==================== wb_fetch_buffer
Figure 1. I/O pins on the die edge (wb_fetch_buffer).
Pins as bars across the die edge, other pins in grey.
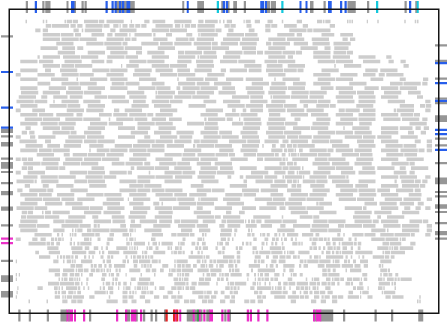
--- src/rtl/wb_pkg.sv ---
// Shared definitions for the Wishbone instruction fetch buffer.
//   - Wishbone cycle type identifier (CTI) encodings
//   - Fetch FSM state type
//   - FIFO entry layout: word address plus instruction data
package wb_pkg;

  localparam logic [2:0] CTI_CLASSIC = 3'b000;
  localparam logic [2:0] CTI_INCR    = 3'b010;
  localparam logic [2:0] CTI_EOB     = 3'b111;

  typedef enum logic [1:0] {
    IDLE  = 2'd0,
    BURST = 2'd1,
    DRAIN = 2'd2
  } fetch_state_t;

  typedef struct packed {
    logic [29:0] adr;
    logic [31:0] dat;
  } fetch_entry_t;

  localparam int unsigned FETCH_ENTRY_W = $bits(fetch_entry_t);

  // CTI to present for a burst beat; only the final beat ends the burst.
  function automatic logic [2:0] burst_cti(input logic last_beat);
    return last_beat ? CTI_EOB : CTI_INCR;
  endfunction

endpackage

--- src/rtl/sync_fifo.sv ---
// Synchronous FIFO with flush.
// Ports:
//   clk_i, rst_i   clock, synchronous active-high reset
//   flush_i        empty the FIFO; takes priority over push and pop
//   push_i/wdata_i write one entry (dropped when full without a same-cycle pop)
//   pop_i/rdata_o  rdata_o is the head entry; pop_i advances it (ignored when empty)
//   count_o        number of entries held, $clog2(DEPTH)+1 bits
//   empty_o/full_o occupancy flags
module sync_fifo #(
  parameter int unsigned WIDTH = 32,
  parameter int unsigned DEPTH = 8
) (
  input  logic                     clk_i,
  input  logic                     rst_i,
  input  logic                     flush_i,
  input  logic                     push_i,
  input  logic [WIDTH-1:0]         wdata_i,
  input  logic                     pop_i,
  output logic [WIDTH-1:0]         rdata_o,
  output logic [$clog2(DEPTH):0]   count_o,
  output logic                     empty_o,
  output logic                     full_o
);

  localparam int unsigned AW = $clog2(DEPTH);
  localparam int unsigned CW = AW + 1;

  logic [WIDTH-1:0] mem_q [DEPTH];
  logic [AW-1:0]    wr_ptr_q;
  logic [AW-1:0]    rd_ptr_q;
  logic [CW-1:0]    count_q;
  logic             do_push;
  logic             do_pop;

  assign empty_o = (count_q == '0);
  assign full_o  = (count_q == CW'(DEPTH));
  assign count_o = count_q;
  assign rdata_o = mem_q[rd_ptr_q];

  assign do_pop  = pop_i & ~empty_o;
  assign do_push = push_i & (~full_o | do_pop);

  // Pointers wrap naturally because DEPTH is a power of two.
  always_ff @(posedge clk_i) begin
    if (rst_i || flush_i) begin
      wr_ptr_q <= '0;
      rd_ptr_q <= '0;
      count_q  <= '0;
    end else begin
      if (do_push) wr_ptr_q <= wr_ptr_q + AW'(1);
      if (do_pop)  rd_ptr_q <= rd_ptr_q + AW'(1);
      unique case ({do_push, do_pop})
        2'b10:   count_q <= count_q + CW'(1);
        2'b01:   count_q <= count_q - CW'(1);
        default: count_q <= count_q;
      endcase
    end
  end

  always_ff @(posedge clk_i) begin
    if (do_push && !flush_i && !rst_i) begin
      mem_q[wr_ptr_q] <= wdata_i;
    end
  end

endmodule

--- src/rtl/wb_fetch_buffer.sv ---
// Wishbone classic-burst instruction prefetcher.
// Fetches sequential 32-bit words in incrementing bursts of BURST_LEN beats into a
// DEPTH-entry FIFO consumed through a valid/ready interface. A redirect flushes the
// FIFO and restarts fetching at a new word address; an interrupted burst is closed
// with one extra cti=111 beat whose data is thrown away.
// Ports:
//   clk_i, rst_i              clock, synchronous active-high reset
//   redirect_i/redirect_adr_i flush and restart fetch at a word address
//   instr_o/instr_adr_o       FIFO head word and its word address
//   instr_valid_o/ready_i     head valid; popped when valid & ready
//   wb_*                      Wishbone master (read only, full-word select)
//   perf_words_o/perf_flush_o popped-word and redirect counters, present only when
//                             WB_FETCH_PERF_EN is defined
module wb_fetch_buffer
  import wb_pkg::*;
#(
  parameter int unsigned DEPTH     = 8,
  parameter int unsigned BURST_LEN = 4,
  parameter logic [29:0] RESET_ADR = 30'h0
) (
  input  logic        clk_i,
  input  logic        rst_i,
  input  logic        redirect_i,
  input  logic [29:0] redirect_adr_i,
  output logic [31:0] instr_o,
  output logic [29:0] instr_adr_o,
  output logic        instr_valid_o,
  input  logic        instr_ready_i,
  input  logic [31:0] wb_dat_i,
  output logic [31:0] wb_dat_o,
  output logic [29:0] wb_adr_o,
  output logic        wb_we_o,
  output logic [3:0]  wb_sel_o,
  output logic        wb_cyc_o,
  output logic        wb_stb_o,
  output logic [2:0]  wb_cti_o,
  input  logic        wb_ack_i
`ifdef WB_FETCH_PERF_EN
  ,
  output logic [31:0] perf_words_o,
  output logic [15:0] perf_flush_o
`endif
);

  localparam int unsigned CW = $clog2(DEPTH) + 1;
  localparam int unsigned BW = $clog2(BURST_LEN);
  localparam logic [BW-1:0] LAST_BEAT = BW'(BURST_LEN - 1);

  fetch_state_t  state_q;
  logic [29:0]   fetch_adr_q;
  logic [29:0]   adr_q;
  logic [2:0]    cti_q;
  logic          req_q;
  logic [BW-1:0] beat_q;

  logic          fifo_push;
  logic          fifo_pop;
  logic          fifo_empty;
  logic          fifo_full;
  logic [CW-1:0] fifo_count;
  fetch_entry_t  push_entry;
  fetch_entry_t  head_entry;
  logic [31:0]   inflight;
  logic          space_ok;

  // Beats still owed by the slave for the current burst. Drain beats are discarded,
  // so they need no FIFO space.
  always_comb begin
    inflight = '0;
    if (state_q == BURST) begin
      inflight = 32'(BURST_LEN) - 32'(beat_q);
    end
  end

  // Reserving a whole burst up front means an acked beat can always be pushed.
  assign space_ok = ~fifo_full &&
                    ((32'(fifo_count) + inflight) <= 32'(DEPTH - BURST_LEN));

  // Redirect wins over same-cycle ack data and over a same-cycle pop.
  assign fifo_push      = (state_q == BURST) & wb_ack_i & ~redirect_i;
  assign fifo_pop       = instr_valid_o & instr_ready_i & ~redirect_i;
  assign push_entry.adr = adr_q;
  assign push_entry.dat = wb_dat_i;

  sync_fifo #(
    .WIDTH (FETCH_ENTRY_W),
    .DEPTH (DEPTH)
  ) u_fifo (
    .clk_i   (clk_i),
    .rst_i   (rst_i),
    .flush_i (redirect_i),
    .push_i  (fifo_push),
    .wdata_i (push_entry),
    .pop_i   (fifo_pop),
    .rdata_o (head_entry),
    .count_o (fifo_count),
    .empty_o (fifo_empty),
    .full_o  (fifo_full)
  );

  assign instr_o       = head_entry.dat;
  assign instr_adr_o   = head_entry.adr;
  assign instr_valid_o = ~fifo_empty;

  always_ff @(posedge clk_i) begin
    if (rst_i) begin
      state_q     <= IDLE;
      fetch_adr_q <= RESET_ADR;
      adr_q       <= '0;
      cti_q       <= CTI_CLASSIC;
      req_q       <= 1'b0;
      beat_q      <= '0;
    end else begin
      unique case (state_q)
        IDLE: begin
          if (redirect_i) begin
            fetch_adr_q <= redirect_adr_i;
          end else if (space_ok) begin
            state_q <= BURST;
            req_q   <= 1'b1;
            adr_q   <= fetch_adr_q;
            beat_q  <= '0;
            cti_q   <= burst_cti(LAST_BEAT == '0);
          end
        end

        BURST: begin
          if (redirect_i) begin
            // Close the slave's burst legally; the next beat address keeps the
            // sequence the slave expects.
            fetch_adr_q <= redirect_adr_i;
            state_q     <= DRAIN;
            cti_q       <= CTI_EOB;
            if (wb_ack_i) adr_q <= adr_q + 30'd1;
          end else if (wb_ack_i) begin
            if (beat_q == LAST_BEAT) begin
              state_q     <= IDLE;
              req_q       <= 1'b0;
              cti_q       <= CTI_CLASSIC;
              fetch_adr_q <= adr_q + 30'd1;
            end else begin
              beat_q <= beat_q + BW'(1);
              adr_q  <= adr_q + 30'd1;
              cti_q  <= burst_cti((beat_q + BW'(1)) == LAST_BEAT);
            end
          end
        end

        DRAIN: begin
          if (redirect_i) fetch_adr_q <= redirect_adr_i;
          if (wb_ack_i) begin
            state_q <= IDLE;
            req_q   <= 1'b0;
            cti_q   <= CTI_CLASSIC;
          end
        end

        default: begin
          state_q <= IDLE;
          req_q   <= 1'b0;
          cti_q   <= CTI_CLASSIC;
        end
      endcase
    end
  end

  assign wb_cyc_o = req_q;
  assign wb_stb_o = req_q;
  assign wb_adr_o = adr_q;
  assign wb_cti_o = cti_q;
  assign wb_we_o  = 1'b0;
  assign wb_sel_o = 4'b1111;
  assign wb_dat_o = '0;

`ifdef WB_FETCH_PERF_EN
  logic [31:0] perf_words_q;
  logic [15:0] perf_flush_q;

  always_ff @(posedge clk_i) begin
    if (rst_i) begin
      perf_words_q <= '0;
      perf_flush_q <= '0;
    end else begin
      if (fifo_pop)   perf_words_q <= perf_words_q + 32'd1;
      if (redirect_i) perf_flush_q <= perf_flush_q + 16'd1;
    end
  end

  assign perf_words_o = perf_words_q;
  assign perf_flush_o = perf_flush_q;
`else
  // Counters absent: pop and redirect strobes feed only the FIFO.
`endif

endmodule

--- config.mk ---
export PLATFORM = sky130hd
export DESIGN_NAME = wb_fetch_buffer
export DESIGN_NICKNAME = d
export VERILOG_FILES = /design/src/rtl/wb_pkg.sv /design/src/rtl/sync_fifo.sv /design/src/rtl/wb_fetch_buffer.sv
export SDC_FILE = /design/constraint.sdc
export NUM_CORES = 1
export LEC_CHECK = 0
export CAP_MARGIN = 40
export CORE_ASPECT_RATIO = 0.7
export CORE_MARGIN = 3
export CORE_UTILIZATION = 52
export CTS_CLUSTER_SIZE = 20
export DETAILED_ROUTE_END_ITERATION = 10
export PLACE_DENSITY_LB_ADDON = 0.1
export SLEW_MARGIN = 20
export SYNTH_ARGS = -nofsm -noshare
export SYNTH_HDL_FRONTEND = slang
export SYNTH_SLANG_ARGS = --single-unit
--- constraint.sdc ---
create_clock -name clk_i -period 8.7 [get_ports clk_i]
set_input_delay 2.61 -clock clk_i [delete_from_list [all_inputs] [get_ports clk_i]]
set_output_delay 2.61 -clock clk_i [all_outputs]
set_load 0.005 [all_outputs]
==> CHANGELOG.md <==
### Changed

* DRT Wirelength at 54.9 mm
* RSZ-0062 raised after global routing: false
* CP required at 6.09 ns
* Area after DPL at 26200 um^2
* Final setup skew at 0.0189 ns
* Final period util at 0.687
* Initial antenna violation count at 0
* Biggest register: u_fifo.mem_q
* Comb power frac at 0.038
* Worst reg2reg path depth at 9
* Remaining antenna violation count at 0
* P_sw at 1.13 mW
* Pwr Total at 5.41 mW
* Area leader share at 0.625
* Status: finished clean
* Antenna diodes at 0
* Gp weighted congestion at 0.858
* Placed Cells at 2110
* Mux cell area share at 0.150
* Final worst slack at 2.73 ns
* Final setup TNS at 0 ns
* Routed len/inst at 24.9 um
* Crit path cell chain: buf_12, mux4_2, mux2_2, clkdlybuf4s50_1
* Power Clock at 2.17 mW
* Top cells by area: edfxtp_1 (62%), mux4_2 (12%), dfxtp_1 (6.7%)
* Drt first-iter violations at 1306
* Longest Clk Path Bufs at 3
* Worst setup endpoint: instr_o[31]
* Ys cells at 1401
## Picture notes: Figure 1
red -> `wb_cti_o`  # pins 3, direction output, edge south
magenta -> `redirect_adr_i`  # pins 30, direction input, edge 28 south, 2 west
blue -> `wb_dat_i`  # pins 32, direction input, edge 23 north, 6 east, 3 west
green -> `wb_ack_i`  # pins 1, direction input, edge south
cyan -> `wb_sel_o`  # pins 4, direction output, edge north

==> per-layer routing <==
| layer | up-vias | global-route usage | share of wire |
|---|---|---|---|
| li1 | 5907 | - | - |
| met1 | 6989 | 0.349 | 0.45 |
| met2 | 556 | 0.347 | 0.46 |
| met3 | 81 | 0.0407 | 0.070 |
| met4 | 0 | 0.0549 | 0.019 |
| met5 | - | 0 | 0 |
==> layout by cell type (no fill, tap or decap), types with 37 or more instances in the layout <==
cell type,n
edfxtp_1,496
clkdlybuf4s50_1,163
mux4_2,124
dfxtp_1,77
nand2_1,75
mux2_2,64
nor2_1,58
clkbuf_16,53
a21oi_1,38
conb_1,37

==================== pwm_duty_sequencer
===== config.mk =====
export PLATFORM = sky130hd
export DESIGN_NAME = pwm_duty_sequencer
export DESIGN_NICKNAME = d
export VERILOG_FILES = /design/src/rtl/pwm_pkg.sv /design/src/rtl/pwm_period_counter.sv /design/src/rtl/pwm_duty_sequencer.sv
export SDC_FILE = /design/constraint.sdc
export NUM_CORES = 1
export LEC_CHECK = 0
export ABC_AREA = 1
export CAP_MARGIN = 40
export CORE_ASPECT_RATIO = 0.8
export CORE_MARGIN = 8
export CORE_UTILIZATION = 50
export CTS_BUF_LIST = sky130_fd_sc_hd__clkbuf_4
export DETAILED_ROUTE_END_ITERATION = 10
export PLACE_DENSITY = 0.68
export SYNTH_ARGS = -nofsm -noshare
export SYNTH_HDL_FRONTEND = slang
export SYNTH_SLANG_ARGS = --single-unit

===== constraint.sdc =====
create_clock -name clk -period 4.5 [get_ports clk]
set_input_delay 1.125 -clock clk [delete_from_list [all_inputs] [get_ports clk]]
set_output_delay 1.125 -clock clk [all_outputs]
set_load 0.01 [all_outputs]

===== src/rtl/pwm_pkg.sv =====
// Shared constants and step helper for the PWM-side blocks.
package pwm_pkg;

  localparam int              DUTY_W    = 8;
  localparam logic [DUTY_W-1:0] PHASE_MAX = 8'd255;

  localparam logic [0:0] ST_IDLE = 1'b0;
  localparam logic [0:0] ST_RAMP = 1'b1;

  // One step from cur toward tgt, clamped at tgt; 9-bit sums so nothing wraps.
  function automatic logic [DUTY_W-1:0] step_toward(input logic [DUTY_W-1:0] cur,
                                                    input logic [DUTY_W-1:0] tgt,
                                                    input logic [DUTY_W:0]   step);
    logic [DUTY_W:0] up;
    logic [DUTY_W:0] floor_lim;
    up        = {1'b0, cur} + step;
    floor_lim = {1'b0, tgt} + step;
    if (tgt > cur) begin
      return (up >= {1'b0, tgt}) ? tgt : up[DUTY_W-1:0];
    end
    return ({1'b0, cur} <= floor_lim) ? tgt : (cur - step[DUTY_W-1:0]);
  endfunction

endpackage


===== src/rtl/pwm_period_counter.sv =====
// Free-running 8-bit PWM phase counter with end-of-period tick decode.
module pwm_period_counter
  import pwm_pkg::*;
(
  input  logic clk_i,
  input  logic rst_i,
  output logic tick_o
);

  logic [DUTY_W-1:0] phase_q, phase_d;

  assign phase_d = phase_q + 8'd1;
  assign tick_o  = (phase_q == PHASE_MAX);

  always_ff @(posedge clk_i) begin
    if (rst_i) phase_q <= '0;
    else       phase_q <= phase_d;
  end

endmodule


===== src/rtl/pwm_duty_sequencer.sv =====
// Ramps the PWM duty toward an accepted target, one step per N periods,
// changing duty only on the last cycle of a PWM period.
module pwm_duty_sequencer
  import pwm_pkg::*;
#(
  parameter int STEP             = 1,
  parameter int PERIODS_PER_STEP = 4
) (
  input  logic              clk,
  input  logic              rst,
  input  logic [DUTY_W-1:0] target,
  input  logic              target_valid,
  output logic              target_ready,
  input  logic              stop,
  output logic [DUTY_W-1:0] duty,
  output logic              busy,
  output logic              done,
  output logic              period_tick
);

  localparam logic [DUTY_W:0]   STEP9    = (DUTY_W+1)'(STEP);
  localparam logic [DUTY_W-1:0] DIV_LAST = DUTY_W'(PERIODS_PER_STEP - 1);

  logic [0:0]        state_q, state_d;
  logic [DUTY_W-1:0] duty_q, duty_d;
  logic [DUTY_W-1:0] tgt_q, tgt_d;
  logic [DUTY_W-1:0] div_q, div_d;
  logic              busy_q, busy_d;
  logic              done_q, done_d;
  logic [DUTY_W-1:0] step_val;

  pwm_period_counter u_period (
    .clk_i  (clk),
    .rst_i  (rst),
    .tick_o (period_tick)
  );

  assign target_ready = (state_q == ST_IDLE) && !stop;
  assign step_val     = step_toward(duty_q, tgt_q, STEP9);

  always_comb begin
    state_d = state_q;
    duty_d  = duty_q;
    tgt_d   = tgt_q;
    div_d   = div_q;
    busy_d  = busy_q;
    done_d  = 1'b0;
    if (stop) begin
      duty_d  = '0;
      state_d = ST_IDLE;
      div_d   = '0;
      busy_d  = 1'b0;
    end else if (state_q == ST_IDLE) begin
      if (target_valid) begin
        tgt_d = target;
        div_d = '0;
        if (target == duty_q) begin
          done_d = 1'b1;
        end else begin
          state_d = ST_RAMP;
          busy_d  = 1'b1;
        end
      end
    end else if (period_tick) begin
      if (div_q == DIV_LAST) begin
        div_d  = '0;
        duty_d = step_val;
        if (step_val == tgt_q) begin
          state_d = ST_IDLE;
          busy_d  = 1'b0;
          done_d  = 1'b1;
        end
      end else begin
        div_d = div_q + 8'd1;
      end
    end
  end

  always_ff @(posedge clk) begin
    if (rst) begin
      state_q <= ST_IDLE;
      duty_q  <= '0;
      tgt_q   <= '0;
      div_q   <= '0;
      busy_q  <= 1'b0;
      done_q  <= 1'b0;
    end else begin
      state_q <= state_d;
      duty_q  <= duty_d;
      tgt_q   <= tgt_d;
      div_q   <= div_d;
      busy_q  <= busy_d;
      done_q  <= done_d;
    end
  end

  assign duty = duty_q;
  assign busy = busy_q;
  assign done = done_q;

endmodule


Figure 2. Metal layers overlaid (pwm_duty_sequencer).
Bar = 20 um.
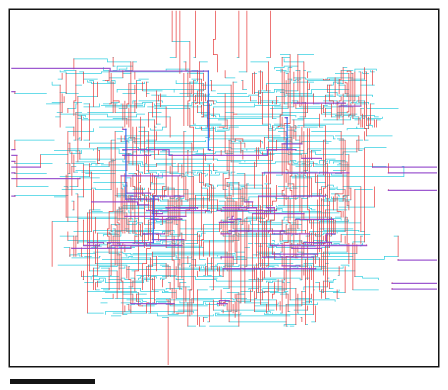
red -> metal 2  # wire length 3330 um
cyan -> metal 1  # wire length 3820 um
purple -> metal 3  # wire length 593 um
blue -> metal 4  # wire length 53.0 um

==> CHANGELOG.md <==
### Changed

* Status: finished clean
* Reg clk slew, reported paths at 0.11 ns
* Most frequent cells in the layout: nand2_1 (94), nand3_1 (58), inv_1 (45)
* Gp weighted congestion at 0.852
* Syn Nets at 463
* Longest Clk Path Bufs at 2
* CP required at 3.38 ns
* CTS tree: built
* Slew Viols, Final at 0
* Worst hold path depth at 1
* Min cycle time layout at 3.45 ns
* Vias per std cell at 5.60
* YS warnings at 0
* Met3 wire len at 592 um
* Via count at 2920
* Final Util at 0.577
* Core Footprint at 5470 um^2
* Worst Path Max Fanout at 4
* M1 GR Usage at 0.269
* Seq pwr at 0.333 mW
* P_int at 0.457 mW
* PwrDens at 229 nW/um^2
* Clk network pwr share at 0.223
* Adder Area Share at 0.128
* Critical Path Max Stage Delay at 0.63 ns
* Busiest layer in global routing: met2
* Final hold vios at 0
* Met2 Use GR at 0.287
Figure 3. I/O pins on the die edge (pwm_duty_sequencer).
Pins as bars across the die edge, other pins in grey.
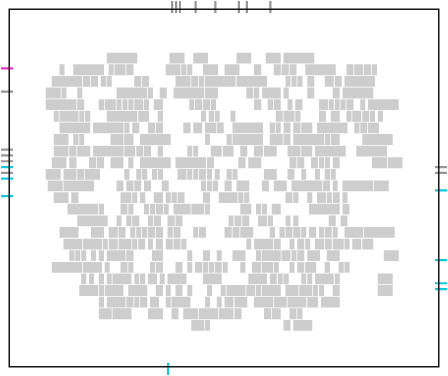
magenta -> `clk`  # pins 1, direction input, edge west
cyan -> `duty`  # pins 8, direction output, edge 4 east, 3 west, 1 south

## cell type report
class,instances,share of cell area
clock buffers,5,0.0119
inverters,47,0.0559
well taps,78,0.0309
flip-flops and latches,35,0.222
repair buffers,26,0.0801
multi-input cells,328,0.596
clock inverters,2,0.00278
## cell families after synthesis
family | after synthesis
AOI/OAI and AO/OA | 67
xor gates and xnor gates | 24
adders and majority gates | 29
buffers and inverters | 59
DFF | 35
and+or+nand+nor | 208
## sequential cells by signal, summed over array words and instances (netlist names)
register	count
tgt_q	8
duty	8
u_period.phase_q	8
busy	1
done	1
div_q	8
state_q	1

==================== fft_frame_ctrl
===== config.mk =====
export PLATFORM = sky130hd
export DESIGN_NAME = fft_frame_ctrl
export DESIGN_NICKNAME = d
export VERILOG_FILES = /design/src/rtl/fft_ctrl_pkg.sv /design/src/rtl/fft_src_monitor.sv /design/src/rtl/fft_frame_ctrl.sv
export SDC_FILE = /design/constraint.sdc
export NUM_CORES = 1
export LEC_CHECK = 0
export CAP_MARGIN = 20
export CORE_ASPECT_RATIO = 1.1
export CORE_MARGIN = 2
export CORE_UTILIZATION = 45
export CTS_BUF_LIST = sky130_fd_sc_hd__clkbuf_16
export DETAILED_ROUTE_END_ITERATION = 12
export GPL_TIMING_DRIVEN = 0
export PLACE_DENSITY = 0.78
export SLEW_MARGIN = 20
export SYNTH_ARGS = -nofsm -noshare
export SYNTH_HDL_FRONTEND = slang
export SYNTH_SLANG_ARGS = --single-unit

===== constraint.sdc =====
create_clock -name clk -period 2.3 [get_ports clk]
set_input_delay 0.46 -clock clk [delete_from_list [all_inputs] [get_ports clk]]
set_output_delay 0.46 -clock clk [all_outputs]
set_load 0.005 [all_outputs]

===== src/rtl/fft_ctrl_pkg.sv =====
// fft_ctrl_pkg: shared state type, exponent limits and default widths
// for the FFT frame sequencer and its source-side monitor.
package fft_ctrl_pkg;

    typedef enum logic [1:0] {
        IDLE,
        RUN,
        DRAIN
    } state_e;

    localparam int EXP_MIN       = -14;
    localparam int EXP_MAX       = 2;
    localparam int NPTS_LOG2_DEF = 10;
    localparam int DW_DEF        = 16;
    localparam int EW_DEF        = 6;
    localparam int CNT_W         = 16;

    // True when a block exponent is outside what the scaler can apply.
    function automatic logic exp_bad(input int e);
        return (e < EXP_MIN) || (e > EXP_MAX);
    endfunction

endpackage


===== src/rtl/fft_src_monitor.sv =====
// fft_src_monitor: holds the output block exponent for a whole frame,
// flags range/core errors and counts output frames (stats: FFT_CTRL_STATS_EN).
module fft_src_monitor
    import fft_ctrl_pkg::*;
#(
    parameter int EW = EW_DEF
) (
    input  logic             clk,
    input  logic             reset,
    input  logic             clr_i,
    input  logic             src_valid_i,
    input  logic             src_ready_i,
    input  logic             src_sop_i,
    input  logic             src_eop_i,
    input  logic [EW-1:0]    src_exp_i,
    input  logic [1:0]       src_error_i,
    output logic [EW-1:0]    exp_out_o,
    output logic             exp_range_err_o,
    output logic             err_sticky_o,
    output logic [CNT_W-1:0] outfr_o
`ifdef FFT_CTRL_STATS_EN
    ,
    output logic [31:0]      frame_count_o,
    output logic [EW-1:0]    max_exp_o
`endif
);

    logic          beat;
    logic          sop_beat;
    logic          eop_beat;
    logic [EW-1:0] exp_hold_q, exp_hold_d;
    logic          rng_q, rng_d;
    logic          err_q, err_d;
    logic [CNT_W-1:0] outfr_q, outfr_d;

    assign beat     = src_valid_i & src_ready_i;
    assign sop_beat = beat & src_sop_i;
    assign eop_beat = beat & src_eop_i;

    assign exp_out_o       = (src_valid_i & src_sop_i) ? src_exp_i : exp_hold_q;
    assign exp_range_err_o = rng_q;
    assign err_sticky_o    = err_q;
    assign outfr_o         = outfr_q;

    // Latch the exponent at sop and accumulate sticky flags and frame count.
    always_comb begin
        exp_hold_d = exp_hold_q;
        rng_d      = rng_q;
        err_d      = err_q;
        outfr_d    = outfr_q;
        if (sop_beat) begin
            exp_hold_d = src_exp_i;
        end
        if (clr_i) begin
            rng_d   = 1'b0;
            err_d   = 1'b0;
            outfr_d = '0;
        end else begin
            if (sop_beat && exp_bad(int'($signed(src_exp_i)))) begin
                rng_d = 1'b1;
            end
            if (beat && (src_error_i != 2'd0)) begin
                err_d = 1'b1;
            end
            if (eop_beat) begin
                outfr_d = outfr_q + 16'd1;
            end
        end
    end

    // Monitor state registers.
    always_ff @(posedge clk or posedge reset) begin
        if (reset) begin
            exp_hold_q <= '0;
            rng_q      <= 1'b0;
            err_q      <= 1'b0;
            outfr_q    <= '0;
        end else begin
            exp_hold_q <= exp_hold_d;
            rng_q      <= rng_d;
            err_q      <= err_d;
            outfr_q    <= outfr_d;
        end
    end

`ifdef FFT_CTRL_STATS_EN
    localparam logic [EW-1:0] EXP_LOW = {1'b1, {(EW-1){1'b0}}};

    logic [31:0]   fc_q, fc_d;
    logic [EW-1:0] mx_q, mx_d;

    assign frame_count_o = fc_q;
    assign max_exp_o     = mx_q;

    // Saturating output-frame count and signed running max of sop exponents.
    always_comb begin
        fc_d = fc_q;
        mx_d = mx_q;
        if (clr_i) begin
            fc_d = '0;
            mx_d = EXP_LOW;
        end else begin
            if (eop_beat && (fc_q != 32'hFFFF_FFFF)) begin
                fc_d = fc_q + 32'd1;
            end
            if (sop_beat && ($signed(src_exp_i) > $signed(mx_q))) begin
                mx_d = src_exp_i;
            end
        end
    end

    // Statistics registers.
    always_ff @(posedge clk or posedge reset) begin
        if (reset) begin
            fc_q <= '0;
            mx_q <= EXP_LOW;
        end else begin
            fc_q <= fc_d;
            mx_q <= mx_d;
        end
    end
`endif

endmodule


===== src/rtl/fft_frame_ctrl.sv =====
// fft_frame_ctrl: slices a sample stream into N-point FFT frames and tracks
// output frames until a run drains. Optional stats: FFT_CTRL_STATS_EN.
module fft_frame_ctrl
    import fft_ctrl_pkg::*;
#(
    parameter int NPTS_LOG2 = NPTS_LOG2_DEF,
    parameter int DW        = DW_DEF,
    parameter int EW        = EW_DEF
) (
    input  logic          clk,
    input  logic          reset,
    input  logic          start,
    input  logic [15:0]   nframes,
    input  logic          abort,
    input  logic          in_valid,
    input  logic [DW-1:0] in_real,
    input  logic [DW-1:0] in_imag,
    output logic          in_ready,
    output logic          fft_sink_valid,
    output logic          fft_sink_sop,
    output logic          fft_sink_eop,
    output logic [DW-1:0] fft_sink_real,
    output logic [DW-1:0] fft_sink_imag,
    input  logic          fft_sink_ready,
    input  logic          fft_src_valid,
    input  logic          fft_src_sop,
    input  logic          fft_src_eop,
    input  logic [EW-1:0] fft_src_exp,
    input  logic [1:0]    fft_src_error,
    input  logic          src_ready,
    output logic          fft_src_ready,
    output logic [EW-1:0] exp_out,
    output logic          busy,
    output logic          done,
    output logic          err_sticky,
    output logic          exp_range_err
`ifdef FFT_CTRL_STATS_EN
    ,
    output logic [31:0]   frame_count,
    output logic [EW-1:0] max_exp
`endif
);

    localparam logic [NPTS_LOG2-1:0] SCNT_ONE  = 1;
    localparam logic [NPTS_LOG2-1:0] SCNT_LAST = '1;

    state_e                 state_q, state_d;
    logic [NPTS_LOG2-1:0]   scnt_q, scnt_d;
    logic [CNT_W-1:0]       infr_q, infr_d;
    logic [CNT_W-1:0]       nfr_q, nfr_d;
    logic                   abort_q, abort_d;
    logic [CNT_W-1:0]       outfr;
    logic                   run;
    logic                   acc;
    logic                   first;
    logic                   last;
    logic                   fin_fr;
    logic                   stop;
    logic                   clr;

    assign run    = (state_q == RUN);
    assign in_ready       = fft_sink_ready & run;
    assign fft_sink_valid = in_valid & run;
    assign fft_sink_real  = in_real;
    assign fft_sink_imag  = in_imag;
    assign acc    = in_valid & in_ready;
    assign first  = (scnt_q == '0);
    assign last   = (scnt_q == SCNT_LAST);
    assign fft_sink_sop = run & first;
    assign fft_sink_eop = run & last;
    assign fin_fr = (nfr_q != '0) && ((infr_q + 16'd1) == nfr_q);
    assign stop   = abort_q | abort;
    assign busy   = (state_q != IDLE);
    assign fft_src_ready = src_ready;

    // Run sequencer: frame-boundary exits to DRAIN, DRAIN waits for outputs.
    always_comb begin
        state_d = state_q;
        scnt_d  = scnt_q;
        infr_d  = infr_q;
        nfr_d   = nfr_q;
        abort_d = abort_q;
        clr     = 1'b0;
        done    = 1'b0;
        unique case (state_q)
            IDLE: begin
                if (start) begin
                    state_d = RUN;
                    clr     = 1'b1;
                    scnt_d  = '0;
                    infr_d  = '0;
                    nfr_d   = nframes;
                    abort_d = 1'b0;
                end
            end
            RUN: begin
                if (abort) begin
                    abort_d = 1'b1;
                end
                if (acc) begin
                    scnt_d = scnt_q + SCNT_ONE;
                    if (last) begin
                        infr_d = infr_q + 16'd1;
                        if (fin_fr || stop) begin
                            state_d = DRAIN;
                        end
                    end
                end else if (first && stop) begin
                    state_d = DRAIN;
                end
            end
            DRAIN: begin
                if (outfr == infr_q) begin
                    state_d = IDLE;
                    done    = 1'b1;
                end
            end
            default: state_d = IDLE;
        endcase
    end

    // Sequencer and sink-side counter registers.
    always_ff @(posedge clk or posedge reset) begin
        if (reset) begin
            state_q <= IDLE;
            scnt_q  <= '0;
            infr_q  <= '0;
            nfr_q   <= '0;
            abort_q <= 1'b0;
        end else begin
            state_q <= state_d;
            scnt_q  <= scnt_d;
            infr_q  <= infr_d;
            nfr_q   <= nfr_d;
            abort_q <= abort_d;
        end
    end

    fft_src_monitor #(
        .EW(EW)
    ) u_mon (
        .clk             (clk),
        .reset           (reset),
        .clr_i           (clr),
        .src_valid_i     (fft_src_valid),
        .src_ready_i     (src_ready),
        .src_sop_i       (fft_src_sop),
        .src_eop_i       (fft_src_eop),
        .src_exp_i       (fft_src_exp),
        .src_error_i     (fft_src_error),
        .exp_out_o       (exp_out),
        .exp_range_err_o (exp_range_err),
        .err_sticky_o    (err_sticky),
        .outfr_o         (outfr)
`ifdef FFT_CTRL_STATS_EN
        ,
        .frame_count_o   (frame_count),
        .max_exp_o       (max_exp)
`endif
    );

endmodule


Figure 4. Routed clock nets over the placement (fft_frame_ctrl).
Bar = 20 um.
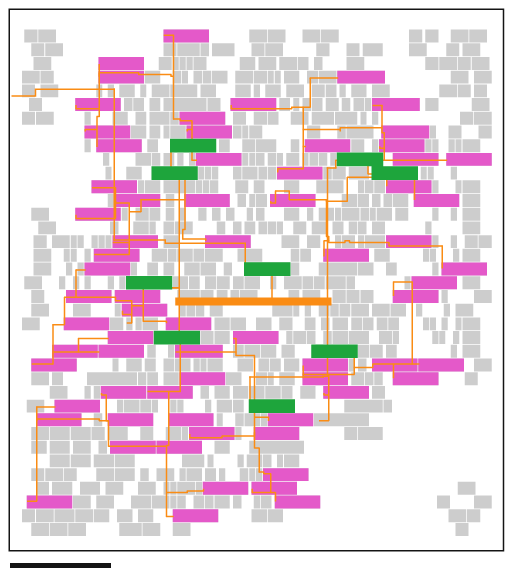
orange -> clock wires  # length 935 um
green -> clock drivers  # count 9
magenta -> flip-flops  # count 69
flops lie = all over the die
routed clock nets = 10

Figure 5. Routing congestion map (fft_frame_ctrl).
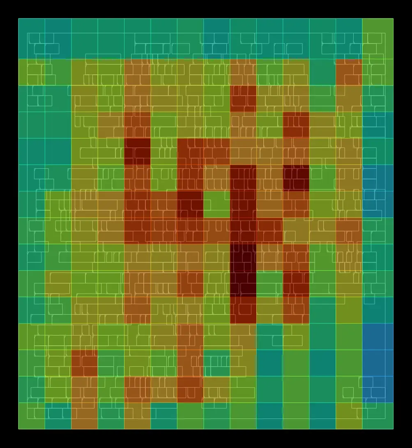
Tot GR Track Use: 0.220
busiest layer in global routing: met2

==> CHANGELOG.md <==
### Changed

* Status: finished with violations
* Failing checks: negative setup slack
* Cell type with the largest total area: dfrtp_1
* Detailed Routing Iterations Pass 1 at 5
* Worst reg2reg path depth at 8
* Chip Area, Yosys at 4350 um^2
* P_sw at 1.66 mW
* Flop2flop setup slack at 0.12 ns
* Final setup viols at 1
* Die span in y at 107 um
* Longest Clk Path Bufs at 2
* Final worst slack at -0.0650 ns
* Syn Nets at 566
* Crit path cell chain: buf_6, xor2_1, nor4_1, nand4_1, nor3b_2, buf_2
* Power Clock at 1.47 mW
* Distinct lib cells used at 56
* CP arrival at 1.90 ns
-- metal layers --
metal | vias to the layer above | global-route usage | part of all wire
met4 | 3 | 0.0893 | 0.030
met2 | 179 | 0.375 | 0.49
met3 | 35 | 0.0398 | 0.068
met5 | - | 0 | 0.0025
li1 | 1907 | - | -
met1 | 1929 | 0.277 | 0.41
-- registers in the layout, summed over array words and instances (netlist names) --
register               count
scnt_q                    10
nfr_q                     16
infr_q                    16
abort_q                    1
u_mon.outfr_o             16
u_mon.exp_hold_q           6
state_q                    2
u_mon.exp_range_err_o      1
u_mon.err_sticky_o         1

==================== instr_fetch
[src/rtl/instr_fetch.sv]
`default_nettype none
// ============================================================================
// Module   : instr_fetch
// Brief    : Instruction-fetch stage. Owns the PC, issues single-outstanding
//            word reads to instruction memory, and presents fetched
//            instructions in an IF/ID register with stall, skid buffering and
//            redirect (flush + stale-response discard).
// Revision : 1.0 - initial release
// ============================================================================
module instr_fetch #(
    parameter logic [31:0] RESET_PC  = 32'h0000_0000,
    parameter logic [31:0] NOP_INSTR = 32'h0000_0013
) (
    input  logic        i_clk,
    input  logic        i_rst,
    // instruction memory request/response
    output logic        o_imem_req,
    output logic [31:0] o_imem_addr,
    input  logic        i_imem_ready,
    input  logic        i_imem_rvalid,
    input  logic [31:0] i_imem_rdata,
    // IF/ID register towards decode
    output logic        o_valid,
    output logic [31:0] o_instr,
    output logic [31:0] o_pc,
    input  logic        i_stall,
    input  logic        i_redirect,
    input  logic [31:0] i_redirect_pc
);

    // REQ  : request pending on the bus (address must stay stable)
    // WAIT : request accepted, waiting for its response
    // HOLD : response captured in the skid register, IF/ID still occupied
    // DRAIN: an accepted request became stale after a redirect; drop its data
    typedef enum logic [1:0] {
        ST_REQ   = 2'd0,
        ST_WAIT  = 2'd1,
        ST_HOLD  = 2'd2,
        ST_DRAIN = 2'd3
    } state_t;

    state_t      state_q, state_d;
    logic [31:0] pc_q, pc_d;
    logic        valid_q, valid_d;
    logic [31:0] instr_q, instr_d;
    logic [31:0] opc_q, opc_d;
    logic [31:0] skid_instr_q, skid_instr_d;
    logic [31:0] skid_pc_q, skid_pc_d;
    logic        slot_free;

    // IF/ID can accept a new instruction when empty or being consumed now
    assign slot_free = !valid_q || !i_stall;

    // Next-state and datapath selection; redirect overrides every other event
    always_comb begin
        state_d      = state_q;
        pc_d         = pc_q;
        valid_d      = valid_q;
        instr_d      = instr_q;
        opc_d        = opc_q;
        skid_instr_d = skid_instr_q;
        skid_pc_d    = skid_pc_q;

        if (i_redirect) begin
            pc_d         = i_redirect_pc & ~32'd3;
            valid_d      = 1'b0;
            instr_d      = NOP_INSTR;
            skid_instr_d = 32'd0;
            skid_pc_d    = 32'd0;
            // Any request already accepted for the old path must be drained
            case (state_q)
                ST_REQ:   state_d = i_imem_ready  ? ST_DRAIN : ST_REQ;
                ST_WAIT:  state_d = i_imem_rvalid ? ST_REQ   : ST_DRAIN;
                ST_HOLD:  state_d = ST_REQ;
                ST_DRAIN: state_d = i_imem_rvalid ? ST_REQ   : ST_DRAIN;
                default:  state_d = ST_REQ;
            endcase
        end else begin
            // Decode consumed the current instruction; overridden by a load
            if (valid_q && !i_stall) begin
                valid_d = 1'b0;
            end
            case (state_q)
                ST_REQ: begin
                    if (i_imem_ready) begin
                        state_d = ST_WAIT;
                    end
                end
                ST_WAIT: begin
                    if (i_imem_rvalid) begin
                        pc_d = pc_q + 32'd4;
                        if (slot_free) begin
                            valid_d = 1'b1;
                            instr_d = i_imem_rdata;
                            opc_d   = pc_q;
                            state_d = ST_REQ;
                        end else begin
                            skid_instr_d = i_imem_rdata;
                            skid_pc_d    = pc_q;
                            state_d      = ST_HOLD;
                        end
                    end
                end
                ST_HOLD: begin
                    if (!i_stall) begin
                        valid_d = 1'b1;
                        instr_d = skid_instr_q;
                        opc_d   = skid_pc_q;
                        state_d = ST_REQ;
                    end
                end
                ST_DRAIN: begin
                    if (i_imem_rvalid) begin
                        state_d = ST_REQ;
                    end
                end
                default: state_d = ST_REQ;
            endcase
        end
    end

    // State and datapath registers with asynchronous reset
    always_ff @(posedge i_clk or posedge i_rst) begin
        if (i_rst) begin
            state_q      <= ST_REQ;
            pc_q         <= RESET_PC;
            valid_q      <= 1'b0;
            instr_q      <= NOP_INSTR;
            opc_q        <= RESET_PC;
            skid_instr_q <= 32'd0;
            skid_pc_q    <= 32'd0;
        end else begin
            state_q      <= state_d;
            pc_q         <= pc_d;
            valid_q      <= valid_d;
            instr_q      <= instr_d;
            opc_q        <= opc_d;
            skid_instr_q <= skid_instr_d;
            skid_pc_q    <= skid_pc_d;
        end
    end

    assign o_imem_req  = (state_q == ST_REQ);
    assign o_imem_addr = pc_q;
    assign o_valid     = valid_q;
    assign o_instr     = instr_q;
    assign o_pc        = opc_q;

endmodule
`default_nettype wire
[config.mk]
export PLATFORM = sky130hd
export DESIGN_NAME = instr_fetch
export DESIGN_NICKNAME = d
export VERILOG_FILES = /design/src/rtl/instr_fetch.sv
export SDC_FILE = /design/constraint.sdc
export NUM_CORES = 1
export LEC_CHECK = 0
export CAP_MARGIN = 20
export CELL_PAD_IN_SITES_DETAIL_PLACEMENT = 1
export CELL_PAD_IN_SITES_GLOBAL_PLACEMENT = 2
export CORE_ASPECT_RATIO = 0.8
export CORE_MARGIN = 8
export CORE_UTILIZATION = 32
export CTS_CLUSTER_DIAMETER = 120
export DETAILED_ROUTE_END_ITERATION = 10
export GPL_TIMING_DRIVEN = 0
export PLACE_DENSITY_LB_ADDON = 0.15
export SLEW_MARGIN = 5
export SYNTH_ARGS = -nofsm -noshare
export SYNTH_HDL_FRONTEND = slang
export SYNTH_SLANG_ARGS = --single-unit
[constraint.sdc]
create_clock -name i_clk -period 6.95 [get_ports i_clk]
set_input_delay 1.0425 -clock i_clk [delete_from_list [all_inputs] [get_ports i_clk]]
set_output_delay 1.0425 -clock i_clk [all_outputs]
set_load 0.005 [all_outputs]
Figure 6. I/O pins on the die edge (instr_fetch).
Pins as bars across the die edge, other pins in grey.
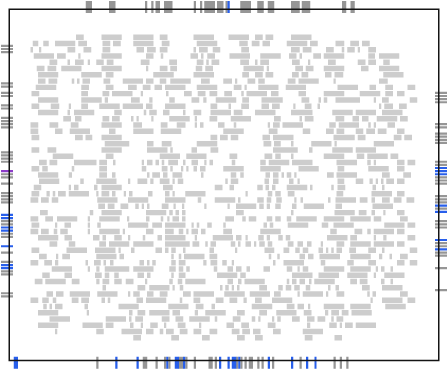
blue -> `i_redirect_pc`  # pins 32, direction input, edge 17 south, 7 west, 7 east, 1 north
purple -> `o_valid`  # pins 1, direction output, edge west

Figure 7. Routing congestion map (instr_fetch).
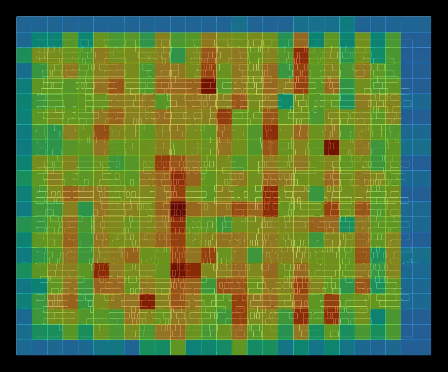
met2 Use GR: 0.281
M1 GR Usage: 0.251
busiest layer in global routing: met2

==> CHANGELOG.md <==
### Changed

* Status: finished clean
* Post-Synth AOI/OAI Area at 0.146
* Top cells by area: dfrtp_1 (53%), mux2i_1 (8.7%), a22o_1 (7.2%)
* P&R area growth vs syn at 36.5%
* Antenna diodes at 0
* RR Startpoint: state_q[0]$_DFFE_PP0P_
* Hold Crit Start: o_pc[27]$_DFFE_PP0P_
* CP arrival at 3.54 ns
* Hold_buf cts at 0
* Vias per std cell at 5.21
* Buffers, non-clock at 219
* Chip Area, Yosys at 7390 um^2
* Synth top cells by count: dfrtp_1 (156), nand2_1 (68), mux2i_1 (64)
* Distinct lib cells used at 46
* CTS tree: built
* Initial antenna violation count at 0
* DRC at 0
* Hold endpoint: o_pc[27]$_DFFE_PP0P_
* Biggest Area Class: sequential cells
* CP Launch Type: input pin
* DRT Wirelength at 24.9 mm
* Main logic family: AND-OR/OR-AND gates
* Final hold vios at 0
* Final setup skew at 0.0104 ns
-- flip-flops by register name, indices dropped and copies added, names as in the netlist --
signal        flops
state_q           2
o_valid           1
o_pc             31
skid_instr_q     32
skid_pc_q        31
o_instr          32
o_imem_addr      30
-- where the power goes --
part / switching, mW / internal, mW
Sequential: 0.132 / 1.11
Combinational: 0.531 / 0.588
Clock: 0.398 / 0.638
-- per-layer routing --
layer	share of wire	wire length [um]	global-route usage
met1	0.47	11600	0.251
met2	0.47	11600	0.281
met3	0.055	1380	0.0441
met4	0.012	305	0.0457
met5	0	0	0

==================== cookie_scan_ctrl_flat
File: src/rtl/cookie_scan_ctrl_if.sv
// cookie_scan_ctrl_if: cookie position ROM read port plus renderer visibility query.
// Latency: Rom_x/Rom_y return one cycle after Rom_addr; Draw_visible is combinational.
// Backpressure: none; the ROM and renderer are always ready.
// Signals: Rom_addr (ctrl->ROM), Rom_x/Rom_y (ROM->ctrl),
//          Draw_idx (renderer->ctrl), Draw_visible (ctrl->renderer).
interface cookie_scan_ctrl_if #(
  parameter int IDX_W = 6
) ();
  logic [IDX_W-1:0] Rom_addr;
  logic [9:0]       Rom_x;
  logic [9:0]       Rom_y;
  logic [IDX_W-1:0] Draw_idx;
  logic             Draw_visible;

  // master: the scan controller; slave: ROM + renderer side
  modport master (
    output Rom_addr,
    input  Rom_x,
    input  Rom_y,
    input  Draw_idx,
    output Draw_visible
  );

  modport slave (
    input  Rom_addr,
    output Rom_x,
    output Rom_y,
    output Draw_idx,
    input  Draw_visible
  );
endinterface

File: src/rtl/cookie_scan_ctrl.sv
// cookie_scan_ctrl: time-shares one pac-man/cookie overlap comparator across all cookies once per frame.
// Latency: scan lasts NUM_COOKIES+1 cycles; cookie k is resolved at edge T+2+k after Frame_tick at T.
// Backpressure: none; Frame_tick outside IDLE is dropped, Level_restart aborts and wins over Frame_tick.
// Ports: Clk, Reset (async, active-high); Frame_tick, Level_restart strobes; Xp/Yp/Sizep pac-man box;
//        Bus (cookie_scan_ctrl_if.master: ROM address/data, renderer query); Eat_pulse, Score,
//        Scan_busy, Scan_done, Level_clear status. Optional macro COOKIE_POWER_PELLET_EN makes
//        cookies 0..3 worth 50 points and adds the Power_pulse output.
module cookie_scan_ctrl #(
  parameter int NUM_COOKIES = 64,
  parameter int IDX_W       = 6,
  parameter int SCORE_W     = 16
) (
  input  logic               Clk,
  input  logic               Reset,
  input  logic               Frame_tick,
  input  logic               Level_restart,
  input  logic [9:0]         Xp,
  input  logic [9:0]         Yp,
  input  logic [9:0]         Sizep,
  cookie_scan_ctrl_if.master Bus,
  output logic               Eat_pulse,
`ifdef COOKIE_POWER_PELLET_EN
  output logic               Power_pulse,
`endif
  output logic [SCORE_W-1:0] Score,
  output logic               Scan_busy,
  output logic               Scan_done,
  output logic               Level_clear
);

  typedef enum logic [1:0] {
    IDLE  = 2'd0,
    SCAN  = 2'd1,
    DRAIN = 2'd2
  } state_t;

  localparam logic [IDX_W-1:0] LAST_IDX = IDX_W'(NUM_COOKIES - 1);

  state_t                 state_q;
  state_t                 state_d;
  logic                   start;
  logic                   scan_end;

  logic [IDX_W-1:0]       rom_addr_q;
  logic                   vld_q;
  logic [IDX_W-1:0]       idx_q;
  logic [9:0]             x_q;
  logic [9:0]             y_q;
  logic [9:0]             half_q;

  logic [NUM_COOKIES-1:0] bitmap_q;

  logic signed [10:0]     dx;
  logic signed [10:0]     dy;
  logic [10:0]            adx;
  logic [10:0]            ady;
  logic                   hit;
  logic                   eat;
  logic [5:0]             points;
  logic [SCORE_W:0]       score_sum;
  logic [SCORE_W-1:0]     score_next;

  // ---------------------------------------------------------------------------
  // Scan FSM
  // ---------------------------------------------------------------------------
  always_ff @(posedge Clk or posedge Reset) begin
    if (Reset) begin
      state_q <= IDLE;
    end else begin
      state_q <= state_d;
    end
  end

  always_comb begin
    state_d  = state_q;
    start    = 1'b0;
    scan_end = 1'b0;
    case (state_q)
      IDLE: begin
        // a restart in the same cycle swallows the frame strobe
        if (Frame_tick && !Level_restart) begin
          state_d = SCAN;
          start   = 1'b1;
        end
      end
      SCAN: begin
        if (Level_restart) begin
          state_d = IDLE;
        end else if (rom_addr_q == LAST_IDX) begin
          state_d = DRAIN;
        end
      end
      DRAIN: begin
        // last cookie is being compared this cycle; an abort here also kills Scan_done
        state_d  = IDLE;
        scan_end = !Level_restart;
      end
      default: begin
        state_d = IDLE;
      end
    endcase
  end

  assign Scan_busy = (state_q != IDLE);

  // ---------------------------------------------------------------------------
  // ROM address walk, compare tag and pac-man snapshot
  // ---------------------------------------------------------------------------
  always_ff @(posedge Clk or posedge Reset) begin
    if (Reset) begin
      rom_addr_q <= '0;
      vld_q      <= 1'b0;
      idx_q      <= '0;
      x_q        <= '0;
      y_q        <= '0;
      half_q     <= '0;
    end else begin
      // tag follows the address by one cycle, matching the ROM's read latency
      vld_q <= (state_q == SCAN) && !Level_restart;
      idx_q <= rom_addr_q;
      if (start) begin
        rom_addr_q <= '0;
        x_q        <= Xp;
        y_q        <= Yp;
        half_q     <= Sizep >> 1;
      end else if ((state_q == SCAN) && !Level_restart && (rom_addr_q != LAST_IDX)) begin
        rom_addr_q <= rom_addr_q + 1'b1;
      end
    end
  end

  assign Bus.Rom_addr = rom_addr_q;

  // ---------------------------------------------------------------------------
  // Overlap comparator: 11-bit signed differences so 0/1023 never wrap
  // ---------------------------------------------------------------------------
  assign dx  = $signed({1'b0, x_q}) - $signed({1'b0, Bus.Rom_x});
  assign dy  = $signed({1'b0, y_q}) - $signed({1'b0, Bus.Rom_y});
  assign adx = dx[10] ? $unsigned(-dx) : $unsigned(dx);
  assign ady = dy[10] ? $unsigned(-dy) : $unsigned(dy);
  assign hit = (adx <= {1'b0, half_q}) && (ady <= {1'b0, half_q});

  // only uneaten cookies score; a restart in flight suppresses the eat
  assign eat = vld_q && hit && bitmap_q[idx_q] && !Level_restart;

`ifdef COOKIE_POWER_PELLET_EN
  logic is_pellet;
  assign is_pellet = (32'(idx_q) < 32'd4);
  assign points    = is_pellet ? 6'd50 : 6'd10;
`else
  assign points    = 6'd10;
`endif

  // one extra bit catches the carry; on overflow the score pins at all-ones
  assign score_sum  = {1'b0, Score} + {{(SCORE_W-5){1'b0}}, points};
  assign score_next = score_sum[SCORE_W] ? {SCORE_W{1'b1}} : score_sum[SCORE_W-1:0];

  // ---------------------------------------------------------------------------
  // Eaten bitmap, score and status outputs
  // ---------------------------------------------------------------------------
  always_ff @(posedge Clk or posedge Reset) begin
    if (Reset) begin
      bitmap_q    <= '1;
      Score       <= '0;
      Eat_pulse   <= 1'b0;
      Scan_done   <= 1'b0;
      Level_clear <= 1'b0;
    end else begin
      Eat_pulse   <= eat;
      Scan_done   <= scan_end;
      Level_clear <= (bitmap_q == '0);
      if (Level_restart) begin
        bitmap_q <= '1;
      end else if (eat) begin
        bitmap_q[idx_q] <= 1'b0;
      end
      if (eat) begin
        Score <= score_next;
      end
    end
  end

`ifdef COOKIE_POWER_PELLET_EN
  always_ff @(posedge Clk or posedge Reset) begin
    if (Reset) begin
      Power_pulse <= 1'b0;
    end else begin
      Power_pulse <= eat && is_pellet;
    end
  end
`endif

  // renderer sees the registered bitmap; indices past the last cookie read as not visible
  assign Bus.Draw_visible = (32'(Bus.Draw_idx) < NUM_COOKIES) && bitmap_q[Bus.Draw_idx];

endmodule

File: src/flat_wrapper.sv
// flat-port wrapper written by rule: the top's interface ports become plain ports
module cookie_scan_ctrl_flat 
#(
  parameter int NUM_COOKIES = 64,
  parameter int IDX_W       = 6,
  parameter int SCORE_W     = 16
)
  (Clk, Reset, Frame_tick, Level_restart, Xp, Yp, Sizep, Eat_pulse, Score, Scan_busy, Scan_done, Level_clear, Bus_Rom_addr, Bus_Rom_x, Bus_Rom_y, Bus_Draw_idx, Bus_Draw_visible);
  cookie_scan_ctrl_if #(.IDX_W(IDX_W)) Bus_i ();
  input  logic Clk;
  input  logic Reset;
  input  logic Frame_tick;
  input  logic Level_restart;
  input  logic [9:0] Xp;
  input  logic [9:0] Yp;
  input  logic [9:0] Sizep;
  output logic Eat_pulse;
  output logic [SCORE_W-1:0] Score;
  output logic Scan_busy;
  output logic Scan_done;
  output logic Level_clear;
  output wire logic [$bits(Bus_i.Rom_addr)-1:0] Bus_Rom_addr;
  input wire logic [$bits(Bus_i.Rom_x)-1:0] Bus_Rom_x;
  input wire logic [$bits(Bus_i.Rom_y)-1:0] Bus_Rom_y;
  input wire logic [$bits(Bus_i.Draw_idx)-1:0] Bus_Draw_idx;
  output wire logic [$bits(Bus_i.Draw_visible)-1:0] Bus_Draw_visible;
  assign Bus_Rom_addr = Bus_i.Rom_addr;
  assign Bus_i.Rom_x = Bus_Rom_x;
  assign Bus_i.Rom_y = Bus_Rom_y;
  assign Bus_i.Draw_idx = Bus_Draw_idx;
  assign Bus_Draw_visible = Bus_i.Draw_visible;
  cookie_scan_ctrl #(.NUM_COOKIES(NUM_COOKIES), .IDX_W(IDX_W), .SCORE_W(SCORE_W)) u_core (.Clk(Clk), .Reset(Reset), .Frame_tick(Frame_tick), .Level_restart(Level_restart), .Xp(Xp), .Yp(Yp), .Sizep(Sizep), .Bus(Bus_i), .Eat_pulse(Eat_pulse), .Score(Score), .Scan_busy(Scan_busy), .Scan_done(Scan_done), .Level_clear(Level_clear));
endmodule
File: config.mk
export PLATFORM = sky130hd
export DESIGN_NAME = cookie_scan_ctrl_flat
export DESIGN_NICKNAME = d
export VERILOG_FILES = /design/src/rtl/cookie_scan_ctrl_if.sv /design/src/rtl/cookie_scan_ctrl.sv /design/src/flat_wrapper.sv
export SDC_FILE = /design/constraint.sdc
export NUM_CORES = 1
export LEC_CHECK = 0
export ABC_AREA = 1
export ABC_CLOCK_PERIOD_IN_PS = 8200
export CORE_ASPECT_RATIO = 1.25
export CORE_MARGIN = 5
export CORE_UTILIZATION = 65
export CTS_BUF_LIST = sky130_fd_sc_hd__clkbuf_4 sky130_fd_sc_hd__clkbuf_8
export CTS_CLUSTER_DIAMETER = 100
export CTS_CLUSTER_SIZE = 28
export DETAILED_ROUTE_END_ITERATION = 12
export GPL_ROUTABILITY_DRIVEN = 0
export PLACE_DENSITY = 0.87
export SYNTH_ARGS = -nofsm -noshare
export SYNTH_HDL_FRONTEND = slang
export SYNTH_SLANG_ARGS = --single-unit
export TNS_END_PERCENT = 5
File: constraint.sdc
create_clock -name Clk -period 8.2 [get_ports Clk]
set_input_delay 0.82 -clock Clk [delete_from_list [all_inputs] [get_ports Clk]]
set_output_delay 0.82 -clock Clk [all_outputs]
set_load 0.1 [all_outputs]
Figure 8. Routed clock nets over the placement (cookie_scan_ctrl_flat).
Bar = 20 um.
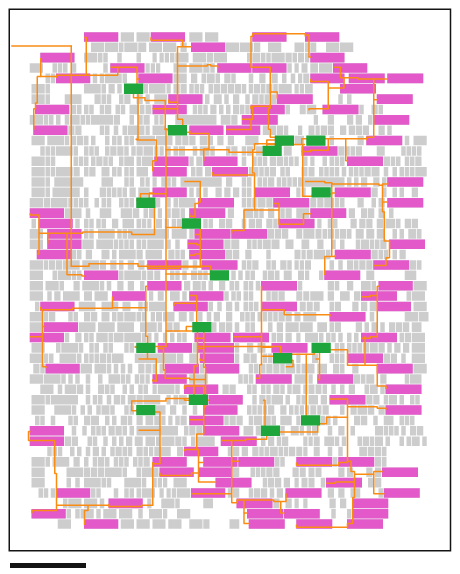
orange -> clock wires  # length 1710 um
magenta -> flip-flops  # count 127
green -> clock drivers  # count 17
routed clock nets = 18
flops lie = all over the die

==> CHANGELOG.md <==
### Changed

* Status: finished clean
* CTS tree: built
* Worst reg2reg path depth at 28
* Setup crit start: Bus_Rom_y[0]
* Fp util at 0.659
* Final setup skew at 0.0160 ns
* Min cycle time layout at 6.03 ns
* Post-Synth AOI/OAI Area at 0.123
* Final setup viols at 0
* Post-cts resize count at 0
* Asr flop ratio synth at 1.00
* M1 GR Usage at 0.351
* Top Consumer: combinational cells
* Clock root cell: clkbuf_8
* Final hold vios at 0
* P_sw at 0.928 mW
* Final Util at 0.763
==> cell families after synthesis <==
kind of cell    count (synthesis)
compound gates                208
xor+xnor                       18
fa+ha+maj                      46
buf+inv                       294
flops                         127
simple gates                  639
==> layout make-up <==
class / instances / area, um^2
well taps: 175 / 219
clock buffers: 21 / 283
repair buffers: 99 / 951
inverters: 244 / 918
clock inverters: 11 / 210
fillers: 1093 / 3240
flip-flops and latches: 127 / 3260
multi-input cells: 911 / 4610

==================== mem_port_arbiter_flat
### src/rtl/mem_port_arbiter_if.sv
// Bundle of the IF/D requester handshakes and the single-port memory bus
// seen by mem_port_arbiter.
interface mem_port_arbiter_if #(
  parameter int DW = 32,
  parameter int AW = 5
);
  logic          if_req_i;
  logic [AW-1:0] if_addr_i;
  logic          if_gnt_o;
  logic          if_rvalid_o;
  logic [DW-1:0] if_rdata_o;

  logic          d_req_i;
  logic          d_we_i;
  logic [AW-1:0] d_addr_i;
  logic [DW-1:0] d_wdata_i;
  logic          d_gnt_o;
  logic          d_rvalid_o;
  logic [DW-1:0] d_rdata_o;

  logic          mem_en_o;
  logic          mem_we_o;
  logic [AW-1:0] mem_addr_o;
  logic [DW-1:0] mem_wdata_o;
  logic [DW-1:0] mem_rdata_i;

  modport slave (
    input  if_req_i, if_addr_i,
    input  d_req_i, d_we_i, d_addr_i, d_wdata_i,
    input  mem_rdata_i,
    output if_gnt_o, if_rvalid_o, if_rdata_o,
    output d_gnt_o, d_rvalid_o, d_rdata_o,
    output mem_en_o, mem_we_o, mem_addr_o, mem_wdata_o
  );

  modport master (
    output if_req_i, if_addr_i,
    output d_req_i, d_we_i, d_addr_i, d_wdata_i,
    output mem_rdata_i,
    input  if_gnt_o, if_rvalid_o, if_rdata_o,
    input  d_gnt_o, d_rvalid_o, d_rdata_o,
    input  mem_en_o, mem_we_o, mem_addr_o, mem_wdata_o
  );
endinterface

### src/rtl/mem_port_arbiter.sv
// Arbitrates one single-port memory between instruction fetch and the data port;
// D has priority, a starvation counter forces an IF win after STARVE_MAX losses.
module mem_port_arbiter #(
  parameter int DW         = 32,
  parameter int AW         = 5,
  parameter int STARVE_MAX = 3
) (
  input logic              clk_i,
  input logic              rst_i,
  mem_port_arbiter_if.slave bus
);
  localparam int CW = (STARVE_MAX > 0) ? $clog2(STARVE_MAX + 1) : 1;
  localparam logic [CW-1:0] STARVE_LIM = CW'(STARVE_MAX);

  typedef enum logic [1:0] {IDLE, RD_IF, RD_D} state_t;

  state_t        state;
  logic [CW-1:0] starve_cnt;
  logic          if_gnt;
  logic          d_gnt;
  logic          d_rd;
  logic          if_rvalid;
  logic          d_rvalid;
  logic [DW-1:0] if_rdata_q;
  logic [DW-1:0] d_rdata_q;

  // Grants are gated by reset so the memory strobe drops asynchronously too.
  always_comb begin
    if_gnt = 1'b0;
    d_gnt  = 1'b0;
    if (!rst_i) begin
      if (bus.d_req_i && !(bus.if_req_i && starve_cnt == STARVE_LIM))
        d_gnt = 1'b1;
      else if (bus.if_req_i)
        if_gnt = 1'b1;
    end
  end

  assign d_rd = d_gnt & ~bus.d_we_i;

  always_comb begin
    bus.mem_addr_o  = '0;
    bus.mem_wdata_o = '0;
    if (d_gnt) begin
      bus.mem_addr_o = bus.d_addr_i;
      if (bus.d_we_i)
        bus.mem_wdata_o = bus.d_wdata_i;
    end else if (if_gnt) begin
      bus.mem_addr_o = bus.if_addr_i;
    end
  end

  assign bus.if_gnt_o    = if_gnt;
  assign bus.d_gnt_o     = d_gnt;
  assign bus.mem_en_o    = if_gnt | d_gnt;
  assign bus.mem_we_o    = d_gnt & bus.d_we_i;
  assign bus.if_rvalid_o = if_rvalid;
  assign bus.d_rvalid_o  = d_rvalid;

  // Memory data arrives in the response cycle itself, so it is passed straight
  // through then and captured for the hold value afterwards.
  assign bus.if_rdata_o = (state == RD_IF) ? bus.mem_rdata_i : if_rdata_q;
  assign bus.d_rdata_o  = (state == RD_D)  ? bus.mem_rdata_i : d_rdata_q;

  always_ff @(posedge clk_i or posedge rst_i) begin
    if (rst_i) begin
      state      <= IDLE;
      starve_cnt <= '0;
      if_rvalid  <= 1'b0;
      d_rvalid   <= 1'b0;
      if_rdata_q <= '0;
      d_rdata_q  <= '0;
    end else begin
      case (state)
        RD_IF:   if_rdata_q <= bus.mem_rdata_i;
        RD_D:    d_rdata_q  <= bus.mem_rdata_i;
        default: ;
      endcase

      if (if_gnt)
        state <= RD_IF;
      else if (d_rd)
        state <= RD_D;
      else
        state <= IDLE;

      if_rvalid <= if_gnt;
      d_rvalid  <= d_rd;

      if (bus.if_req_i && !if_gnt) begin
        if (starve_cnt != STARVE_LIM)
          starve_cnt <= starve_cnt + CW'(1);
      end else begin
        starve_cnt <= '0;
      end
    end
  end
endmodule

### src/flat_wrapper.sv
// flat-port wrapper written by rule: the top's interface ports become plain ports
module mem_port_arbiter_flat 
#(
  parameter int DW         = 32,
  parameter int AW         = 5,
  parameter int STARVE_MAX = 3
)
  (clk_i, rst_i, bus_if_req_i, bus_if_addr_i, bus_d_req_i, bus_d_we_i, bus_d_addr_i, bus_d_wdata_i, bus_mem_rdata_i, bus_if_gnt_o, bus_if_rvalid_o, bus_if_rdata_o, bus_d_gnt_o, bus_d_rvalid_o, bus_d_rdata_o, bus_mem_en_o, bus_mem_we_o, bus_mem_addr_o, bus_mem_wdata_o);
  mem_port_arbiter_if #(.DW(DW), .AW(AW)) bus_i ();
  input logic clk_i;
  input logic rst_i;
  input wire logic [$bits(bus_i.if_req_i)-1:0] bus_if_req_i;
  input wire logic [$bits(bus_i.if_addr_i)-1:0] bus_if_addr_i;
  input wire logic [$bits(bus_i.d_req_i)-1:0] bus_d_req_i;
  input wire logic [$bits(bus_i.d_we_i)-1:0] bus_d_we_i;
  input wire logic [$bits(bus_i.d_addr_i)-1:0] bus_d_addr_i;
  input wire logic [$bits(bus_i.d_wdata_i)-1:0] bus_d_wdata_i;
  input wire logic [$bits(bus_i.mem_rdata_i)-1:0] bus_mem_rdata_i;
  output wire logic [$bits(bus_i.if_gnt_o)-1:0] bus_if_gnt_o;
  output wire logic [$bits(bus_i.if_rvalid_o)-1:0] bus_if_rvalid_o;
  output wire logic [$bits(bus_i.if_rdata_o)-1:0] bus_if_rdata_o;
  output wire logic [$bits(bus_i.d_gnt_o)-1:0] bus_d_gnt_o;
  output wire logic [$bits(bus_i.d_rvalid_o)-1:0] bus_d_rvalid_o;
  output wire logic [$bits(bus_i.d_rdata_o)-1:0] bus_d_rdata_o;
  output wire logic [$bits(bus_i.mem_en_o)-1:0] bus_mem_en_o;
  output wire logic [$bits(bus_i.mem_we_o)-1:0] bus_mem_we_o;
  output wire logic [$bits(bus_i.mem_addr_o)-1:0] bus_mem_addr_o;
  output wire logic [$bits(bus_i.mem_wdata_o)-1:0] bus_mem_wdata_o;
  assign bus_i.if_req_i = bus_if_req_i;
  assign bus_i.if_addr_i = bus_if_addr_i;
  assign bus_i.d_req_i = bus_d_req_i;
  assign bus_i.d_we_i = bus_d_we_i;
  assign bus_i.d_addr_i = bus_d_addr_i;
  assign bus_i.d_wdata_i = bus_d_wdata_i;
  assign bus_i.mem_rdata_i = bus_mem_rdata_i;
  assign bus_if_gnt_o = bus_i.if_gnt_o;
  assign bus_if_rvalid_o = bus_i.if_rvalid_o;
  assign bus_if_rdata_o = bus_i.if_rdata_o;
  assign bus_d_gnt_o = bus_i.d_gnt_o;
  assign bus_d_rvalid_o = bus_i.d_rvalid_o;
  assign bus_d_rdata_o = bus_i.d_rdata_o;
  assign bus_mem_en_o = bus_i.mem_en_o;
  assign bus_mem_we_o = bus_i.mem_we_o;
  assign bus_mem_addr_o = bus_i.mem_addr_o;
  assign bus_mem_wdata_o = bus_i.mem_wdata_o;
  mem_port_arbiter #(.DW(DW), .AW(AW), .STARVE_MAX(STARVE_MAX)) u_core (.clk_i(clk_i), .rst_i(rst_i), .bus(bus_i));
endmodule
### config.mk
export PLATFORM = sky130hd
export DESIGN_NAME = mem_port_arbiter_flat
export DESIGN_NICKNAME = d
export VERILOG_FILES = /design/src/rtl/mem_port_arbiter_if.sv /design/src/rtl/mem_port_arbiter.sv /design/src/flat_wrapper.sv
export SDC_FILE = /design/constraint.sdc
export NUM_CORES = 1
export LEC_CHECK = 0
export ABC_AREA = 1
export CAP_MARGIN = 0
export CORE_UTILIZATION = 34
export CTS_BUF_LIST = sky130_fd_sc_hd__clkbuf_16
export DETAILED_ROUTE_END_ITERATION = 8
export PLACE_DENSITY_LB_ADDON = 0.25
export SYNTH_ARGS = -nofsm -noshare
export SYNTH_HDL_FRONTEND = slang
export SYNTH_SLANG_ARGS = --single-unit
export TNS_END_PERCENT = 50
### constraint.sdc
create_clock -name clk_i -period 2.4 [get_ports clk_i]
set_clock_uncertainty 0.1 [all_clocks]
set_input_delay 0.72 -clock clk_i [delete_from_list [all_inputs] [get_ports clk_i]]
set_output_delay 0.72 -clock clk_i [all_outputs]
set_load 0.02 [all_outputs]
Figure 9. Sequential cells coloured by netlist name (mem_port_arbiter_flat).
Other sequential cells in the stronger grey, the rest of the logic in the fainter grey.
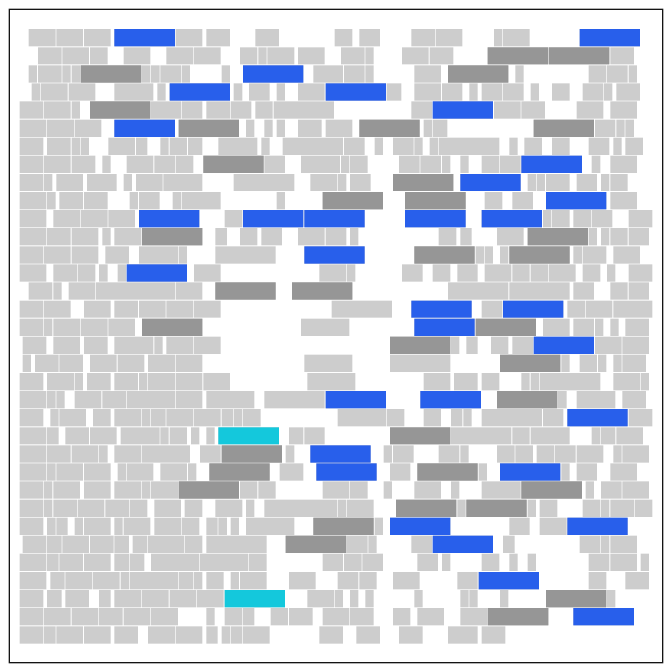
cyan -> `u_core.state`  # sequential cells 2
blue -> `u_core.d_rdata_q`  # sequential cells 32, where all over the die
not coloured = 35

Figure 10. M4 wires (mem_port_arbiter_flat).
Cells faint in the background.
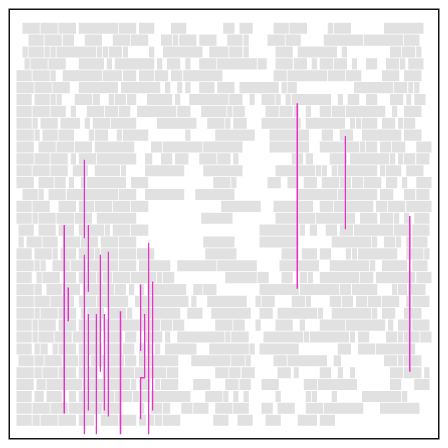
nets with wire on the layer = 18
main direction = vertical

==> CHANGELOG.md <==
### Changed

* Remaining antenna violation count at 0
* Relative max-transition margin at 0.752
* Clock root cell: clkbuf_16
* Finished Layout Cells at 716
* Failing checks: design-rule violations, negative setup slack
* ClkCell Share at 0.0421
* Initial antenna violation count at 0
* Register area at 1730 um^2
* Taps Inserted at 108
* Status: finished with violations
* Final worst slack at -0.225 ns
* Full die area at 9610 um^2
* Worst setup endpoint: bus_mem_wdata_o[10]
* DRC at 11
* Area leader share at 0.551
* Final setup viols at 47
* CP arrival at 1.81 ns
* Hold endpoint: u_core.d_rdata_q[16]$_DFF_PP0_
* Busiest layer in global routing: met2
* M1 GR Usage at 0.232
* Adder Area Share at 0.00399
* Share of cells above drive strength 1 at 0.538
* Ys cells at 355
[sequential cells by signal (all words and copies together), names as in the netlist]
name,count
u_core.d_rdata_q,32
u_core.if_rdata_q,32
u_core.starve_cnt,2
u_core.state,2
u_core.bus.d_rvalid_o,1
[routing by layer]
metal  vias to the layer above  routed length (um)  share of wire
met5                         -                   0              0
met4                         0                 497          0.042
met3                        38                 801          0.067
met2                       163                6610           0.55
met1                      1647                4040           0.34
li1                       1607                   -              -

==================== conf_sender
Figure 11. Routing congestion map (conf_sender).
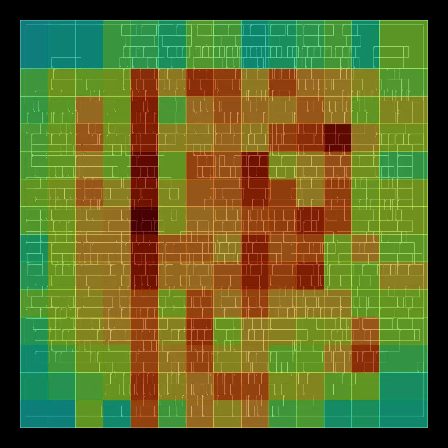
Figure 12. I/O pins on the die edge (conf_sender).
Pins as bars across the die edge, other pins in grey.
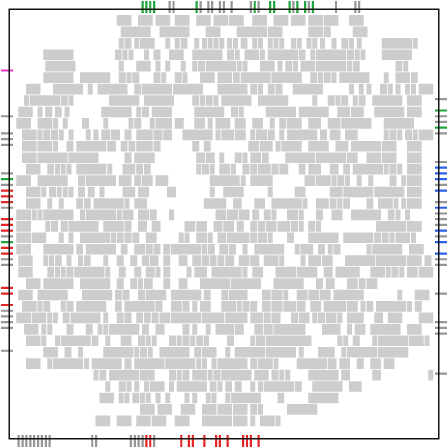
===== src/rtl/conf_pkg.sv =====
`default_nettype none
// ============================================================================
// Module      : conf_pkg
// Description : Shared constants, field widths and FSM encoding for the
//               RS232 configuration-frame sender.
// Revision    : 1.0 - initial release
// ============================================================================
package conf_pkg;

  // Payload byte count (command byte excluded)
  localparam int CONF_NBYTES = 11;

  // Register field widths
  localparam int CONF_W_CTRL = 8;
  localparam int CONF_W_FMOD = 24;
  localparam int CONF_W_FPOR = 24;
  localparam int CONF_W_AM   = 16;
  localparam int CONF_W_FM   = 16;

  // Shadow holds the command byte followed by the payload, MSB first
  localparam int CONF_SHADOW_W = 8 + CONF_W_CTRL + CONF_W_FMOD + CONF_W_FPOR +
                                 CONF_W_AM + CONF_W_FM;
  localparam int CONF_IDX_W    = 4;

  // Default command bytes
  localparam logic [7:0] CONF_WR_CMD = 8'h57;
  localparam logic [7:0] CONF_RD_CMD = 8'h52;

  typedef enum logic [2:0] {
    S_IDLE    = 3'd0,
    S_SEND    = 3'd1,
    S_WAIT_HI = 3'd2,
    S_WAIT_LO = 3'd3,
    S_FINISH  = 3'd4,
    S_RB_RX   = 3'd5
  } conf_state_e;

endpackage
`default_nettype wire


===== src/rtl/conf_byte_mux.sv =====
`default_nettype none
// ============================================================================
// Module      : conf_byte_mux
// Description : Picks byte i_idx (0 = command byte) out of the frame shadow,
//               most significant byte first. Shared by the transmit and
//               readback-compare paths.
// Revision    : 1.0 - initial release
// ============================================================================
module conf_byte_mux
  import conf_pkg::*;
(
  input  logic [CONF_SHADOW_W-1:0] i_shadow,
  input  logic [CONF_IDX_W-1:0]    i_idx,
  output logic [7:0]               o_byte
);

  localparam int c_NB_TOTAL = CONF_NBYTES + 1;

  // Byte select; out-of-range indices read as zero
  always_comb begin
    o_byte = '0;
    for (int k = 0; k < c_NB_TOTAL; k++) begin
      if (i_idx == CONF_IDX_W'(k)) begin
        o_byte = i_shadow[8*(c_NB_TOTAL-1-k) +: 8];
      end
    end
  end

endmodule
`default_nettype wire


===== src/rtl/conf_sender.sv =====
`default_nettype none
// ============================================================================
// Module      : conf_sender
// Description : Snapshots the configuration register set and sends it as a
//               12-byte write frame through a byte-level UART transmitter.
//               Optional macro CONF_SENDER_READBACK_EN adds a readback phase
//               (RD_CMD, then 11 echoed bytes compared against the snapshot).
// Revision    : 1.0 - initial release
// ============================================================================
module conf_sender
  import conf_pkg::*;
#(
  parameter logic [7:0]  WR_CMD  = CONF_WR_CMD,
  parameter logic [7:0]  RD_CMD  = CONF_RD_CMD,
  parameter int unsigned TIMEOUT = 69440
) (
  input  logic                   clk,
  input  logic                   rst,
  input  logic                   start,
  input  logic [CONF_W_CTRL-1:0] r_control,
  input  logic [CONF_W_FMOD-1:0] r_frec_mod,
  input  logic [CONF_W_FPOR-1:0] r_frec_por,
  input  logic [CONF_W_AM-1:0]   r_im_am,
  input  logic [CONF_W_FM-1:0]   r_im_fm,
  output logic [7:0]             txdw,
  output logic                   txena,
  input  logic                   txbusy,
  input  logic [7:0]             rxdw,
  input  logic                   rxrdy,
  output logic                   busy,
  output logic                   done,
  output logic                   err
);

  conf_state_e               r_state;
  logic [CONF_IDX_W-1:0]     r_idx;
  logic [CONF_SHADOW_W-1:0]  r_shadow;
  logic [7:0]                w_byte;
  logic [7:0]                w_tx_byte;

  conf_byte_mux u_mux (
    .i_shadow (r_shadow),
    .i_idx    (r_idx),
    .o_byte   (w_byte)
  );

`ifdef CONF_SENDER_READBACK_EN
  localparam int c_TW = $clog2(TIMEOUT + 1);

  logic            r_rb;     // set while the RD_CMD byte is in flight
  logic            r_err;
  logic [c_TW-1:0] r_timer;  // cycles since the last echoed byte

  assign w_tx_byte = r_rb ? RD_CMD : w_byte;
  assign err       = r_err;
`else
  logic w_unused_rb;

  assign w_unused_rb = ^{rxdw, rxrdy, RD_CMD, TIMEOUT};
  assign w_tx_byte   = w_byte;
  assign err         = 1'b0;
`endif

  // Frame sequencer: handshake with the transmitter, registered outputs
  always_ff @(posedge clk) begin
    if (rst) begin
      r_state  <= S_IDLE;
      r_idx    <= '0;
      r_shadow <= '0;
      txdw     <= '0;
      txena    <= 1'b0;
      busy     <= 1'b0;
      done     <= 1'b0;
`ifdef CONF_SENDER_READBACK_EN
      r_rb     <= 1'b0;
      r_err    <= 1'b0;
      r_timer  <= '0;
`endif
    end else begin
      txena <= 1'b0;
      done  <= 1'b0;
      case (r_state)
        S_IDLE: begin
          if (start) begin
            r_shadow <= {WR_CMD, r_control, r_frec_mod, r_frec_por, r_im_am, r_im_fm};
            r_idx    <= '0;
            busy     <= 1'b1;
            r_state  <= S_SEND;
`ifdef CONF_SENDER_READBACK_EN
            r_rb     <= 1'b0;
            r_err    <= 1'b0;
`endif
          end
        end
        S_SEND: begin
          if (!txbusy) begin
            txdw    <= w_tx_byte;
            txena   <= 1'b1;
            r_state <= S_WAIT_HI;
          end
        end
        S_WAIT_HI: begin
          if (txbusy) begin
            r_state <= S_WAIT_LO;
          end
        end
        S_WAIT_LO: begin
          if (!txbusy) begin
`ifdef CONF_SENDER_READBACK_EN
            if (r_rb) begin
              // RD_CMD is out: echo of payload byte 1 is compared first
              r_rb    <= 1'b0;
              r_idx   <= CONF_IDX_W'(1);
              r_timer <= '0;
              r_state <= S_RB_RX;
            end else if (r_idx == CONF_IDX_W'(CONF_NBYTES)) begin
              r_rb    <= 1'b1;
              r_state <= S_SEND;
            end else begin
              r_idx   <= r_idx + CONF_IDX_W'(1);
              r_state <= S_SEND;
            end
`else
            if (r_idx == CONF_IDX_W'(CONF_NBYTES)) begin
              done    <= 1'b1;
              busy    <= 1'b0;
              r_state <= S_FINISH;
            end else begin
              r_idx   <= r_idx + CONF_IDX_W'(1);
              r_state <= S_SEND;
            end
`endif
          end
        end
`ifdef CONF_SENDER_READBACK_EN
        S_RB_RX: begin
          if (rxrdy) begin
            r_timer <= '0;
            if (rxdw != w_byte) begin
              r_err <= 1'b1;
            end
            if (r_idx == CONF_IDX_W'(CONF_NBYTES)) begin
              done    <= 1'b1;
              busy    <= 1'b0;
              r_state <= S_FINISH;
            end else begin
              r_idx <= r_idx + CONF_IDX_W'(1);
            end
          end else if (r_timer == c_TW'(TIMEOUT)) begin
            r_err   <= 1'b1;
            done    <= 1'b1;
            busy    <= 1'b0;
            r_state <= S_FINISH;
          end else begin
            r_timer <= r_timer + c_TW'(1);
          end
        end
`endif
        // Holds off one cycle so a start coincident with done is dropped
        S_FINISH: begin
          r_state <= S_IDLE;
        end
        default: begin
          r_state <= S_IDLE;
        end
      endcase
    end
  end

endmodule
`default_nettype wire


===== config.mk =====
export PLATFORM = sky130hd
export DESIGN_NAME = conf_sender
export DESIGN_NICKNAME = d
export VERILOG_FILES = /design/src/rtl/conf_pkg.sv /design/src/rtl/conf_byte_mux.sv /design/src/rtl/conf_sender.sv
export SDC_FILE = /design/constraint.sdc
export NUM_CORES = 1
export LEC_CHECK = 0
export CAP_MARGIN = 20
export CORE_UTILIZATION = 50
export DETAILED_ROUTE_END_ITERATION = 10
export MAX_ROUTING_LAYER = met4
export PLACE_DENSITY = 0.87
export SYNTH_ARGS = -nofsm -noshare
export SYNTH_HDL_FRONTEND = slang
export SYNTH_SLANG_ARGS = --single-unit
export TNS_END_PERCENT = 1

===== constraint.sdc =====
create_clock -name clk -period 2.3 [get_ports clk]
set_clock_uncertainty 0.15 [all_clocks]
set_input_delay 0.575 -clock clk [delete_from_list [all_inputs] [get_ports clk]]
set_output_delay 0.575 -clock clk [all_outputs]
set_load 0.005 [all_outputs]

==> CHANGELOG.md <==
### Changed

* Tot GR Track Use at 0.286
* Hold_buf cts at 0
* Seq_cells at 107
* YS warnings at 0
* Adder Area Share at 0.0126
* NonClk Buf Share at 0.203
* Finished Layout Cells at 907
* # fillers at 849
* Comb power frac at 0.200
* Synth Cell Area at 4980 um^2
* Area after DPL at 6220 um^2
* Number of enable flip-flop cells at 0
* Sequential cell area share at 0.333
* Flop2flop setup slack at 0.12 ns
* Most frequent cells in the layout: nand2_1 (206), a21oi_1 (123), dfxtp_1 (106)
* Status: finished clean
* Peak VDD IR at 0.000385 V
* Hold slack final at 0.313 ns
* Design Area, Final at 6430 um^2
* Reg clk slew, reported paths at 0.10 ns
Notes on Figure 11 above:
met3 Track Usage GR: 0.0449
routed len/inst: 15.4 um
busiest layer in global routing: met2
Final Util: 0.661

Notes on Figure 12 above:
blue -> `txdw`  # pins 8, direction output, edge east
green -> `r_im_am`  # pins 16, direction input, edge 12 north, 2 west, 2 east
red -> `r_frec_por`  # pins 24, direction input, edge 13 south, 11 west
magenta -> `clk`  # pins 1, direction input, edge west
count of input and output buffers: 102
Die W: 102 um
die span in y: 102 um

## worst max-delay path, stage by stage
cell and delay, ns:
clkdlybuf4s50_1 0.43, or3b_4 0.39, buf_4 0.15, nor3_4 0.19, and2_1 0.24, o221ai_1 0.12
o21ai_0 0.24
## routing by layer
layer	vias to the layer above	share of wire
li1	2485	-
met1	2324	0.43
met2	171	0.50
met3	35	0.051
met4	0	0.024
met5	-	0
## state kept, by name (all words and copies together) (netlist names)
name,flops
r_shadow,89
txdw,8
r_idx,4
r_state,3
busy,1
done,1
txena,1

==================== dcache_ctrl
Figure 13. Sequential cells coloured by netlist name (dcache_ctrl).
Other cells in grey.
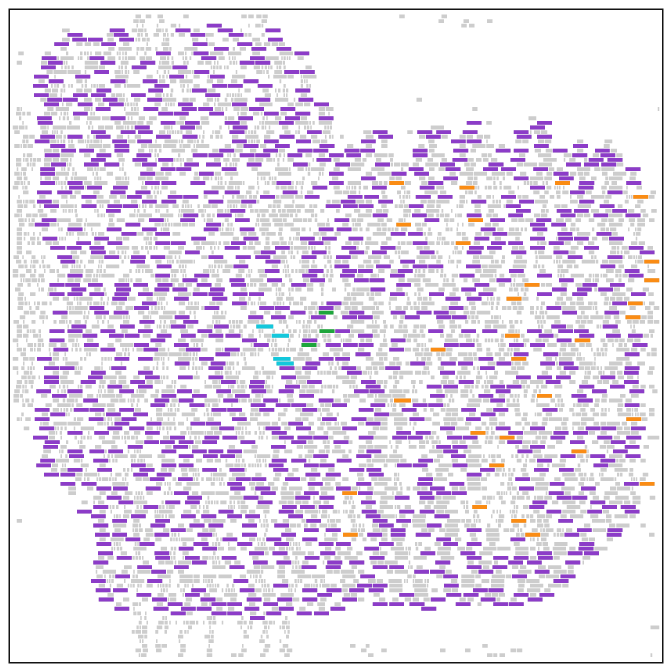
Figure 14. I/O pins on the die edge (dcache_ctrl).
Pins as bars across the die edge, other pins in grey.
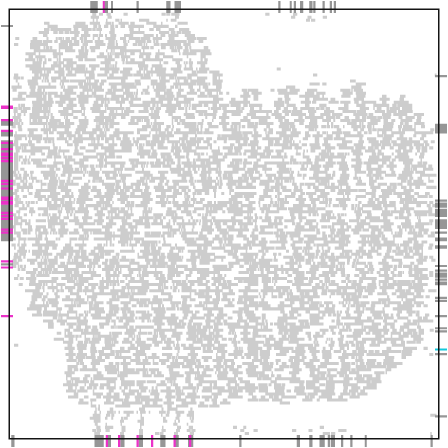
Figure 15. Routed clock nets over the placement (dcache_ctrl).
Bar = 100 um.
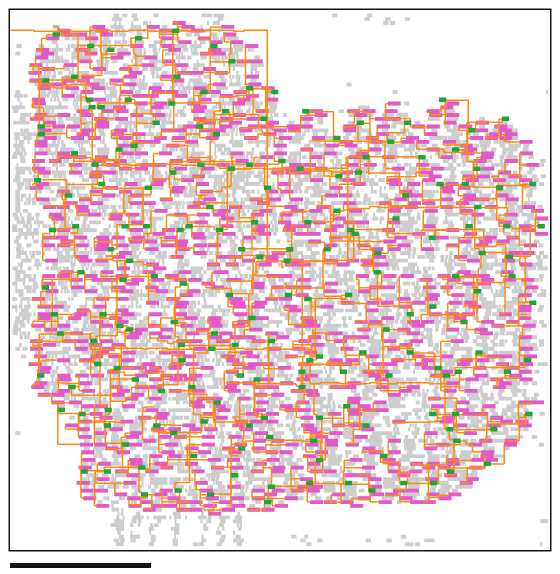
**config.mk**
```make
export PLATFORM = sky130hd
export DESIGN_NAME = dcache_ctrl
export DESIGN_NICKNAME = d
export VERILOG_FILES = /design/src/rtl/cpu_types_pkg.sv /design/src/rtl/dcache_array.sv /design/src/rtl/dcache_ctrl.sv
export SDC_FILE = /design/constraint.sdc
export NUM_CORES = 2
export LEC_CHECK = 0
export CORE_UTILIZATION = 43
export CTS_BUF_LIST = sky130_fd_sc_hd__clkbuf_8
export DETAILED_ROUTE_END_ITERATION = 10
export SYNTH_ARGS = -nofsm -noshare
export SYNTH_HDL_FRONTEND = slang
export SYNTH_SLANG_ARGS = --single-unit
```
**constraint.sdc**
```tcl
create_clock -name CLK -period 27.5 [get_ports CLK]
set_input_delay 8.25 -clock CLK [delete_from_list [all_inputs] [get_ports CLK]]
set_output_delay 8.25 -clock CLK [all_outputs]
set_load 0.02 [all_outputs]
```
**src/rtl/cpu_types_pkg.sv**
```systemverilog
`default_nettype none
// +----------------------------------------------------------------------------+
// | cpu_types_pkg: shared CPU types, including data-cache frame and FSM types |
// | Rev 1.0                                                                   |
// +----------------------------------------------------------------------------+
package cpu_types_pkg;

    typedef logic [31:0] word_t;

    localparam int DCACHE_SETS_DEFAULT = 16;

    typedef enum logic [2:0] {
        IDLE  = 3'd0,
        WB    = 3'd1,
        FILL  = 3'd2,
        FLUSH = 3'd3,
        DONE  = 3'd4
    } dcache_state_t;

    // Tag field is sized for the smallest legal index; shorter tags are zero-extended.
    typedef struct packed {
        logic        valid;
        logic        dirty;
        logic [29:0] tag;
        word_t       data;
    } dcache_frame_t;

endpackage
`default_nettype wire

```
**src/rtl/dcache_array.sv**
```systemverilog
`default_nettype none
// +----------------------------------------------------------------------------+
// | dcache_array: frame storage, two async read ports, one sync write port    |
// | Rev 1.0                                                                   |
// +----------------------------------------------------------------------------+
module dcache_array
    import cpu_types_pkg::*;
#(
    parameter int SETS  = DCACHE_SETS_DEFAULT,
    parameter int IDX_W = $clog2(SETS)
) (
    input  logic               CLK,
    input  logic               nRST,
    input  logic [IDX_W-1:0]   rd_idx,
    output dcache_frame_t      rd_frame,
    input  logic [IDX_W-1:0]   fl_idx,
    output dcache_frame_t      fl_frame,
    input  logic               we,
    input  logic [IDX_W-1:0]   wr_idx,
    input  dcache_frame_t      wr_frame
);

    dcache_frame_t frames_q [SETS];

    always_ff @(posedge CLK or negedge nRST) begin
        if (!nRST) begin
            for (int i = 0; i < SETS; i++) begin
                frames_q[i] <= '0;
            end
        end else if (we) begin
            frames_q[wr_idx] <= wr_frame;
        end
    end

    assign rd_frame = frames_q[rd_idx];
    assign fl_frame = frames_q[fl_idx];

endmodule
`default_nettype wire

```
**src/rtl/dcache_ctrl.sv**
```systemverilog
`default_nettype none
// +----------------------------------------------------------------------------+
// | dcache_ctrl: direct-mapped write-back/write-allocate data cache with flush|
// | Optional hit/miss counters under macro DCACHE_STATS_EN.  Rev 1.0          |
// +----------------------------------------------------------------------------+
module dcache_ctrl
    import cpu_types_pkg::*;
#(
    parameter int SETS = DCACHE_SETS_DEFAULT
) (
    input  logic        CLK,
    input  logic        nRST,
    input  logic        dmemREN,
    input  logic        dmemWEN,
    input  word_t       dmemaddr,
    input  word_t       dmemstore,
    output logic        dhit,
    output word_t       dmemload,
    input  logic        halt,
    output logic        flushed,
    output logic        ramREN,
    output logic        ramWEN,
    output word_t       ramaddr,
    output word_t       ramstore,
    input  word_t       ramload,
    input  logic        ramready
`ifdef DCACHE_STATS_EN
    ,
    output logic [31:0] hit_count,
    output logic [31:0] miss_count
`endif
);

    localparam int IDX_W = $clog2(SETS);
    localparam int TAG_W = 30 - IDX_W;

    dcache_state_t    state_q, state_d;
    logic [IDX_W-1:0] flush_idx_q, flush_idx_d;
    word_t            miss_addr_q, miss_addr_d;

    logic             req;
    logic [IDX_W-1:0] req_idx, miss_idx, lk_idx;
    logic [29:0]      req_tag, miss_tag;
    logic             lk_hit;
    logic             advance;
    logic             hit_ev, miss_ev;

    dcache_frame_t    lk_frame, fl_frame, wr_frame;
    logic             we;
    logic [IDX_W-1:0] wr_idx;
    logic             unused_ok;

    assign req      = dmemREN | dmemWEN;
    assign req_idx  = dmemaddr[IDX_W+1:2];
    assign req_tag  = {{IDX_W{1'b0}}, dmemaddr[31:IDX_W+2]};
    assign miss_idx = miss_addr_q[IDX_W+1:2];
    assign miss_tag = {{IDX_W{1'b0}}, miss_addr_q[31:IDX_W+2]};
    // Once a miss is outstanding the array is addressed by the latched miss,
    // so a requester that drops or changes its address cannot disturb WB/FILL.
    assign lk_idx   = (state_q == IDLE) ? req_idx : miss_idx;
    assign lk_hit   = (state_q == IDLE) && req && lk_frame.valid && (lk_frame.tag == req_tag);
    assign flushed  = (state_q == DONE);
    assign unused_ok = ^{dmemaddr[1:0], miss_addr_q[1:0], lk_frame.tag[29:TAG_W], fl_frame.tag[29:TAG_W]};

    dcache_array #(
        .SETS  (SETS),
        .IDX_W (IDX_W)
    ) u_array (
        .CLK      (CLK),
        .nRST     (nRST),
        .rd_idx   (lk_idx),
        .rd_frame (lk_frame),
        .fl_idx   (flush_idx_q),
        .fl_frame (fl_frame),
        .we       (we),
        .wr_idx   (wr_idx),
        .wr_frame (wr_frame)
    );

    always_ff @(posedge CLK or negedge nRST) begin
        if (!nRST) begin
            state_q     <= IDLE;
            flush_idx_q <= '0;
            miss_addr_q <= '0;
        end else begin
            state_q     <= state_d;
            flush_idx_q <= flush_idx_d;
            miss_addr_q <= miss_addr_d;
        end
    end

    always_comb begin
        state_d     = state_q;
        flush_idx_d = flush_idx_q;
        miss_addr_d = miss_addr_q;
        dhit        = 1'b0;
        dmemload    = '0;
        ramREN      = 1'b0;
        ramWEN      = 1'b0;
        ramaddr     = '0;
        ramstore    = '0;
        we          = 1'b0;
        wr_idx      = lk_idx;
        wr_frame    = lk_frame;
        advance     = 1'b0;
        hit_ev      = 1'b0;
        miss_ev     = 1'b0;

        case (state_q)
            IDLE: begin
                if (lk_hit) begin
                    dhit     = 1'b1;
                    dmemload = lk_frame.data;
                    hit_ev   = 1'b1;
                    if (dmemWEN) begin
                        we             = 1'b1;
                        wr_frame.dirty = 1'b1;
                        wr_frame.data  = dmemstore;
                    end
                end else if (req) begin
                    miss_ev     = 1'b1;
                    miss_addr_d = dmemaddr;
                    state_d     = (lk_frame.valid && lk_frame.dirty) ? WB : FILL;
                end else if (halt) begin
                    state_d     = FLUSH;
                    flush_idx_d = '0;
                end
            end
            WB: begin
                ramWEN   = 1'b1;
                ramaddr  = {lk_frame.tag[TAG_W-1:0], miss_idx, 2'b00};
                ramstore = lk_frame.data;
                if (ramready) begin
                    we             = 1'b1;
                    wr_frame.dirty = 1'b0;
                    state_d        = FILL;
                end
            end
            FILL: begin
                ramREN  = 1'b1;
                ramaddr = {miss_addr_q[31:2], 2'b00};
                if (ramready) begin
                    we             = 1'b1;
                    wr_frame.valid = 1'b1;
                    wr_frame.dirty = 1'b0;
                    wr_frame.tag   = miss_tag;
                    wr_frame.data  = ramload;
                    state_d        = IDLE;
                end
            end
            FLUSH: begin
                if (fl_frame.valid && fl_frame.dirty) begin
                    ramWEN   = 1'b1;
                    ramaddr  = {fl_frame.tag[TAG_W-1:0], flush_idx_q, 2'b00};
                    ramstore = fl_frame.data;
                    if (ramready) begin
                        we             = 1'b1;
                        wr_idx         = flush_idx_q;
                        wr_frame       = fl_frame;
                        wr_frame.dirty = 1'b0;
                        advance        = 1'b1;
                    end
                end else begin
                    advance = 1'b1;
                end
                if (advance) begin
                    if (flush_idx_q == IDX_W'(SETS - 1)) begin
                        state_d = DONE;
                    end else begin
                        flush_idx_d = flush_idx_q + 1'b1;
                    end
                end
            end
            DONE: begin
            end
            default: begin
                state_d = IDLE;
            end
        endcase
    end

`ifdef DCACHE_STATS_EN
    logic        after_fill_q, after_fill_d;
    logic [31:0] hit_count_q, hit_count_d;
    logic [31:0] miss_count_q, miss_count_d;

    // The hit that retires a filled request was already counted as its miss.
    always_comb begin
        after_fill_d = after_fill_q;
        hit_count_d  = hit_count_q;
        miss_count_d = miss_count_q;
        if (state_q == FILL && ramready) begin
            after_fill_d = 1'b1;
        end else if (state_q == IDLE) begin
            after_fill_d = 1'b0;
        end
        if (hit_ev && !after_fill_q && hit_count_q != 32'hFFFF_FFFF) begin
            hit_count_d = hit_count_q + 32'd1;
        end
        if (miss_ev && miss_count_q != 32'hFFFF_FFFF) begin
            miss_count_d = miss_count_q + 32'd1;
        end
    end

    always_ff @(posedge CLK or negedge nRST) begin
        if (!nRST) begin
            after_fill_q <= 1'b0;
            hit_count_q  <= '0;
            miss_count_q <= '0;
        end else begin
            after_fill_q <= after_fill_d;
            hit_count_q  <= hit_count_d;
            miss_count_q <= miss_count_d;
        end
    end

    assign hit_count  = hit_count_q;
    assign miss_count = miss_count_q;
`else
    logic unused_ev;
    assign unused_ev = hit_ev ^ miss_ev;
`endif

endmodule
`default_nettype wire

```
==> CHANGELOG.md <==
### Changed

* Met2 Routed Length at 100 mm
* Cell with the most instances after synthesis: dfrtp_1
* WL met1 at 90.2 mm
* Failing checks: design-rule violations
* Worst-margin pin slew at 1.22 ns
* Hold_buf cts at 0
* Most numerous logic cell after layout: dfrtp_1
* IO Pins at 202
* Synth top cells by count: dfrtp_1 (1061), mux2_2 (949), nand2_1 (743)
* P&R area growth vs syn at 11.5%
* Routed len/inst at 29.2 um
* Detail Placement HPWL at 121 mm
* DRC at 10
* CTS tree: built
* CP Launch Type: input pin
* Asr flop ratio synth at 1.00
* Register area at 26600 um^2
* Crit path max-delay family: buffers and inverters
* Clock root cell: clkbuf_8
* Logic share of the area at 0.484
* Hold endpoint: u_array.frames_q[295]$_DFFE_PN0P_
* YS warnings at 0
* Mapped Avg Cell Area at 11.6 um^2
* Status: finished with violations
* Area leader share at 0.425
* Pwr Total at 9.85 mW
* F_max at 0.0433 GHz
* OpenROAD warning count at 41
* Hold Crit Start: u_array.frames_q[295]$_DFFE_PN0P_
Notes on Figure 13 above:
green -> `state_q`  # sequential cells 3
cyan -> `flush_idx_q`  # sequential cells 4, where centre
purple -> `u_array.frames_q`  # sequential cells 1024, where all over the die
orange -> `miss_addr_q`  # sequential cells 30

Notes on Figure 14 above:
magenta -> `dmemstore`  # pins 32, direction input, edge 25 west, 6 south, 1 north
cyan -> `ramREN`  # pins 1, direction output, edge east
all pins by edge = 81 west, 49 south, 43 east, 29 north
count of input and output buffers: 197
die span in y: 383 um
Die W: 383 um

Notes on Figure 15 above:
orange -> clock wires  # length 15700 um
green -> clock drivers  # count 185
magenta -> flip-flops  # count 1061
flops lie = all over the die
final setup skew: 0.0414 ns
Late-Pin Clk Latency: 0.92 ns
Power Clock: 1.46 mW
Clk network pwr share: 0.149

power by group:
part / leakage, nW / internal, mW / switching [mW]
combinational: 13.7 / 2.20 / 3.42
clock: 2.14 / 0.770 / 0.693
sequential: 13.7 / 2.23 / 0.544
state kept, by name, indices dropped and copies added, names as in the netlist:
| signal | flops |
|---|---|
| u_array.frames_q | 1024 |
| miss_addr_q | 30 |
| flush_idx_q | 4 |
| state_q | 3 |

==================== mem_port_arbiter
Figure 16. I/O pins on the die edge (mem_port_arbiter).
Pins as bars across the die edge, other pins in grey.
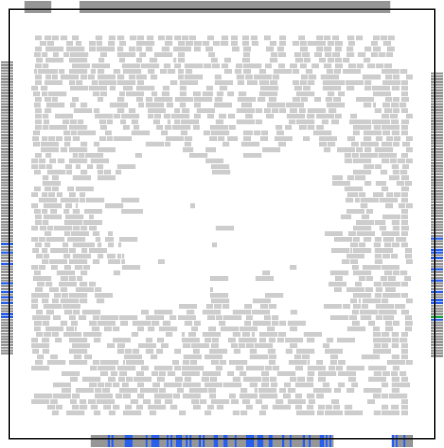
Figure 17. Sequential cells coloured by netlist name (mem_port_arbiter).
Other sequential cells in the stronger grey, the rest of the logic in the fainter grey.
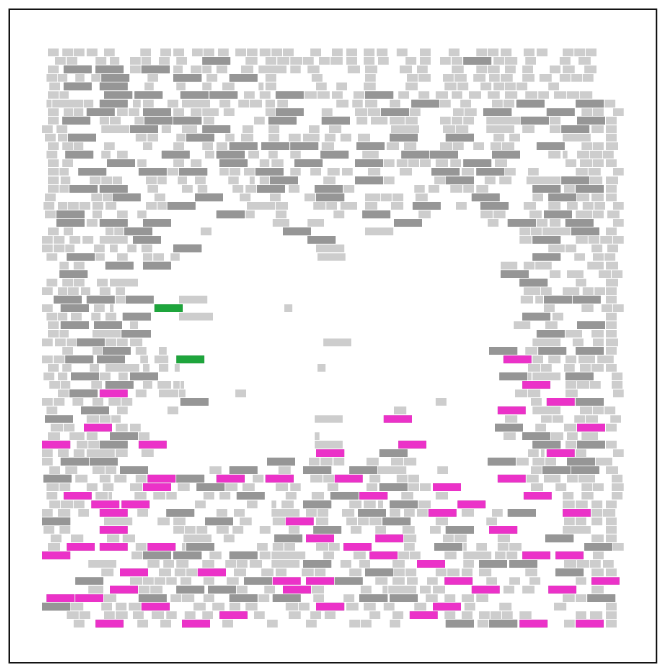
===== config.mk =====
export PLATFORM = sky130hd
export DESIGN_NAME = mem_port_arbiter
export DESIGN_NICKNAME = d
export VERILOG_FILES = /design/src/rtl/mem_port_arbiter.sv
export SDC_FILE = /design/constraint.sdc
export NUM_CORES = 1
export LEC_CHECK = 0
export CORE_AREA = 10 10 196 198
export DETAILED_ROUTE_END_ITERATION = 7
export DIE_AREA = 0 0 206 208
export PLACE_DENSITY = 0.64
export SKIP_CTS_REPAIR_TIMING = 1
export SKIP_LAST_GASP = 1
export SYNTH_ARGS = -nofsm -noshare
export SYNTH_HDL_FRONTEND = slang
export SYNTH_SLANG_ARGS = --single-unit

===== constraint.sdc =====
create_clock -name clk -period 19.15 [get_ports clk]
set_input_delay 3.83 -clock clk [delete_from_list [all_inputs] [get_ports clk]]
set_output_delay 3.83 -clock clk [all_outputs]
set_load 0.005 [all_outputs]

===== src/rtl/mem_port_arbiter.sv =====
// Shares one single-ported memory between fetch and data requesters; each access takes MEM_LAT+2 cycles, request to IDLE.
// Requesters hold their request until their one-cycle done pulse; ties alternate with the previous owner.
module mem_port_arbiter #(
    parameter int ADDR_W  = 64,
    parameter int DATA_W  = 64,
    parameter int MEM_LAT = 2
) (
    input  logic              clk,
    input  logic              reset,
    input  logic              i_req,
    input  logic [ADDR_W-1:0] i_addr,
    output logic              i_done,
    output logic [DATA_W-1:0] i_rdata,
    input  logic              d_read,
    input  logic              d_write,
    input  logic [ADDR_W-1:0] d_addr,
    input  logic [DATA_W-1:0] d_wdata,
    output logic              d_done,
    output logic [DATA_W-1:0] d_rdata,
    output logic [ADDR_W-1:0] mem_addr,
    output logic [DATA_W-1:0] mem_wdata,
    output logic              mem_read,
    output logic              mem_write,
    input  logic [DATA_W-1:0] mem_rdata,
    output logic              busy,
    output logic              grant_data,
    output logic              err_rw
);

    localparam int CNT_W = (MEM_LAT > 1) ? $clog2(MEM_LAT) : 1;
    localparam logic [CNT_W-1:0] LAST_CNT = CNT_W'(MEM_LAT - 1);

    typedef enum logic [1:0] {
        IDLE = 2'd0,
        BUSY = 2'd1,
        DONE = 2'd2
    } state_t;

    state_t           state;
    state_t           stateNext;
    logic [CNT_W-1:0] latCnt;
    logic             opWrite;
    logic             dReq;
    logic             pickData;
    logic             grantNow;
    logic             lastBusy;

    always_comb begin
        dReq      = d_read | d_write;
        // Round-robin: on a tie the port that did not own the last access wins.
        pickData  = dReq & (~i_req | ~grant_data);
        grantNow  = (state == IDLE) & (i_req | dReq);
        lastBusy  = (state == BUSY) & (latCnt == LAST_CNT);
        stateNext = state;
        case (state)
            IDLE:    if (i_req | dReq) stateNext = BUSY;
            BUSY:    if (latCnt == LAST_CNT) stateNext = DONE;
            DONE:    stateNext = IDLE;
            default: stateNext = IDLE;
        endcase
    end

    always_ff @(posedge clk or posedge reset) begin
        if (reset) begin
            state <= IDLE;
        end else begin
            state <= stateNext;
        end
    end

    always_ff @(posedge clk or posedge reset) begin
        if (reset) begin
            grant_data <= 1'b1;
            opWrite    <= 1'b0;
            mem_addr   <= '0;
            mem_wdata  <= '0;
            err_rw     <= 1'b0;
            latCnt     <= '0;
            i_rdata    <= '0;
            d_rdata    <= '0;
        end else begin
            if (grantNow) begin
                grant_data <= pickData;
                // A simultaneous read+write executes as a write and flags the conflict.
                opWrite    <= pickData & d_write;
                mem_addr   <= pickData ? d_addr : i_addr;
                mem_wdata  <= pickData ? d_wdata : '0;
                if (pickData & d_read & d_write) begin
                    err_rw <= 1'b1;
                end
            end
            if (state == BUSY) begin
                latCnt <= latCnt + CNT_W'(1);
            end else begin
                latCnt <= '0;
            end
            if (lastBusy & ~opWrite) begin
                if (grant_data) begin
                    d_rdata <= mem_rdata;
                end else begin
                    i_rdata <= mem_rdata;
                end
            end
        end
    end

    assign mem_read  = (state == BUSY) & ~opWrite;
    assign mem_write = (state == BUSY) & opWrite & (latCnt == '0);
    assign busy      = (state != IDLE);
    assign i_done    = (state == DONE) & ~grant_data;
    assign d_done    = (state == DONE) & grant_data;

endmodule


==> CHANGELOG.md <==
### Changed

* Status: finished clean
* Chip Area, Yosys at 10400 um^2
* Crit path depth at 5
* DRT Wirelength at 38.1 mm
* Drt first-iter violations at 300
* Distinct lib cells used at 22
* CP arrival at 6.68 ns
* Synth Seq Share at 0.628
* Longest Clk Path Bufs at 3
* Design Area, Final at 17200 um^2
* Reg clk slew, reported paths at 0.06 ns
* Seq_cells at 262
* Biggest Area Class: sequential cells
* CTS Buf Count at 30
* Busiest layer in global routing: met2
* Comb power frac at 0.446
* Flops after synth at 262
* Top cells by area: dfrtp_1 (63%), mux2_2 (25%), a22o_1 (5.4%)
* PwrDens at 167 nW/um^2
* RSZ-0062 raised after global routing: false
* Yosys xor share at 0
* Critical Path Max Stage Delay at 0.82 ns
* Count of input and output buffers at 523
* Core Footprint at 34400 um^2
* Power Clock at 0.610 mW
## Picture notes: Figure 16
green -> `reset`  # pins 1, direction input, edge east
blue -> `i_rdata`  # pins 64, direction output, edge 45 south, 10 east, 9 west
all pins by edge = 178 north, 139 south, 105 west, 102 east

## Picture notes: Figure 17
magenta -> `d_rdata`  # sequential cells 64
green -> `state`  # sequential cells 2
not coloured = 196
sequential cell area share: 0.382
register area: 6560 um^2
seq pwr: 0.980 mW

## layout by cell type, fill, tap and decap left out, types with 2 or more instances in the layout
cell type / count
a22o_1: 65
and3b_1: 2
buf_4: 6
bufinv_16: 5
clkbuf_1: 6
clkbuf_16: 31
clkbuf_8: 5
clkdlybuf4s50_1: 523
clkinv_2: 7
dfrtp_1: 261
mux2_2: 233
mux2_4: 23
nor3b_2: 2
## cells by family (layout without fill, tap and decap cells)
family,Yosys count,after routing
compound gates,69,69
buf+inv,43,585
mux,256,256
simple gates,13,13
flops,262,262

==================== lane_permute_pipe
Figure 18. Routed clock nets over the placement (lane_permute_pipe).
Bar = 20 um.
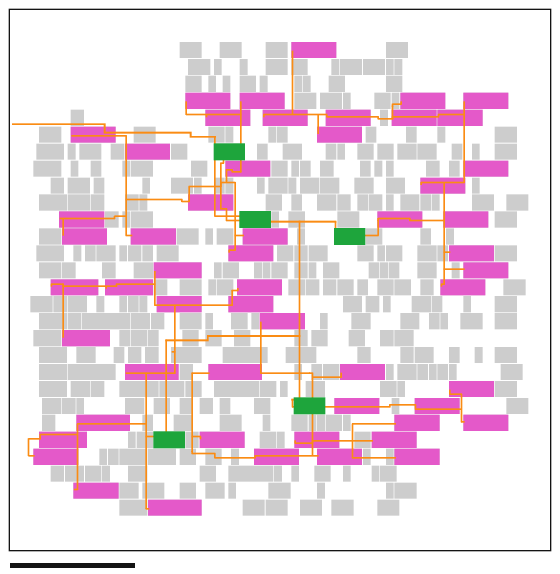
--- src/rtl/lane_pkg.sv ---
// Shared definitions for the lane permutation pipeline.
// Mode encodings travel with each word through the pipe.
package lane_pkg;

    localparam int MODE_W = 2;

    typedef enum logic [MODE_W-1:0] {
        MODE_PASS  = 2'b00,
        MODE_REV   = 2'b01,
        MODE_HSWAP = 2'b10,
        MODE_ROTL  = 2'b11
    } mode_t;

endpackage

--- src/rtl/lane_permute.sv ---
// Combinational lane permutation: each output lane selects one input lane.
// Rotation moves lanes toward the MSB by rot positions.
module lane_permute
    import lane_pkg::*;
#(
    parameter int LANE_W = 4,
    parameter int LANES  = 4,
    localparam int DATA_W = LANE_W * LANES,
    localparam int RW     = $clog2(LANES)
) (
    input  logic [DATA_W-1:0] data,
    input  logic [MODE_W-1:0] mode,
    input  logic [RW-1:0]     rot,
    output logic [DATA_W-1:0] perm
);

    function automatic logic [RW-1:0] src_lane(
        input logic [MODE_W-1:0] m,
        input int                j,
        input logic [RW-1:0]     r
    );
        int s;
        s = j;
        unique case (mode_t'(m))
            MODE_PASS:  s = j;
            MODE_REV:   s = LANES - 1 - j;
            MODE_HSWAP: s = (j + LANES / 2) % LANES;
            MODE_ROTL:  s = (j + LANES - (int'(r) % LANES)) % LANES;
        endcase
        return RW'(s);
    endfunction

    logic [LANE_W-1:0] lane [LANES];

    for (genvar i = 0; i < LANES; i++) begin : g_lane
        assign lane[i] = data[i*LANE_W +: LANE_W];
        assign perm[i*LANE_W +: LANE_W] = lane[src_lane(mode, i, rot)];
    end

endmodule

--- src/rtl/lane_permute_pipe.sv ---
// Two-stage valid/ready lane permuter with a wrapping transfer counter.
// Stage 1 captures word+mode+rot; stage 2 holds the permuted result.
module lane_permute_pipe
    import lane_pkg::*;
#(
    parameter int LANE_W = 4,
    parameter int LANES  = 4,
    parameter int CNT_W  = 16,
    localparam int DATA_W = LANE_W * LANES,
    localparam int RW     = $clog2(LANES)
) (
    input  logic              clk,
    input  logic              rst_n,
    input  logic [DATA_W-1:0] in_data,
    input  logic [1:0]        in_mode,
    input  logic [RW-1:0]     in_rot,
    input  logic              in_valid,
    output logic              in_ready,
    output logic [DATA_W-1:0] out_data,
    output logic              out_valid,
    input  logic              out_ready,
    output logic [CNT_W-1:0]  xfer_cnt
);

    if (LANES < 2 || (LANES % 2) != 0) begin : g_bad_lanes
        $fatal(1, "lane_permute_pipe: LANES must be even and >= 2");
    end

    logic [DATA_W-1:0] s1_data;
    logic [MODE_W-1:0] s1_mode;
    logic [RW-1:0]     s1_rot;
    logic              s1_valid;
    logic [DATA_W-1:0] s2_data;
    logic              s2_valid;
    logic [CNT_W-1:0]  cnt;
    logic [DATA_W-1:0] perm;

    logic s2_load;
    logic accept;
    logic xfer;

    assign s2_load  = s1_valid && (!s2_valid || out_ready);
    assign in_ready = !s1_valid || s2_load;
    assign accept   = in_valid && in_ready;
    assign xfer     = s2_valid && out_ready;

    always_ff @(posedge clk) begin
        if (!rst_n) begin
            s1_valid <= 1'b0;
            s1_data  <= '0;
            s1_mode  <= '0;
            s1_rot   <= '0;
        end else if (accept) begin
            s1_valid <= 1'b1;
            s1_data  <= in_data;
            s1_mode  <= in_mode;
            s1_rot   <= in_rot;
        end else if (s2_load) begin
            s1_valid <= 1'b0;
        end
    end

    lane_permute #(
        .LANE_W (LANE_W),
        .LANES  (LANES)
    ) u_permute (
        .data (s1_data),
        .mode (s1_mode),
        .rot  (s1_rot),
        .perm (perm)
    );

    // A load while the old word leaves keeps s2_valid set.
    always_ff @(posedge clk) begin
        if (!rst_n) begin
            s2_valid <= 1'b0;
            s2_data  <= '0;
        end else if (s2_load) begin
            s2_valid <= 1'b1;
            s2_data  <= perm;
        end else if (xfer) begin
            s2_valid <= 1'b0;
        end
    end

    always_ff @(posedge clk) begin
        if (!rst_n) begin
            cnt <= '0;
        end else if (xfer) begin
            cnt <= cnt + CNT_W'(1);
        end
    end

    assign out_data  = s2_data;
    assign out_valid = s2_valid;
    assign xfer_cnt  = cnt;

endmodule

--- config.mk ---
export PLATFORM = sky130hd
export DESIGN_NAME = lane_permute_pipe
export DESIGN_NICKNAME = d
export VERILOG_FILES = /design/src/rtl/lane_pkg.sv /design/src/rtl/lane_permute.sv /design/src/rtl/lane_permute_pipe.sv
export SDC_FILE = /design/constraint.sdc
export NUM_CORES = 1
export LEC_CHECK = 0
export CORE_MARGIN = 3
export CORE_UTILIZATION = 40
export DETAILED_ROUTE_END_ITERATION = 10
export PLACE_DENSITY = 0.67
export REMOVE_ABC_BUFFERS = 1
export SLEW_MARGIN = 0
export SYNTH_ARGS = -nofsm -noshare
export SYNTH_HDL_FRONTEND = slang
export SYNTH_SLANG_ARGS = --single-unit
--- constraint.sdc ---
create_clock -name clk -period 1.6 [get_ports clk]
set_input_delay 0.32 -clock clk [delete_from_list [all_inputs] [get_ports clk]]
set_output_delay 0.32 -clock clk [all_outputs]
set_load 0.01 [all_outputs]
==> CHANGELOG.md <==
### Changed

* Chip Area, Yosys at 2600 um^2
* Ys flop type: dfxtp_1
* Post-Synth AOI/OAI Area at 0.247
* Min cycle time layout at 1.57 ns
* Antenna diodes at 0
* Sequential cell area share at 0.317
* Reg clk slew, reported paths at 0.09 ns
* Routed len/inst at 13.8 um
* Status: finished clean
* Area leader share at 0.415
* Fp util at 0.427
* Synth Cell Area at 2600 um^2
* Vias in the first global route at 2186
* Share of cells above drive strength 1 at 0.116
* Final setup viols at 0
* Area after DPL at 3330 um^2
* H-tree Lvls at 2
* Yosys xor share at 0.0303
* Synth Seq Share at 0.415
* Multi-input gates at 229
* Post-CTS Setup Repair Bufs at 0
* Remaining antenna violation count at 0
* Static Leak at 1.51 nW
## Picture notes: Figure 18
orange -> clock wires  # length 634 um
magenta -> flip-flops  # count 54
green -> clock drivers  # count 5
routed clock nets = 6
flops lie = all over the die
Late-Pin Clk Latency: 0.31 ns
final setup skew: 0.00848 ns
Clk network pwr share: 0.298
Power Clock: 0.777 mW

==> where the power goes <==
group / switching [mW] / total [mW] / internal (mW)
logic: 0.169 / 0.379 / 0.210
registers: 0.0601 / 1.45 / 1.39
clock network: 0.427 / 0.777 / 0.350
total: 0.656 / 2.61 / 1.95
==> metal layers <==
| layer | up-vias | GRT usage | part of all wire |
|---|---|---|---|
| met5 | - | 0 | 0 |
| met4 | 0 | 0.0453 | 0.0045 |
| met3 | 3 | 0.0494 | 0.076 |
| met2 | 68 | 0.268 | 0.47 |
| met1 | 1072 | 0.229 | 0.45 |
| li1 | 1211 | - | - |

==================== afisare_7seg_decod
Figure 19. Routed clock nets over the placement (afisare_7seg_decod).
Bar = 20 um.
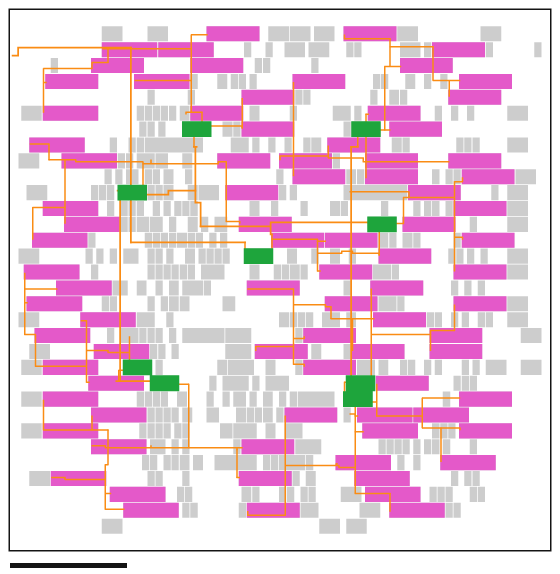
Figure 20. Routing congestion map (afisare_7seg_decod).
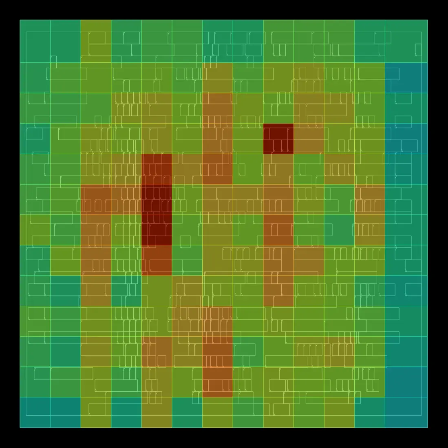
Figure 21. Sequential cells coloured by netlist name (afisare_7seg_decod).
Other sequential cells in the stronger grey, the rest of the logic in the fainter grey.
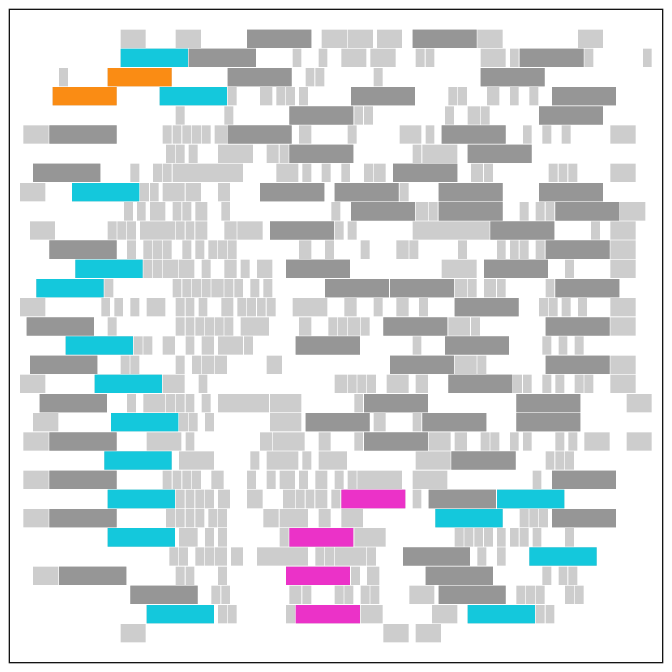
$ cat config.mk
export PLATFORM = sky130hd
export DESIGN_NAME = afisare_7seg_decod
export DESIGN_NICKNAME = d
export VERILOG_FILES = /design/src/rtl/seg7_pkg.sv /design/src/rtl/seg7_lookup.sv /design/src/rtl/afisare_7seg_decod.sv
export SDC_FILE = /design/constraint.sdc
export NUM_CORES = 1
export LEC_CHECK = 0
export ABC_AREA = 1
export CAP_MARGIN = 20
export CORE_UTILIZATION = 45
export DETAILED_ROUTE_END_ITERATION = 10
export GPL_ROUTABILITY_DRIVEN = 0
export GPL_TIMING_DRIVEN = 0
export PLACE_DENSITY_LB_ADDON = 0.12
export RECOVER_POWER = 25
export REMOVE_ABC_BUFFERS = 1
export SYNTH_ARGS = -nofsm -noshare
export SYNTH_HDL_FRONTEND = slang
export SYNTH_SLANG_ARGS = --single-unit
$ cat constraint.sdc
create_clock -name clk_out_seg -period 2.75 [get_ports clk_out_seg]
set_input_delay 0.4125 -clock clk_out_seg [delete_from_list [all_inputs] [get_ports clk_out_seg]]
set_output_delay 0.4125 -clock clk_out_seg [all_outputs]
set_load 0.005 [all_outputs]
$ cat src/rtl/seg7_pkg.sv
// Shared seven-segment constants: active-low segment codes, anode selects and blank codes.
// Used by both the display driver and the display decoder.
package seg7_pkg;

    localparam int NUM_DIGITS = 4;

    localparam logic [3:0] AN_BLANK      = 4'b1111;
    localparam logic [3:0] AN_UPPER_IDLE = 4'b1111;
    localparam logic [6:0] SEG_BLANK     = 7'h7F;

    // An[3:0] pattern that selects digit i (active low)
    localparam logic [3:0] AN_SEL [NUM_DIGITS] = '{4'b0111, 4'b1011, 4'b1101, 4'b1110};

    // Active-low segment codes, Seg[6]=a .. Seg[0]=g, indexed by hex value 0..F
    localparam logic [6:0] SEG_TABLE [16] = '{
        7'h01, 7'h4F, 7'h12, 7'h06, 7'h4C, 7'h24, 7'h20, 7'h0F,
        7'h00, 7'h04, 7'h08, 7'h60, 7'h31, 7'h42, 7'h30, 7'h38
    };

    typedef enum logic {
        COLLECT = 1'b0,
        PUBLISH = 1'b1
    } decod_state_t;

    typedef struct packed {
        logic [7:0] an;
        logic [6:0] seg;
        logic       dp;
    } disp_sample_t;

    localparam disp_sample_t SAMPLE_IDLE = '{an: 8'hFF, seg: SEG_BLANK, dp: 1'b1};

    typedef struct packed {
        logic       hit;
        logic [1:0] idx;
    } an_sel_t;

    function automatic an_sel_t anode_decode(input logic [3:0] an);
        an_sel_t r;
        r = '0;
        for (int i = 0; i < NUM_DIGITS; i++) begin
            if (an == AN_SEL[i]) begin
                r.hit = 1'b1;
                r.idx = 2'(i);
            end
        end
        return r;
    endfunction

endpackage

$ cat src/rtl/seg7_lookup.sv
// Combinational reverse lookup of an active-low segment pattern into its hex value.
// hit is low when the pattern is not one of the 16 table entries.
module seg7_lookup
    import seg7_pkg::*;
(
    input  logic [6:0] seg,
    output logic [3:0] value,
    output logic       hit
);

    always_comb begin
        value = '0;
        hit   = 1'b0;
        for (int i = 0; i < 16; i++) begin
            if (seg == SEG_TABLE[i]) begin
                value = 4'(i);
                hit   = 1'b1;
            end
        end
    end

endmodule

$ cat src/rtl/afisare_7seg_decod.sv
// Recovers the four hex digits and decimal points from a multiplexed seven-segment bus.
// Define DECOD7_ERR_EN to pulse err on accepted samples that cannot be decoded.
module afisare_7seg_decod
    import seg7_pkg::*;
#(
    parameter int STABLE_N = 2
)
(
    input  logic       clk_out_seg,
    input  logic       reset,
    input  logic [7:0] An,
    input  logic [6:0] Seg,
    input  logic       DP,
    output logic [3:0] BCD0,
    output logic [3:0] BCD1,
    output logic [3:0] BCD2,
    output logic [3:0] BCD3,
    output logic [3:0] DPo,
    output logic       frame_valid,
    output logic       err
);

    localparam logic [3:0] STABLE_CNT = 4'(STABLE_N);

    logic [1:0]   rst_sync;
    logic         rst_n;
    disp_sample_t sample;
    disp_sample_t prev_sample;
    logic [3:0]   stable_cnt;
    logic [3:0]   cnt_cur;
    logic         same;
    logic         accept;
    an_sel_t      an_sel;
    logic [3:0]   seg_value;
    logic         seg_hit;
    logic         blank;
    logic         legal;
    logic         capture;
    logic [3:0]   cap_bits;
    logic [3:0]   mask;
    logic [3:0][3:0] shadow_val;
    logic [3:0]   shadow_dp;
    decod_state_t state;

    // Reset asserts at once but releases only on a clock edge
    always_ff @(posedge clk_out_seg or negedge reset) begin
        if (!reset) rst_sync <= 2'b00;
        else        rst_sync <= {rst_sync[0], 1'b1};
    end

    assign rst_n = rst_sync[1];

    always_ff @(posedge clk_out_seg or negedge rst_n) begin
        if (!rst_n) begin
            sample      <= SAMPLE_IDLE;
            prev_sample <= SAMPLE_IDLE;
            stable_cnt  <= '0;
        end else begin
            sample      <= '{an: An, seg: Seg, dp: DP};
            prev_sample <= sample;
            stable_cnt  <= cnt_cur;
        end
    end

    // cnt_cur is the run length of the current registered sample; accept fires on reaching STABLE_N only
    assign same    = (sample == prev_sample);
    assign cnt_cur = !same ? 4'd1 :
                     (stable_cnt == STABLE_CNT) ? stable_cnt : 4'(stable_cnt + 4'd1);
    assign accept  = (cnt_cur == STABLE_CNT) && !(same && (stable_cnt == STABLE_CNT));

    seg7_lookup u_lookup (
        .seg   (sample.seg),
        .value (seg_value),
        .hit   (seg_hit)
    );

    assign an_sel   = anode_decode(sample.an[3:0]);
    assign blank    = (sample.an[3:0] == AN_BLANK);
    assign legal    = (sample.an[7:4] == AN_UPPER_IDLE) && an_sel.hit && seg_hit;
    assign capture  = accept && !blank && legal;
    assign cap_bits = capture ? (4'b0001 << an_sel.idx) : 4'b0000;

    // Captures land in the shadows every cycle, including PUBLISH, so the next frame starts without loss
    always_ff @(posedge clk_out_seg or negedge rst_n) begin
        if (!rst_n) begin
            state       <= COLLECT;
            mask        <= '0;
            shadow_val  <= '0;
            shadow_dp   <= '0;
            BCD0        <= '0;
            BCD1        <= '0;
            BCD2        <= '0;
            BCD3        <= '0;
            DPo         <= '0;
            frame_valid <= 1'b0;
        end else begin
            frame_valid <= 1'b0;
            if (capture) begin
                shadow_val[an_sel.idx] <= seg_value;
                shadow_dp[an_sel.idx]  <= ~sample.dp;
            end
            case (state)
                COLLECT: begin
                    mask <= mask | cap_bits;
                    if ((mask | cap_bits) == 4'b1111) state <= PUBLISH;
                end
                PUBLISH: begin
                    BCD0        <= shadow_val[0];
                    BCD1        <= shadow_val[1];
                    BCD2        <= shadow_val[2];
                    BCD3        <= shadow_val[3];
                    DPo         <= shadow_dp;
                    frame_valid <= 1'b1;
                    mask        <= cap_bits;
                    state       <= COLLECT;
                end
                default: state <= COLLECT;
            endcase
        end
    end

`ifdef DECOD7_ERR_EN
    logic reject;
    assign reject = accept && !blank && !legal;

    always_ff @(posedge clk_out_seg or negedge rst_n) begin
        if (!rst_n) err <= 1'b0;
        else        err <= reject;
    end
`else
    assign err = 1'b0;
`endif

endmodule

==> CHANGELOG.md <==
### Changed

* Status: finished clean
* Top cells by area: dfrtp_1 (35%), dfstp_2 (23%), nand2_1 (16%)
* Number of enable flip-flop cells at 0
* Number of max-cap violations at 0
* Setup WS pre-CTS at 0.533 ns
* Final setup viols at 0
* Yosys simple share at 0.288
* Placed Cells at 550
* Most numerous logic cell after layout: nand2_1
* Detail Placement HPWL at 4.29 mm
* DRC at 0
* M1 GR Usage at 0.199
* Reg clk slew, reported paths at 0.08 ns
* Flops after synth at 84
* Final worst slack at 0.506 ns
* Worst setup endpoint: state$_DFF_PN0_
* Comb power frac at 0.051
* Drt first-iter violations at 100
* CTS tree: built
* Slew Viols, Final at 0
* H-tree Lvls at 3
* Yosys xor share at 0.00713
* Hold_buf cts at 0
* Relative max-transition margin at 0.369
* Remaining antenna violation count at 0
* Crit path top cell by count: nand2_1
* Min cycle time layout at 2.24 ns
* Synth top cells by count: nand2_1 (157), dfrtp_1 (52), inv_1 (43)
* Final hold vios at 0
* Mux cell area share at 0
About Figure 19:
orange -> clock wires  # length 939 um
green -> clock drivers  # count 9
magenta -> flip-flops  # count 84
flops lie = all over the die
Clk network pwr share: 0.372
Power Clock: 0.842 mW
Late-Pin Clk Latency: 0.35 ns
final setup skew: 0.0107 ns

About Figure 20:
met3 Track Usage GR: 0.0353
Tot GR Track Use: 0.164

About Figure 21:
orange -> `rst_sync`  # sequential cells 2
magenta -> `stable_cnt`  # sequential cells 4, where south
cyan -> `prev_sample`  # sequential cells 16, where all over the die
register area: 2140 um^2
Final Util: 0.557
sequential cell area share: 0.493
seq pwr: 1.31 mW

## area by class of cell
type	instances	area [um^2]
Sequential cell	84	2140
Inverter	51	191
Multi-Input combinational cell	274	1290
Tap cell	102	128
Clock inverter	6	65.1
Timing Repair Buffer	39	408
Clock buffer	10	128
Fill cell	724	3460
## worst max-delay path, delay by kind of cell, from the launching register on
family | cells | cell delay, ns
buffers and inverters | 1 | 0.05
flip-flops | 1 | 0.57
AND/OR/NAND/NOR | 11 | 1.57

==================== btn_conditioner
File: config.mk
export PLATFORM = sky130hd
export DESIGN_NAME = btn_conditioner
export DESIGN_NICKNAME = d
export VERILOG_FILES = /design/src/rtl/btn_conditioner.sv
export SDC_FILE = /design/constraint.sdc
export NUM_CORES = 1
export LEC_CHECK = 0
export CAP_MARGIN = 0
export CORE_ASPECT_RATIO = 1.4
export CORE_MARGIN = 2
export CORE_UTILIZATION = 42
export DETAILED_ROUTE_END_ITERATION = 6
export GPL_TIMING_DRIVEN = 0
export PLACE_DENSITY = 0.58
export SLEW_MARGIN = 30
export SYNTH_ARGS = -nofsm -noshare
export SYNTH_HDL_FRONTEND = slang
export SYNTH_SLANG_ARGS = --single-unit
File: constraint.sdc
create_clock -name clk -period 2.1 [get_ports clk]
set_input_delay 0.21 -clock clk [delete_from_list [all_inputs] [get_ports clk]]
set_output_delay 0.21 -clock clk [all_outputs]
set_load 0.1 [all_outputs]
File: src/rtl/btn_conditioner.sv
// btn_conditioner: keypad input conditioner.
// Synchronises four raw push-buttons, debounces them and merges one physical
// press (single key or chord) into a single-cycle code pulse on btn_pulse.
//
// state      | meaning
// -----------+-----------------------------------------------------------
// ST_IDLE    | keys released and quiet; waiting for any key
// ST_SETTLE  | key(s) down; accumulating chord, waiting for a stable window
// ST_HELD    | press accepted and pulsed; waiting for all keys to release
// ST_RELEASE | keys released; waiting for a quiet window before re-arming
module btn_conditioner #(
  parameter int unsigned DEBOUNCE_CYCLES = 500000,
  parameter bit          ACTIVE_LOW      = 1'b1
) (
  input  logic       clk,
  input  logic       rst,
  input  logic [3:0] btn_raw,
  output logic [3:0] btn_pulse,
  output logic       pressed,
  output logic       ready
);

  localparam int unsigned      CNT_W        = $clog2(DEBOUNCE_CYCLES + 1);
  localparam logic [CNT_W-1:0] CNT_LAST     = CNT_W'(DEBOUNCE_CYCLES - 1);
  localparam logic [CNT_W-1:0] CNT_ONE      = CNT_W'(1);
  // Sync flops reset to the released pin level so reset never looks like a press.
  localparam logic [3:0]       RELEASED_LVL = ACTIVE_LOW ? 4'hF : 4'h0;

  typedef enum logic [1:0] {
    ST_IDLE    = 2'd0,
    ST_SETTLE  = 2'd1,
    ST_HELD    = 2'd2,
    ST_RELEASE = 2'd3
  } state_t;

  state_t           state_q,  state_d;
  logic [CNT_W-1:0] cnt_q,    cnt_d;
  logic [3:0]       cap_q,    cap_d;
  logic [3:0]       pulse_q,  pulse_d;
  logic [3:0]       sync1_q,  sync1_d;
  logic [3:0]       sync2_q,  sync2_d;
  logic [3:0]       s_prev_q, s_prev_d;

  logic [3:0]       s;
  logic             s_any;
  logic             s_changed;
  logic             cnt_done;

  // Two-flop synchroniser chain and one-cycle history of the sampled vector.
  always_comb begin
    sync1_d  = btn_raw;
    sync2_d  = sync1_q;
    s_prev_d = s;
  end

  // Polarity fix: s is 1 for a pressed key regardless of pin polarity.
  always_comb begin
    s         = ACTIVE_LOW ? ~sync2_q : sync2_q;
    s_any     = (s != 4'b0000);
    s_changed = (s != s_prev_q);
    cnt_done  = (cnt_q == CNT_LAST);
  end

  // State register and datapath flops, synchronous active-high reset.
  always_ff @(posedge clk) begin
    if (rst) begin
      state_q  <= ST_IDLE;
      cnt_q    <= '0;
      cap_q    <= 4'b0000;
      pulse_q  <= 4'b0000;
      sync1_q  <= RELEASED_LVL;
      sync2_q  <= RELEASED_LVL;
      s_prev_q <= 4'b0000;
    end else begin
      state_q  <= state_d;
      cnt_q    <= cnt_d;
      cap_q    <= cap_d;
      pulse_q  <= pulse_d;
      sync1_q  <= sync1_d;
      sync2_q  <= sync2_d;
      s_prev_q <= s_prev_d;
    end
  end

  // Next-state logic: window counter, chord accumulation and pulse capture.
  always_comb begin
    state_d = state_q;
    cnt_d   = cnt_q;
    cap_d   = cap_q;
    pulse_d = 4'b0000;
    unique case (state_q)
      ST_IDLE: begin
        if (s_any) begin
          state_d = ST_SETTLE;
          cnt_d   = '0;
          cap_d   = s;
        end
      end
      ST_SETTLE: begin
        if (!s_any) begin
          // Everything let go before the window closed: treat as a glitch.
          state_d = ST_IDLE;
          cnt_d   = '0;
          cap_d   = 4'b0000;
        end else if (s_changed) begin
          // Released keys stay in the chord; any change restarts the window.
          cap_d = cap_q | s;
          cnt_d = '0;
        end else if (cnt_done) begin
          state_d = ST_HELD;
          pulse_d = cap_q;
          cnt_d   = '0;
        end else begin
          cnt_d = cnt_q + CNT_ONE;
        end
      end
      ST_HELD: begin
        if (!s_any) begin
          state_d = ST_RELEASE;
          cnt_d   = '0;
        end
      end
      ST_RELEASE: begin
        if (s_any) begin
          // Release bounce: go back to waiting, never a new press.
          state_d = ST_HELD;
          cnt_d   = '0;
        end else if (cnt_done) begin
          state_d = ST_IDLE;
          cnt_d   = '0;
          cap_d   = 4'b0000;
        end else begin
          cnt_d = cnt_q + CNT_ONE;
        end
      end
      default: begin
        state_d = ST_IDLE;
        cnt_d   = '0;
        cap_d   = 4'b0000;
      end
    endcase
  end

  // Output decode straight from the state register.
  always_comb begin
    btn_pulse = pulse_q;
    pressed   = (state_q == ST_SETTLE) || (state_q == ST_HELD);
    ready     = (state_q == ST_IDLE);
  end

endmodule

Figure 22. I/O pins on the die edge (btn_conditioner).
Pins as bars across the die edge, other pins in grey.
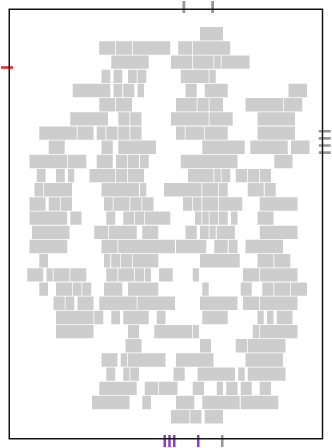
purple -> `btn_raw`  # pins 4, direction input, edge south
red -> `clk`  # pins 1, direction input, edge west
all pins by edge = 5 south, 4 east, 2 north, 1 west
count of input and output buffers: 10
Die W: 59.8 um
die span in y: 82.1 um

Figure 23. Sequential cells coloured by netlist name (btn_conditioner).
Other sequential cells in the stronger grey, the rest of the logic in the fainter grey.
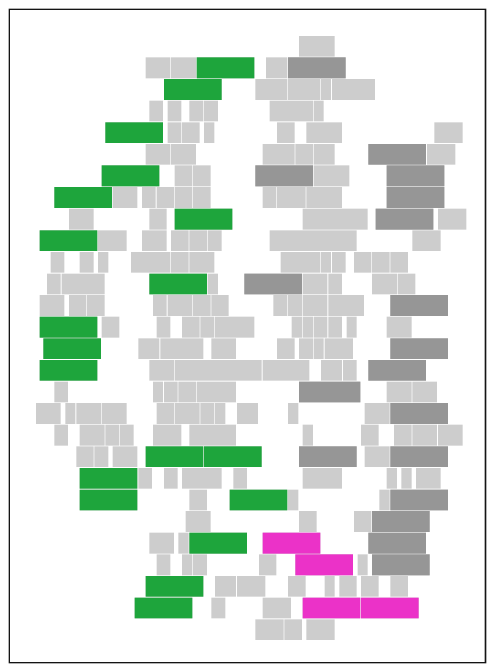
magenta -> `sync1_q`  # sequential cells 4
green -> `cnt_q`  # sequential cells 19

==> CHANGELOG.md <==
### Changed

* Status: finished clean
* Hold Crit Start: rst
* Cell type with the largest total area: dfxtp_1
* Vias in the first global route at 1473
* Most frequent cells in the layout: dfxtp_1 (40), nor3_1 (22), nand4_1 (13), xor2_1 (13), nand2_1 (9)
* Slew Viols, Final at 0
* OpenROAD warning count at 30
* NonClk Buf Share at 0.0648
* Post-Synth AOI/OAI Area at 0.0855
* Clock root cell: clkbuf_8
* Syn Inst Count at 190
* Worst reg2reg path depth at 6
* Design Area, Final at 2160 um^2
* Main logic family: simple AND/OR/NAND/NOR gates
* P&R area growth vs syn at 18.2%
* Synth Cell Area at 1830 um^2
* DRT Wirelength at 3.91 mm
* Detailed Routing Iterations Pass 1 at 4
* CTS tree: built
* Logic share of the area at 0.460
* Ys cells at 190
* Nets at 219
* Reg clk slew, reported paths at 0.09 ns
* Worst hold path depth at 2
* Final setup viols at 0
Figure 24. Routing congestion map (btn_conditioner).
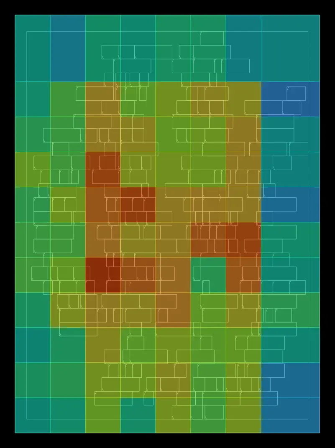
met3 Track Usage GR: 0.0331
M1 GR Usage: 0.176
Tot GR Track Use: 0.171

[per-stage QoR]
stage	power, mW	utilization	hold slack [ns]
after floorplan	1.56	-	0.314
after global placement	1.71	0.473	0.393
after detailed placement	1.74	0.473	0.399
after CTS	2.52	0.509	0.345
after global routing	2.66	0.514	0.388
final	2.53	0.514	0.352
[per-layer routing]
metal	GRT usage	up-vias
met3	0.0331	10
met2	0.328	38
met1	0.176	713
met4	0.0644	0
met5	0	-
li1	-	731
[registers in the layout, indices dropped and copies added (netlist names), named ones only]
signal     flops
state_q        1
sync1_q        4
cap_q          4
sync2_q        4
cnt_q         19
btn_pulse      4
s_prev_q       4

==================== neurocore_result_tx
==> config.mk <==
export PLATFORM = sky130hd
export DESIGN_NAME = neurocore_result_tx
export DESIGN_NICKNAME = d
export VERILOG_FILES = /design/src/rtl/neurocore_result_tx_pkg.sv /design/src/rtl/neurocore_uart_tx_byte.sv /design/src/rtl/neurocore_result_tx.sv
export SDC_FILE = /design/constraint.sdc
export NUM_CORES = 1
export LEC_CHECK = 0
export ABC_CLOCK_PERIOD_IN_PS = 5810
export CAP_MARGIN = 0
export CORE_MARGIN = 4
export CORE_UTILIZATION = 50
export CTS_BUF_LIST = sky130_fd_sc_hd__clkbuf_8 sky130_fd_sc_hd__clkbuf_16
export CTS_CLUSTER_DIAMETER = 60
export DETAILED_ROUTE_END_ITERATION = 8
export GPL_ROUTABILITY_DRIVEN = 0
export GPL_TIMING_DRIVEN = 0
export PLACE_DENSITY = 0.74
export SLEW_MARGIN = 40
export SYNTH_ARGS = -nofsm -noshare
export SYNTH_HDL_FRONTEND = slang
export SYNTH_SLANG_ARGS = --single-unit
==> constraint.sdc <==
create_clock -name CLK -period 5.81 [get_ports CLK]
set_input_delay 1.162 -clock CLK [delete_from_list [all_inputs] [get_ports CLK]]
set_output_delay 1.162 -clock CLK [all_outputs]
set_load 0.01 [all_outputs]
==> src/rtl/neurocore_result_tx_pkg.sv <==
// Shared constants, bit-FSM encoding and frame byte selection for the
// result transmitter. Build option: NEUROCORE_TX_PARITY_EN adds an even
// parity bit after b7 (8E1); without it the line format is 8N1.
package neurocore_result_tx_pkg;

  localparam int         CLKS_PER_BIT_DEF = 87;     // 10 MHz / 115200
  localparam logic [7:0] SYNC_BYTE_DEF    = 8'hA5;
  localparam int         FRAME_BYTES      = 3;      // sync, lo, hi

  typedef enum logic [2:0] {
    TX_IDLE   = 3'd0,
    TX_START  = 3'd1,
    TX_DATA   = 3'd2,
`ifdef NEUROCORE_TX_PARITY_EN
    TX_PARITY = 3'd3,
`endif
    TX_STOP   = 3'd4
  } tx_state_e;

  // Byte idx of a frame: 0 = sync, 1 = word low, 2 = word high
  function automatic logic [7:0] frame_byte(input logic [1:0]  idx,
                                            input logic [15:0] word,
                                            input logic [7:0]  sync);
    case (idx)
      2'd0:    return sync;
      2'd1:    return word[7:0];
      default: return word[15:8];
    endcase
  endfunction

endpackage

==> src/rtl/neurocore_uart_tx_byte.sv <==
// Bit-level UART serialiser: start, 8 data bits LSB first, optional even
// parity (NEUROCORE_TX_PARITY_EN), stop. byte_ready is high in IDLE and in
// the last cycle of the stop bit, so a new byte can follow with no gap.
module neurocore_uart_tx_byte
  import neurocore_result_tx_pkg::*;
#(
  parameter int CLKS_PER_BIT = CLKS_PER_BIT_DEF
) (
  input  logic       CLK,
  input  logic       RESET,
  input  logic [7:0] byte_in,
  input  logic       byte_valid,
  output logic       byte_ready,
  output logic       byte_done,
  output logic       TXD
);

  localparam int            CW      = $clog2(CLKS_PER_BIT);
  localparam logic [CW-1:0] CNT_MAX = CW'(CLKS_PER_BIT - 1);

  tx_state_e     state_q, state_d;
  logic [CW-1:0] cnt_q;
  logic [2:0]    bit_q;
  logic [7:0]    sh_q;
  logic          txd_q;
  logic          bit_end, load;
`ifdef NEUROCORE_TX_PARITY_EN
  logic          par_q;
`endif

  assign bit_end    = (cnt_q == '0);
  assign byte_done  = (state_q == TX_STOP) && bit_end;
  assign byte_ready = (state_q == TX_IDLE) || byte_done;
  assign load       = byte_valid && byte_ready;
  assign TXD        = txd_q;

  // Bit FSM next state
  always_comb begin
    state_d = state_q;
    case (state_q)
      TX_IDLE:   if (load) state_d = TX_START;
      TX_START:  if (bit_end) state_d = TX_DATA;
      TX_DATA:
        if (bit_end && bit_q == 3'd7) begin
`ifdef NEUROCORE_TX_PARITY_EN
          state_d = TX_PARITY;
`else
          state_d = TX_STOP;
`endif
        end
`ifdef NEUROCORE_TX_PARITY_EN
      TX_PARITY: if (bit_end) state_d = TX_STOP;
`endif
      TX_STOP:   if (bit_end) state_d = load ? TX_START : TX_IDLE;
      default:   state_d = TX_IDLE;
    endcase
  end

  // Bit FSM state register
  always_ff @(posedge CLK or negedge RESET) begin
    if (!RESET) state_q <= TX_IDLE;
    else        state_q <= state_d;
  end

  // Baud counter, shifter and registered line; the counter reloads at every bit boundary
  always_ff @(posedge CLK or negedge RESET) begin
    if (!RESET) begin
      cnt_q <= '0;
      bit_q <= '0;
      sh_q  <= '0;
      txd_q <= 1'b1;
`ifdef NEUROCORE_TX_PARITY_EN
      par_q <= 1'b0;
`endif
    end else if (load) begin
      cnt_q <= CNT_MAX;
      bit_q <= '0;
      sh_q  <= byte_in;
      txd_q <= 1'b0;
`ifdef NEUROCORE_TX_PARITY_EN
      par_q <= ^byte_in;
`endif
    end else if (state_q != TX_IDLE) begin
      if (!bit_end) begin
        cnt_q <= cnt_q - CW'(1);
      end else begin
        cnt_q <= CNT_MAX;
        case (state_q)
          TX_START: begin
            txd_q <= sh_q[0];
            sh_q  <= {1'b0, sh_q[7:1]};
          end
          TX_DATA: begin
            bit_q <= bit_q + 3'd1;
            if (bit_q == 3'd7) begin
`ifdef NEUROCORE_TX_PARITY_EN
              txd_q <= par_q;
`else
              txd_q <= 1'b1;
`endif
            end else begin
              txd_q <= sh_q[0];
              sh_q  <= {1'b0, sh_q[7:1]};
            end
          end
`ifdef NEUROCORE_TX_PARITY_EN
          TX_PARITY: txd_q <= 1'b1;
`endif
          TX_STOP: begin
            txd_q <= 1'b1;
            cnt_q <= '0;
          end
          default: ;
        endcase
      end
    end
  end

endmodule

==> src/rtl/neurocore_result_tx.sv <==
// Result word transmitter: latches a 16-bit word on accept and sends it as
// a 3-byte frame (SYNC_BYTE, lo, hi) through the byte serialiser.
// Build option: NEUROCORE_TX_PARITY_EN (8E1 instead of 8N1).
module neurocore_result_tx
  import neurocore_result_tx_pkg::*;
#(
  parameter int         CLKS_PER_BIT = CLKS_PER_BIT_DEF,
  parameter logic [7:0] SYNC_BYTE    = SYNC_BYTE_DEF
) (
  input  logic        CLK,
  input  logic        RESET,
  input  logic [15:0] word_data,
  input  logic        word_valid,
  output logic        word_ready,
  output logic        TXD,
  output logic        busy,
  output logic        frame_done
);

  localparam logic [1:0] IDX_LAST = 2'(FRAME_BYTES - 1);

  logic [15:0] data_q;
  logic [1:0]  idx_q;
  logic        busy_q, ready_q, done_q;
  logic        accept, byte_valid, byte_ready, byte_done;
  logic [7:0]  byte_in;

  assign accept     = word_valid && ready_q;
  // Sync byte is loaded on accept; later bytes chain on the stop-bit boundary
  assign byte_valid = accept || (busy_q && byte_done && idx_q != IDX_LAST);
  assign byte_in    = busy_q ? frame_byte(idx_q + 2'd1, data_q, SYNC_BYTE) : SYNC_BYTE;

  assign word_ready = ready_q;
  assign busy       = busy_q;
  assign frame_done = done_q;

  // Word latch, byte index and frame-level handshake
  always_ff @(posedge CLK or negedge RESET) begin
    if (!RESET) begin
      data_q  <= '0;
      idx_q   <= '0;
      busy_q  <= 1'b0;
      ready_q <= 1'b1;
      done_q  <= 1'b0;
    end else begin
      done_q <= 1'b0;
      if (accept) begin
        data_q  <= word_data;
        idx_q   <= '0;
        busy_q  <= 1'b1;
        ready_q <= 1'b0;
      end else if (busy_q && byte_done) begin
        if (idx_q == IDX_LAST) begin
          idx_q   <= '0;
          busy_q  <= 1'b0;
          ready_q <= 1'b1;
          done_q  <= 1'b1;
        end else begin
          idx_q <= idx_q + 2'd1;
        end
      end
    end
  end

  neurocore_uart_tx_byte #(
    .CLKS_PER_BIT (CLKS_PER_BIT)
  ) u_byte (
    .CLK        (CLK),
    .RESET      (RESET),
    .byte_in    (byte_in),
    .byte_valid (byte_valid),
    .byte_ready (byte_ready),
    .byte_done  (byte_done),
    .TXD        (TXD)
  );

endmodule
Figure 25. Routed clock nets over the placement (neurocore_result_tx).
Bar = 20 um.
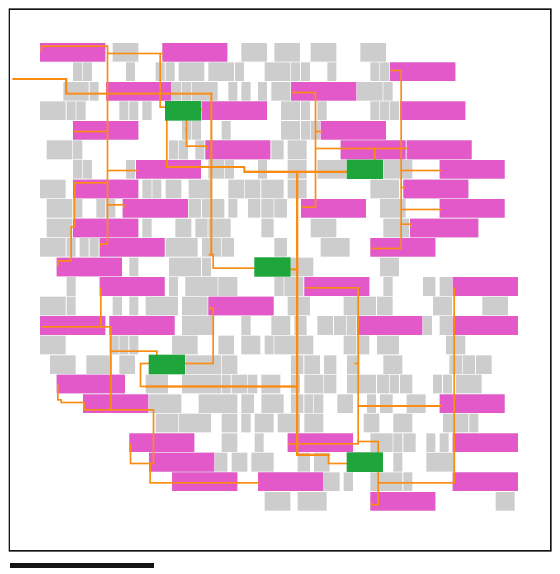
magenta -> flip-flops  # count 43
green -> clock drivers  # count 5
orange -> clock wires  # length 556 um
flops lie = all over the die

Figure 26. Metal layers overlaid (neurocore_result_tx).
Bar = 20 um.
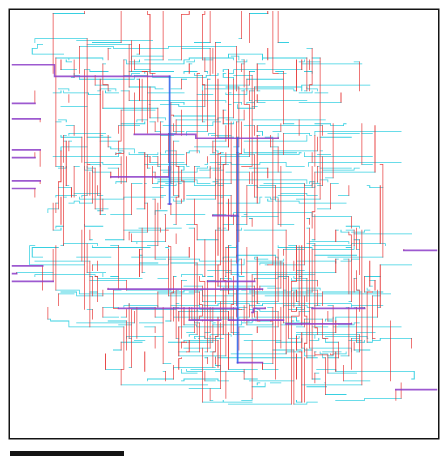
blue -> metal 4  # wire length 61.9 um
red -> metal 2  # wire length 2150 um
cyan -> metal 1  # wire length 2350 um
purple -> metal 3  # wire length 222 um
routed len/inst: 14.9 um
Tot GR Track Use: 0.187
via count: 1825
DRT Wirelength: 4.79 mm

==> CHANGELOG.md <==
### Changed

* Status: finished clean
* CP Launch Type: input pin
* Worst setup EP type: flop
* Mux cell area share at 0.0249
* Crit path cell chain: clkdlybuf4s50_1, nand2_1, clkbuf_1, nand2_1, o22ai_1, o311ai_0
* Vias in the first global route at 1730
* Worst-margin pin slew at 0.630 ns
* Hold_buf cts at 0
* Adder Area Share at 0.0443
* GRT overflow at 0
* Detail Placement HPWL at 3.50 mm
* Core Rows at 24
* Clock root cell: clkbuf_8
* Chip Area, Yosys at 2260 um^2
* Final setup TNS at 0 ns
* Main logic family: simple AND/OR/NAND/NOR gates
* Sequential power share at 0.560
* Yosys xor share at 0
* Reg clk slew, reported paths at 0.08 ns
## layout make-up
cell class | count | area, um^2
buffer | 10 | 47.5
tap | 52 | 65.1
sequential | 43 | 1080
fill | 376 | 1710
clock buffer | 6 | 82.6
clock inverter | 2 | 8.76
inverter | 8 | 30.0
timing repair buffer | 22 | 218
multi-input combinational | 178 | 1110
## power by group through the flow
stage	Sequential, mW	Clock [mW]	Combinational [mW]
after detailed placement	0.329	0	0.0592
after global placement	0.330	0	0.0579
after CTS	0.324	0.203	0.0591
final	0.324	0.196	0.0584
after floorplan	0.327	0	0.0332
after global routing	0.326	0.214	0.0669

==================== adc_avg_filter_flat
Figure 27. Metal layers overlaid (adc_avg_filter_flat).
Bar = 20 um.
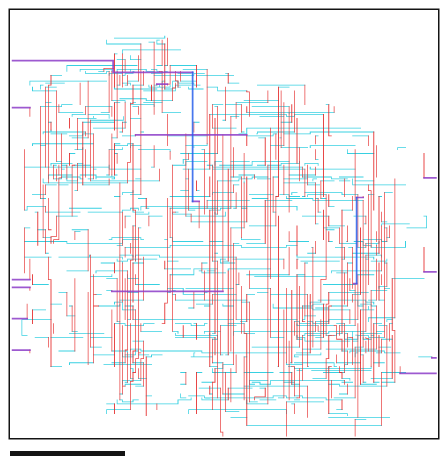
Figure 28. Sequential cells coloured by netlist name (adc_avg_filter_flat).
Other sequential cells in the stronger grey, the rest of the logic in the fainter grey.
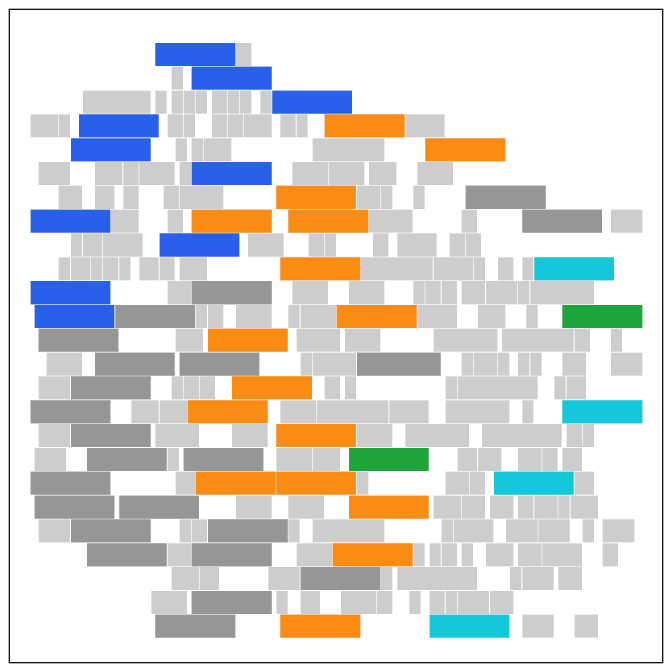
**src/rtl/adc_avg_filter_pkg.sv**
```systemverilog
// Shared constants for the ADC conditioning slice: default widths, sample-rate
// divider default and the averaging FSM state encoding.
package adc_avg_filter_pkg;

    localparam int ADC_BITWIDTH_DEF = 4;

    // 1000 enable pulses per sample slot gives 1 kHz sampling at a 1 MHz enable.
    localparam int SAMPLE_DIV_DEF = 1000;

    localparam logic [0:0] ST_INIT = 1'b0;
    localparam logic [0:0] ST_RUN  = 1'b1;

endpackage

```
**src/rtl/adc_avg_filter_if.sv**
```systemverilog
// Bus bundle between the ADC filter and its neighbours: enable, raw ADC in,
// filtered value out with valid/reject pulses.
interface adc_avg_filter_if
    import adc_avg_filter_pkg::*;
#(
    parameter int ADC_BITWIDTH = ADC_BITWIDTH_DEF
) ();

    logic                    clk_en_i;
    logic [ADC_BITWIDTH-1:0] ADC_value_i;
    logic [ADC_BITWIDTH-1:0] ADC_value_o;
    logic                    valid_o;
    logic                    reject_o;

    modport master (
        output clk_en_i,
        output ADC_value_i,
        input  ADC_value_o,
        input  valid_o,
        input  reject_o
    );

    modport slave (
        input  clk_en_i,
        input  ADC_value_i,
        output ADC_value_o,
        output valid_o,
        output reject_o
    );

endinterface

```
**src/rtl/adc_sample_divider.sv**
```systemverilog
// Enable-gated modulo-SAMPLE_DIV counter producing a single-cycle sample tick;
// also usable as the controller timestep generator.
module adc_sample_divider
    import adc_avg_filter_pkg::*;
#(
    parameter int SAMPLE_DIV = SAMPLE_DIV_DEF
) (
    input  logic clk_i,
    input  logic rstn_i,
    input  logic clk_en_i,
    output logic tick_o
);

    localparam int CNT_W = (SAMPLE_DIV > 1) ? $clog2(SAMPLE_DIV) : 1;

    logic [CNT_W-1:0] cnt_reg;

    assign tick_o = clk_en_i && (cnt_reg == CNT_W'(SAMPLE_DIV - 1));

    always_ff @(posedge clk_i or negedge rstn_i) begin
        if (!rstn_i) begin
            cnt_reg <= '0;
        end else if (clk_en_i) begin
            cnt_reg <= tick_o ? '0 : cnt_reg + CNT_W'(1);
        end
    end

endmodule

```
**src/rtl/adc_avg_filter.sv**
```systemverilog
// Synchronise, decimate, stability-check and moving-average the pad ADC bus.
// Define ADC_AVG_HYST_EN to suppress output changes smaller than 2 LSB.
module adc_avg_filter
    import adc_avg_filter_pkg::*;
#(
    parameter int ADC_BITWIDTH = ADC_BITWIDTH_DEF,
    parameter int AVG_LOG2     = 2,
    parameter int SAMPLE_DIV   = SAMPLE_DIV_DEF
) (
    input logic             clk_i,
    input logic             rstn_i,
    adc_avg_filter_if.slave bus
);

    localparam int DEPTH = 1 << AVG_LOG2;
    localparam int SUM_W = ADC_BITWIDTH + AVG_LOG2;

    logic [ADC_BITWIDTH-1:0] sync1_reg, sync2_reg, sync3_reg;
    logic                    tick;
    logic [ADC_BITWIDTH-1:0] sample_reg;
    logic                    accept_reg;
    logic                    pend_reg;
    logic [0:0]              state_reg;
    logic [AVG_LOG2-1:0]     ptr_reg;
    logic [SUM_W-1:0]        sum_reg;
    logic [SUM_W-1:0]        sum_next;
    logic [ADC_BITWIDTH-1:0] buf_reg [DEPTH];
    logic [ADC_BITWIDTH-1:0] avg_next;
    logic [ADC_BITWIDTH-1:0] out_reg;
    logic                    valid_reg;
    logic                    reject_reg;
    logic                    acc_fire;
    logic                    do_update;

    adc_sample_divider #(
        .SAMPLE_DIV (SAMPLE_DIV)
    ) u_div (
        .clk_i    (clk_i),
        .rstn_i   (rstn_i),
        .clk_en_i (bus.clk_en_i),
        .tick_o   (tick)
    );

    assign acc_fire = pend_reg && accept_reg;

    // The running sum always equals the sum of the buffer, so the subtraction never wraps.
    always_comb begin
        sum_next = sum_reg;
        if (state_reg == ST_INIT) begin
            sum_next = SUM_W'(sample_reg) << AVG_LOG2;
        end else begin
            sum_next = sum_reg + SUM_W'(sample_reg) - SUM_W'(buf_reg[ptr_reg]);
        end
    end

    assign avg_next = sum_next[SUM_W-1:AVG_LOG2];

`ifdef ADC_AVG_HYST_EN
    logic [ADC_BITWIDTH-1:0] diff;
    assign diff      = (avg_next > out_reg) ? (avg_next - out_reg) : (out_reg - avg_next);
    // Rails and the first post-INIT value always pass so the output can reach the extremes.
    assign do_update = (state_reg == ST_INIT) || (diff >= ADC_BITWIDTH'(2))
                    || (avg_next == '0) || (avg_next == {ADC_BITWIDTH{1'b1}});
`else
    assign do_update = 1'b1;
`endif

    always_ff @(posedge clk_i or negedge rstn_i) begin
        if (!rstn_i) begin
            sync1_reg  <= '0;
            sync2_reg  <= '0;
            sync3_reg  <= '0;
            sample_reg <= '0;
            accept_reg <= 1'b0;
            pend_reg   <= 1'b0;
            state_reg  <= ST_INIT;
            ptr_reg    <= '0;
            sum_reg    <= '0;
            out_reg    <= '0;
            valid_reg  <= 1'b0;
            reject_reg <= 1'b0;
            for (int i = 0; i < DEPTH; i++) begin
                buf_reg[i] <= '0;
            end
        end else begin
            sync1_reg  <= bus.ADC_value_i;
            sync2_reg  <= sync1_reg;
            sync3_reg  <= sync2_reg;
            pend_reg   <= tick;
            reject_reg <= tick && (sync2_reg != sync3_reg);
            valid_reg  <= acc_fire;
            if (tick) begin
                sample_reg <= sync2_reg;
                accept_reg <= (sync2_reg == sync3_reg);
            end
            if (acc_fire) begin
                sum_reg <= sum_next;
                if (state_reg == ST_INIT) begin
                    for (int i = 0; i < DEPTH; i++) begin
                        buf_reg[i] <= sample_reg;
                    end
                    ptr_reg   <= '0;
                    state_reg <= ST_RUN;
                end else begin
                    buf_reg[ptr_reg] <= sample_reg;
                    ptr_reg          <= ptr_reg + AVG_LOG2'(1);
                end
                if (do_update) begin
                    out_reg <= avg_next;
                end
            end
        end
    end

    assign bus.ADC_value_o = out_reg;
    assign bus.valid_o     = valid_reg;
    assign bus.reject_o    = reject_reg;

endmodule

```
**src/flat_wrapper.sv**
```systemverilog
// flat-port wrapper written by rule: the top's interface ports become plain ports
module adc_avg_filter_flat import adc_avg_filter_pkg::*;
#(
    parameter int ADC_BITWIDTH = ADC_BITWIDTH_DEF,
    parameter int AVG_LOG2     = 2,
    parameter int SAMPLE_DIV   = SAMPLE_DIV_DEF
)
  (clk_i, rstn_i, bus_clk_en_i, bus_ADC_value_i, bus_ADC_value_o, bus_valid_o, bus_reject_o);
  adc_avg_filter_if #(.ADC_BITWIDTH(ADC_BITWIDTH)) bus_i ();
  input logic clk_i;
  input logic rstn_i;
  input wire logic [$bits(bus_i.clk_en_i)-1:0] bus_clk_en_i;
  input wire logic [$bits(bus_i.ADC_value_i)-1:0] bus_ADC_value_i;
  output wire logic [$bits(bus_i.ADC_value_o)-1:0] bus_ADC_value_o;
  output wire logic [$bits(bus_i.valid_o)-1:0] bus_valid_o;
  output wire logic [$bits(bus_i.reject_o)-1:0] bus_reject_o;
  assign bus_i.clk_en_i = bus_clk_en_i;
  assign bus_i.ADC_value_i = bus_ADC_value_i;
  assign bus_ADC_value_o = bus_i.ADC_value_o;
  assign bus_valid_o = bus_i.valid_o;
  assign bus_reject_o = bus_i.reject_o;
  adc_avg_filter #(.ADC_BITWIDTH(ADC_BITWIDTH), .AVG_LOG2(AVG_LOG2), .SAMPLE_DIV(SAMPLE_DIV)) u_core (.clk_i(clk_i), .rstn_i(rstn_i), .bus(bus_i));
endmodule
```
**config.mk**
```make
export PLATFORM = sky130hd
export DESIGN_NAME = adc_avg_filter_flat
export DESIGN_NICKNAME = d
export VERILOG_FILES = /design/src/rtl/adc_avg_filter_pkg.sv /design/src/rtl/adc_avg_filter_if.sv /design/src/rtl/adc_sample_divider.sv /design/src/rtl/adc_avg_filter.sv /design/src/flat_wrapper.sv
export SDC_FILE = /design/constraint.sdc
export NUM_CORES = 1
export LEC_CHECK = 0
export ABC_CLOCK_PERIOD_IN_PS = 3000
export CAP_MARGIN = 20
export CORE_MARGIN = 2
export CORE_UTILIZATION = 53
export DETAILED_ROUTE_END_ITERATION = 6
export HOLD_SLACK_MARGIN = 0.05
export PLACE_DENSITY = 0.74
export SLEW_MARGIN = 20
export SYNTH_ARGS = -nofsm -noshare
export SYNTH_HDL_FRONTEND = slang
export SYNTH_SLANG_ARGS = --single-unit
```
**constraint.sdc**
```tcl
create_clock -name clk_i -period 3 [get_ports clk_i]
set_clock_uncertainty 0.1 [all_clocks]
set_input_delay 0.6 -clock clk_i [delete_from_list [all_inputs] [get_ports clk_i]]
set_output_delay 0.6 -clock clk_i [all_outputs]
set_load 0.02 [all_outputs]
```
==> CHANGELOG.md <==
### Changed

* Status: finished with violations
* Failing checks: negative setup slack
* Main logic family: multiplexers
* Core Footprint at 4750 um^2
* Longest Clk Path Bufs at 2
* Late-Pin Clk Latency at 0.31 ns
* Final setup viols at 1
* Syn Inst Count at 228
* PwrDens at 466 nW/um^2
* Final worst slack at -0.0387 ns
* P&R area growth vs syn at 14.4%
* Nets at 270
* Crit path max-delay family: adder cells
* H-tree Lvls at 2
* Ys flop type: dfrtp_1
* Die span in y at 74.4 um
* Most numerous logic cell after layout: dfrtp_1
* Synth top cells by count: dfrtp_1 (55), inv_1 (27), o21ai_0 (19)
* Min cycle time layout at 3.04 ns
* Post-Synth AOI/OAI Area at 0.0766
* Comb power frac at 0.096
About Figure 27:
red -> metal 2  # wire length 2370 um
blue -> metal 4  # wire length 37.4 um
purple -> metal 3  # wire length 102 um
cyan -> metal 1  # wire length 2060 um

About Figure 28:
cyan -> `u_core.bus.ADC_value_o`  # sequential cells 4
orange -> `u_core.buf_reg`  # sequential cells 16
blue -> `u_core.u_div.cnt_reg`  # sequential cells 10, where north-west
green -> `u_core.sum_reg`  # sequential cells 2
not coloured = 23
sequential cell area share: 0.458
Final Util: 0.633
seq pwr: 0.844 mW
register area: 1380 um^2

## area by class of cell
cell class	instances	share of cell area
flip-flops and latches	55	0.458
multi-input cells	135	0.381
repair buffers	23	0.0670
inverters	28	0.0349
well taps	67	0.0279
clock buffers	5	0.0229
clock inverters	3	0.00874
## stage by stage
step	instances	setup slack [ns]	setup TNS [ns]	hold WS (ns)
after global routing	316	-0.120	-0.190	0.239
after detailed placement	308	-0.165	-0.246	0.237
after floorplan	228	-0.103	-0.103	0.204
final	316	-0.0387	-0.0387	0.202
after global placement	308	-0.0814	-0.0814	0.234
after CTS	316	-0.00777	-0.00777	0.216

==================== mem_access_ctrl_flat
Figure 29. I/O pins on the die edge (mem_access_ctrl_flat).
Pins as bars across the die edge, other pins in grey.
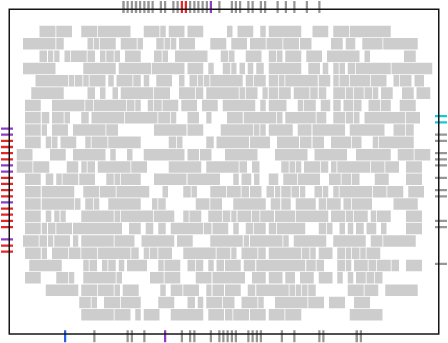
Figure 30. Routing congestion map (mem_access_ctrl_flat).
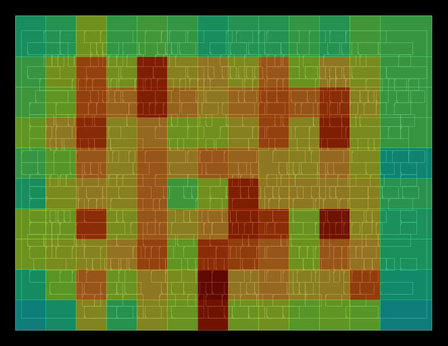
$ cat config.mk
export PLATFORM = sky130hd
export DESIGN_NAME = mem_access_ctrl_flat
export DESIGN_NICKNAME = d
export VERILOG_FILES = /design/src/rtl/mem_if_pkg.sv /design/src/rtl/mem_access_ctrl_if.sv /design/src/rtl/mem_access_ctrl.sv /design/src/flat_wrapper.sv
export SDC_FILE = /design/constraint.sdc
export NUM_CORES = 1
export LEC_CHECK = 0
export CORE_ASPECT_RATIO = 0.75
export CORE_UTILIZATION = 49
export CTS_BUF_LIST = sky130_fd_sc_hd__clkbuf_2
export CTS_CLUSTER_SIZE = 10
export DETAILED_ROUTE_END_ITERATION = 7
export GPL_ROUTABILITY_DRIVEN = 0
export HOLD_SLACK_MARGIN = 0.15
export MAX_ROUTING_LAYER = met4
export PLACE_DENSITY = 0.82
export REMOVE_ABC_BUFFERS = 1
export SLEW_MARGIN = 15
export SYNTH_ARGS = -nofsm -noshare
export SYNTH_HDL_FRONTEND = slang
export SYNTH_SLANG_ARGS = --single-unit
$ cat constraint.sdc
create_clock -name clk -period 1.9 [get_ports clk]
set_input_delay 0.38 -clock clk [delete_from_list [all_inputs] [get_ports clk]]
set_output_delay 0.38 -clock clk [all_outputs]
set_load 0.01 [all_outputs]
$ cat src/rtl/mem_if_pkg.sv
// Shared definitions for the MEM-stage data-memory interface.
// Holds the FSM state encoding and the default address width.
package mem_if_pkg;

  localparam int DEF_ADDR_W = 16;

  typedef enum logic [1:0] {
    S_IDLE = 2'd0,
    S_HI   = 2'd1,
    S_LO   = 2'd2,
    S_DONE = 2'd3
  } state_t;

endpackage

$ cat src/rtl/mem_access_ctrl_if.sv
// Byte-wide, variable-latency data-memory port between the MEM-stage initiator and memory.
// Handshake: a byte completes on any rising edge where mem_req and mem_ack are both 1; while mem_req=1 and mem_ack=0 the initiator holds mem_addr/mem_we/mem_wdata stable, mem_rdata is valid only in the mem_ack cycle, and mem_ack with mem_req=0 is ignored.
interface mem_access_ctrl_if #(
  parameter int ADDR_W = mem_if_pkg::DEF_ADDR_W
) ();

  logic              mem_req;
  logic              mem_we;
  logic [ADDR_W-1:0] mem_addr;
  logic [7:0]        mem_wdata;
  logic              mem_ack;
  logic [7:0]        mem_rdata;

  modport master (
    output mem_req,
    output mem_we,
    output mem_addr,
    output mem_wdata,
    input  mem_ack,
    input  mem_rdata
  );

  modport slave (
    input  mem_req,
    input  mem_we,
    input  mem_addr,
    input  mem_wdata,
    output mem_ack,
    output mem_rdata
  );

endinterface

$ cat src/rtl/mem_access_ctrl.sv
// Splits one 16-bit load/store into two big-endian byte transactions (high byte at address,
// low byte at address+1) and stalls the pipeline until both bytes have completed.
module mem_access_ctrl
  import mem_if_pkg::*;
#(
  parameter int ADDR_W = DEF_ADDR_W
) (
  input  logic              clk,
  input  logic              rst_n,
  input  logic              MemRead,
  input  logic              MemWrite,
  input  logic [ADDR_W-1:0] address,
  input  logic [15:0]       write_data,
  output logic              stall,
  output logic              done,
  output logic [15:0]       read_data,
  output state_t            dbg_state,
  mem_access_ctrl_if.master mem
);

  state_t            state;
  logic [ADDR_W-1:0] addr_q;
  logic [15:0]       wdata_q;
  logic              we_q;

  // Only the IDLE term looks at live inputs; everything else comes from registers.
  assign stall     = ((state == S_IDLE) && (MemRead || MemWrite)) ||
                     (state == S_HI) || (state == S_LO);
  assign dbg_state = state;

  always_ff @(posedge clk) begin
    if (!rst_n) begin
      state         <= S_IDLE;
      addr_q        <= '0;
      wdata_q       <= '0;
      we_q          <= 1'b0;
      done          <= 1'b0;
      read_data     <= '0;
      mem.mem_req   <= 1'b0;
      mem.mem_we    <= 1'b0;
      mem.mem_addr  <= '0;
      mem.mem_wdata <= '0;
    end else begin
      case (state)
        S_IDLE: begin
          if (MemRead || MemWrite) begin
            // A store wins when both are requested; the load is dropped.
            addr_q        <= address;
            wdata_q       <= write_data;
            we_q          <= MemWrite;
            mem.mem_req   <= 1'b1;
            mem.mem_we    <= MemWrite;
            mem.mem_addr  <= address;
            mem.mem_wdata <= write_data[15:8];
            state         <= S_HI;
          end
        end
        S_HI: begin
          if (mem.mem_ack) begin
            if (!we_q) read_data[15:8] <= mem.mem_rdata;
            mem.mem_addr  <= addr_q + ADDR_W'(1);
            mem.mem_wdata <= wdata_q[7:0];
            state         <= S_LO;
          end
        end
        S_LO: begin
          if (mem.mem_ack) begin
            if (!we_q) read_data[7:0] <= mem.mem_rdata;
            mem.mem_req <= 1'b0;
            mem.mem_we  <= 1'b0;
            done        <= 1'b1;
            state       <= S_DONE;
          end
        end
        S_DONE: begin
          done  <= 1'b0;
          state <= S_IDLE;
        end
        default: state <= S_IDLE;
      endcase
    end
  end

endmodule
$ cat src/flat_wrapper.sv
// flat-port wrapper written by rule: the top's interface ports become plain ports
module mem_access_ctrl_flat import mem_if_pkg::*;
#(
  parameter int ADDR_W = DEF_ADDR_W
)
  (clk, rst_n, MemRead, MemWrite, address, write_data, stall, done, read_data, dbg_state, mem_mem_req, mem_mem_we, mem_mem_addr, mem_mem_wdata, mem_mem_ack, mem_mem_rdata);
  mem_access_ctrl_if #(.ADDR_W(ADDR_W)) mem_i ();
  input  logic clk;
  input  logic rst_n;
  input  logic MemRead;
  input  logic MemWrite;
  input  logic [ADDR_W-1:0] address;
  input  logic [15:0] write_data;
  output logic stall;
  output logic done;
  output logic [15:0] read_data;
  output state_t dbg_state;
  output wire logic [$bits(mem_i.mem_req)-1:0] mem_mem_req;
  output wire logic [$bits(mem_i.mem_we)-1:0] mem_mem_we;
  output wire logic [$bits(mem_i.mem_addr)-1:0] mem_mem_addr;
  output wire logic [$bits(mem_i.mem_wdata)-1:0] mem_mem_wdata;
  input wire logic [$bits(mem_i.mem_ack)-1:0] mem_mem_ack;
  input wire logic [$bits(mem_i.mem_rdata)-1:0] mem_mem_rdata;
  assign mem_mem_req = mem_i.mem_req;
  assign mem_mem_we = mem_i.mem_we;
  assign mem_mem_addr = mem_i.mem_addr;
  assign mem_mem_wdata = mem_i.mem_wdata;
  assign mem_i.mem_ack = mem_mem_ack;
  assign mem_i.mem_rdata = mem_mem_rdata;
  mem_access_ctrl #(.ADDR_W(ADDR_W)) u_core (.clk(clk), .rst_n(rst_n), .MemRead(MemRead), .MemWrite(MemWrite), .address(address), .write_data(write_data), .stall(stall), .done(done), .read_data(read_data), .dbg_state(dbg_state), .mem(mem_i));
endmodule
==> CHANGELOG.md <==
### Changed

* Status: finished with violations
* Failing checks: negative setup slack
* Final setup viols at 1
* Synth top cells by count: nand2_1 (93), dfxtp_1 (70), a21oi_1 (47)
* Vias in the first global route at 3006
* Seq_cells at 70
* Final setup skew at 0.0256 ns
* M1 GR Usage at 0.333
* PwrDens at 1370 nW/um^2
* Reg clk slew, reported paths at 0.21 ns
* Final worst slack at -0.176 ns
* P&R area growth vs syn at 44.1%
* Cell type with the largest total area: dfxtp_1
* Antenna diodes at 0
* Logic share of the area at 0.372
* CP required at 1.52 ns
* Comb power frac at 0.495
* Area after DPL at 4270 um^2
* Taps Inserted at 78
Notes on Figure 29 above:
cyan -> `dbg_state`  # pins 2, direction output, edge east
blue -> `clk`  # pins 1, direction input, edge south
purple -> `mem_mem_wdata`  # pins 8, direction output, edge 6 west, 1 south, 1 north
red -> `write_data`  # pins 16, direction input, edge 14 west, 2 north

Notes on Figure 30 above:
routed len/inst: 15.1 um
Final Util: 0.755
met3 Track Usage GR: 0.0616
busiest layer in global routing: met2

[flip-flops by register name, indices dropped and copies added, names as in the netlist]
register / count
u_core.addr_q: 16
u_core.dbg_state: 2
u_core.done: 1
u_core.mem.mem_addr: 16
u_core.mem.mem_req: 1
u_core.mem.mem_wdata: 8
u_core.mem.mem_we: 1
u_core.read_data: 16
u_core.wdata_q: 8
u_core.we_q: 1
[through the flow]
stage | TNS, ns | hold slack [ns]
after detailed placement | -1.54 | 0.447
after global placement | -0.887 | 0.442
after global routing | -0.239 | 0.402
final | -0.176 | 0.393
after floorplan | -19.30 | 0.436
after CTS | -0.173 | 0.386

==================== m_mem_access_unit_flat
Figure 31. Sequential cells coloured by netlist name (m_mem_access_unit_flat).
Other sequential cells in the stronger grey, the rest of the logic in the fainter grey.
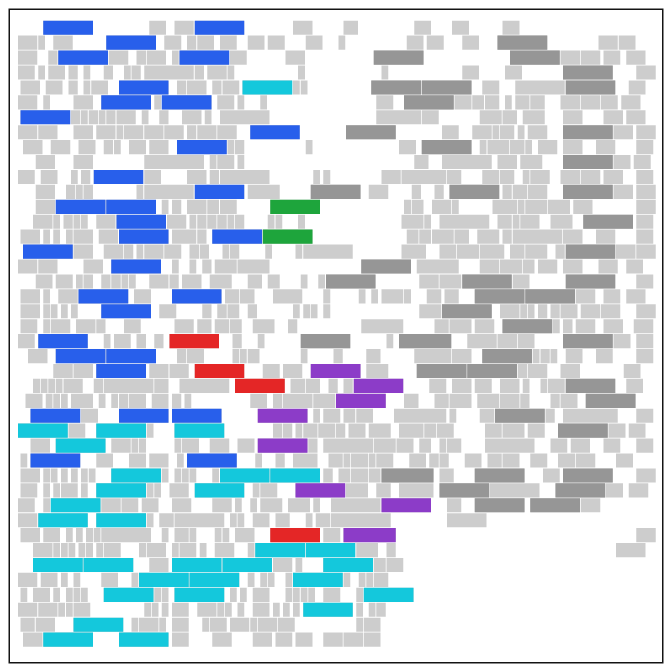
Figure 32. I/O pins on the die edge (m_mem_access_unit_flat).
Pins as bars across the die edge, other pins in grey.
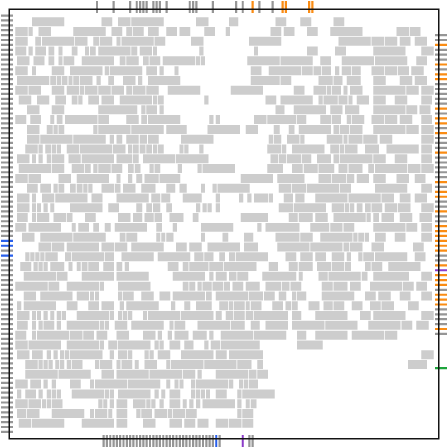
Figure 33. Routed clock nets over the placement (m_mem_access_unit_flat).
Bar = 20 um.
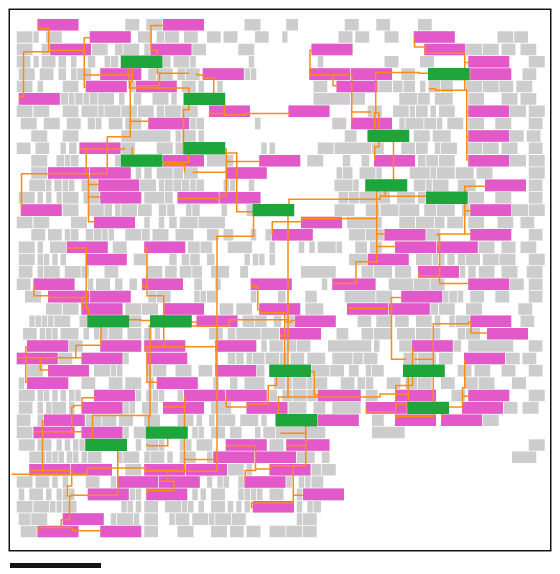
==> src/rtl/m_mem_pkg.sv <==
// Shared encodings for the memory access unit: access sizes, error codes,
// FSM state values and the byte-lane mask helper.
package m_mem_pkg;

  localparam logic [1:0] SIZE_B = 2'd0;
  localparam logic [1:0] SIZE_H = 2'd1;
  localparam logic [1:0] SIZE_W = 2'd2;
  localparam logic [1:0] SIZE_D = 2'd3;

  localparam logic [1:0] ERR_OK       = 2'b00;
  localparam logic [1:0] ERR_MISALIGN = 2'b01;
  localparam logic [1:0] ERR_TIMEOUT  = 2'b10;

  typedef logic [1:0] state_t;
  localparam state_t ST_IDLE = 2'd0;
  localparam state_t ST_BUSY = 2'd1;
  localparam state_t ST_RESP = 2'd2;

  // One bit per byte touched by an access of the given size, right-justified.
  function automatic logic [7:0] lane_mask(input logic [1:0] size);
    case (size)
      SIZE_B:  return 8'h01;
      SIZE_H:  return 8'h03;
      SIZE_W:  return 8'h0F;
      default: return 8'hFF;
    endcase
  endfunction

endpackage

==> src/rtl/m_mem_bus_if.sv <==
// MIO bus seen by the access unit: the unit is master, memory is slave.
// A bus cycle runs while bus_req=1 and completes on the rising edge where bus_ack=1;
// the master holds every bus_* field stable until that edge.
interface m_mem_bus_if #(
  parameter int DATA_W = 32,
  parameter int ADDR_W = 32
);
  localparam int LANES = DATA_W / 8;

  logic              bus_req;
  logic              bus_we;
  logic [ADDR_W-1:0] bus_addr;
  logic [LANES-1:0]  bus_be;
  logic [DATA_W-1:0] bus_wdata;
  logic [DATA_W-1:0] bus_rdata;
  logic              bus_ack;

  modport master (
    output bus_req, bus_we, bus_addr, bus_be, bus_wdata,
    input  bus_rdata, bus_ack
  );

  modport slave (
    input  bus_req, bus_we, bus_addr, bus_be, bus_wdata,
    output bus_rdata, bus_ack
  );
endinterface

==> src/rtl/m_lane_align.sv <==
// Byte-lane steering: store replication and byte enables on the way out,
// load shift plus sign/zero extension on the way back.
module m_lane_align
  import m_mem_pkg::*;
#(
  parameter  int DATA_W = 32,
  localparam int LANES  = DATA_W / 8,
  localparam int OFFS   = $clog2(LANES)
) (
  input  logic [1:0]        st_size,
  input  logic [OFFS-1:0]   st_offs,
  input  logic [DATA_W-1:0] st_data,
  output logic [LANES-1:0]  st_be,
  output logic [DATA_W-1:0] st_wdata,
  input  logic [1:0]        ld_size,
  input  logic [OFFS-1:0]   ld_offs,
  input  logic              ld_sign,
  input  logic [DATA_W-1:0] ld_raw,
  output logic [DATA_W-1:0] ld_data
);

  logic [7:0]        lm_st;
  logic [7:0]        lm_ld;
  logic [LANES-1:0]  st_lanes;
  logic [LANES-1:0]  ld_lanes;
  logic [OFFS-1:0]   idx_mask;
  logic [DATA_W-1:0] shifted;
  logic              fill;

  always_comb begin
    lm_st    = lane_mask(st_size);
    st_lanes = LANES'(lm_st);
    st_be    = st_lanes << st_offs;
    // Byte index modulo the access width: lane i repeats source byte (i mod 2^size).
    idx_mask = OFFS'({st_size == SIZE_D, st_size[1], |st_size});
    st_wdata = '0;
    for (int i = 0; i < LANES; i++) begin
      st_wdata[8*i +: 8] = st_data[8*(OFFS'(i) & idx_mask) +: 8];
    end
  end

  always_comb begin
    shifted  = ld_raw >> {ld_offs, 3'b000};
    lm_ld    = lane_mask(ld_size);
    ld_lanes = LANES'(lm_ld);
    case (ld_size)
      SIZE_B:  fill = shifted[7];
      SIZE_H:  fill = shifted[15];
      SIZE_W:  fill = shifted[31];
      default: fill = shifted[DATA_W-1];
    endcase
    fill    = fill & ld_sign;
    ld_data = '0;
    for (int i = 0; i < LANES; i++) begin
      ld_data[8*i +: 8] = ld_lanes[i] ? shifted[8*i +: 8] : {8{fill}};
    end
  end

endmodule

==> src/rtl/m_mem_access_unit.sv <==
// Load/store engine between the datapath and the MIO bus: alignment check,
// lane steering, ack handshake with wait-state timeout, registered results.
module m_mem_access_unit
  import m_mem_pkg::*;
#(
  parameter int DATA_W  = 32,
  parameter int ADDR_W  = 32,
  parameter int TIMEOUT = 255
) (
  input  logic              clk,
  input  logic              reset,
  // req is taken on a rising edge where ready=1; the result appears with a
  // one-cycle done pulse, err and rdata valid alongside it.
  input  logic              req,
  input  logic              we,
  input  logic [1:0]        size,
  input  logic              sign_ext,
  input  logic [ADDR_W-1:0] addr,
  input  logic [DATA_W-1:0] wdata,
  output logic              ready,
  output logic              done,
  output logic [1:0]        err,
  output logic [DATA_W-1:0] rdata,
  output state_t            state_dbg,
  m_mem_bus_if.master       bus
);

  localparam int LANES = DATA_W / 8;
  localparam int OFFS  = $clog2(LANES);
  localparam int CNT_W = (TIMEOUT > 1) ? $clog2(TIMEOUT) : 1;
  localparam logic [CNT_W-1:0] TO_LAST = CNT_W'((TIMEOUT > 0) ? TIMEOUT - 1 : 0);

  state_t            state;
  logic [CNT_W-1:0]  cnt;
  logic              lat_we;
  logic [1:0]        lat_size;
  logic              lat_sign;
  logic [OFFS-1:0]   lat_offs;
  logic              misalign;
  logic [LANES-1:0]  st_be;
  logic [DATA_W-1:0] st_wdata;
  logic [DATA_W-1:0] ld_data;

  always_comb begin
    case (size)
      SIZE_B:  misalign = 1'b0;
      SIZE_H:  misalign = addr[0];
      SIZE_W:  misalign = |addr[1:0];
      default: misalign = (DATA_W != 64) || (|addr[2:0]);
    endcase
  end

  m_lane_align #(.DATA_W(DATA_W)) u_align (
    .st_size  (size),
    .st_offs  (addr[OFFS-1:0]),
    .st_data  (wdata),
    .st_be    (st_be),
    .st_wdata (st_wdata),
    .ld_size  (lat_size),
    .ld_offs  (lat_offs),
    .ld_sign  (lat_sign),
    .ld_raw   (bus.bus_rdata),
    .ld_data  (ld_data)
  );

  assign ready     = (state == ST_IDLE);
  assign state_dbg = state;

  always_ff @(posedge clk or negedge reset) begin
    if (!reset) begin
      state         <= ST_IDLE;
      cnt           <= '0;
      lat_we        <= 1'b0;
      lat_size      <= SIZE_B;
      lat_sign      <= 1'b0;
      lat_offs      <= '0;
      done          <= 1'b0;
      err           <= ERR_OK;
      rdata         <= '0;
      bus.bus_req   <= 1'b0;
      bus.bus_we    <= 1'b0;
      bus.bus_addr  <= '0;
      bus.bus_be    <= '0;
      bus.bus_wdata <= '0;
    end else begin
      done <= 1'b0;
      case (state)
        ST_IDLE: if (req) begin
          if (misalign) begin
            state <= ST_RESP;
            done  <= 1'b1;
            err   <= ERR_MISALIGN;
            rdata <= '0;
          end else begin
            state         <= ST_BUSY;
            cnt           <= '0;
            lat_we        <= we;
            lat_size      <= size;
            lat_sign      <= sign_ext;
            lat_offs      <= addr[OFFS-1:0];
            bus.bus_req   <= 1'b1;
            bus.bus_we    <= we;
            bus.bus_addr  <= {addr[ADDR_W-1:OFFS], {OFFS{1'b0}}};
            bus.bus_be    <= we ? st_be : '1;
            bus.bus_wdata <= st_wdata;
          end
        end
        ST_BUSY: begin
          // An ack on the last allowed wait cycle still completes normally.
          if (bus.bus_ack) begin
            state       <= ST_RESP;
            done        <= 1'b1;
            err         <= ERR_OK;
            rdata       <= lat_we ? '0 : ld_data;
            bus.bus_req <= 1'b0;
          end else if (TIMEOUT != 0 && cnt == TO_LAST) begin
            state       <= ST_RESP;
            done        <= 1'b1;
            err         <= ERR_TIMEOUT;
            rdata       <= '0;
            bus.bus_req <= 1'b0;
          end else begin
            cnt <= cnt + CNT_W'(1);
          end
        end
        ST_RESP: state <= ST_IDLE;
        default: state <= ST_IDLE;
      endcase
    end
  end

endmodule

==> src/flat_wrapper.sv <==
// flat-port wrapper written by rule: the top's interface ports become plain ports
module m_mem_access_unit_flat import m_mem_pkg::*;
#(
  parameter int DATA_W  = 32,
  parameter int ADDR_W  = 32,
  parameter int TIMEOUT = 255
)
  (clk, reset, req, we, size, sign_ext, addr, wdata, ready, done, err, rdata, state_dbg, bus_bus_req, bus_bus_we, bus_bus_addr, bus_bus_be, bus_bus_wdata, bus_bus_rdata, bus_bus_ack);
  m_mem_bus_if #(.DATA_W(DATA_W), .ADDR_W(ADDR_W)) bus_i ();
  input  logic clk;
  input  logic reset;
  input  logic req;
  input  logic we;
  input  logic [1:0] size;
  input  logic sign_ext;
  input  logic [ADDR_W-1:0] addr;
  input  logic [DATA_W-1:0] wdata;
  output logic ready;
  output logic done;
  output logic [1:0] err;
  output logic [DATA_W-1:0] rdata;
  output state_t state_dbg;
  output wire logic [$bits(bus_i.bus_req)-1:0] bus_bus_req;
  output wire logic [$bits(bus_i.bus_we)-1:0] bus_bus_we;
  output wire logic [$bits(bus_i.bus_addr)-1:0] bus_bus_addr;
  output wire logic [$bits(bus_i.bus_be)-1:0] bus_bus_be;
  output wire logic [$bits(bus_i.bus_wdata)-1:0] bus_bus_wdata;
  input wire logic [$bits(bus_i.bus_rdata)-1:0] bus_bus_rdata;
  input wire logic [$bits(bus_i.bus_ack)-1:0] bus_bus_ack;
  assign bus_bus_req = bus_i.bus_req;
  assign bus_bus_we = bus_i.bus_we;
  assign bus_bus_addr = bus_i.bus_addr;
  assign bus_bus_be = bus_i.bus_be;
  assign bus_bus_wdata = bus_i.bus_wdata;
  assign bus_i.bus_rdata = bus_bus_rdata;
  assign bus_i.bus_ack = bus_bus_ack;
  m_mem_access_unit #(.DATA_W(DATA_W), .ADDR_W(ADDR_W), .TIMEOUT(TIMEOUT)) u_core (.clk(clk), .reset(reset), .req(req), .we(we), .size(size), .sign_ext(sign_ext), .addr(addr), .wdata(wdata), .ready(ready), .done(done), .err(err), .rdata(rdata), .state_dbg(state_dbg), .bus(bus_i));
endmodule
==> config.mk <==
export PLATFORM = sky130hd
export DESIGN_NAME = m_mem_access_unit_flat
export DESIGN_NICKNAME = d
export VERILOG_FILES = /design/src/rtl/m_mem_pkg.sv /design/src/rtl/m_mem_bus_if.sv /design/src/rtl/m_lane_align.sv /design/src/rtl/m_mem_access_unit.sv /design/src/flat_wrapper.sv
export SDC_FILE = /design/constraint.sdc
export NUM_CORES = 1
export LEC_CHECK = 0
export CAP_MARGIN = 0
export CORE_UTILIZATION = 40
export CTS_CLUSTER_SIZE = 14
export DETAILED_ROUTE_END_ITERATION = 8
export GPL_ROUTABILITY_DRIVEN = 0
export GPL_TIMING_DRIVEN = 0
export PLACE_DENSITY = 0.77
export SLEW_MARGIN = 30
export SYNTH_ARGS = -nofsm -noshare
export SYNTH_HDL_FRONTEND = slang
export SYNTH_SLANG_ARGS = --single-unit
==> constraint.sdc <==
create_clock -name clk -period 1.75 [get_ports clk]
set_input_delay 0.4375 -clock clk [delete_from_list [all_inputs] [get_ports clk]]
set_output_delay 0.4375 -clock clk [all_outputs]
set_load 0.02 [all_outputs]
==> CHANGELOG.md <==
### Changed

* Status: finished with violations
* Failing checks: negative setup slack
* Fp util at 0.411
* Nets at 911
* Crit path max-delay family: AND-OR/OR-AND gates
* Largest net degree at the start of global routing at 61
* Final setup viols at 9
* Comb power frac at 0.383
* Clk sink count at 118
* Final period util at 1.05
* Detail Placement HPWL at 12.9 mm
* Hold endpoint: u_core.lat_offs[1]$_DFFE_PN0P_
* Hold Crit Start: addr[1]
* Core Footprint at 13300 um^2
* Pwr Total at 12.1 mW
* Finished Layout Cells at 993
* Clock root cell: clkbuf_16
* Hold slack final at 0.412 ns
* Final worst slack at -0.0933 ns
* Most numerous logic cell after layout: nand2_1
## Picture notes: Figure 31
green -> `u_core.lat_size`  # sequential cells 2
purple -> `u_core.cnt`  # sequential cells 8
red -> `u_core.bus.bus_be`  # sequential cells 4
cyan -> `u_core.bus.bus_addr`  # sequential cells 30
blue -> `u_core.bus.bus_wdata`  # sequential cells 32
seq pwr: 4.07 mW
register area: 2960 um^2
Final Util: 0.653
sequential cell area share: 0.340

## Picture notes: Figure 32
green -> `reset`  # pins 1, direction input, edge east
orange -> `rdata`  # pins 32, direction output, edge 27 east, 5 north
blue -> `bus_bus_be`  # pins 4, direction output, edge 3 west, 1 south
purple -> `state_dbg`  # pins 2, direction output, edge 1 south, 1 east
all pins by edge = 86 west, 63 east, 39 south, 24 north
Die W: 119 um
die span in y: 119 um
count of input and output buffers: 208

## Picture notes: Figure 33
green -> clock drivers  # count 17
magenta -> flip-flops  # count 118
orange -> clock wires  # length 1520 um
routed clock nets = 18
flops lie = all over the die

-- final cells by class --
| cell class | instances | share of cell area |
|---|---|---|
| buffer | 38 | 0.0327 |
| clock buffer | 17 | 0.0490 |
| clock inverter | 14 | 0.0180 |
| inverter | 6 | 0.00259 |
| multi-input combinational | 391 | 0.280 |
| sequential | 118 | 0.340 |
| tap | 176 | 0.0253 |
| timing repair buffer | 233 | 0.252 |
-- layer usage --
metal / track usage / wire (um) / vias up
met5: 0 / 0 / -
met4: 0.106 / 446 / 0
met3: 0.0953 / 1720 / 35
met2: 0.431 / 8810 / 268
met1: 0.319 / 7140 / 2599
li1: - / - / 2425

==================== button_conditioner_flat
Figure 34. Sequential cells coloured by netlist name (button_conditioner_flat).
Other sequential cells in the stronger grey, the rest of the logic in the fainter grey.
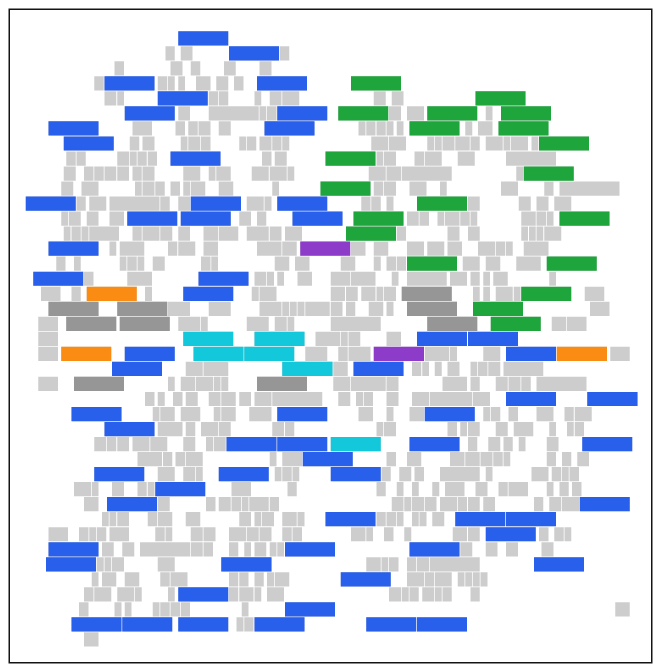
Figure 35. I/O pins on the die edge (button_conditioner_flat).
Pins as bars across the die edge, other pins in grey.
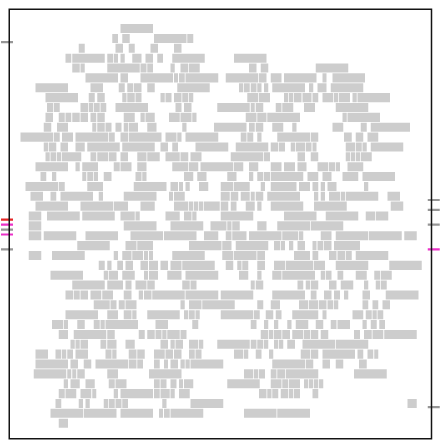
`src/rtl/button_conditioner_if.sv`:
```
// Raw push-button inputs and conditioned press/level outputs of the stopwatch button front end.
interface button_conditioner_if;
  logic       start_raw;
  logic       stop_raw;
  logic       midstop_raw;
  logic       start;
  logic       stop;
  logic       midstop;
  logic [2:0] btn_level;

  modport master (
    output start_raw, stop_raw, midstop_raw,
    input  start, stop, midstop, btn_level
  );

  modport slave (
    input  start_raw, stop_raw, midstop_raw,
    output start, stop, midstop, btn_level
  );
endinterface

```
`src/rtl/button_conditioner.sv`:
```
// Synchronises, debounces and arbitrates the three stopwatch buttons into stretched,
// mutually exclusive press pulses suitable for sampling by the slow counter domain.
module button_conditioner #(
  parameter int unsigned SYNC_STAGES     = 2,
  parameter int unsigned DEBOUNCE_CYCLES = 2_000_000,
  parameter int unsigned PULSE_CYCLES    = 1_000_000
) (
  input logic                  clk100MHz,
  input logic                  rst_n,
  button_conditioner_if.slave  bus
);

  localparam int unsigned N_BTN = 3;
  localparam int unsigned CW    = $clog2(DEBOUNCE_CYCLES + 1);
  localparam int unsigned PW    = $clog2(PULSE_CYCLES + 1);

  typedef enum logic [1:0] {LOW, ARM_HI, HIGH, ARM_LO} deb_state_t;
  // Encoding doubles as priority rank: a larger value preempts a smaller one.
  typedef enum logic [1:0] {IDLE, ACT_START, ACT_MIDSTOP, ACT_STOP} arb_state_t;

  logic [N_BTN-1:0] raw;
  logic [N_BTN-1:0] press_c;
  logic [N_BTN-1:0] level_vec;

  assign raw = {bus.midstop_raw, bus.stop_raw, bus.start_raw};

  for (genvar g = 0; g < N_BTN; g++) begin : g_chan
    logic [SYNC_STAGES-1:0] sync_q;
    logic                   s;
    deb_state_t             state_q, state_d;
    logic [CW-1:0]          cnt_q, cnt_d;
    logic                   level_q, level_d;
    logic                   press;

    assign s = sync_q[SYNC_STAGES-1];

    // Input synchroniser, debounce state, counter and level register.
    always_ff @(posedge clk100MHz or negedge rst_n) begin
      if (!rst_n) begin
        sync_q  <= '0;
        state_q <= LOW;
        cnt_q   <= '0;
        level_q <= 1'b0;
      end else begin
        sync_q  <= {sync_q[SYNC_STAGES-2:0], raw[g]};
        state_q <= state_d;
        cnt_q   <= cnt_d;
        level_q <= level_d;
      end
    end

    // A level is accepted only after staying stable; any glitch returns to the prior level.
    always_comb begin
      state_d = state_q;
      cnt_d   = cnt_q;
      press   = 1'b0;
      unique case (state_q)
        LOW: begin
          if (s) begin
            state_d = ARM_HI;
            cnt_d   = CW'(1);
          end
        end
        ARM_HI: begin
          if (!s) begin
            state_d = LOW;
            cnt_d   = '0;
          end else if (cnt_q == CW'(DEBOUNCE_CYCLES)) begin
            state_d = HIGH;
            cnt_d   = '0;
            press   = 1'b1;
          end else begin
            cnt_d = cnt_q + CW'(1);
          end
        end
        HIGH: begin
          if (!s) begin
            state_d = ARM_LO;
            cnt_d   = CW'(1);
          end
        end
        ARM_LO: begin
          if (s) begin
            state_d = HIGH;
            cnt_d   = '0;
          end else if (cnt_q == CW'(DEBOUNCE_CYCLES)) begin
            state_d = LOW;
            cnt_d   = '0;
          end else begin
            cnt_d = cnt_q + CW'(1);
          end
        end
      endcase
      level_d = (state_d == HIGH) || (state_d == ARM_LO);
    end

    assign press_c[g]   = press;
    assign level_vec[g] = level_q;
  end

  arb_state_t      arb_q, arb_d, winner_c;
  logic [PW-1:0]   pcnt_q, pcnt_d;
  logic [N_BTN-1:0] out_q, out_d;

  // Same-cycle priority: stop > midstop > start.
  always_comb begin
    winner_c = IDLE;
    if (press_c[1])      winner_c = ACT_STOP;
    else if (press_c[2]) winner_c = ACT_MIDSTOP;
    else if (press_c[0]) winner_c = ACT_START;
  end

  // Stretcher: load on a higher-rank event, otherwise count the active pulse down.
  always_comb begin
    arb_d  = arb_q;
    pcnt_d = pcnt_q;
    if (winner_c > arb_q) begin
      arb_d  = winner_c;
      pcnt_d = PW'(PULSE_CYCLES);
    end else if (arb_q != IDLE) begin
      if (pcnt_q == PW'(1)) arb_d = IDLE;
      pcnt_d = pcnt_q - PW'(1);
    end
    out_d = {arb_d == ACT_MIDSTOP, arb_d == ACT_STOP, arb_d == ACT_START};
  end

  always_ff @(posedge clk100MHz or negedge rst_n) begin
    if (!rst_n) begin
      arb_q  <= IDLE;
      pcnt_q <= '0;
      out_q  <= '0;
    end else begin
      arb_q  <= arb_d;
      pcnt_q <= pcnt_d;
      out_q  <= out_d;
    end
  end

  assign bus.start     = out_q[0];
  assign bus.stop      = out_q[1];
  assign bus.midstop   = out_q[2];
  assign bus.btn_level = level_vec;

endmodule

```
`src/flat_wrapper.sv`:
```
// flat-port wrapper written by rule: the top's interface ports become plain ports
module button_conditioner_flat 
#(
  parameter int unsigned SYNC_STAGES     = 2,
  parameter int unsigned DEBOUNCE_CYCLES = 2_000_000,
  parameter int unsigned PULSE_CYCLES    = 1_000_000
)
  (clk100MHz, rst_n, bus_start_raw, bus_stop_raw, bus_midstop_raw, bus_start, bus_stop, bus_midstop, bus_btn_level);
  button_conditioner_if bus_i ();
  input logic clk100MHz;
  input logic rst_n;
  input wire logic [$bits(bus_i.start_raw)-1:0] bus_start_raw;
  input wire logic [$bits(bus_i.stop_raw)-1:0] bus_stop_raw;
  input wire logic [$bits(bus_i.midstop_raw)-1:0] bus_midstop_raw;
  output wire logic [$bits(bus_i.start)-1:0] bus_start;
  output wire logic [$bits(bus_i.stop)-1:0] bus_stop;
  output wire logic [$bits(bus_i.midstop)-1:0] bus_midstop;
  output wire logic [$bits(bus_i.btn_level)-1:0] bus_btn_level;
  assign bus_i.start_raw = bus_start_raw;
  assign bus_i.stop_raw = bus_stop_raw;
  assign bus_i.midstop_raw = bus_midstop_raw;
  assign bus_start = bus_i.start;
  assign bus_stop = bus_i.stop;
  assign bus_midstop = bus_i.midstop;
  assign bus_btn_level = bus_i.btn_level;
  button_conditioner #(.SYNC_STAGES(SYNC_STAGES), .DEBOUNCE_CYCLES(DEBOUNCE_CYCLES), .PULSE_CYCLES(PULSE_CYCLES)) u_core (.clk100MHz(clk100MHz), .rst_n(rst_n), .bus(bus_i));
endmodule
```
`config.mk`:
```
export PLATFORM = sky130hd
export DESIGN_NAME = button_conditioner_flat
export DESIGN_NICKNAME = d
export VERILOG_FILES = /design/src/rtl/button_conditioner_if.sv /design/src/rtl/button_conditioner.sv /design/src/flat_wrapper.sv
export SDC_FILE = /design/constraint.sdc
export NUM_CORES = 1
export LEC_CHECK = 0
export ABC_AREA = 0
export CAP_MARGIN = 20
export CORE_AREA = 2 2 114 116
export CTS_CLUSTER_SIZE = 20
export DETAILED_ROUTE_END_ITERATION = 6
export DIE_AREA = 0 0 116 118
export HOLD_SLACK_MARGIN = 0.06
export PLACE_DENSITY = 0.64
export SLEW_MARGIN = 5
export SYNTH_ARGS = -nofsm -noshare
export SYNTH_HDL_FRONTEND = slang
export SYNTH_SLANG_ARGS = --single-unit
```
`constraint.sdc`:
```
create_clock -name clk100MHz -period 3.09 [get_ports clk100MHz]
set_input_delay 0.7725 -clock clk100MHz [delete_from_list [all_inputs] [get_ports clk100MHz]]
set_output_delay 0.7725 -clock clk100MHz [all_outputs]
set_load 0.03 [all_outputs]
```
==> CHANGELOG.md <==
### Changed

* Worst Path Max Fanout at 4
* Detailed Routing Iterations Pass 1 at 5
* P&R area growth vs syn at 13.4%
* Final setup viols at 0
* DRT Wirelength at 12.0 mm
* Vias per std cell at 5.72
* Flops after synth at 103
* Main logic family: simple AND/OR/NAND/NOR gates
* Static Leak at 2.71 nW
* Synth Seq Share at 0.468
* Status: finished clean
* Sequential cell area share at 0.413
* Biggest register: u_core.g_chan.cnt_q
* Critical Path Max Stage Delay at 0.51 ns
* Yosys xor share at 0.0397
* Layout inverter count without the clock tree at 19
* Crit path depth at 9
* Critical setup path kind: flop to flop
* Longest Clk Path Bufs at 2
* Power Combinational at 0.213 mW
* Met2 Use GR at 0.277
* Final worst slack at 0.119 ns
* Late-Pin Clk Latency at 0.36 ns
* Met3 wire len at 492 um
* Max layer used: met4
* Taps Inserted at 172
* Peak VDD IR at 0.000311 V
About Figure 34:
green -> `u_core.pcnt_q`  # sequential cells 20
orange -> `u_core.g_chan.level_q`  # sequential cells 3
cyan -> `u_core.g_chan.state_q`  # sequential cells 6, where centre
purple -> `u_core.arb_q`  # sequential cells 2
blue -> `u_core.g_chan.cnt_q`  # sequential cells 63, where all over the die
not coloured = 9

About Figure 35:
red -> `bus_midstop_raw`  # pins 1, direction input, edge west
magenta -> `bus_btn_level`  # pins 3, direction output, edge 2 west, 1 east
all pins by edge = 6 west, 5 east

repair_timing:
action / in CTS / in global routing
gates resized: 0 / 8
setup buffers: 0 / 2
setup endpoints to repair: 0 / 21
Yosys cell counts (all sizes together) (9+ instances only):
master	number	share of area
xor2	16	0.025
a31oi	32	0.036
nor3	13	0.012
a21oi	42	0.038
inv	19	0.013
nand4	16	0.018
nor4	16	0.020
and3	11	0.012
dfrtp	103	0.47
o21ai	31	0.028
xnor2	9	0.014
nand3	37	0.034
ha	10	0.023
nand2	63	0.043
clkbuf	21	0.014
nor2	46	0.031

==================== mc_controller_flat
Figure 36. The metal 3 layer (mc_controller_flat).
Bar = 20 um.
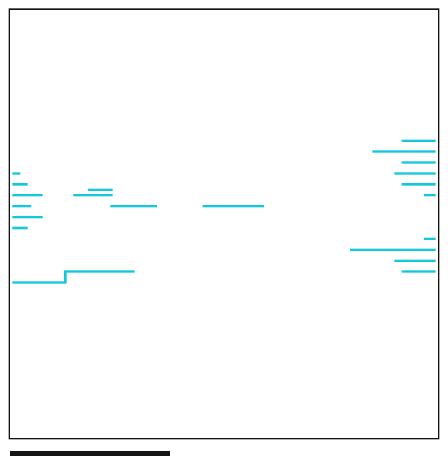
Figure 37. Metal layers overlaid (mc_controller_flat).
Bar = 20 um.
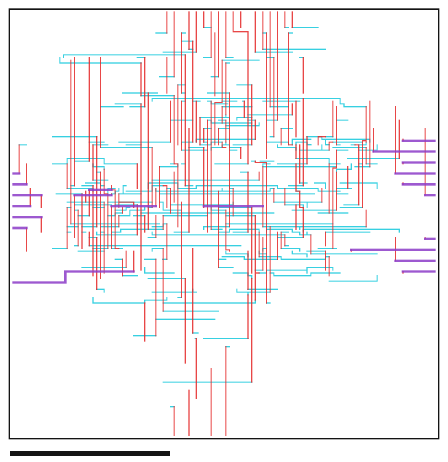
Figure 38. Routing congestion map (mc_controller_flat).
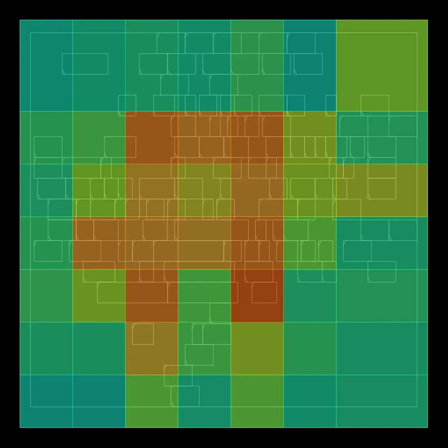
===== config.mk =====
export PLATFORM = sky130hd
export DESIGN_NAME = mc_controller_flat
export DESIGN_NICKNAME = d
export VERILOG_FILES = /design/src/rtl/mc_controller_if.sv /design/src/rtl/mc_controller.sv /design/src/flat_wrapper.sv
export SDC_FILE = /design/constraint.sdc
export NUM_CORES = 1
export LEC_CHECK = 0
export CORE_UTILIZATION = 25
export CTS_CLUSTER_SIZE = 16
export DETAILED_ROUTE_END_ITERATION = 8
export PLACE_DENSITY = 0.66
export SETUP_SLACK_MARGIN = 0.2
export SYNTH_ARGS = -nofsm -noshare
export SYNTH_HDL_FRONTEND = slang
export SYNTH_SLANG_ARGS = --single-unit

===== constraint.sdc =====
create_clock -name clk -period 3.05 [get_ports clk]
set_clock_uncertainty 0.2 [all_clocks]
set_input_delay 0.305 -clock clk [delete_from_list [all_inputs] [get_ports clk]]
set_output_delay 0.305 -clock clk [all_outputs]
set_load 0.01 [all_outputs]

===== src/rtl/mc_controller_if.sv =====
// ----------------------------------------------------------------------------
// mc_controller_if
//   Bundle between the multicycle control FSM and the multicycle datapath /
//   memory side. The FSM connects through "master": it reads the IR fields,
//   the ALU zero flag and the memory ready flag, and drives every datapath
//   select and enable. The datapath, or a testbench acting in its place,
//   connects through "slave".
//
//   Signals
//     op[5:0]       instr[31:26] from IR
//     funct[5:0]    instr[5:0] from IR
//     zero          ALU zero flag, valid in the same cycle
//     memready      memory finishes the current read/write this cycle
//     pcen          PC register enable
//     regwrite      register file write enable
//     alusrca       ALU A select: 0 pc, 1 latched rs
//     alusrcb[1:0]  ALU B select: 00 reg, 01 const 4, 10 signimm, 11 signimm<<2
//     pcsrc[1:0]    next-PC select: 00 aluresult, 01 aluout, 10 jump target
//     alucont[2:0]  ALU op: 010 add, 110 sub, 000 and, 001 or, 111 slt
//     memtoreg      writeback data: 1 readdata, 0 aluout
//     regdst        destination register: 1 rd, 0 rt
//     iord          memory address: 0 pc, 1 aluout
//     memread       memory read request
//     memwrite      memory write request
//     irwrite       IR load enable
//     illegal       one-cycle pulse on an unsupported op/funct
//     state_o[3:0]  current FSM state (debug)
// ----------------------------------------------------------------------------
interface mc_controller_if;
    logic [5:0] op;
    logic [5:0] funct;
    logic       zero;
    logic       memready;

    logic       pcen;
    logic       regwrite;
    logic       alusrca;
    logic [1:0] alusrcb;
    logic [1:0] pcsrc;
    logic [2:0] alucont;
    logic       memtoreg;
    logic       regdst;
    logic       iord;
    logic       memread;
    logic       memwrite;
    logic       irwrite;
    logic       illegal;
    logic [3:0] state_o;

    modport master (
        input  op, funct, zero, memready,
        output pcen, regwrite, alusrca, alusrcb, pcsrc, alucont,
               memtoreg, regdst, iord, memread, memwrite, irwrite,
               illegal, state_o
    );

    modport slave (
        output op, funct, zero, memready,
        input  pcen, regwrite, alusrca, alusrcb, pcsrc, alucont,
               memtoreg, regdst, iord, memread, memwrite, irwrite,
               illegal, state_o
    );
endinterface


===== src/rtl/mc_controller.sv =====
// ----------------------------------------------------------------------------
// mc_controller
//   Control FSM for a multicycle MIPS datapath. Decodes the IR opcode/funct,
//   sequences fetch, decode, execute, memory and writeback, and drives every
//   datapath select/enable plus the memory request lines. Memory accesses
//   stall on the memready handshake.
//
//   Ports
//     clk    in  clock, all state on the rising edge
//     reset  in  asynchronous, active-high; forces FETCH
//     bus    mc_controller_if.master (IR fields, zero, memready in;
//            datapath controls, illegal pulse and state_o out)
//
//   Build option
//     MC_CTRL_BNE_EN  when defined, op 000101 (bne) is accepted and shares
//                     the beq execute state with the zero test inverted.
//                     When undefined, 000101 is reported as illegal.
//
//   state   | meaning
//   --------+-------------------------------------------------------------
//   FETCH   | read instruction at pc, pc+4 -> pc, load IR once memready
//   DECODE  | branch target into aluout, dispatch on op
//   MEMADR  | rs + signimm effective address for lw/sw
//   MEMRD   | data read at aluout, wait for memready
//   MEMWB   | readdata -> rt
//   MEMWR   | data write at aluout, wait for memready
//   RTEX    | rs op rt, ALU op from funct
//   RTWB    | aluout -> rd
//   BEQEX   | rs - rt compare, branch to aluout on condition
//   ADDIEX  | rs + signimm
//   ADDIWB  | aluout -> rt
//   JEX     | jump target -> pc
// ----------------------------------------------------------------------------
module mc_controller (
    input  logic              clk,
    input  logic              reset,
    mc_controller_if.master   bus
);

    typedef enum logic [3:0] {
        S_FETCH  = 4'd0,
        S_DECODE = 4'd1,
        S_MEMADR = 4'd2,
        S_MEMRD  = 4'd3,
        S_MEMWB  = 4'd4,
        S_MEMWR  = 4'd5,
        S_RTEX   = 4'd6,
        S_RTWB   = 4'd7,
        S_BEQEX  = 4'd8,
        S_ADDIEX = 4'd9,
        S_ADDIWB = 4'd10,
        S_JEX    = 4'd11
    } state_t;

    localparam logic [5:0] OP_RTYPE = 6'b000000;
    localparam logic [5:0] OP_LW    = 6'b100011;
    localparam logic [5:0] OP_SW    = 6'b101011;
    localparam logic [5:0] OP_BEQ   = 6'b000100;
    localparam logic [5:0] OP_ADDI  = 6'b001000;
    localparam logic [5:0] OP_J     = 6'b000010;
`ifdef MC_CTRL_BNE_EN
    localparam logic [5:0] OP_BNE   = 6'b000101;
`endif

    localparam logic [5:0] FN_ADD = 6'b100000;
    localparam logic [5:0] FN_SUB = 6'b100010;
    localparam logic [5:0] FN_AND = 6'b100100;
    localparam logic [5:0] FN_OR  = 6'b100101;
    localparam logic [5:0] FN_SLT = 6'b101010;

    localparam logic [2:0] ALU_ADD = 3'b010;
    localparam logic [2:0] ALU_SUB = 3'b110;
    localparam logic [2:0] ALU_AND = 3'b000;
    localparam logic [2:0] ALU_OR  = 3'b001;
    localparam logic [2:0] ALU_SLT = 3'b111;

    localparam logic [1:0] SRCB_REG   = 2'b00;
    localparam logic [1:0] SRCB_FOUR  = 2'b01;
    localparam logic [1:0] SRCB_IMM   = 2'b10;
    localparam logic [1:0] SRCB_SHIMM = 2'b11;

    localparam logic [1:0] PC_ALURES = 2'b00;
    localparam logic [1:0] PC_ALUOUT = 2'b01;
    localparam logic [1:0] PC_JUMP   = 2'b10;

    state_t     state;
    state_t     state_next;

    logic       funct_legal;
    logic [2:0] funct_alu;

    logic       pcen;
    logic       regwrite;
    logic       alusrca;
    logic [1:0] alusrcb;
    logic [1:0] pcsrc;
    logic [2:0] alucont;
    logic       memtoreg;
    logic       regdst;
    logic       iord;
    logic       memread;
    logic       memwrite;
    logic       irwrite;
    logic       illegal;

    // Reset is applied asynchronously so that every output falls back to
    // its FETCH value (memwrite/regwrite low) in the cycle reset rises.
    always_ff @(posedge clk or posedge reset) begin
        if (reset) begin
            state <= S_FETCH;
        end else begin
            state <= state_next;
        end
    end

    // R-type ALU operation; shared by RTEX and RTWB so the result stays
    // stable across the writeback cycle.
    always_comb begin
        funct_legal = 1'b1;
        funct_alu   = ALU_ADD;
        case (bus.funct)
            FN_ADD:  funct_alu = ALU_ADD;
            FN_SUB:  funct_alu = ALU_SUB;
            FN_AND:  funct_alu = ALU_AND;
            FN_OR:   funct_alu = ALU_OR;
            FN_SLT:  funct_alu = ALU_SLT;
            default: funct_legal = 1'b0;
        endcase
    end

    always_comb begin
        state_next = S_FETCH;
        pcen       = 1'b0;
        regwrite   = 1'b0;
        alusrca    = 1'b0;
        alusrcb    = SRCB_REG;
        pcsrc      = PC_ALURES;
        alucont    = ALU_ADD;
        memtoreg   = 1'b0;
        regdst     = 1'b0;
        iord       = 1'b0;
        memread    = 1'b0;
        memwrite   = 1'b0;
        irwrite    = 1'b0;
        illegal    = 1'b0;

        case (state)
            S_FETCH: begin
                memread = 1'b1;
                alusrcb = SRCB_FOUR;
                // PC and IR only move once the instruction word is present.
                irwrite = bus.memready;
                pcen    = bus.memready;
                state_next = bus.memready ? S_DECODE : S_FETCH;
            end

            S_DECODE: begin
                // Precompute the branch target while the register file reads.
                alusrcb = SRCB_SHIMM;
                case (bus.op)
                    OP_LW, OP_SW: state_next = S_MEMADR;
                    OP_RTYPE:     state_next = S_RTEX;
                    OP_BEQ:       state_next = S_BEQEX;
`ifdef MC_CTRL_BNE_EN
                    OP_BNE:       state_next = S_BEQEX;
`endif
                    OP_ADDI:      state_next = S_ADDIEX;
                    OP_J:         state_next = S_JEX;
                    default: begin
                        illegal    = 1'b1;
                        state_next = S_FETCH;
                    end
                endcase
            end

            S_MEMADR: begin
                alusrca = 1'b1;
                alusrcb = SRCB_IMM;
                if (bus.op == OP_LW) begin
                    state_next = S_MEMRD;
                end else if (bus.op == OP_SW) begin
                    state_next = S_MEMWR;
                end else begin
                    state_next = S_FETCH;
                end
            end

            S_MEMRD: begin
                iord    = 1'b1;
                memread = 1'b1;
                state_next = bus.memready ? S_MEMWB : S_MEMRD;
            end

            S_MEMWB: begin
                regwrite = 1'b1;
                memtoreg = 1'b1;
                state_next = S_FETCH;
            end

            S_MEMWR: begin
                // The write request stays up for every stall cycle.
                iord     = 1'b1;
                memwrite = 1'b1;
                state_next = bus.memready ? S_FETCH : S_MEMWR;
            end

            S_RTEX: begin
                alusrca = 1'b1;
                alusrcb = SRCB_REG;
                if (funct_legal) begin
                    alucont    = funct_alu;
                    state_next = S_RTWB;
                end else begin
                    illegal    = 1'b1;
                    state_next = S_FETCH;
                end
            end

            S_RTWB: begin
                regwrite = 1'b1;
                regdst   = 1'b1;
                alucont  = funct_alu;
                state_next = S_FETCH;
            end

            S_BEQEX: begin
                alusrca = 1'b1;
                alusrcb = SRCB_REG;
                alucont = ALU_SUB;
                pcsrc   = PC_ALUOUT;
`ifdef MC_CTRL_BNE_EN
                // beq and bne share this state; the op still held in IR
                // selects the sense of the zero test.
                pcen = (bus.op == OP_BNE) ? ~bus.zero : bus.zero;
`else
                pcen = bus.zero;
`endif
                state_next = S_FETCH;
            end

            S_ADDIEX: begin
                alusrca = 1'b1;
                alusrcb = SRCB_IMM;
                state_next = S_ADDIWB;
            end

            S_ADDIWB: begin
                regwrite = 1'b1;
                state_next = S_FETCH;
            end

            S_JEX: begin
                pcsrc = PC_JUMP;
                pcen  = 1'b1;
                state_next = S_FETCH;
            end

            // Unused encodings drive all-inactive outputs and recover to FETCH.
            default: begin
                state_next = S_FETCH;
            end
        endcase
    end

    assign bus.pcen     = pcen;
    assign bus.regwrite = regwrite;
    assign bus.alusrca  = alusrca;
    assign bus.alusrcb  = alusrcb;
    assign bus.pcsrc    = pcsrc;
    assign bus.alucont  = alucont;
    assign bus.memtoreg = memtoreg;
    assign bus.regdst   = regdst;
    assign bus.iord     = iord;
    assign bus.memread  = memread;
    assign bus.memwrite = memwrite;
    assign bus.irwrite  = irwrite;
    assign bus.illegal  = illegal;
    assign bus.state_o  = state;

endmodule


===== src/flat_wrapper.sv =====
// flat-port wrapper written by rule: the top's interface ports become plain ports
module mc_controller_flat 
  (clk, reset, bus_op, bus_funct, bus_zero, bus_memready, bus_pcen, bus_regwrite, bus_alusrca, bus_alusrcb, bus_pcsrc, bus_alucont, bus_memtoreg, bus_regdst, bus_iord, bus_memread, bus_memwrite, bus_irwrite, bus_illegal, bus_state_o);
  mc_controller_if bus_i ();
  input  logic clk;
  input  logic reset;
  input wire logic [$bits(bus_i.op)-1:0] bus_op;
  input wire logic [$bits(bus_i.funct)-1:0] bus_funct;
  input wire logic [$bits(bus_i.zero)-1:0] bus_zero;
  input wire logic [$bits(bus_i.memready)-1:0] bus_memready;
  output wire logic [$bits(bus_i.pcen)-1:0] bus_pcen;
  output wire logic [$bits(bus_i.regwrite)-1:0] bus_regwrite;
  output wire logic [$bits(bus_i.alusrca)-1:0] bus_alusrca;
  output wire logic [$bits(bus_i.alusrcb)-1:0] bus_alusrcb;
  output wire logic [$bits(bus_i.pcsrc)-1:0] bus_pcsrc;
  output wire logic [$bits(bus_i.alucont)-1:0] bus_alucont;
  output wire logic [$bits(bus_i.memtoreg)-1:0] bus_memtoreg;
  output wire logic [$bits(bus_i.regdst)-1:0] bus_regdst;
  output wire logic [$bits(bus_i.iord)-1:0] bus_iord;
  output wire logic [$bits(bus_i.memread)-1:0] bus_memread;
  output wire logic [$bits(bus_i.memwrite)-1:0] bus_memwrite;
  output wire logic [$bits(bus_i.irwrite)-1:0] bus_irwrite;
  output wire logic [$bits(bus_i.illegal)-1:0] bus_illegal;
  output wire logic [$bits(bus_i.state_o)-1:0] bus_state_o;
  assign bus_i.op = bus_op;
  assign bus_i.funct = bus_funct;
  assign bus_i.zero = bus_zero;
  assign bus_i.memready = bus_memready;
  assign bus_pcen = bus_i.pcen;
  assign bus_regwrite = bus_i.regwrite;
  assign bus_alusrca = bus_i.alusrca;
  assign bus_alusrcb = bus_i.alusrcb;
  assign bus_pcsrc = bus_i.pcsrc;
  assign bus_alucont = bus_i.alucont;
  assign bus_memtoreg = bus_i.memtoreg;
  assign bus_regdst = bus_i.regdst;
  assign bus_iord = bus_i.iord;
  assign bus_memread = bus_i.memread;
  assign bus_memwrite = bus_i.memwrite;
  assign bus_irwrite = bus_i.irwrite;
  assign bus_illegal = bus_i.illegal;
  assign bus_state_o = bus_i.state_o;
  mc_controller u_core (.clk(clk), .reset(reset), .bus(bus_i));
endmodule

==> CHANGELOG.md <==
### Changed

* Status: finished clean
* Crit path cell chain: and2b_4, nand4b_1, nor3_1, or2_2, clkdlybuf4s50_1
* Die span in y at 53.4 um
* CTS tree: built
* RR Startpoint: u_core.bus.state_o[1]$_DFF_PP0_
* Peak VDD IR at 0.000177 V
* P&R area growth vs syn at 56.7%
* Worst setup endpoint: bus_alucont[2]
* Ys flop type: dfrtp_1
* Vias in the first global route at 706
* Final setup viols at 0
* OpenROAD warning count at 26
* Flops after synth at 4
* Top cells by area: dfrtp_1 (15%), nor2_1 (6.3%), nor3_1 (6.1%)
* ClkCell Share at 0.0218
* Min-delay worst type: input pin to async pin
* Hold slack final at 0.0589 ns
* Late-Pin Clk Latency at 0.23 ns
* GRT overflow at 0
* Met2 Routed Length at 1.00 mm
* DRC at 0
* Worst Path Max Fanout at 14
* M1 GR Usage at 0.195
* Setup crit start: u_core.bus.state_o[3]$_DFF_PP0_
* Synth top cells by count: nor2_1 (11), nor3_1 (8), a21oi_1 (4), dfrtp_1 (4), nand2b_1 (4)
* Most frequent cells in the layout: clkdlybuf4s50_1 (36), nor2_1 (11), nor3_1 (8)
* Reg clk slew, reported paths at 0.04 ns
* Cell type with the largest total area: dfrtp_1
* Detailed Routing Iterations Pass 1 at 4
* Share of cells above drive strength 1 at 0.137
Notes on Figure 36 above:
nets with wire on the layer = 21
share of all routed wire = 4.9%
longest straight run = 10.3 um
main direction = horizontal
wire length on this layer = 95.0 um

Notes on Figure 37 above:
red -> metal 2  # wire length 1000 um
purple -> metal 3  # wire length 95.0 um
cyan -> metal 1  # wire length 851 um
via count: 754
DRT Wirelength: 1.95 mm
routed len/inst: 13.3 um
Tot GR Track Use: 0.151

Notes on Figure 38 above:
Final Util: 0.417
met2 Use GR: 0.254

-- power by group --
group	leakage, nW	switching, mW	internal (mW)
Combinational	0.306	0.0506	0.0681
Clock	0.0138	0.0205	0.0439
Sequential	0.0542	0.0104	0.0561
-- cells by family (layout without fill, tap and decap cells) --
family | Yosys count | after routing | synth area share
AND/OR/NAND/NOR | 49 | 49 | 0.469
flip-flops | 4 | 4 | 0.152
AND-OR/OR-AND | 16 | 16 | 0.205
buffers and inverters | 8 | 42 | 0.0873
XOR/XNOR | 3 | 3 | 0.0399
multiplexers | 3 | 3 | 0.0474

==================== vga_timing_ctrl
File: src/rtl/vga_timing_ctrl.sv
`default_nettype none
// ============================================================================
// Module      : vga_timing_ctrl
// Description : VGA raster timing generator. Free-running h/v counters
//               produce X/Y coordinates (stage 0). Sync and blanking are
//               delayed one cycle (stage 1) to line up with the pattern
//               stage's registered colour, then registered to the pins
//               (stage 2). Counter-to-pin latency is 2 cycles.
//               Optional: define VGA_BORDER_EN to force a white one-pixel
//               frame around the visible area.
// Revision    : 1.0 - initial release
// ============================================================================
module vga_timing_ctrl #(
    parameter int H_VISIBLE = 640,
    parameter int H_FRONT   = 16,
    parameter int H_SYNC    = 96,
    parameter int H_BACK    = 48,
    parameter int V_VISIBLE = 480,
    parameter int V_FRONT   = 10,
    parameter int V_SYNC    = 2,
    parameter int V_BACK    = 33
) (
    input  logic       iVGA_CLK,
    input  logic       reset,
    input  logic       iRed,
    input  logic       iGreen,
    input  logic       iBlue,
    output logic [9:0] oVGA_X,
    output logic [9:0] oVGA_Y,
    output logic       oVGA_HS,
    output logic       oVGA_VS,
    output logic       oVGA_BLANK_N,
    output logic       oVGA_R,
    output logic       oVGA_G,
    output logic       oVGA_B,
    output logic       oFrame_start
);

    localparam int H_TOTAL = H_VISIBLE + H_FRONT + H_SYNC + H_BACK;
    localparam int V_TOTAL = V_VISIBLE + V_FRONT + V_SYNC + V_BACK;
    localparam int H_W     = $clog2(H_TOTAL);
    localparam int V_W     = $clog2(V_TOTAL);

    localparam logic [H_W-1:0] c_h_last     = H_W'(H_TOTAL - 1);
    localparam logic [V_W-1:0] c_v_last     = V_W'(V_TOTAL - 1);
    localparam logic [H_W-1:0] c_h_vis      = H_W'(H_VISIBLE);
    localparam logic [V_W-1:0] c_v_vis      = V_W'(V_VISIBLE);
    localparam logic [H_W-1:0] c_h_vis_last = H_W'(H_VISIBLE - 1);
    localparam logic [V_W-1:0] c_v_vis_last = V_W'(V_VISIBLE - 1);
    localparam logic [H_W-1:0] c_hs_start   = H_W'(H_VISIBLE + H_FRONT);
    localparam logic [H_W-1:0] c_hs_end     = H_W'(H_VISIBLE + H_FRONT + H_SYNC - 1);
    localparam logic [V_W-1:0] c_vs_start   = V_W'(V_VISIBLE + V_FRONT);
    localparam logic [V_W-1:0] c_vs_end     = V_W'(V_VISIBLE + V_FRONT + V_SYNC - 1);

    logic [H_W-1:0] h_cnt_q, h_cnt_d;
    logic [V_W-1:0] v_cnt_q, v_cnt_d;
    logic           frame_start_q, frame_start_d;
    logic           hs_s1_q, hs_s1_d;
    logic           vs_s1_q, vs_s1_d;
    logic           blank_s1_q, blank_s1_d;
    logic           hs_out_q, hs_out_d;
    logic           vs_out_q, vs_out_d;
    logic           blank_out_q, blank_out_d;
    logic           r_out_q, r_out_d;
    logic           g_out_q, g_out_d;
    logic           b_out_q, b_out_d;
    logic           h_vis, v_vis;
`ifdef VGA_BORDER_EN
    logic           border_s1_q, border_s1_d;
`endif

    // Next-state counters, stage-0 decode and stage-2 colour gating
    always_comb begin
        h_vis       = (h_cnt_q < c_h_vis);
        v_vis       = (v_cnt_q < c_v_vis);
        h_cnt_d     = h_cnt_q + 1'b1;
        v_cnt_d     = v_cnt_q;
        if (h_cnt_q == c_h_last) begin
            h_cnt_d = '0;
            v_cnt_d = (v_cnt_q == c_v_last) ? '0 : v_cnt_q + 1'b1;
        end
        frame_start_d = (h_cnt_q == '0) && (v_cnt_q == '0);

        hs_s1_d    = !((h_cnt_q >= c_hs_start) && (h_cnt_q <= c_hs_end));
        vs_s1_d    = !((v_cnt_q >= c_vs_start) && (v_cnt_q <= c_vs_end));
        blank_s1_d = h_vis && v_vis;

        hs_out_d    = hs_s1_q;
        vs_out_d    = vs_s1_q;
        blank_out_d = blank_s1_q;
`ifdef VGA_BORDER_EN
        border_s1_d = h_vis && v_vis &&
                      ((h_cnt_q == '0) || (h_cnt_q == c_h_vis_last) ||
                       (v_cnt_q == '0) || (v_cnt_q == c_v_vis_last));
        r_out_d = blank_s1_q && (iRed   || border_s1_q);
        g_out_d = blank_s1_q && (iGreen || border_s1_q);
        b_out_d = blank_s1_q && (iBlue  || border_s1_q);
`else
        r_out_d = blank_s1_q && iRed;
        g_out_d = blank_s1_q && iGreen;
        b_out_d = blank_s1_q && iBlue;
`endif
    end

    // Raster counters and frame-start pulse
    always_ff @(posedge iVGA_CLK or posedge reset) begin
        if (reset) begin
            h_cnt_q       <= '0;
            v_cnt_q       <= '0;
            frame_start_q <= 1'b0;
        end else begin
            h_cnt_q       <= h_cnt_d;
            v_cnt_q       <= v_cnt_d;
            frame_start_q <= frame_start_d;
        end
    end

    // Stage-1 alignment registers and stage-2 pin registers
    always_ff @(posedge iVGA_CLK or posedge reset) begin
        if (reset) begin
            hs_s1_q     <= 1'b1;
            vs_s1_q     <= 1'b1;
            blank_s1_q  <= 1'b0;
            hs_out_q    <= 1'b1;
            vs_out_q    <= 1'b1;
            blank_out_q <= 1'b0;
            r_out_q     <= 1'b0;
            g_out_q     <= 1'b0;
            b_out_q     <= 1'b0;
`ifdef VGA_BORDER_EN
            border_s1_q <= 1'b0;
`endif
        end else begin
            hs_s1_q     <= hs_s1_d;
            vs_s1_q     <= vs_s1_d;
            blank_s1_q  <= blank_s1_d;
            hs_out_q    <= hs_out_d;
            vs_out_q    <= vs_out_d;
            blank_out_q <= blank_out_d;
            r_out_q     <= r_out_d;
            g_out_q     <= g_out_d;
            b_out_q     <= b_out_d;
`ifdef VGA_BORDER_EN
            border_s1_q <= border_s1_d;
`endif
        end
    end

    assign oVGA_X       = h_vis ? 10'(h_cnt_q) : 10'd0;
    assign oVGA_Y       = v_vis ? 10'(v_cnt_q) : 10'd0;
    assign oVGA_HS      = hs_out_q;
    assign oVGA_VS      = vs_out_q;
    assign oVGA_BLANK_N = blank_out_q;
    assign oVGA_R       = r_out_q;
    assign oVGA_G       = g_out_q;
    assign oVGA_B       = b_out_q;
    assign oFrame_start = frame_start_q;

endmodule
`default_nettype wire

File: config.mk
export PLATFORM = sky130hd
export DESIGN_NAME = vga_timing_ctrl
export DESIGN_NICKNAME = d
export VERILOG_FILES = /design/src/rtl/vga_timing_ctrl.sv
export SDC_FILE = /design/constraint.sdc
export NUM_CORES = 1
export LEC_CHECK = 0
export CAP_MARGIN = 0
export CORE_ASPECT_RATIO = 0.7
export CORE_UTILIZATION = 35
export DETAILED_ROUTE_END_ITERATION = 7
export GPL_TIMING_DRIVEN = 0
export HOLD_SLACK_MARGIN = 0.12
export PLACE_DENSITY = 0.63
export SETUP_SLACK_MARGIN = 0.4
export SYNTH_ARGS = -nofsm -noshare
export SYNTH_HDL_FRONTEND = slang
export SYNTH_SLANG_ARGS = --single-unit
File: constraint.sdc
create_clock -name iVGA_CLK -period 5.3 [get_ports iVGA_CLK]
set_clock_uncertainty 0.1 [all_clocks]
set_input_delay 0.795 -clock iVGA_CLK [delete_from_list [all_inputs] [get_ports iVGA_CLK]]
set_output_delay 0.795 -clock iVGA_CLK [all_outputs]
set_load 0.02 [all_outputs]
Figure 39. Metal layers overlaid (vga_timing_ctrl).
Bar = 20 um.
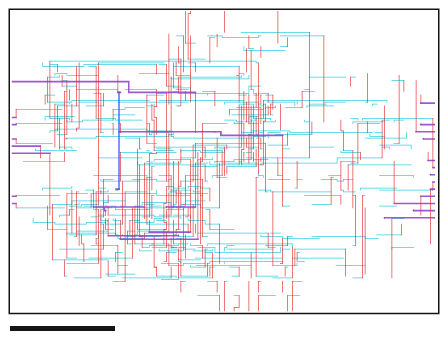
red -> metal 2  # wire length 1400 um
cyan -> metal 1  # wire length 1710 um
blue -> metal 4  # wire length 18.4 um
purple -> metal 3  # wire length 174 um
routed len/inst: 13.8 um
Tot GR Track Use: 0.156
DRT Wirelength: 3.31 mm
via count: 1188

==> CHANGELOG.md <==
### Changed

* Drt first-iter violations at 36
* Synth Cell Area at 1540 um^2
* Status: finished clean
* Top Consumer: sequential cells
* Biggest Area Class: sequential cells
* Ys flop type: dfrtp_1
* Yosys xor share at 0.0570
* Final setup TNS at 0 ns
* Longest Clk Path Bufs at 2
* Multi-input gates at 105
* Synth Seq Share at 0.491
* Critical setup path kind: flop to primary output
* Hold Crit Start: hs_out_d$_DFF_PP1_
* Main logic family: simple AND/OR/NAND/NOR gates
* Static Leak at 0.883 nW
* Post-CTS Setup Repair Bufs at 0
* Final setup viols at 0
Figure 40. Routed clock nets over the placement (vga_timing_ctrl).
Bar = 20 um.
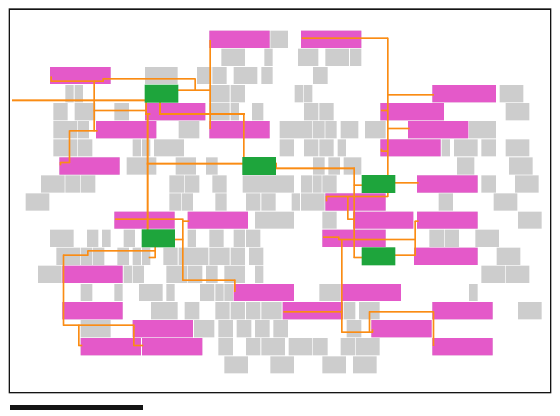
orange -> clock wires  # length 402 um
green -> clock drivers  # count 5
magenta -> flip-flops  # count 30
flops lie = all over the die
routed clock nets = 6
Clk network pwr share: 0.428
Late-Pin Clk Latency: 0.28 ns

[routing by layer]
layer	part of all wire	routed length [um]
met5	0	0
met4	0.0054	18
met3	0.052	173
met2	0.42	1400
met1	0.52	1710
[per-stage QoR]
step / hold slack [ns] / util / area (um^2) / setup WS [ns]
after floorplan: 0.245 / - / 1540 / 3.06
after global placement: 0.246 / 0.468 / 1900 / 2.35
after detailed placement: 0.247 / 0.468 / 1900 / 2.35
after CTS: 0.256 / 0.489 / 1990 / 2.04
after global routing: 0.258 / 0.489 / 1990 / 1.91
final: 0.254 / 0.489 / 1990 / 2.08

==================== key_serializer
Figure 41. I/O pins on the die edge (key_serializer).
Pins as bars across the die edge, other pins in grey.
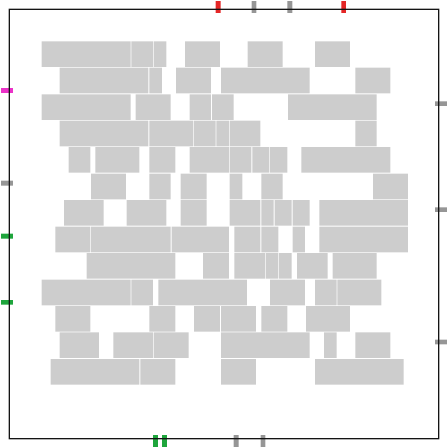
Figure 42. Routing congestion map (key_serializer).
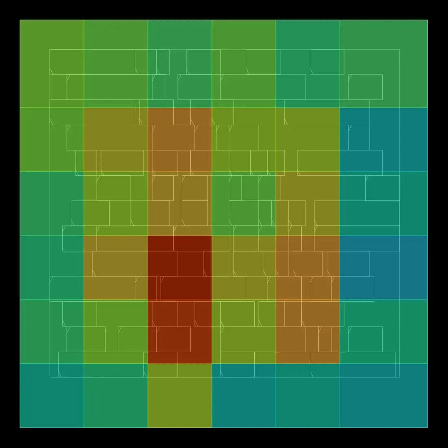
$ cat src/rtl/lock_pkg.sv
// lock_pkg: shared keypad/lock types (FSM states, 4-bit BCD digit width, debounce/frame defaults, BCD check)
package lock_pkg;
  typedef enum logic [1:0] {S_IDLE, S_DEBOUNCE, S_SHIFT, S_WAIT_REL} ser_state_e;
  localparam int DEB_CYCLES_DEF = 4;
  localparam int DIGITS_DEF = 4;
  localparam int DIGIT_W = 4;
  localparam int DCNT_W = 2;
  function automatic logic is_bcd(input logic [DIGIT_W-1:0] d);
    return d <= 4'd9;
  endfunction
endpackage

$ cat src/rtl/key_debounce.sv
// key_debounce: counts consecutive cycles i_level==i_pol while i_en; o_stable flags the cycle the count reaches DEB_CYCLES (clk, rst active-low async)
module key_debounce
  import lock_pkg::*;
#(
  parameter int DEB_CYCLES = DEB_CYCLES_DEF
) (
  input  logic clk,
  input  logic rst,
  input  logic i_en,
  input  logic i_pol,
  input  logic i_level,
  output logic o_stable
);
  localparam int CW = $clog2(DEB_CYCLES + 1);
  logic [CW-1:0] r_cnt;
  logic w_match;
  assign w_match = i_level == i_pol;
  assign o_stable = w_match && (r_cnt >= CW'(DEB_CYCLES - 1));
  always_ff @(posedge clk or negedge rst) begin
    if (!rst) r_cnt <= '0;
    else r_cnt <= (i_en && w_match) ? (o_stable ? CW'(DEB_CYCLES) : r_cnt + 1'b1) : '0;
  end
endmodule

$ cat src/rtl/key_serializer.sv
// key_serializer: debounced keypad digit -> MSB-first serial bits (ser_out/ser_valid), frame_done per DIGITS digits, digit_cnt, key_err, busy; clear aborts; rst active-low async
module key_serializer
  import lock_pkg::*;
#(
  parameter int DEB_CYCLES = DEB_CYCLES_DEF,
  parameter int DIGITS = DIGITS_DEF
) (
  input  logic               clk,
  input  logic               rst,
  input  logic [DIGIT_W-1:0] key_code,
  input  logic               key_press,
  input  logic               clear,
  output logic               ser_out,
  output logic               ser_valid,
  output logic               frame_done,
  output logic [DCNT_W-1:0]  digit_cnt,
  output logic               key_err,
  output logic               busy
);
  ser_state_e r_state, w_next;
  logic [DIGIT_W-1:0] r_code;
  logic [1:0] r_bit;
  logic [DCNT_W-1:0] r_digit;
  logic r_frame_done, r_key_err;
  logic w_deb_en, w_deb_pol, w_stable, w_latch, w_last;
  key_debounce #(.DEB_CYCLES(DEB_CYCLES)) u_deb (
    .clk(clk),
    .rst(rst),
    .i_en(w_deb_en),
    .i_pol(w_deb_pol),
    .i_level(key_press),
    .o_stable(w_stable)
  );
  always_comb begin
    w_next = r_state;
    w_deb_pol = r_state != S_WAIT_REL;
    w_deb_en = 1'b0;
    w_latch = 1'b0;
    w_last = 1'b0;
    if (!clear) begin
      case (r_state)
        S_IDLE: begin
          w_deb_en = 1'b1;
          w_next = key_press ? S_DEBOUNCE : S_IDLE;
        end
        S_DEBOUNCE: begin
          w_deb_en = !w_stable;
          w_latch = w_stable;
          w_next = !key_press ? S_IDLE : w_stable ? (is_bcd(key_code) ? S_SHIFT : S_WAIT_REL) : S_DEBOUNCE;
        end
        S_SHIFT: begin
          w_last = r_bit == 2'd3;
          w_next = w_last ? S_WAIT_REL : S_SHIFT;
        end
        S_WAIT_REL: begin
          w_deb_en = !w_stable;
          w_next = w_stable ? S_IDLE : S_WAIT_REL;
        end
        default: w_next = S_IDLE;
      endcase
    end else begin
      w_next = S_IDLE;
    end
  end
  always_ff @(posedge clk or negedge rst) begin
    if (!rst) begin
      r_state <= S_IDLE;
      r_code <= '0;
      r_bit <= '0;
      r_digit <= '0;
      r_frame_done <= 1'b0;
      r_key_err <= 1'b0;
    end else begin
      r_state <= w_next;
      r_code <= w_latch ? key_code : r_code;
      r_bit <= (r_state == S_SHIFT && !clear) ? r_bit + 2'd1 : 2'd0;
      r_digit <= clear ? '0 : w_last ? (r_digit == DCNT_W'(DIGITS - 1) ? '0 : r_digit + 1'b1) : r_digit;
      r_frame_done <= w_last && r_digit == DCNT_W'(DIGITS - 1);
      r_key_err <= w_latch && !is_bcd(key_code);
    end
  end
  assign ser_valid = r_state == S_SHIFT && !clear;
  assign ser_out = ser_valid && r_code[2'd3 - r_bit];
  assign frame_done = r_frame_done;
  assign key_err = r_key_err;
  assign digit_cnt = r_digit;
  assign busy = r_state != S_IDLE;
endmodule
$ cat config.mk
export PLATFORM = sky130hd
export DESIGN_NAME = key_serializer
export DESIGN_NICKNAME = d
export VERILOG_FILES = /design/src/rtl/lock_pkg.sv /design/src/rtl/key_debounce.sv /design/src/rtl/key_serializer.sv
export SDC_FILE = /design/constraint.sdc
export NUM_CORES = 1
export LEC_CHECK = 0
export ABC_AREA = 0
export CORE_MARGIN = 3
export CORE_UTILIZATION = 52
export DETAILED_ROUTE_END_ITERATION = 8
export GPL_TIMING_DRIVEN = 0
export PLACE_DENSITY = 0.77
export SYNTH_ARGS = -nofsm -noshare
export SYNTH_HDL_FRONTEND = slang
export SYNTH_HIERARCHICAL = 1
export SYNTH_SLANG_ARGS = --single-unit
$ cat constraint.sdc
create_clock -name clk -period 3.4 [get_ports clk]
set_input_delay 0.68 -clock clk [delete_from_list [all_inputs] [get_ports clk]]
set_output_delay 0.68 -clock clk [all_outputs]
set_load 0.02 [all_outputs]
==> CHANGELOG.md <==
### Changed

* Status: finished clean
* Synth top cells by count: dfrtp_1 (15), ha_1 (4), mux2_2 (4), nand2_1 (4), nor2b_1 (4)
* Worst-margin pin slew at 0.643 ns
* P_sw at 0.0722 mW
* PwrDens at 343 nW/um^2
* Mapped Avg Cell Area at 12.1 um^2
* Met3 wire len at 43 um
* Worst Path Max Fanout at 7
* Synth Cell Area at 749 um^2
* Area leader share at 0.501
* Nets at 93
* Worst reg2reg path depth at 8
* Cell type with the largest total area: dfrtp_1
* Final hold vios at 0
* CP Launch Type: input pin
* Ys flop type: dfrtp_1
* Final period util at 0.885
Notes on Figure 41 above:
magenta -> `clk`  # pins 1, direction input, edge west
green -> `key_code`  # pins 4, direction input, edge 2 west, 2 south
red -> `digit_cnt`  # pins 2, direction output, edge north

Notes on Figure 42 above:
met3 Track Usage GR: 0.0249
Final Util: 0.701

[logic make-up (layout without fill, tap and decap cells)]
family,after synthesis,count (layout),synth area share
flip-flops,15,15,0.501
adder cells (fa/ha/maj),4,4,0.0668
buffers and inverters,2,20,0.0100
AND/OR/NAND/NOR,25,25,0.220
XOR/XNOR,2,2,0.0234
multiplexers,6,6,0.103
AND-OR/OR-AND,8,8,0.0751
[final cells by class]
cell class	instances	area, um^2	share of cell area
inverters	2	7.51	0.00803
multi-input cells	45	367	0.392
clock buffers	4	26.3	0.0281
well taps	15	18.8	0.0201
repair buffers	14	140	0.150
flip-flops and latches	15	375	0.402

==================== request_unit_flat
[src/rtl/cpu_types_pkg.sv]
// Shared CPU types.
// reqstate_t: request-unit FSM states, encoded in the order FETCH, DWAIT, HALTED.
package cpu_types_pkg;

  typedef enum logic [1:0] {
    FETCH  = 2'd0,
    DWAIT  = 2'd1,
    HALTED = 2'd2
  } reqstate_t;

endpackage

[src/rtl/request_unit_if.sv]
// Request unit bundle: every non-clock/reset signal of request_unit.
//   ihit, dhit, dren, dwen, halt        : inputs to the unit
//   imemREN, dmemREN, dmemWEN, pcEn,
//   haltOut, instrCount, stallCount     : outputs of the unit
// Modports: ru (the unit itself), tb (whoever drives and observes it).
interface request_unit_if #(
  parameter int unsigned CNT_W = 32
);

  logic             ihit;
  logic             dhit;
  logic             dren;
  logic             dwen;
  logic             halt;
  logic             imemREN;
  logic             dmemREN;
  logic             dmemWEN;
  logic             pcEn;
  logic             haltOut;
  logic [CNT_W-1:0] instrCount;
  logic [CNT_W-1:0] stallCount;

  modport ru (
    input  ihit, dhit, dren, dwen, halt,
    output imemREN, dmemREN, dmemWEN, pcEn, haltOut, instrCount, stallCount
  );

  modport tb (
    output ihit, dhit, dren, dwen, halt,
    input  imemREN, dmemREN, dmemWEN, pcEn, haltOut, instrCount, stallCount
  );

endinterface

[src/rtl/perf_counter.sv]
// Enable-driven wrapping event counter with asynchronous active-low clear.
//   CLK     : clock
//   nRST    : asynchronous active-low clear
//   en_i    : count this edge
//   count_o : current count, wraps modulo 2^CNT_W
module perf_counter #(
  parameter int unsigned CNT_W = 32
) (
  input  logic             CLK,
  input  logic             nRST,
  input  logic             en_i,
  output logic [CNT_W-1:0] count_o
);

  logic [CNT_W-1:0] count_q, count_d;

  always_comb begin
    count_d = count_q;
    if (en_i) count_d = count_q + CNT_W'(1);
  end

  always_ff @(posedge CLK or negedge nRST) begin
    if (!nRST) count_q <= '0;
    else       count_q <= count_d;
  end

  assign count_o = count_q;

endmodule

[src/rtl/request_unit.sv]
// Memory request unit: sequences instruction fetch, one outstanding data
// access, and halt, and keeps retired-instruction / data-stall counters.
//   CLK, nRST : clock, asynchronous active-low reset
//   rif       : request_unit_if.ru (hit/decode inputs, memory requests,
//               PC strobe, sticky halt, performance counters)
module request_unit
  import cpu_types_pkg::*;
#(
  parameter int unsigned CNT_W = 32
) (
  input  logic            CLK,
  input  logic            nRST,
  request_unit_if.ru      rif
);

  reqstate_t state_q, state_d;
  logic      dmem_ren_q, dmem_ren_d;
  logic      dmem_wen_q, dmem_wen_d;
  logic      pc_en;
  logic      stall_en;

  always_comb begin
    state_d    = state_q;
    dmem_ren_d = dmem_ren_q;
    dmem_wen_d = dmem_wen_q;
    unique case (state_q)
      FETCH: begin
        if (rif.ihit) begin
          if (rif.halt) begin
            state_d    = HALTED;
            dmem_ren_d = 1'b0;
            dmem_wen_d = 1'b0;
          end else if (rif.dren || rif.dwen) begin
            state_d    = DWAIT;
            // A store wins when the decoder flags both.
            dmem_wen_d = rif.dwen;
            dmem_ren_d = rif.dren & ~rif.dwen;
          end
        end
      end
      DWAIT: begin
        if (rif.dhit) begin
          state_d    = FETCH;
          dmem_ren_d = 1'b0;
          dmem_wen_d = 1'b0;
        end
      end
      HALTED: begin
        dmem_ren_d = 1'b0;
        dmem_wen_d = 1'b0;
      end
      default: begin
        state_d    = FETCH;
        dmem_ren_d = 1'b0;
        dmem_wen_d = 1'b0;
      end
    endcase
  end

  always_ff @(posedge CLK or negedge nRST) begin
    if (!nRST) begin
      state_q    <= FETCH;
      dmem_ren_q <= 1'b0;
      dmem_wen_q <= 1'b0;
    end else begin
      state_q    <= state_d;
      dmem_ren_q <= dmem_ren_d;
      dmem_wen_q <= dmem_wen_d;
    end
  end

  always_comb begin
    pc_en = ((state_q == FETCH) && rif.ihit && !rif.halt && !rif.dren && !rif.dwen)
         || ((state_q == DWAIT) && rif.dhit);
    stall_en = (state_q == DWAIT) && !rif.dhit;
  end

  logic [CNT_W-1:0] instr_count;
  logic [CNT_W-1:0] stall_count;

  perf_counter #(.CNT_W(CNT_W)) u_instr_cnt (
    .CLK     (CLK),
    .nRST    (nRST),
    .en_i    (pc_en),
    .count_o (instr_count)
  );

  perf_counter #(.CNT_W(CNT_W)) u_stall_cnt (
    .CLK     (CLK),
    .nRST    (nRST),
    .en_i    (stall_en),
    .count_o (stall_count)
  );

  assign rif.imemREN    = (state_q == FETCH) || (state_q == DWAIT);
  assign rif.dmemREN    = dmem_ren_q;
  assign rif.dmemWEN    = dmem_wen_q;
  assign rif.pcEn       = pc_en;
  // Halt is sticky because HALTED only leaves on reset.
  assign rif.haltOut    = (state_q == HALTED);
  assign rif.instrCount = instr_count;
  assign rif.stallCount = stall_count;

endmodule
[src/flat_wrapper.sv]
// flat-port wrapper written by rule: the top's interface ports become plain ports
module request_unit_flat import cpu_types_pkg::*;
#(
  parameter int unsigned CNT_W = 32
)
  (CLK, nRST, rif_ihit, rif_dhit, rif_dren, rif_dwen, rif_halt, rif_imemREN, rif_dmemREN, rif_dmemWEN, rif_pcEn, rif_haltOut, rif_instrCount, rif_stallCount);
  request_unit_if #(.CNT_W(CNT_W)) rif_i ();
  input  logic CLK;
  input  logic nRST;
  input wire logic [$bits(rif_i.ihit)-1:0] rif_ihit;
  input wire logic [$bits(rif_i.dhit)-1:0] rif_dhit;
  input wire logic [$bits(rif_i.dren)-1:0] rif_dren;
  input wire logic [$bits(rif_i.dwen)-1:0] rif_dwen;
  input wire logic [$bits(rif_i.halt)-1:0] rif_halt;
  output wire logic [$bits(rif_i.imemREN)-1:0] rif_imemREN;
  output wire logic [$bits(rif_i.dmemREN)-1:0] rif_dmemREN;
  output wire logic [$bits(rif_i.dmemWEN)-1:0] rif_dmemWEN;
  output wire logic [$bits(rif_i.pcEn)-1:0] rif_pcEn;
  output wire logic [$bits(rif_i.haltOut)-1:0] rif_haltOut;
  output wire logic [$bits(rif_i.instrCount)-1:0] rif_instrCount;
  output wire logic [$bits(rif_i.stallCount)-1:0] rif_stallCount;
  assign rif_i.ihit = rif_ihit;
  assign rif_i.dhit = rif_dhit;
  assign rif_i.dren = rif_dren;
  assign rif_i.dwen = rif_dwen;
  assign rif_i.halt = rif_halt;
  assign rif_imemREN = rif_i.imemREN;
  assign rif_dmemREN = rif_i.dmemREN;
  assign rif_dmemWEN = rif_i.dmemWEN;
  assign rif_pcEn = rif_i.pcEn;
  assign rif_haltOut = rif_i.haltOut;
  assign rif_instrCount = rif_i.instrCount;
  assign rif_stallCount = rif_i.stallCount;
  request_unit #(.CNT_W(CNT_W)) u_core (.CLK(CLK), .nRST(nRST), .rif(rif_i));
endmodule
[config.mk]
export PLATFORM = sky130hd
export DESIGN_NAME = request_unit_flat
export DESIGN_NICKNAME = d
export VERILOG_FILES = /design/src/rtl/cpu_types_pkg.sv /design/src/rtl/request_unit_if.sv /design/src/rtl/perf_counter.sv /design/src/rtl/request_unit.sv /design/src/flat_wrapper.sv
export SDC_FILE = /design/constraint.sdc
export NUM_CORES = 1
export LEC_CHECK = 0
export CORE_AREA = 2 2 80 82
export DETAILED_ROUTE_END_ITERATION = 8
export DIE_AREA = 0 0 82 84
export GPL_ROUTABILITY_DRIVEN = 0
export PLACE_DENSITY_LB_ADDON = 0.15
export SYNTH_ARGS = -nofsm -noshare
export SYNTH_HDL_FRONTEND = slang
export SYNTH_HIERARCHICAL = 1
export SYNTH_SLANG_ARGS = --single-unit
export TNS_END_PERCENT = 20
[constraint.sdc]
create_clock -name CLK -period 4.38 [get_ports CLK]
set_input_delay 0.438 -clock CLK [delete_from_list [all_inputs] [get_ports CLK]]
set_output_delay 0.438 -clock CLK [all_outputs]
set_load 0.1 [all_outputs]
Figure 43. Routed clock nets over the placement (request_unit_flat).
Bar = 20 um.
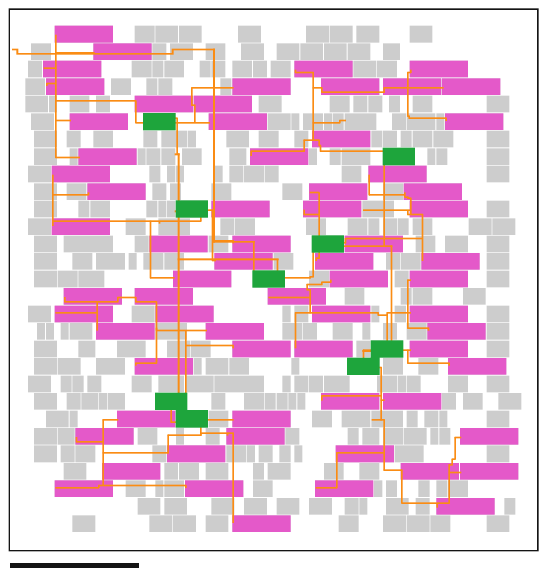
magenta -> flip-flops  # count 68
orange -> clock wires  # length 791 um
green -> clock drivers  # count 9
flops lie = all over the die
routed clock nets = 10

==> CHANGELOG.md <==
### Changed

* Peak VDD IR at 0.000456 V
* Crit path max-delay family: simple AND/OR/NAND/NOR gates
* Synth Seq Share at 0.543
* Mapped Avg Cell Area at 11.6 um^2
* Final setup TNS at 0 ns
* Final setup viols at 0
* M1 GR Usage at 0.294
* Core Rows at 29
* Hold_buf cts at 0
* Buffers, non-clock at 76
* CP required at 4.59 ns
* Ys cells at 269
* Routed len/inst at 14.9 um
* Layout inverter count without the clock tree at 5
* Register area at 1700 um^2
* Status: finished clean
* Finished Layout Cells at 438
* IO Pins at 76
* Most numerous logic cell after layout: clkdlybuf4s50_1
* Core Footprint at 6100 um^2
* Sequential power share at 0.426
* Tot GR Track Use at 0.204
* Critical Path Max Stage Delay at 0.74 ns
* Worst-margin pin slew at 0.991 ns
* Vias per std cell at 5.45
* Placed Cells at 422
* Met2 Use GR at 0.304
* Top cells by area: dfrtp_1 (54%), xnor2_1 (11%), xor2_1 (6.7%)
Figure 44. I/O pins on the die edge (request_unit_flat).
Pins as bars across the die edge, other pins in grey.
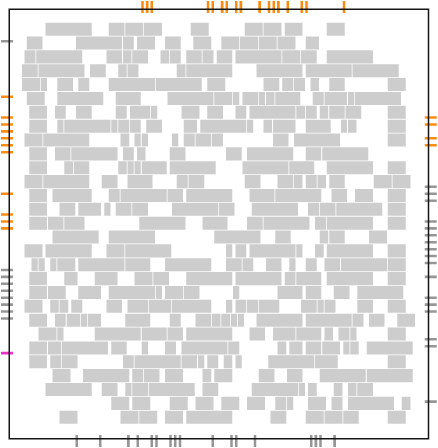
magenta -> `rif_dmemREN`  # pins 1, direction output, edge west
orange -> `rif_stallCount`  # pins 32, direction output, edge 17 north, 11 west, 4 east
all pins by edge = 21 west, 21 east, 17 south, 17 north

## flip-flops by register name, indices dropped and copies added, names as in the netlist
signal / cells
u_core/rif.dmemREN: 1
u_core/rif.dmemWEN: 1
u_core/state_q: 2
u_core/u_instr_cnt/count_o: 32
u_core/u_stall_cnt/count_o: 32
## cell families (layout without fill, tap and decap cells)
family                   Yosys count  in the layout
AND/OR/NAND/NOR                  122            122
flip-flops                        68             68
XOR/XNOR                          62             62
AND-OR/OR-AND                      7              7
buffers and inverters              5             97
multiplexers                       3              3
adder cells (fa/ha/maj)            2              2

==================== uart_frame_ctrl
`src/rtl/uart_pkg.sv`:
```
// uart_pkg: state and error-code types shared by the UART frame controller.
// Also holds the default start-of-frame marker.
package uart_pkg;

    typedef enum logic [2:0] {
        S_IDLE,
        S_CMD,
        S_LEN,
        S_DATA,
        S_CSUM,
        S_HOLD
    } state_t;

    typedef enum logic [1:0] {
        ERR_TIMEOUT = 2'd0,
        ERR_LEN     = 2'd1,
        ERR_CSUM    = 2'd2,
        ERR_OVERRUN = 2'd3
    } err_code_t;

    localparam logic [7:0] SOF_DEFAULT = 8'hA5;

endpackage

```
`src/rtl/uart_timeout_cnt.sv`:
```
// uart_timeout_cnt: loadable down counter; expire fires on the LIMIT-th
// enabled cycle after the last load.
module uart_timeout_cnt #(
    parameter int LIMIT = 34700
) (
    input  logic clk,
    input  logic rst,
    input  logic load,
    input  logic en,
    output logic expire
);

    localparam int W = (LIMIT > 1) ? $clog2(LIMIT) : 1;
    localparam logic [W-1:0] LOAD_VAL = W'(LIMIT - 1);

    logic [W-1:0] cnt;

    // A load in the same cycle always wins over expiry.
    assign expire = en && !load && (cnt == '0);

    always_ff @(posedge clk) begin
        if (rst) begin
            cnt <= '0;
        end else if (load) begin
            cnt <= LOAD_VAL;
        end else if (en && cnt != '0) begin
            cnt <= cnt - W'(1);
        end
    end

endmodule

```
`src/rtl/uart_frame_ctrl.sv`:
```
// uart_frame_ctrl: parses SOF/CMD/LEN/DATA[/CSUM] byte frames from a UART.
// Optional checksum byte is enabled by defining UART_FRAME_CHECKSUM_EN.
module uart_frame_ctrl
    import uart_pkg::*;
#(
    parameter logic [7:0] SOF_BYTE    = SOF_DEFAULT,
    parameter int         MAX_LEN     = 16,
    parameter int         TIMEOUT_CYC = 34700
) (
    input  logic         clk,
    input  logic         rst,
    input  logic [7:0]   rx_data,
    input  logic         rx_valid,
    output logic         frame_valid,
    input  logic         frame_ready,
    output logic [7:0]   cmd,
    output logic [4:0]   len,
    output logic [127:0] payload,
    output logic         err,
    output logic [1:0]   err_code
);

    state_t    state, state_n;
    err_code_t code_n;
    logic      err_n;
    logic      cap_cmd, cap_len, cap_data;
    logic      active, expire;
    logic      len_ok, last_byte;
    logic [3:0] idx;

    assign active = (state == S_CMD) || (state == S_LEN) ||
                    (state == S_DATA) || (state == S_CSUM);
    assign len_ok = (rx_data != 8'd0) && (rx_data <= 8'(MAX_LEN));
    assign last_byte = ({1'b0, idx} == len - 5'd1);
    assign frame_valid = (state == S_HOLD);

    uart_timeout_cnt #(
        .LIMIT (TIMEOUT_CYC)
    ) u_tmo (
        .clk    (clk),
        .rst    (rst),
        .load   (rx_valid),
        .en     (active),
        .expire (expire)
    );

`ifdef UART_FRAME_CHECKSUM_EN
    // Unused payload bytes are zero, so folding all 16 is exact.
    logic [7:0] csum;
    always_comb begin
        csum = cmd ^ {3'b000, len};
        for (int i = 0; i < 16; i++) begin
            csum = csum ^ payload[8*i +: 8];
        end
    end
`endif

    always_comb begin
        state_n  = state;
        err_n    = 1'b0;
        code_n   = ERR_TIMEOUT;
        cap_cmd  = 1'b0;
        cap_len  = 1'b0;
        cap_data = 1'b0;
        unique case (state)
            S_IDLE: begin
                if (rx_valid && rx_data == SOF_BYTE) state_n = S_CMD;
            end
            S_CMD: begin
                if (rx_valid) begin
                    cap_cmd = 1'b1;
                    state_n = S_LEN;
                end
            end
            S_LEN: begin
                if (rx_valid && len_ok) begin
                    cap_len = 1'b1;
                    state_n = S_DATA;
                end else if (rx_valid) begin
                    err_n   = 1'b1;
                    code_n  = ERR_LEN;
                    state_n = S_IDLE;
                end
            end
            S_DATA: begin
                if (rx_valid) begin
                    cap_data = 1'b1;
`ifdef UART_FRAME_CHECKSUM_EN
                    if (last_byte) state_n = S_CSUM;
`else
                    if (last_byte) state_n = S_HOLD;
`endif
                end
            end
`ifdef UART_FRAME_CHECKSUM_EN
            S_CSUM: begin
                if (rx_valid && rx_data == csum) begin
                    state_n = S_HOLD;
                end else if (rx_valid) begin
                    err_n   = 1'b1;
                    code_n  = ERR_CSUM;
                    state_n = S_IDLE;
                end
            end
`endif
            S_HOLD: begin
                if (rx_valid) begin
                    err_n  = 1'b1;
                    code_n = ERR_OVERRUN;
                end
                if (frame_ready) state_n = S_IDLE;
            end
            default: state_n = S_IDLE;
        endcase
        // expire implies no byte this cycle, so it never masks another cause
        if (expire) begin
            err_n   = 1'b1;
            code_n  = ERR_TIMEOUT;
            state_n = S_IDLE;
        end
    end

    always_ff @(posedge clk) begin
        if (rst) state <= S_IDLE;
        else     state <= state_n;
    end

    always_ff @(posedge clk) begin
        if (rst) begin
            cmd      <= '0;
            len      <= '0;
            payload  <= '0;
            idx      <= '0;
            err      <= 1'b0;
            err_code <= '0;
        end else begin
            err <= err_n;
            if (err_n) err_code <= code_n;
            if (cap_cmd) cmd <= rx_data;
            if (cap_len) begin
                len     <= rx_data[4:0];
                payload <= '0;
                idx     <= '0;
            end
            if (cap_data) begin
                payload[8*idx +: 8] <= rx_data;
                idx <= idx + 4'd1;
            end
        end
    end

endmodule

```
`config.mk`:
```
export PLATFORM = sky130hd
export DESIGN_NAME = uart_frame_ctrl
export DESIGN_NICKNAME = d
export VERILOG_FILES = /design/src/rtl/uart_pkg.sv /design/src/rtl/uart_timeout_cnt.sv /design/src/rtl/uart_frame_ctrl.sv
export SDC_FILE = /design/constraint.sdc
export NUM_CORES = 1
export LEC_CHECK = 0
export CAP_MARGIN = 20
export CORE_UTILIZATION = 50
export CTS_BUF_LIST = sky130_fd_sc_hd__clkbuf_4 sky130_fd_sc_hd__clkbuf_8
export DETAILED_ROUTE_END_ITERATION = 8
export HOLD_SLACK_MARGIN = 0.08
export PLACE_DENSITY = 0.79
export SLEW_MARGIN = 20
export SYNTH_ARGS = -nofsm -noshare
export SYNTH_HDL_FRONTEND = slang
export SYNTH_SLANG_ARGS = --single-unit
```
`constraint.sdc`:
```
create_clock -name clk -period 3.2 [get_ports clk]
set_clock_uncertainty 0.15 [all_clocks]
set_input_delay 0.64 -clock clk [delete_from_list [all_inputs] [get_ports clk]]
set_output_delay 0.64 -clock clk [all_outputs]
set_load 0.01 [all_outputs]
```
==> CHANGELOG.md <==
### Changed

* Most frequent cells in the layout: dfxtp_1 (167), clkdlybuf4s50_1 (155), nand2_1 (105)
* Clk network pwr share at 0.399
* P&R area growth vs syn at 30.2%
* Adder Area Share at 0.0101
* Biggest register: payload
* Cell type with the largest total area: dfxtp_1
* Nets at 1025
* Ys cells at 865
* P_sw at 0.898 mW
* Hold slack final at 0.321 ns
* Status: finished clean
* Share of cells above drive strength 1 at 0.115
* Final setup viols at 0
* Critical setup path kind: flop to flop
* Syn Inst Count at 865
* Post-Synth AOI/OAI Area at 0.200
* Routed len/inst at 17.9 um
* Relative max-transition margin at 0.278
## final cells by class
cell class,count,area (um^2),share of cell area
flip-flops and latches,167,3340,0.345
inverters,14,52.6,0.00543
multi-input cells,606,3700,0.383
clock inverters,9,126,0.0131
clock buffers,21,277,0.0286
well taps,184,230,0.0238
repair buffers,201,1950,0.201
## critical path: cells and delay by family (launching register included)
kind | cells | cell delay (ns)
AOI/OAI and AO/OA | 2 | 0.69
buffers and inverters | 2 | 0.34
DFF | 1 | 0.47
and+or+nand+nor | 3 | 0.84
adders and majority gates | 1 | 0.42
Figure 45. M4 wires (uart_frame_ctrl).
Cells faint in the background.
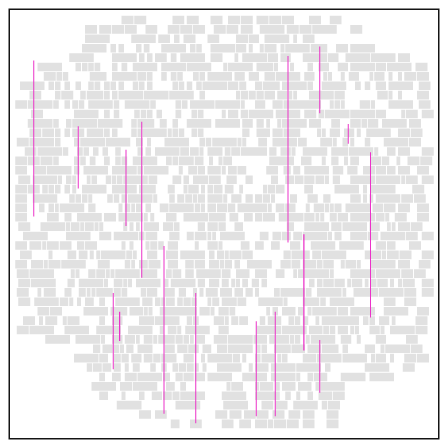
share of all routed wire = 2.2%
main direction = vertical
wire length on this layer = 476 um
nets with wire on the layer = 10
longest straight run = 53.7 um
DRT Wirelength: 21.6 mm
via count: 7310


==================== reg_file_scoreboard
Figure 46. M4 wires (reg_file_scoreboard).
Cells faint in the background.
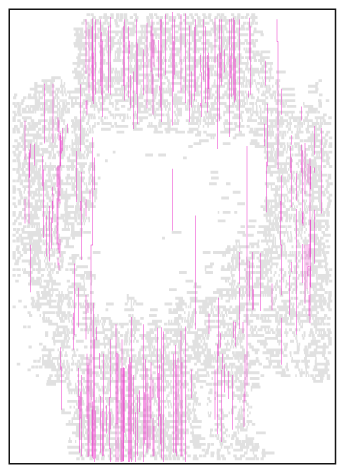
Figure 47. Routed clock nets over the placement (reg_file_scoreboard).
Bar = 100 um.
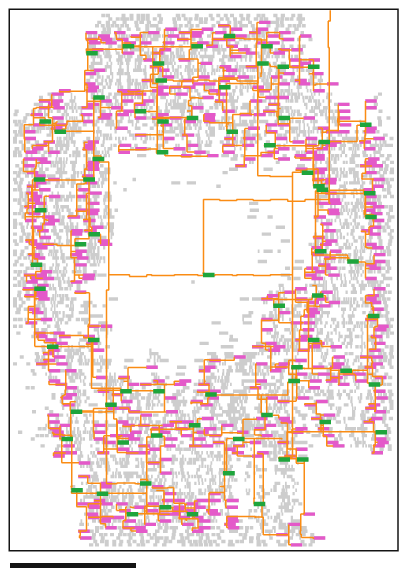
Figure 48. Sequential cells coloured by netlist name (reg_file_scoreboard).
Other cells in grey.
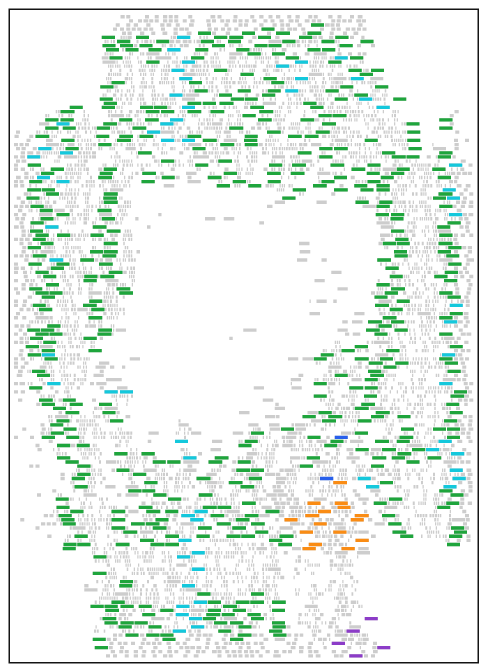
`config.mk`:
```
export PLATFORM = sky130hd
export DESIGN_NAME = reg_file_scoreboard
export DESIGN_NICKNAME = d
export VERILOG_FILES = /design/src/rtl/reg_file_scoreboard_pkg.sv /design/src/rtl/reg_file_scoreboard_read_port.sv /design/src/rtl/reg_file_scoreboard.sv
export SDC_FILE = /design/constraint.sdc
export NUM_CORES = 1
export LEC_CHECK = 0
export ABC_AREA = 1
export ABC_CLOCK_PERIOD_IN_PS = 2200
export CAP_MARGIN = 15
export CORE_ASPECT_RATIO = 1.4
export CORE_MARGIN = 2
export CORE_UTILIZATION = 27
export DETAILED_ROUTE_END_ITERATION = 10
export SLEW_MARGIN = 0
export SYNTH_ARGS = -nofsm -noshare
export SYNTH_HDL_FRONTEND = slang
export SYNTH_HIERARCHICAL = 1
export SYNTH_SLANG_ARGS = --single-unit
```
`constraint.sdc`:
```
create_clock -name clock -period 2.2 [get_ports clock]
set_input_delay 0.55 -clock clock [delete_from_list [all_inputs] [get_ports clock]]
set_output_delay 0.55 -clock clock [all_outputs]
set_load 0.01 [all_outputs]
```
`src/rtl/reg_file_scoreboard_pkg.sv`:
```
// Shared register-file constants: default geometry and the reset value.
package reg_file_scoreboard_pkg;

    localparam int RF_DATA_W     = 32;
    localparam int RF_ADDR_W     = 4;
    localparam int RF_MAX_DATA_W = 64;
    localparam logic [RF_MAX_DATA_W-1:0] RF_RESET_VAL = '0;

endpackage

```
`src/rtl/reg_file_scoreboard_read_port.sv`:
```
// One registered read port: array mux, write-back bypass and captured pending bit.
module rf_read_port
    import reg_file_scoreboard_pkg::*;
#(
    parameter int DATA_W = RF_DATA_W,
    parameter int ADDR_W = RF_ADDR_W,
    parameter int DEPTH  = 2 ** RF_ADDR_W
) (
    input  logic              clock_i,
    input  logic              reset_n_i,
    input  logic              en_i,
    input  logic [ADDR_W-1:0] rd_addr_i,
    input  logic [DATA_W-1:0] regs_i [DEPTH],
    input  logic [DEPTH-1:0]  pend_d_i,
    input  logic              wr_eff_i,
    input  logic [ADDR_W-1:0] wr_addr_i,
    input  logic [DATA_W-1:0] wr_data_i,
    output logic [DATA_W-1:0] rd_data_o,
    output logic              rd_busy_o
);

    logic [DATA_W-1:0] rd_data_q, rd_data_d;
    logic              rd_busy_q, rd_busy_d;

    // Busy comes from the next-state pend vector so a same-edge write-back reads as free.
    always_comb begin
        rd_data_d = regs_i[rd_addr_i];
        if (wr_eff_i && (wr_addr_i == rd_addr_i)) begin
            rd_data_d = wr_data_i;
        end
        rd_busy_d = pend_d_i[rd_addr_i];
    end

    always_ff @(posedge clock_i or negedge reset_n_i) begin
        if (!reset_n_i) begin
            rd_data_q <= DATA_W'(RF_RESET_VAL);
            rd_busy_q <= 1'b0;
        end else if (en_i) begin
            rd_data_q <= rd_data_d;
            rd_busy_q <= rd_busy_d;
        end
    end

    assign rd_data_o = rd_data_q;
    assign rd_busy_o = rd_busy_q;

endmodule

```
`src/rtl/reg_file_scoreboard.sv`:
```
// Register file with N registered read ports, write-back bypass, hardwired r0
// and a per-register pending scoreboard with an incrementally kept busy count.
module reg_file_scoreboard
    import reg_file_scoreboard_pkg::*;
#(
    parameter int DATA_W   = RF_DATA_W,
    parameter int ADDR_W   = RF_ADDR_W,
    parameter int N_RD     = 2,
    parameter int ZERO_REG = 1
) (
    input  logic                          clock,
    input  logic                          reset_n,
    input  logic                          en,
    input  logic [N_RD*ADDR_W-1:0]        rd_addr,
    output logic [N_RD*DATA_W-1:0]        rd_data,
    output logic [N_RD-1:0]               rd_busy,
    input  logic                          wr_en,
    input  logic [ADDR_W-1:0]             wr_addr,
    input  logic [DATA_W-1:0]             wr_data,
    input  logic                          iss_en,
    input  logic [ADDR_W-1:0]             iss_addr,
    output logic [ADDR_W:0]               busy_count,
    output logic [(2**ADDR_W)*DATA_W-1:0] regs_flat
);

    localparam int DEPTH = 2 ** ADDR_W;

    logic [DATA_W-1:0] regs_q [DEPTH];
    logic [DEPTH-1:0]  pend_q, pend_d;
    logic [ADDR_W:0]   busy_count_q, busy_count_d;
    logic              wr_eff, iss_eff, cnt_inc, cnt_dec;

    // wr_en and iss_en are single-cycle strobes with no back-pressure: each is
    // acted on at the edge where it is high; en stalls issue but never write-back.
    assign wr_eff  = wr_en && !((ZERO_REG != 0) && (wr_addr == '0));
    assign iss_eff = iss_en && en && !((ZERO_REG != 0) && (iss_addr == '0));

    always_ff @(posedge clock or negedge reset_n) begin
        if (!reset_n) begin
            for (int r = 0; r < DEPTH; r++) begin
                regs_q[r] <= DATA_W'(RF_RESET_VAL);
            end
        end else if (wr_eff) begin
            regs_q[wr_addr] <= wr_data;
        end
    end

    // Set is applied last so a new producer supersedes a same-cycle write-back.
    always_comb begin
        pend_d = pend_q;
        if (wr_en) begin
            pend_d[wr_addr] = 1'b0;
        end
        if (iss_eff) begin
            pend_d[iss_addr] = 1'b1;
        end
    end

    always_comb begin
        cnt_inc      = iss_eff && !pend_q[iss_addr];
        cnt_dec      = wr_en && pend_q[wr_addr] && !(iss_eff && (iss_addr == wr_addr));
        busy_count_d = busy_count_q + (ADDR_W+1)'(cnt_inc) - (ADDR_W+1)'(cnt_dec);
    end

    always_ff @(posedge clock or negedge reset_n) begin
        if (!reset_n) begin
            pend_q       <= '0;
            busy_count_q <= '0;
        end else begin
            pend_q       <= pend_d;
            busy_count_q <= busy_count_d;
        end
    end

    assign busy_count = busy_count_q;

    for (genvar r = 0; r < DEPTH; r++) begin : g_flat
        assign regs_flat[r*DATA_W +: DATA_W] = regs_q[r];
    end

    for (genvar i = 0; i < N_RD; i++) begin : g_port
        rf_read_port #(
            .DATA_W (DATA_W),
            .ADDR_W (ADDR_W),
            .DEPTH  (DEPTH)
        ) u_port (
            .clock_i   (clock),
            .reset_n_i (reset_n),
            .en_i      (en),
            .rd_addr_i (rd_addr[i*ADDR_W +: ADDR_W]),
            .regs_i    (regs_q),
            .pend_d_i  (pend_d),
            .wr_eff_i  (wr_eff),
            .wr_addr_i (wr_addr),
            .wr_data_i (wr_data),
            .rd_data_o (rd_data[i*DATA_W +: DATA_W]),
            .rd_busy_o (rd_busy[i])
        );
    end

endmodule

```
==> CHANGELOG.md <==
### Changed

* Final setup viols at 36
* IO Pins at 636
* NonClk Buf Share at 0.205
* Crit path depth at 15
* Failing checks: negative setup slack
* Finished Layout Cells at 7875
* Syn Nets at 5429
* Status: finished with violations
* Sequential cell area share at 0.317
* Critical setup path kind: flop to flop
* Adder Area Share at 0.00236
* CP Launch Type: flop
* Power Combinational at 14.0 mW
* Mapped Avg Cell Area at 6.52 um^2
* Met3 Track Usage GR at 0.0446
* Peak VDD IR at 0.000479 V
* Final worst slack at -0.0967 ns
* Routed len/inst at 22.1 um
* Ys flop type: dfrtp_1
## Picture notes: Figure 46
main direction = vertical
share of all routed wire = 7.1%

## Picture notes: Figure 47
green -> clock drivers  # count 72
orange -> clock wires  # length 9470 um
magenta -> flip-flops  # count 599
routed clock nets = 73
flops lie = all over the die

## Picture notes: Figure 48
cyan -> `g_port.u_port/rd_data_o`  # sequential cells 64, where all over the die
orange -> `pend_q`  # sequential cells 16
blue -> `g_port.u_port/rd_busy_o`  # sequential cells 2
green -> `regs_flat`  # sequential cells 512, where all over the die
purple -> `busy_count`  # sequential cells 5, where south-east

-- registers in the layout, indices dropped and copies added (netlist names) --
signal	flops
regs_flat	512
busy_count	5
g_port.u_port/rd_busy_o	2
g_port.u_port/rd_data_o	64
pend_q	16
-- logic make-up after synthesis --
family / after synthesis
buf+inv: 996
fa+ha+maj: 6
simple gates: 3244
flops: 599
compound gates: 515
xor+xnor: 10


## Gallery

Routed clock nets over the placement.
shot_01.png
Bar = 20 um.
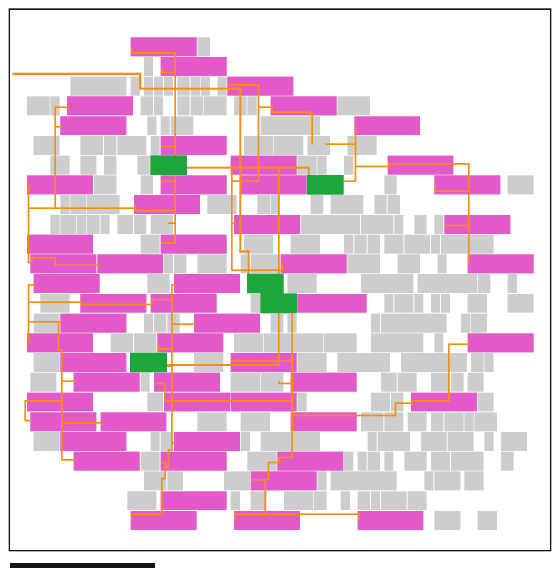
shot_02.png
Bar = 20 um.
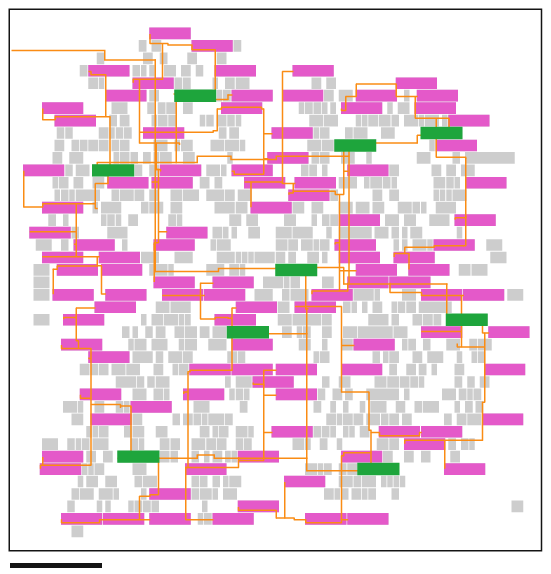
shot_03.png
Bar = 20 um.
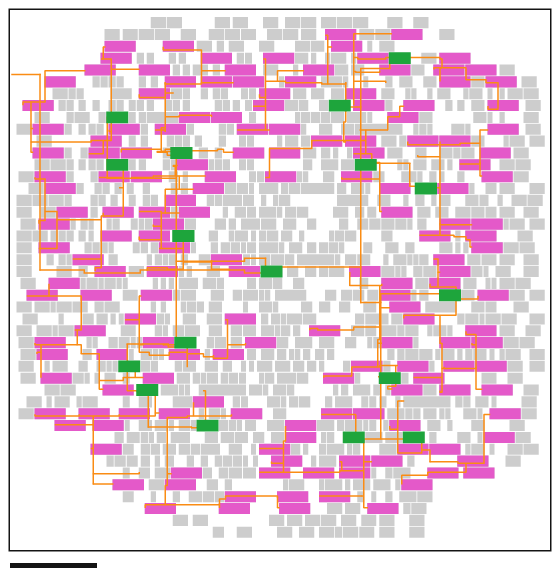
shot_04.png
Bar = 20 um.
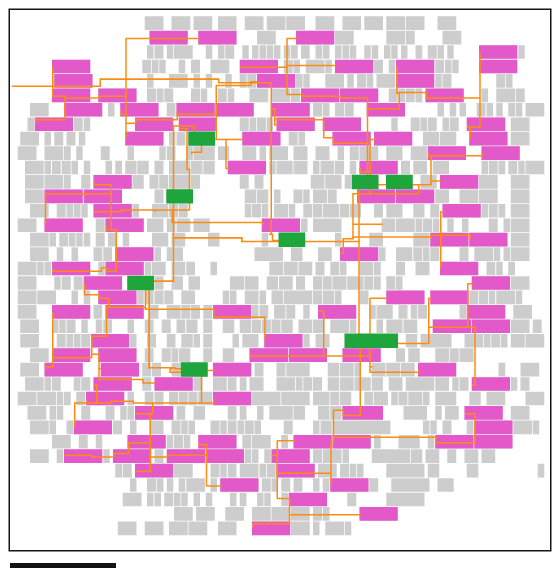
shot_05.png
Bar = 50 um.
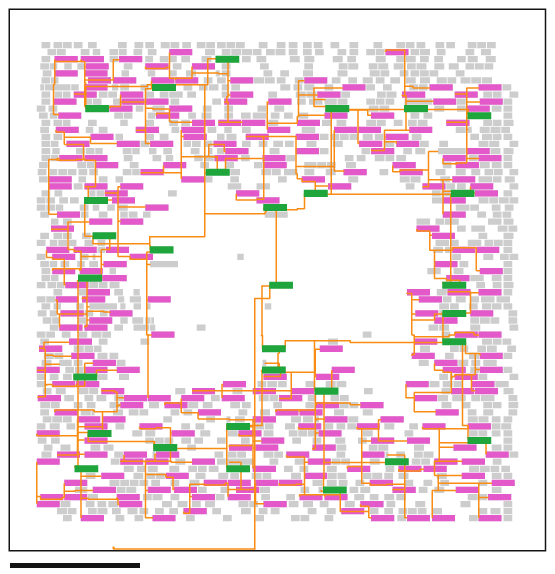
shot_06.png
Bar = 20 um.
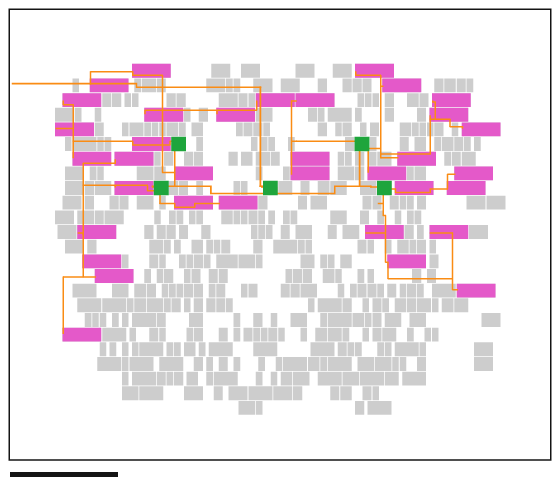
Of these, smallest die: shot_01.png
Of these, most sequential cells: shot_05.png
shot_06.png -> pwm_duty_sequencer
shot_02.png -> button_conditioner_flat
shot_04.png -> conf_sender
shot_05.png -> mem_port_arbiter
shot_01.png -> adc_avg_filter_flat
shot_03.png -> uart_frame_ctrl

Key to shot_01.png:
magenta -> flip-flops  # count 55
orange -> clock wires  # length 585 um
green -> clock drivers  # count 5
routed clock nets = 6
flops lie = all over the die


==> screenshots <==
Sequential cells coloured by netlist name.
Other sequential cells in the stronger grey, the rest of the logic in the fainter grey.
panel A
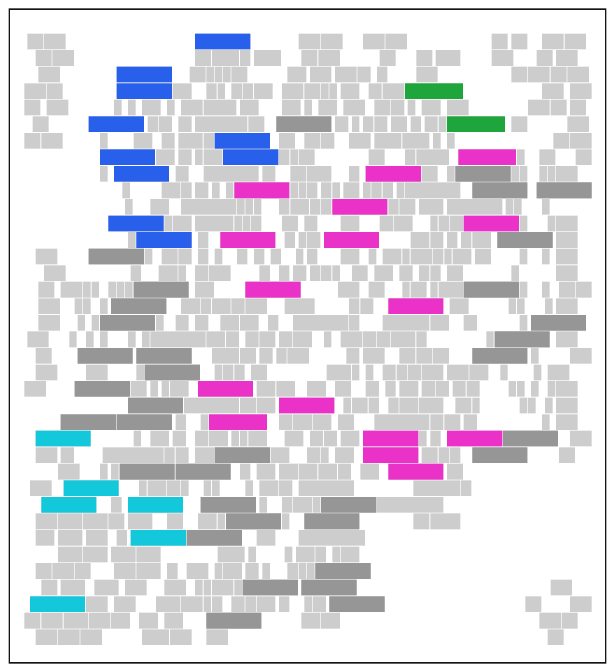
panel B
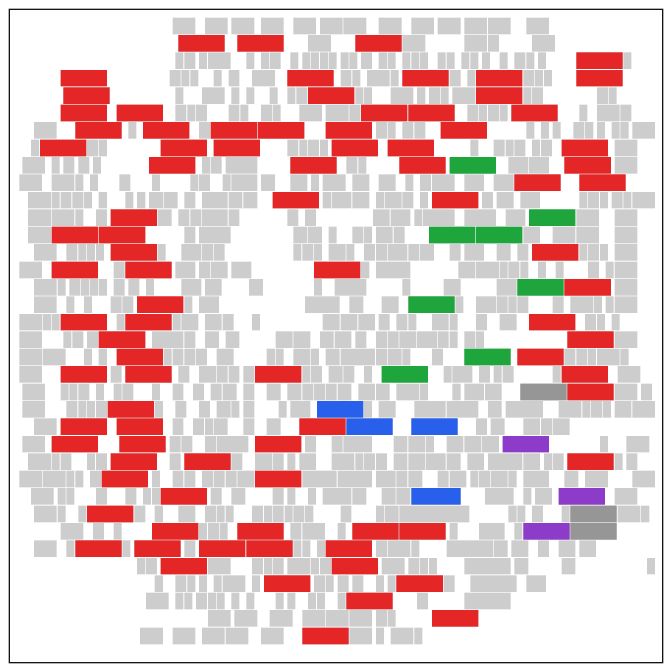
panel C
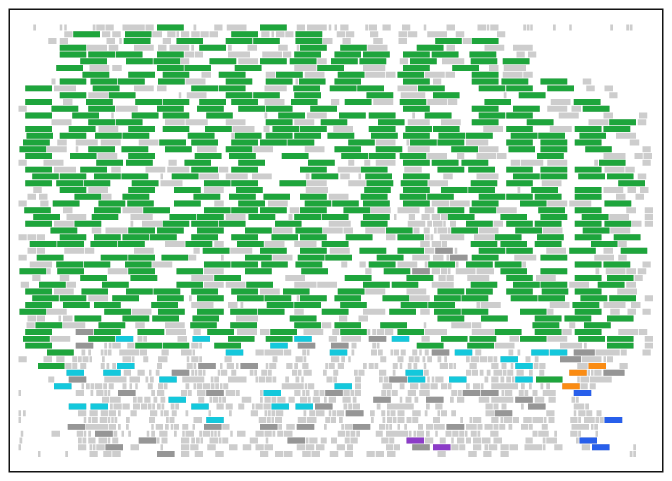
panel D
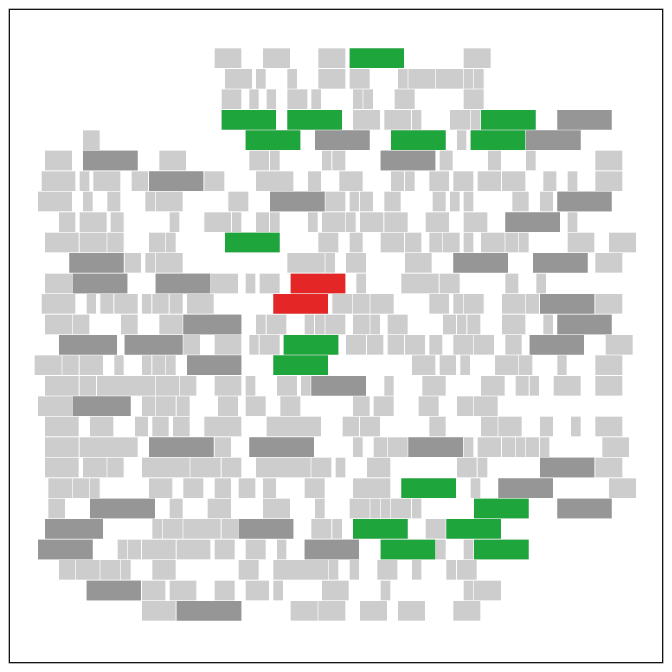
panel E
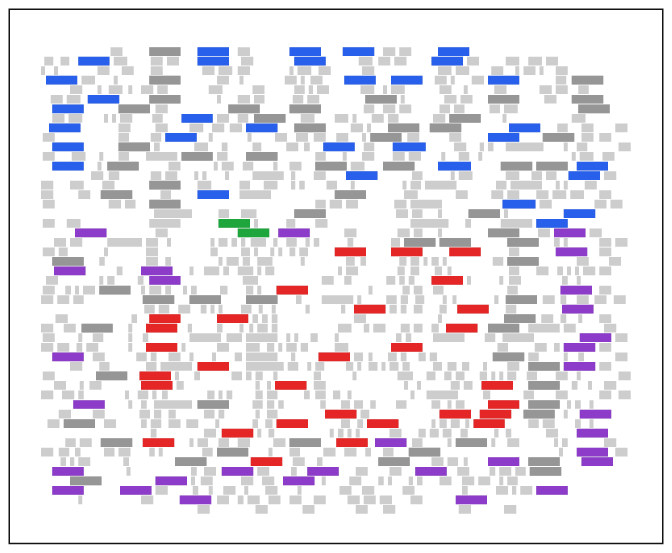
panel F
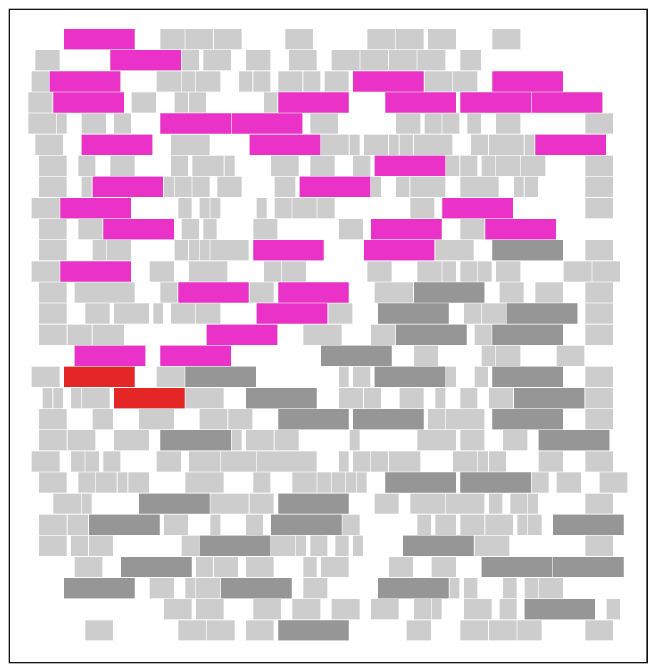
Panel E is instr_fetch.
Panel F is request_unit_flat.
Panel B is conf_sender.
Panel A is fft_frame_ctrl.
Panel D is lane_permute_pipe.
Panel C is wb_fetch_buffer.
- most sequential cells: panel C
- fewest sequential cells: panel D

Key to panel C:
orange -> `u_fifo.rd_ptr_q`  # sequential cells 3
purple -> `state_q`  # sequential cells 2
blue -> `u_fifo.count_o`  # sequential cells 4, where south-east
cyan -> `wb_adr_o`  # sequential cells 30, where a band across the bottom
green -> `u_fifo.mem_q`  # sequential cells 496
not coloured = 41

Power figures rest on the tool's default switching activity, not on a simulated workload.
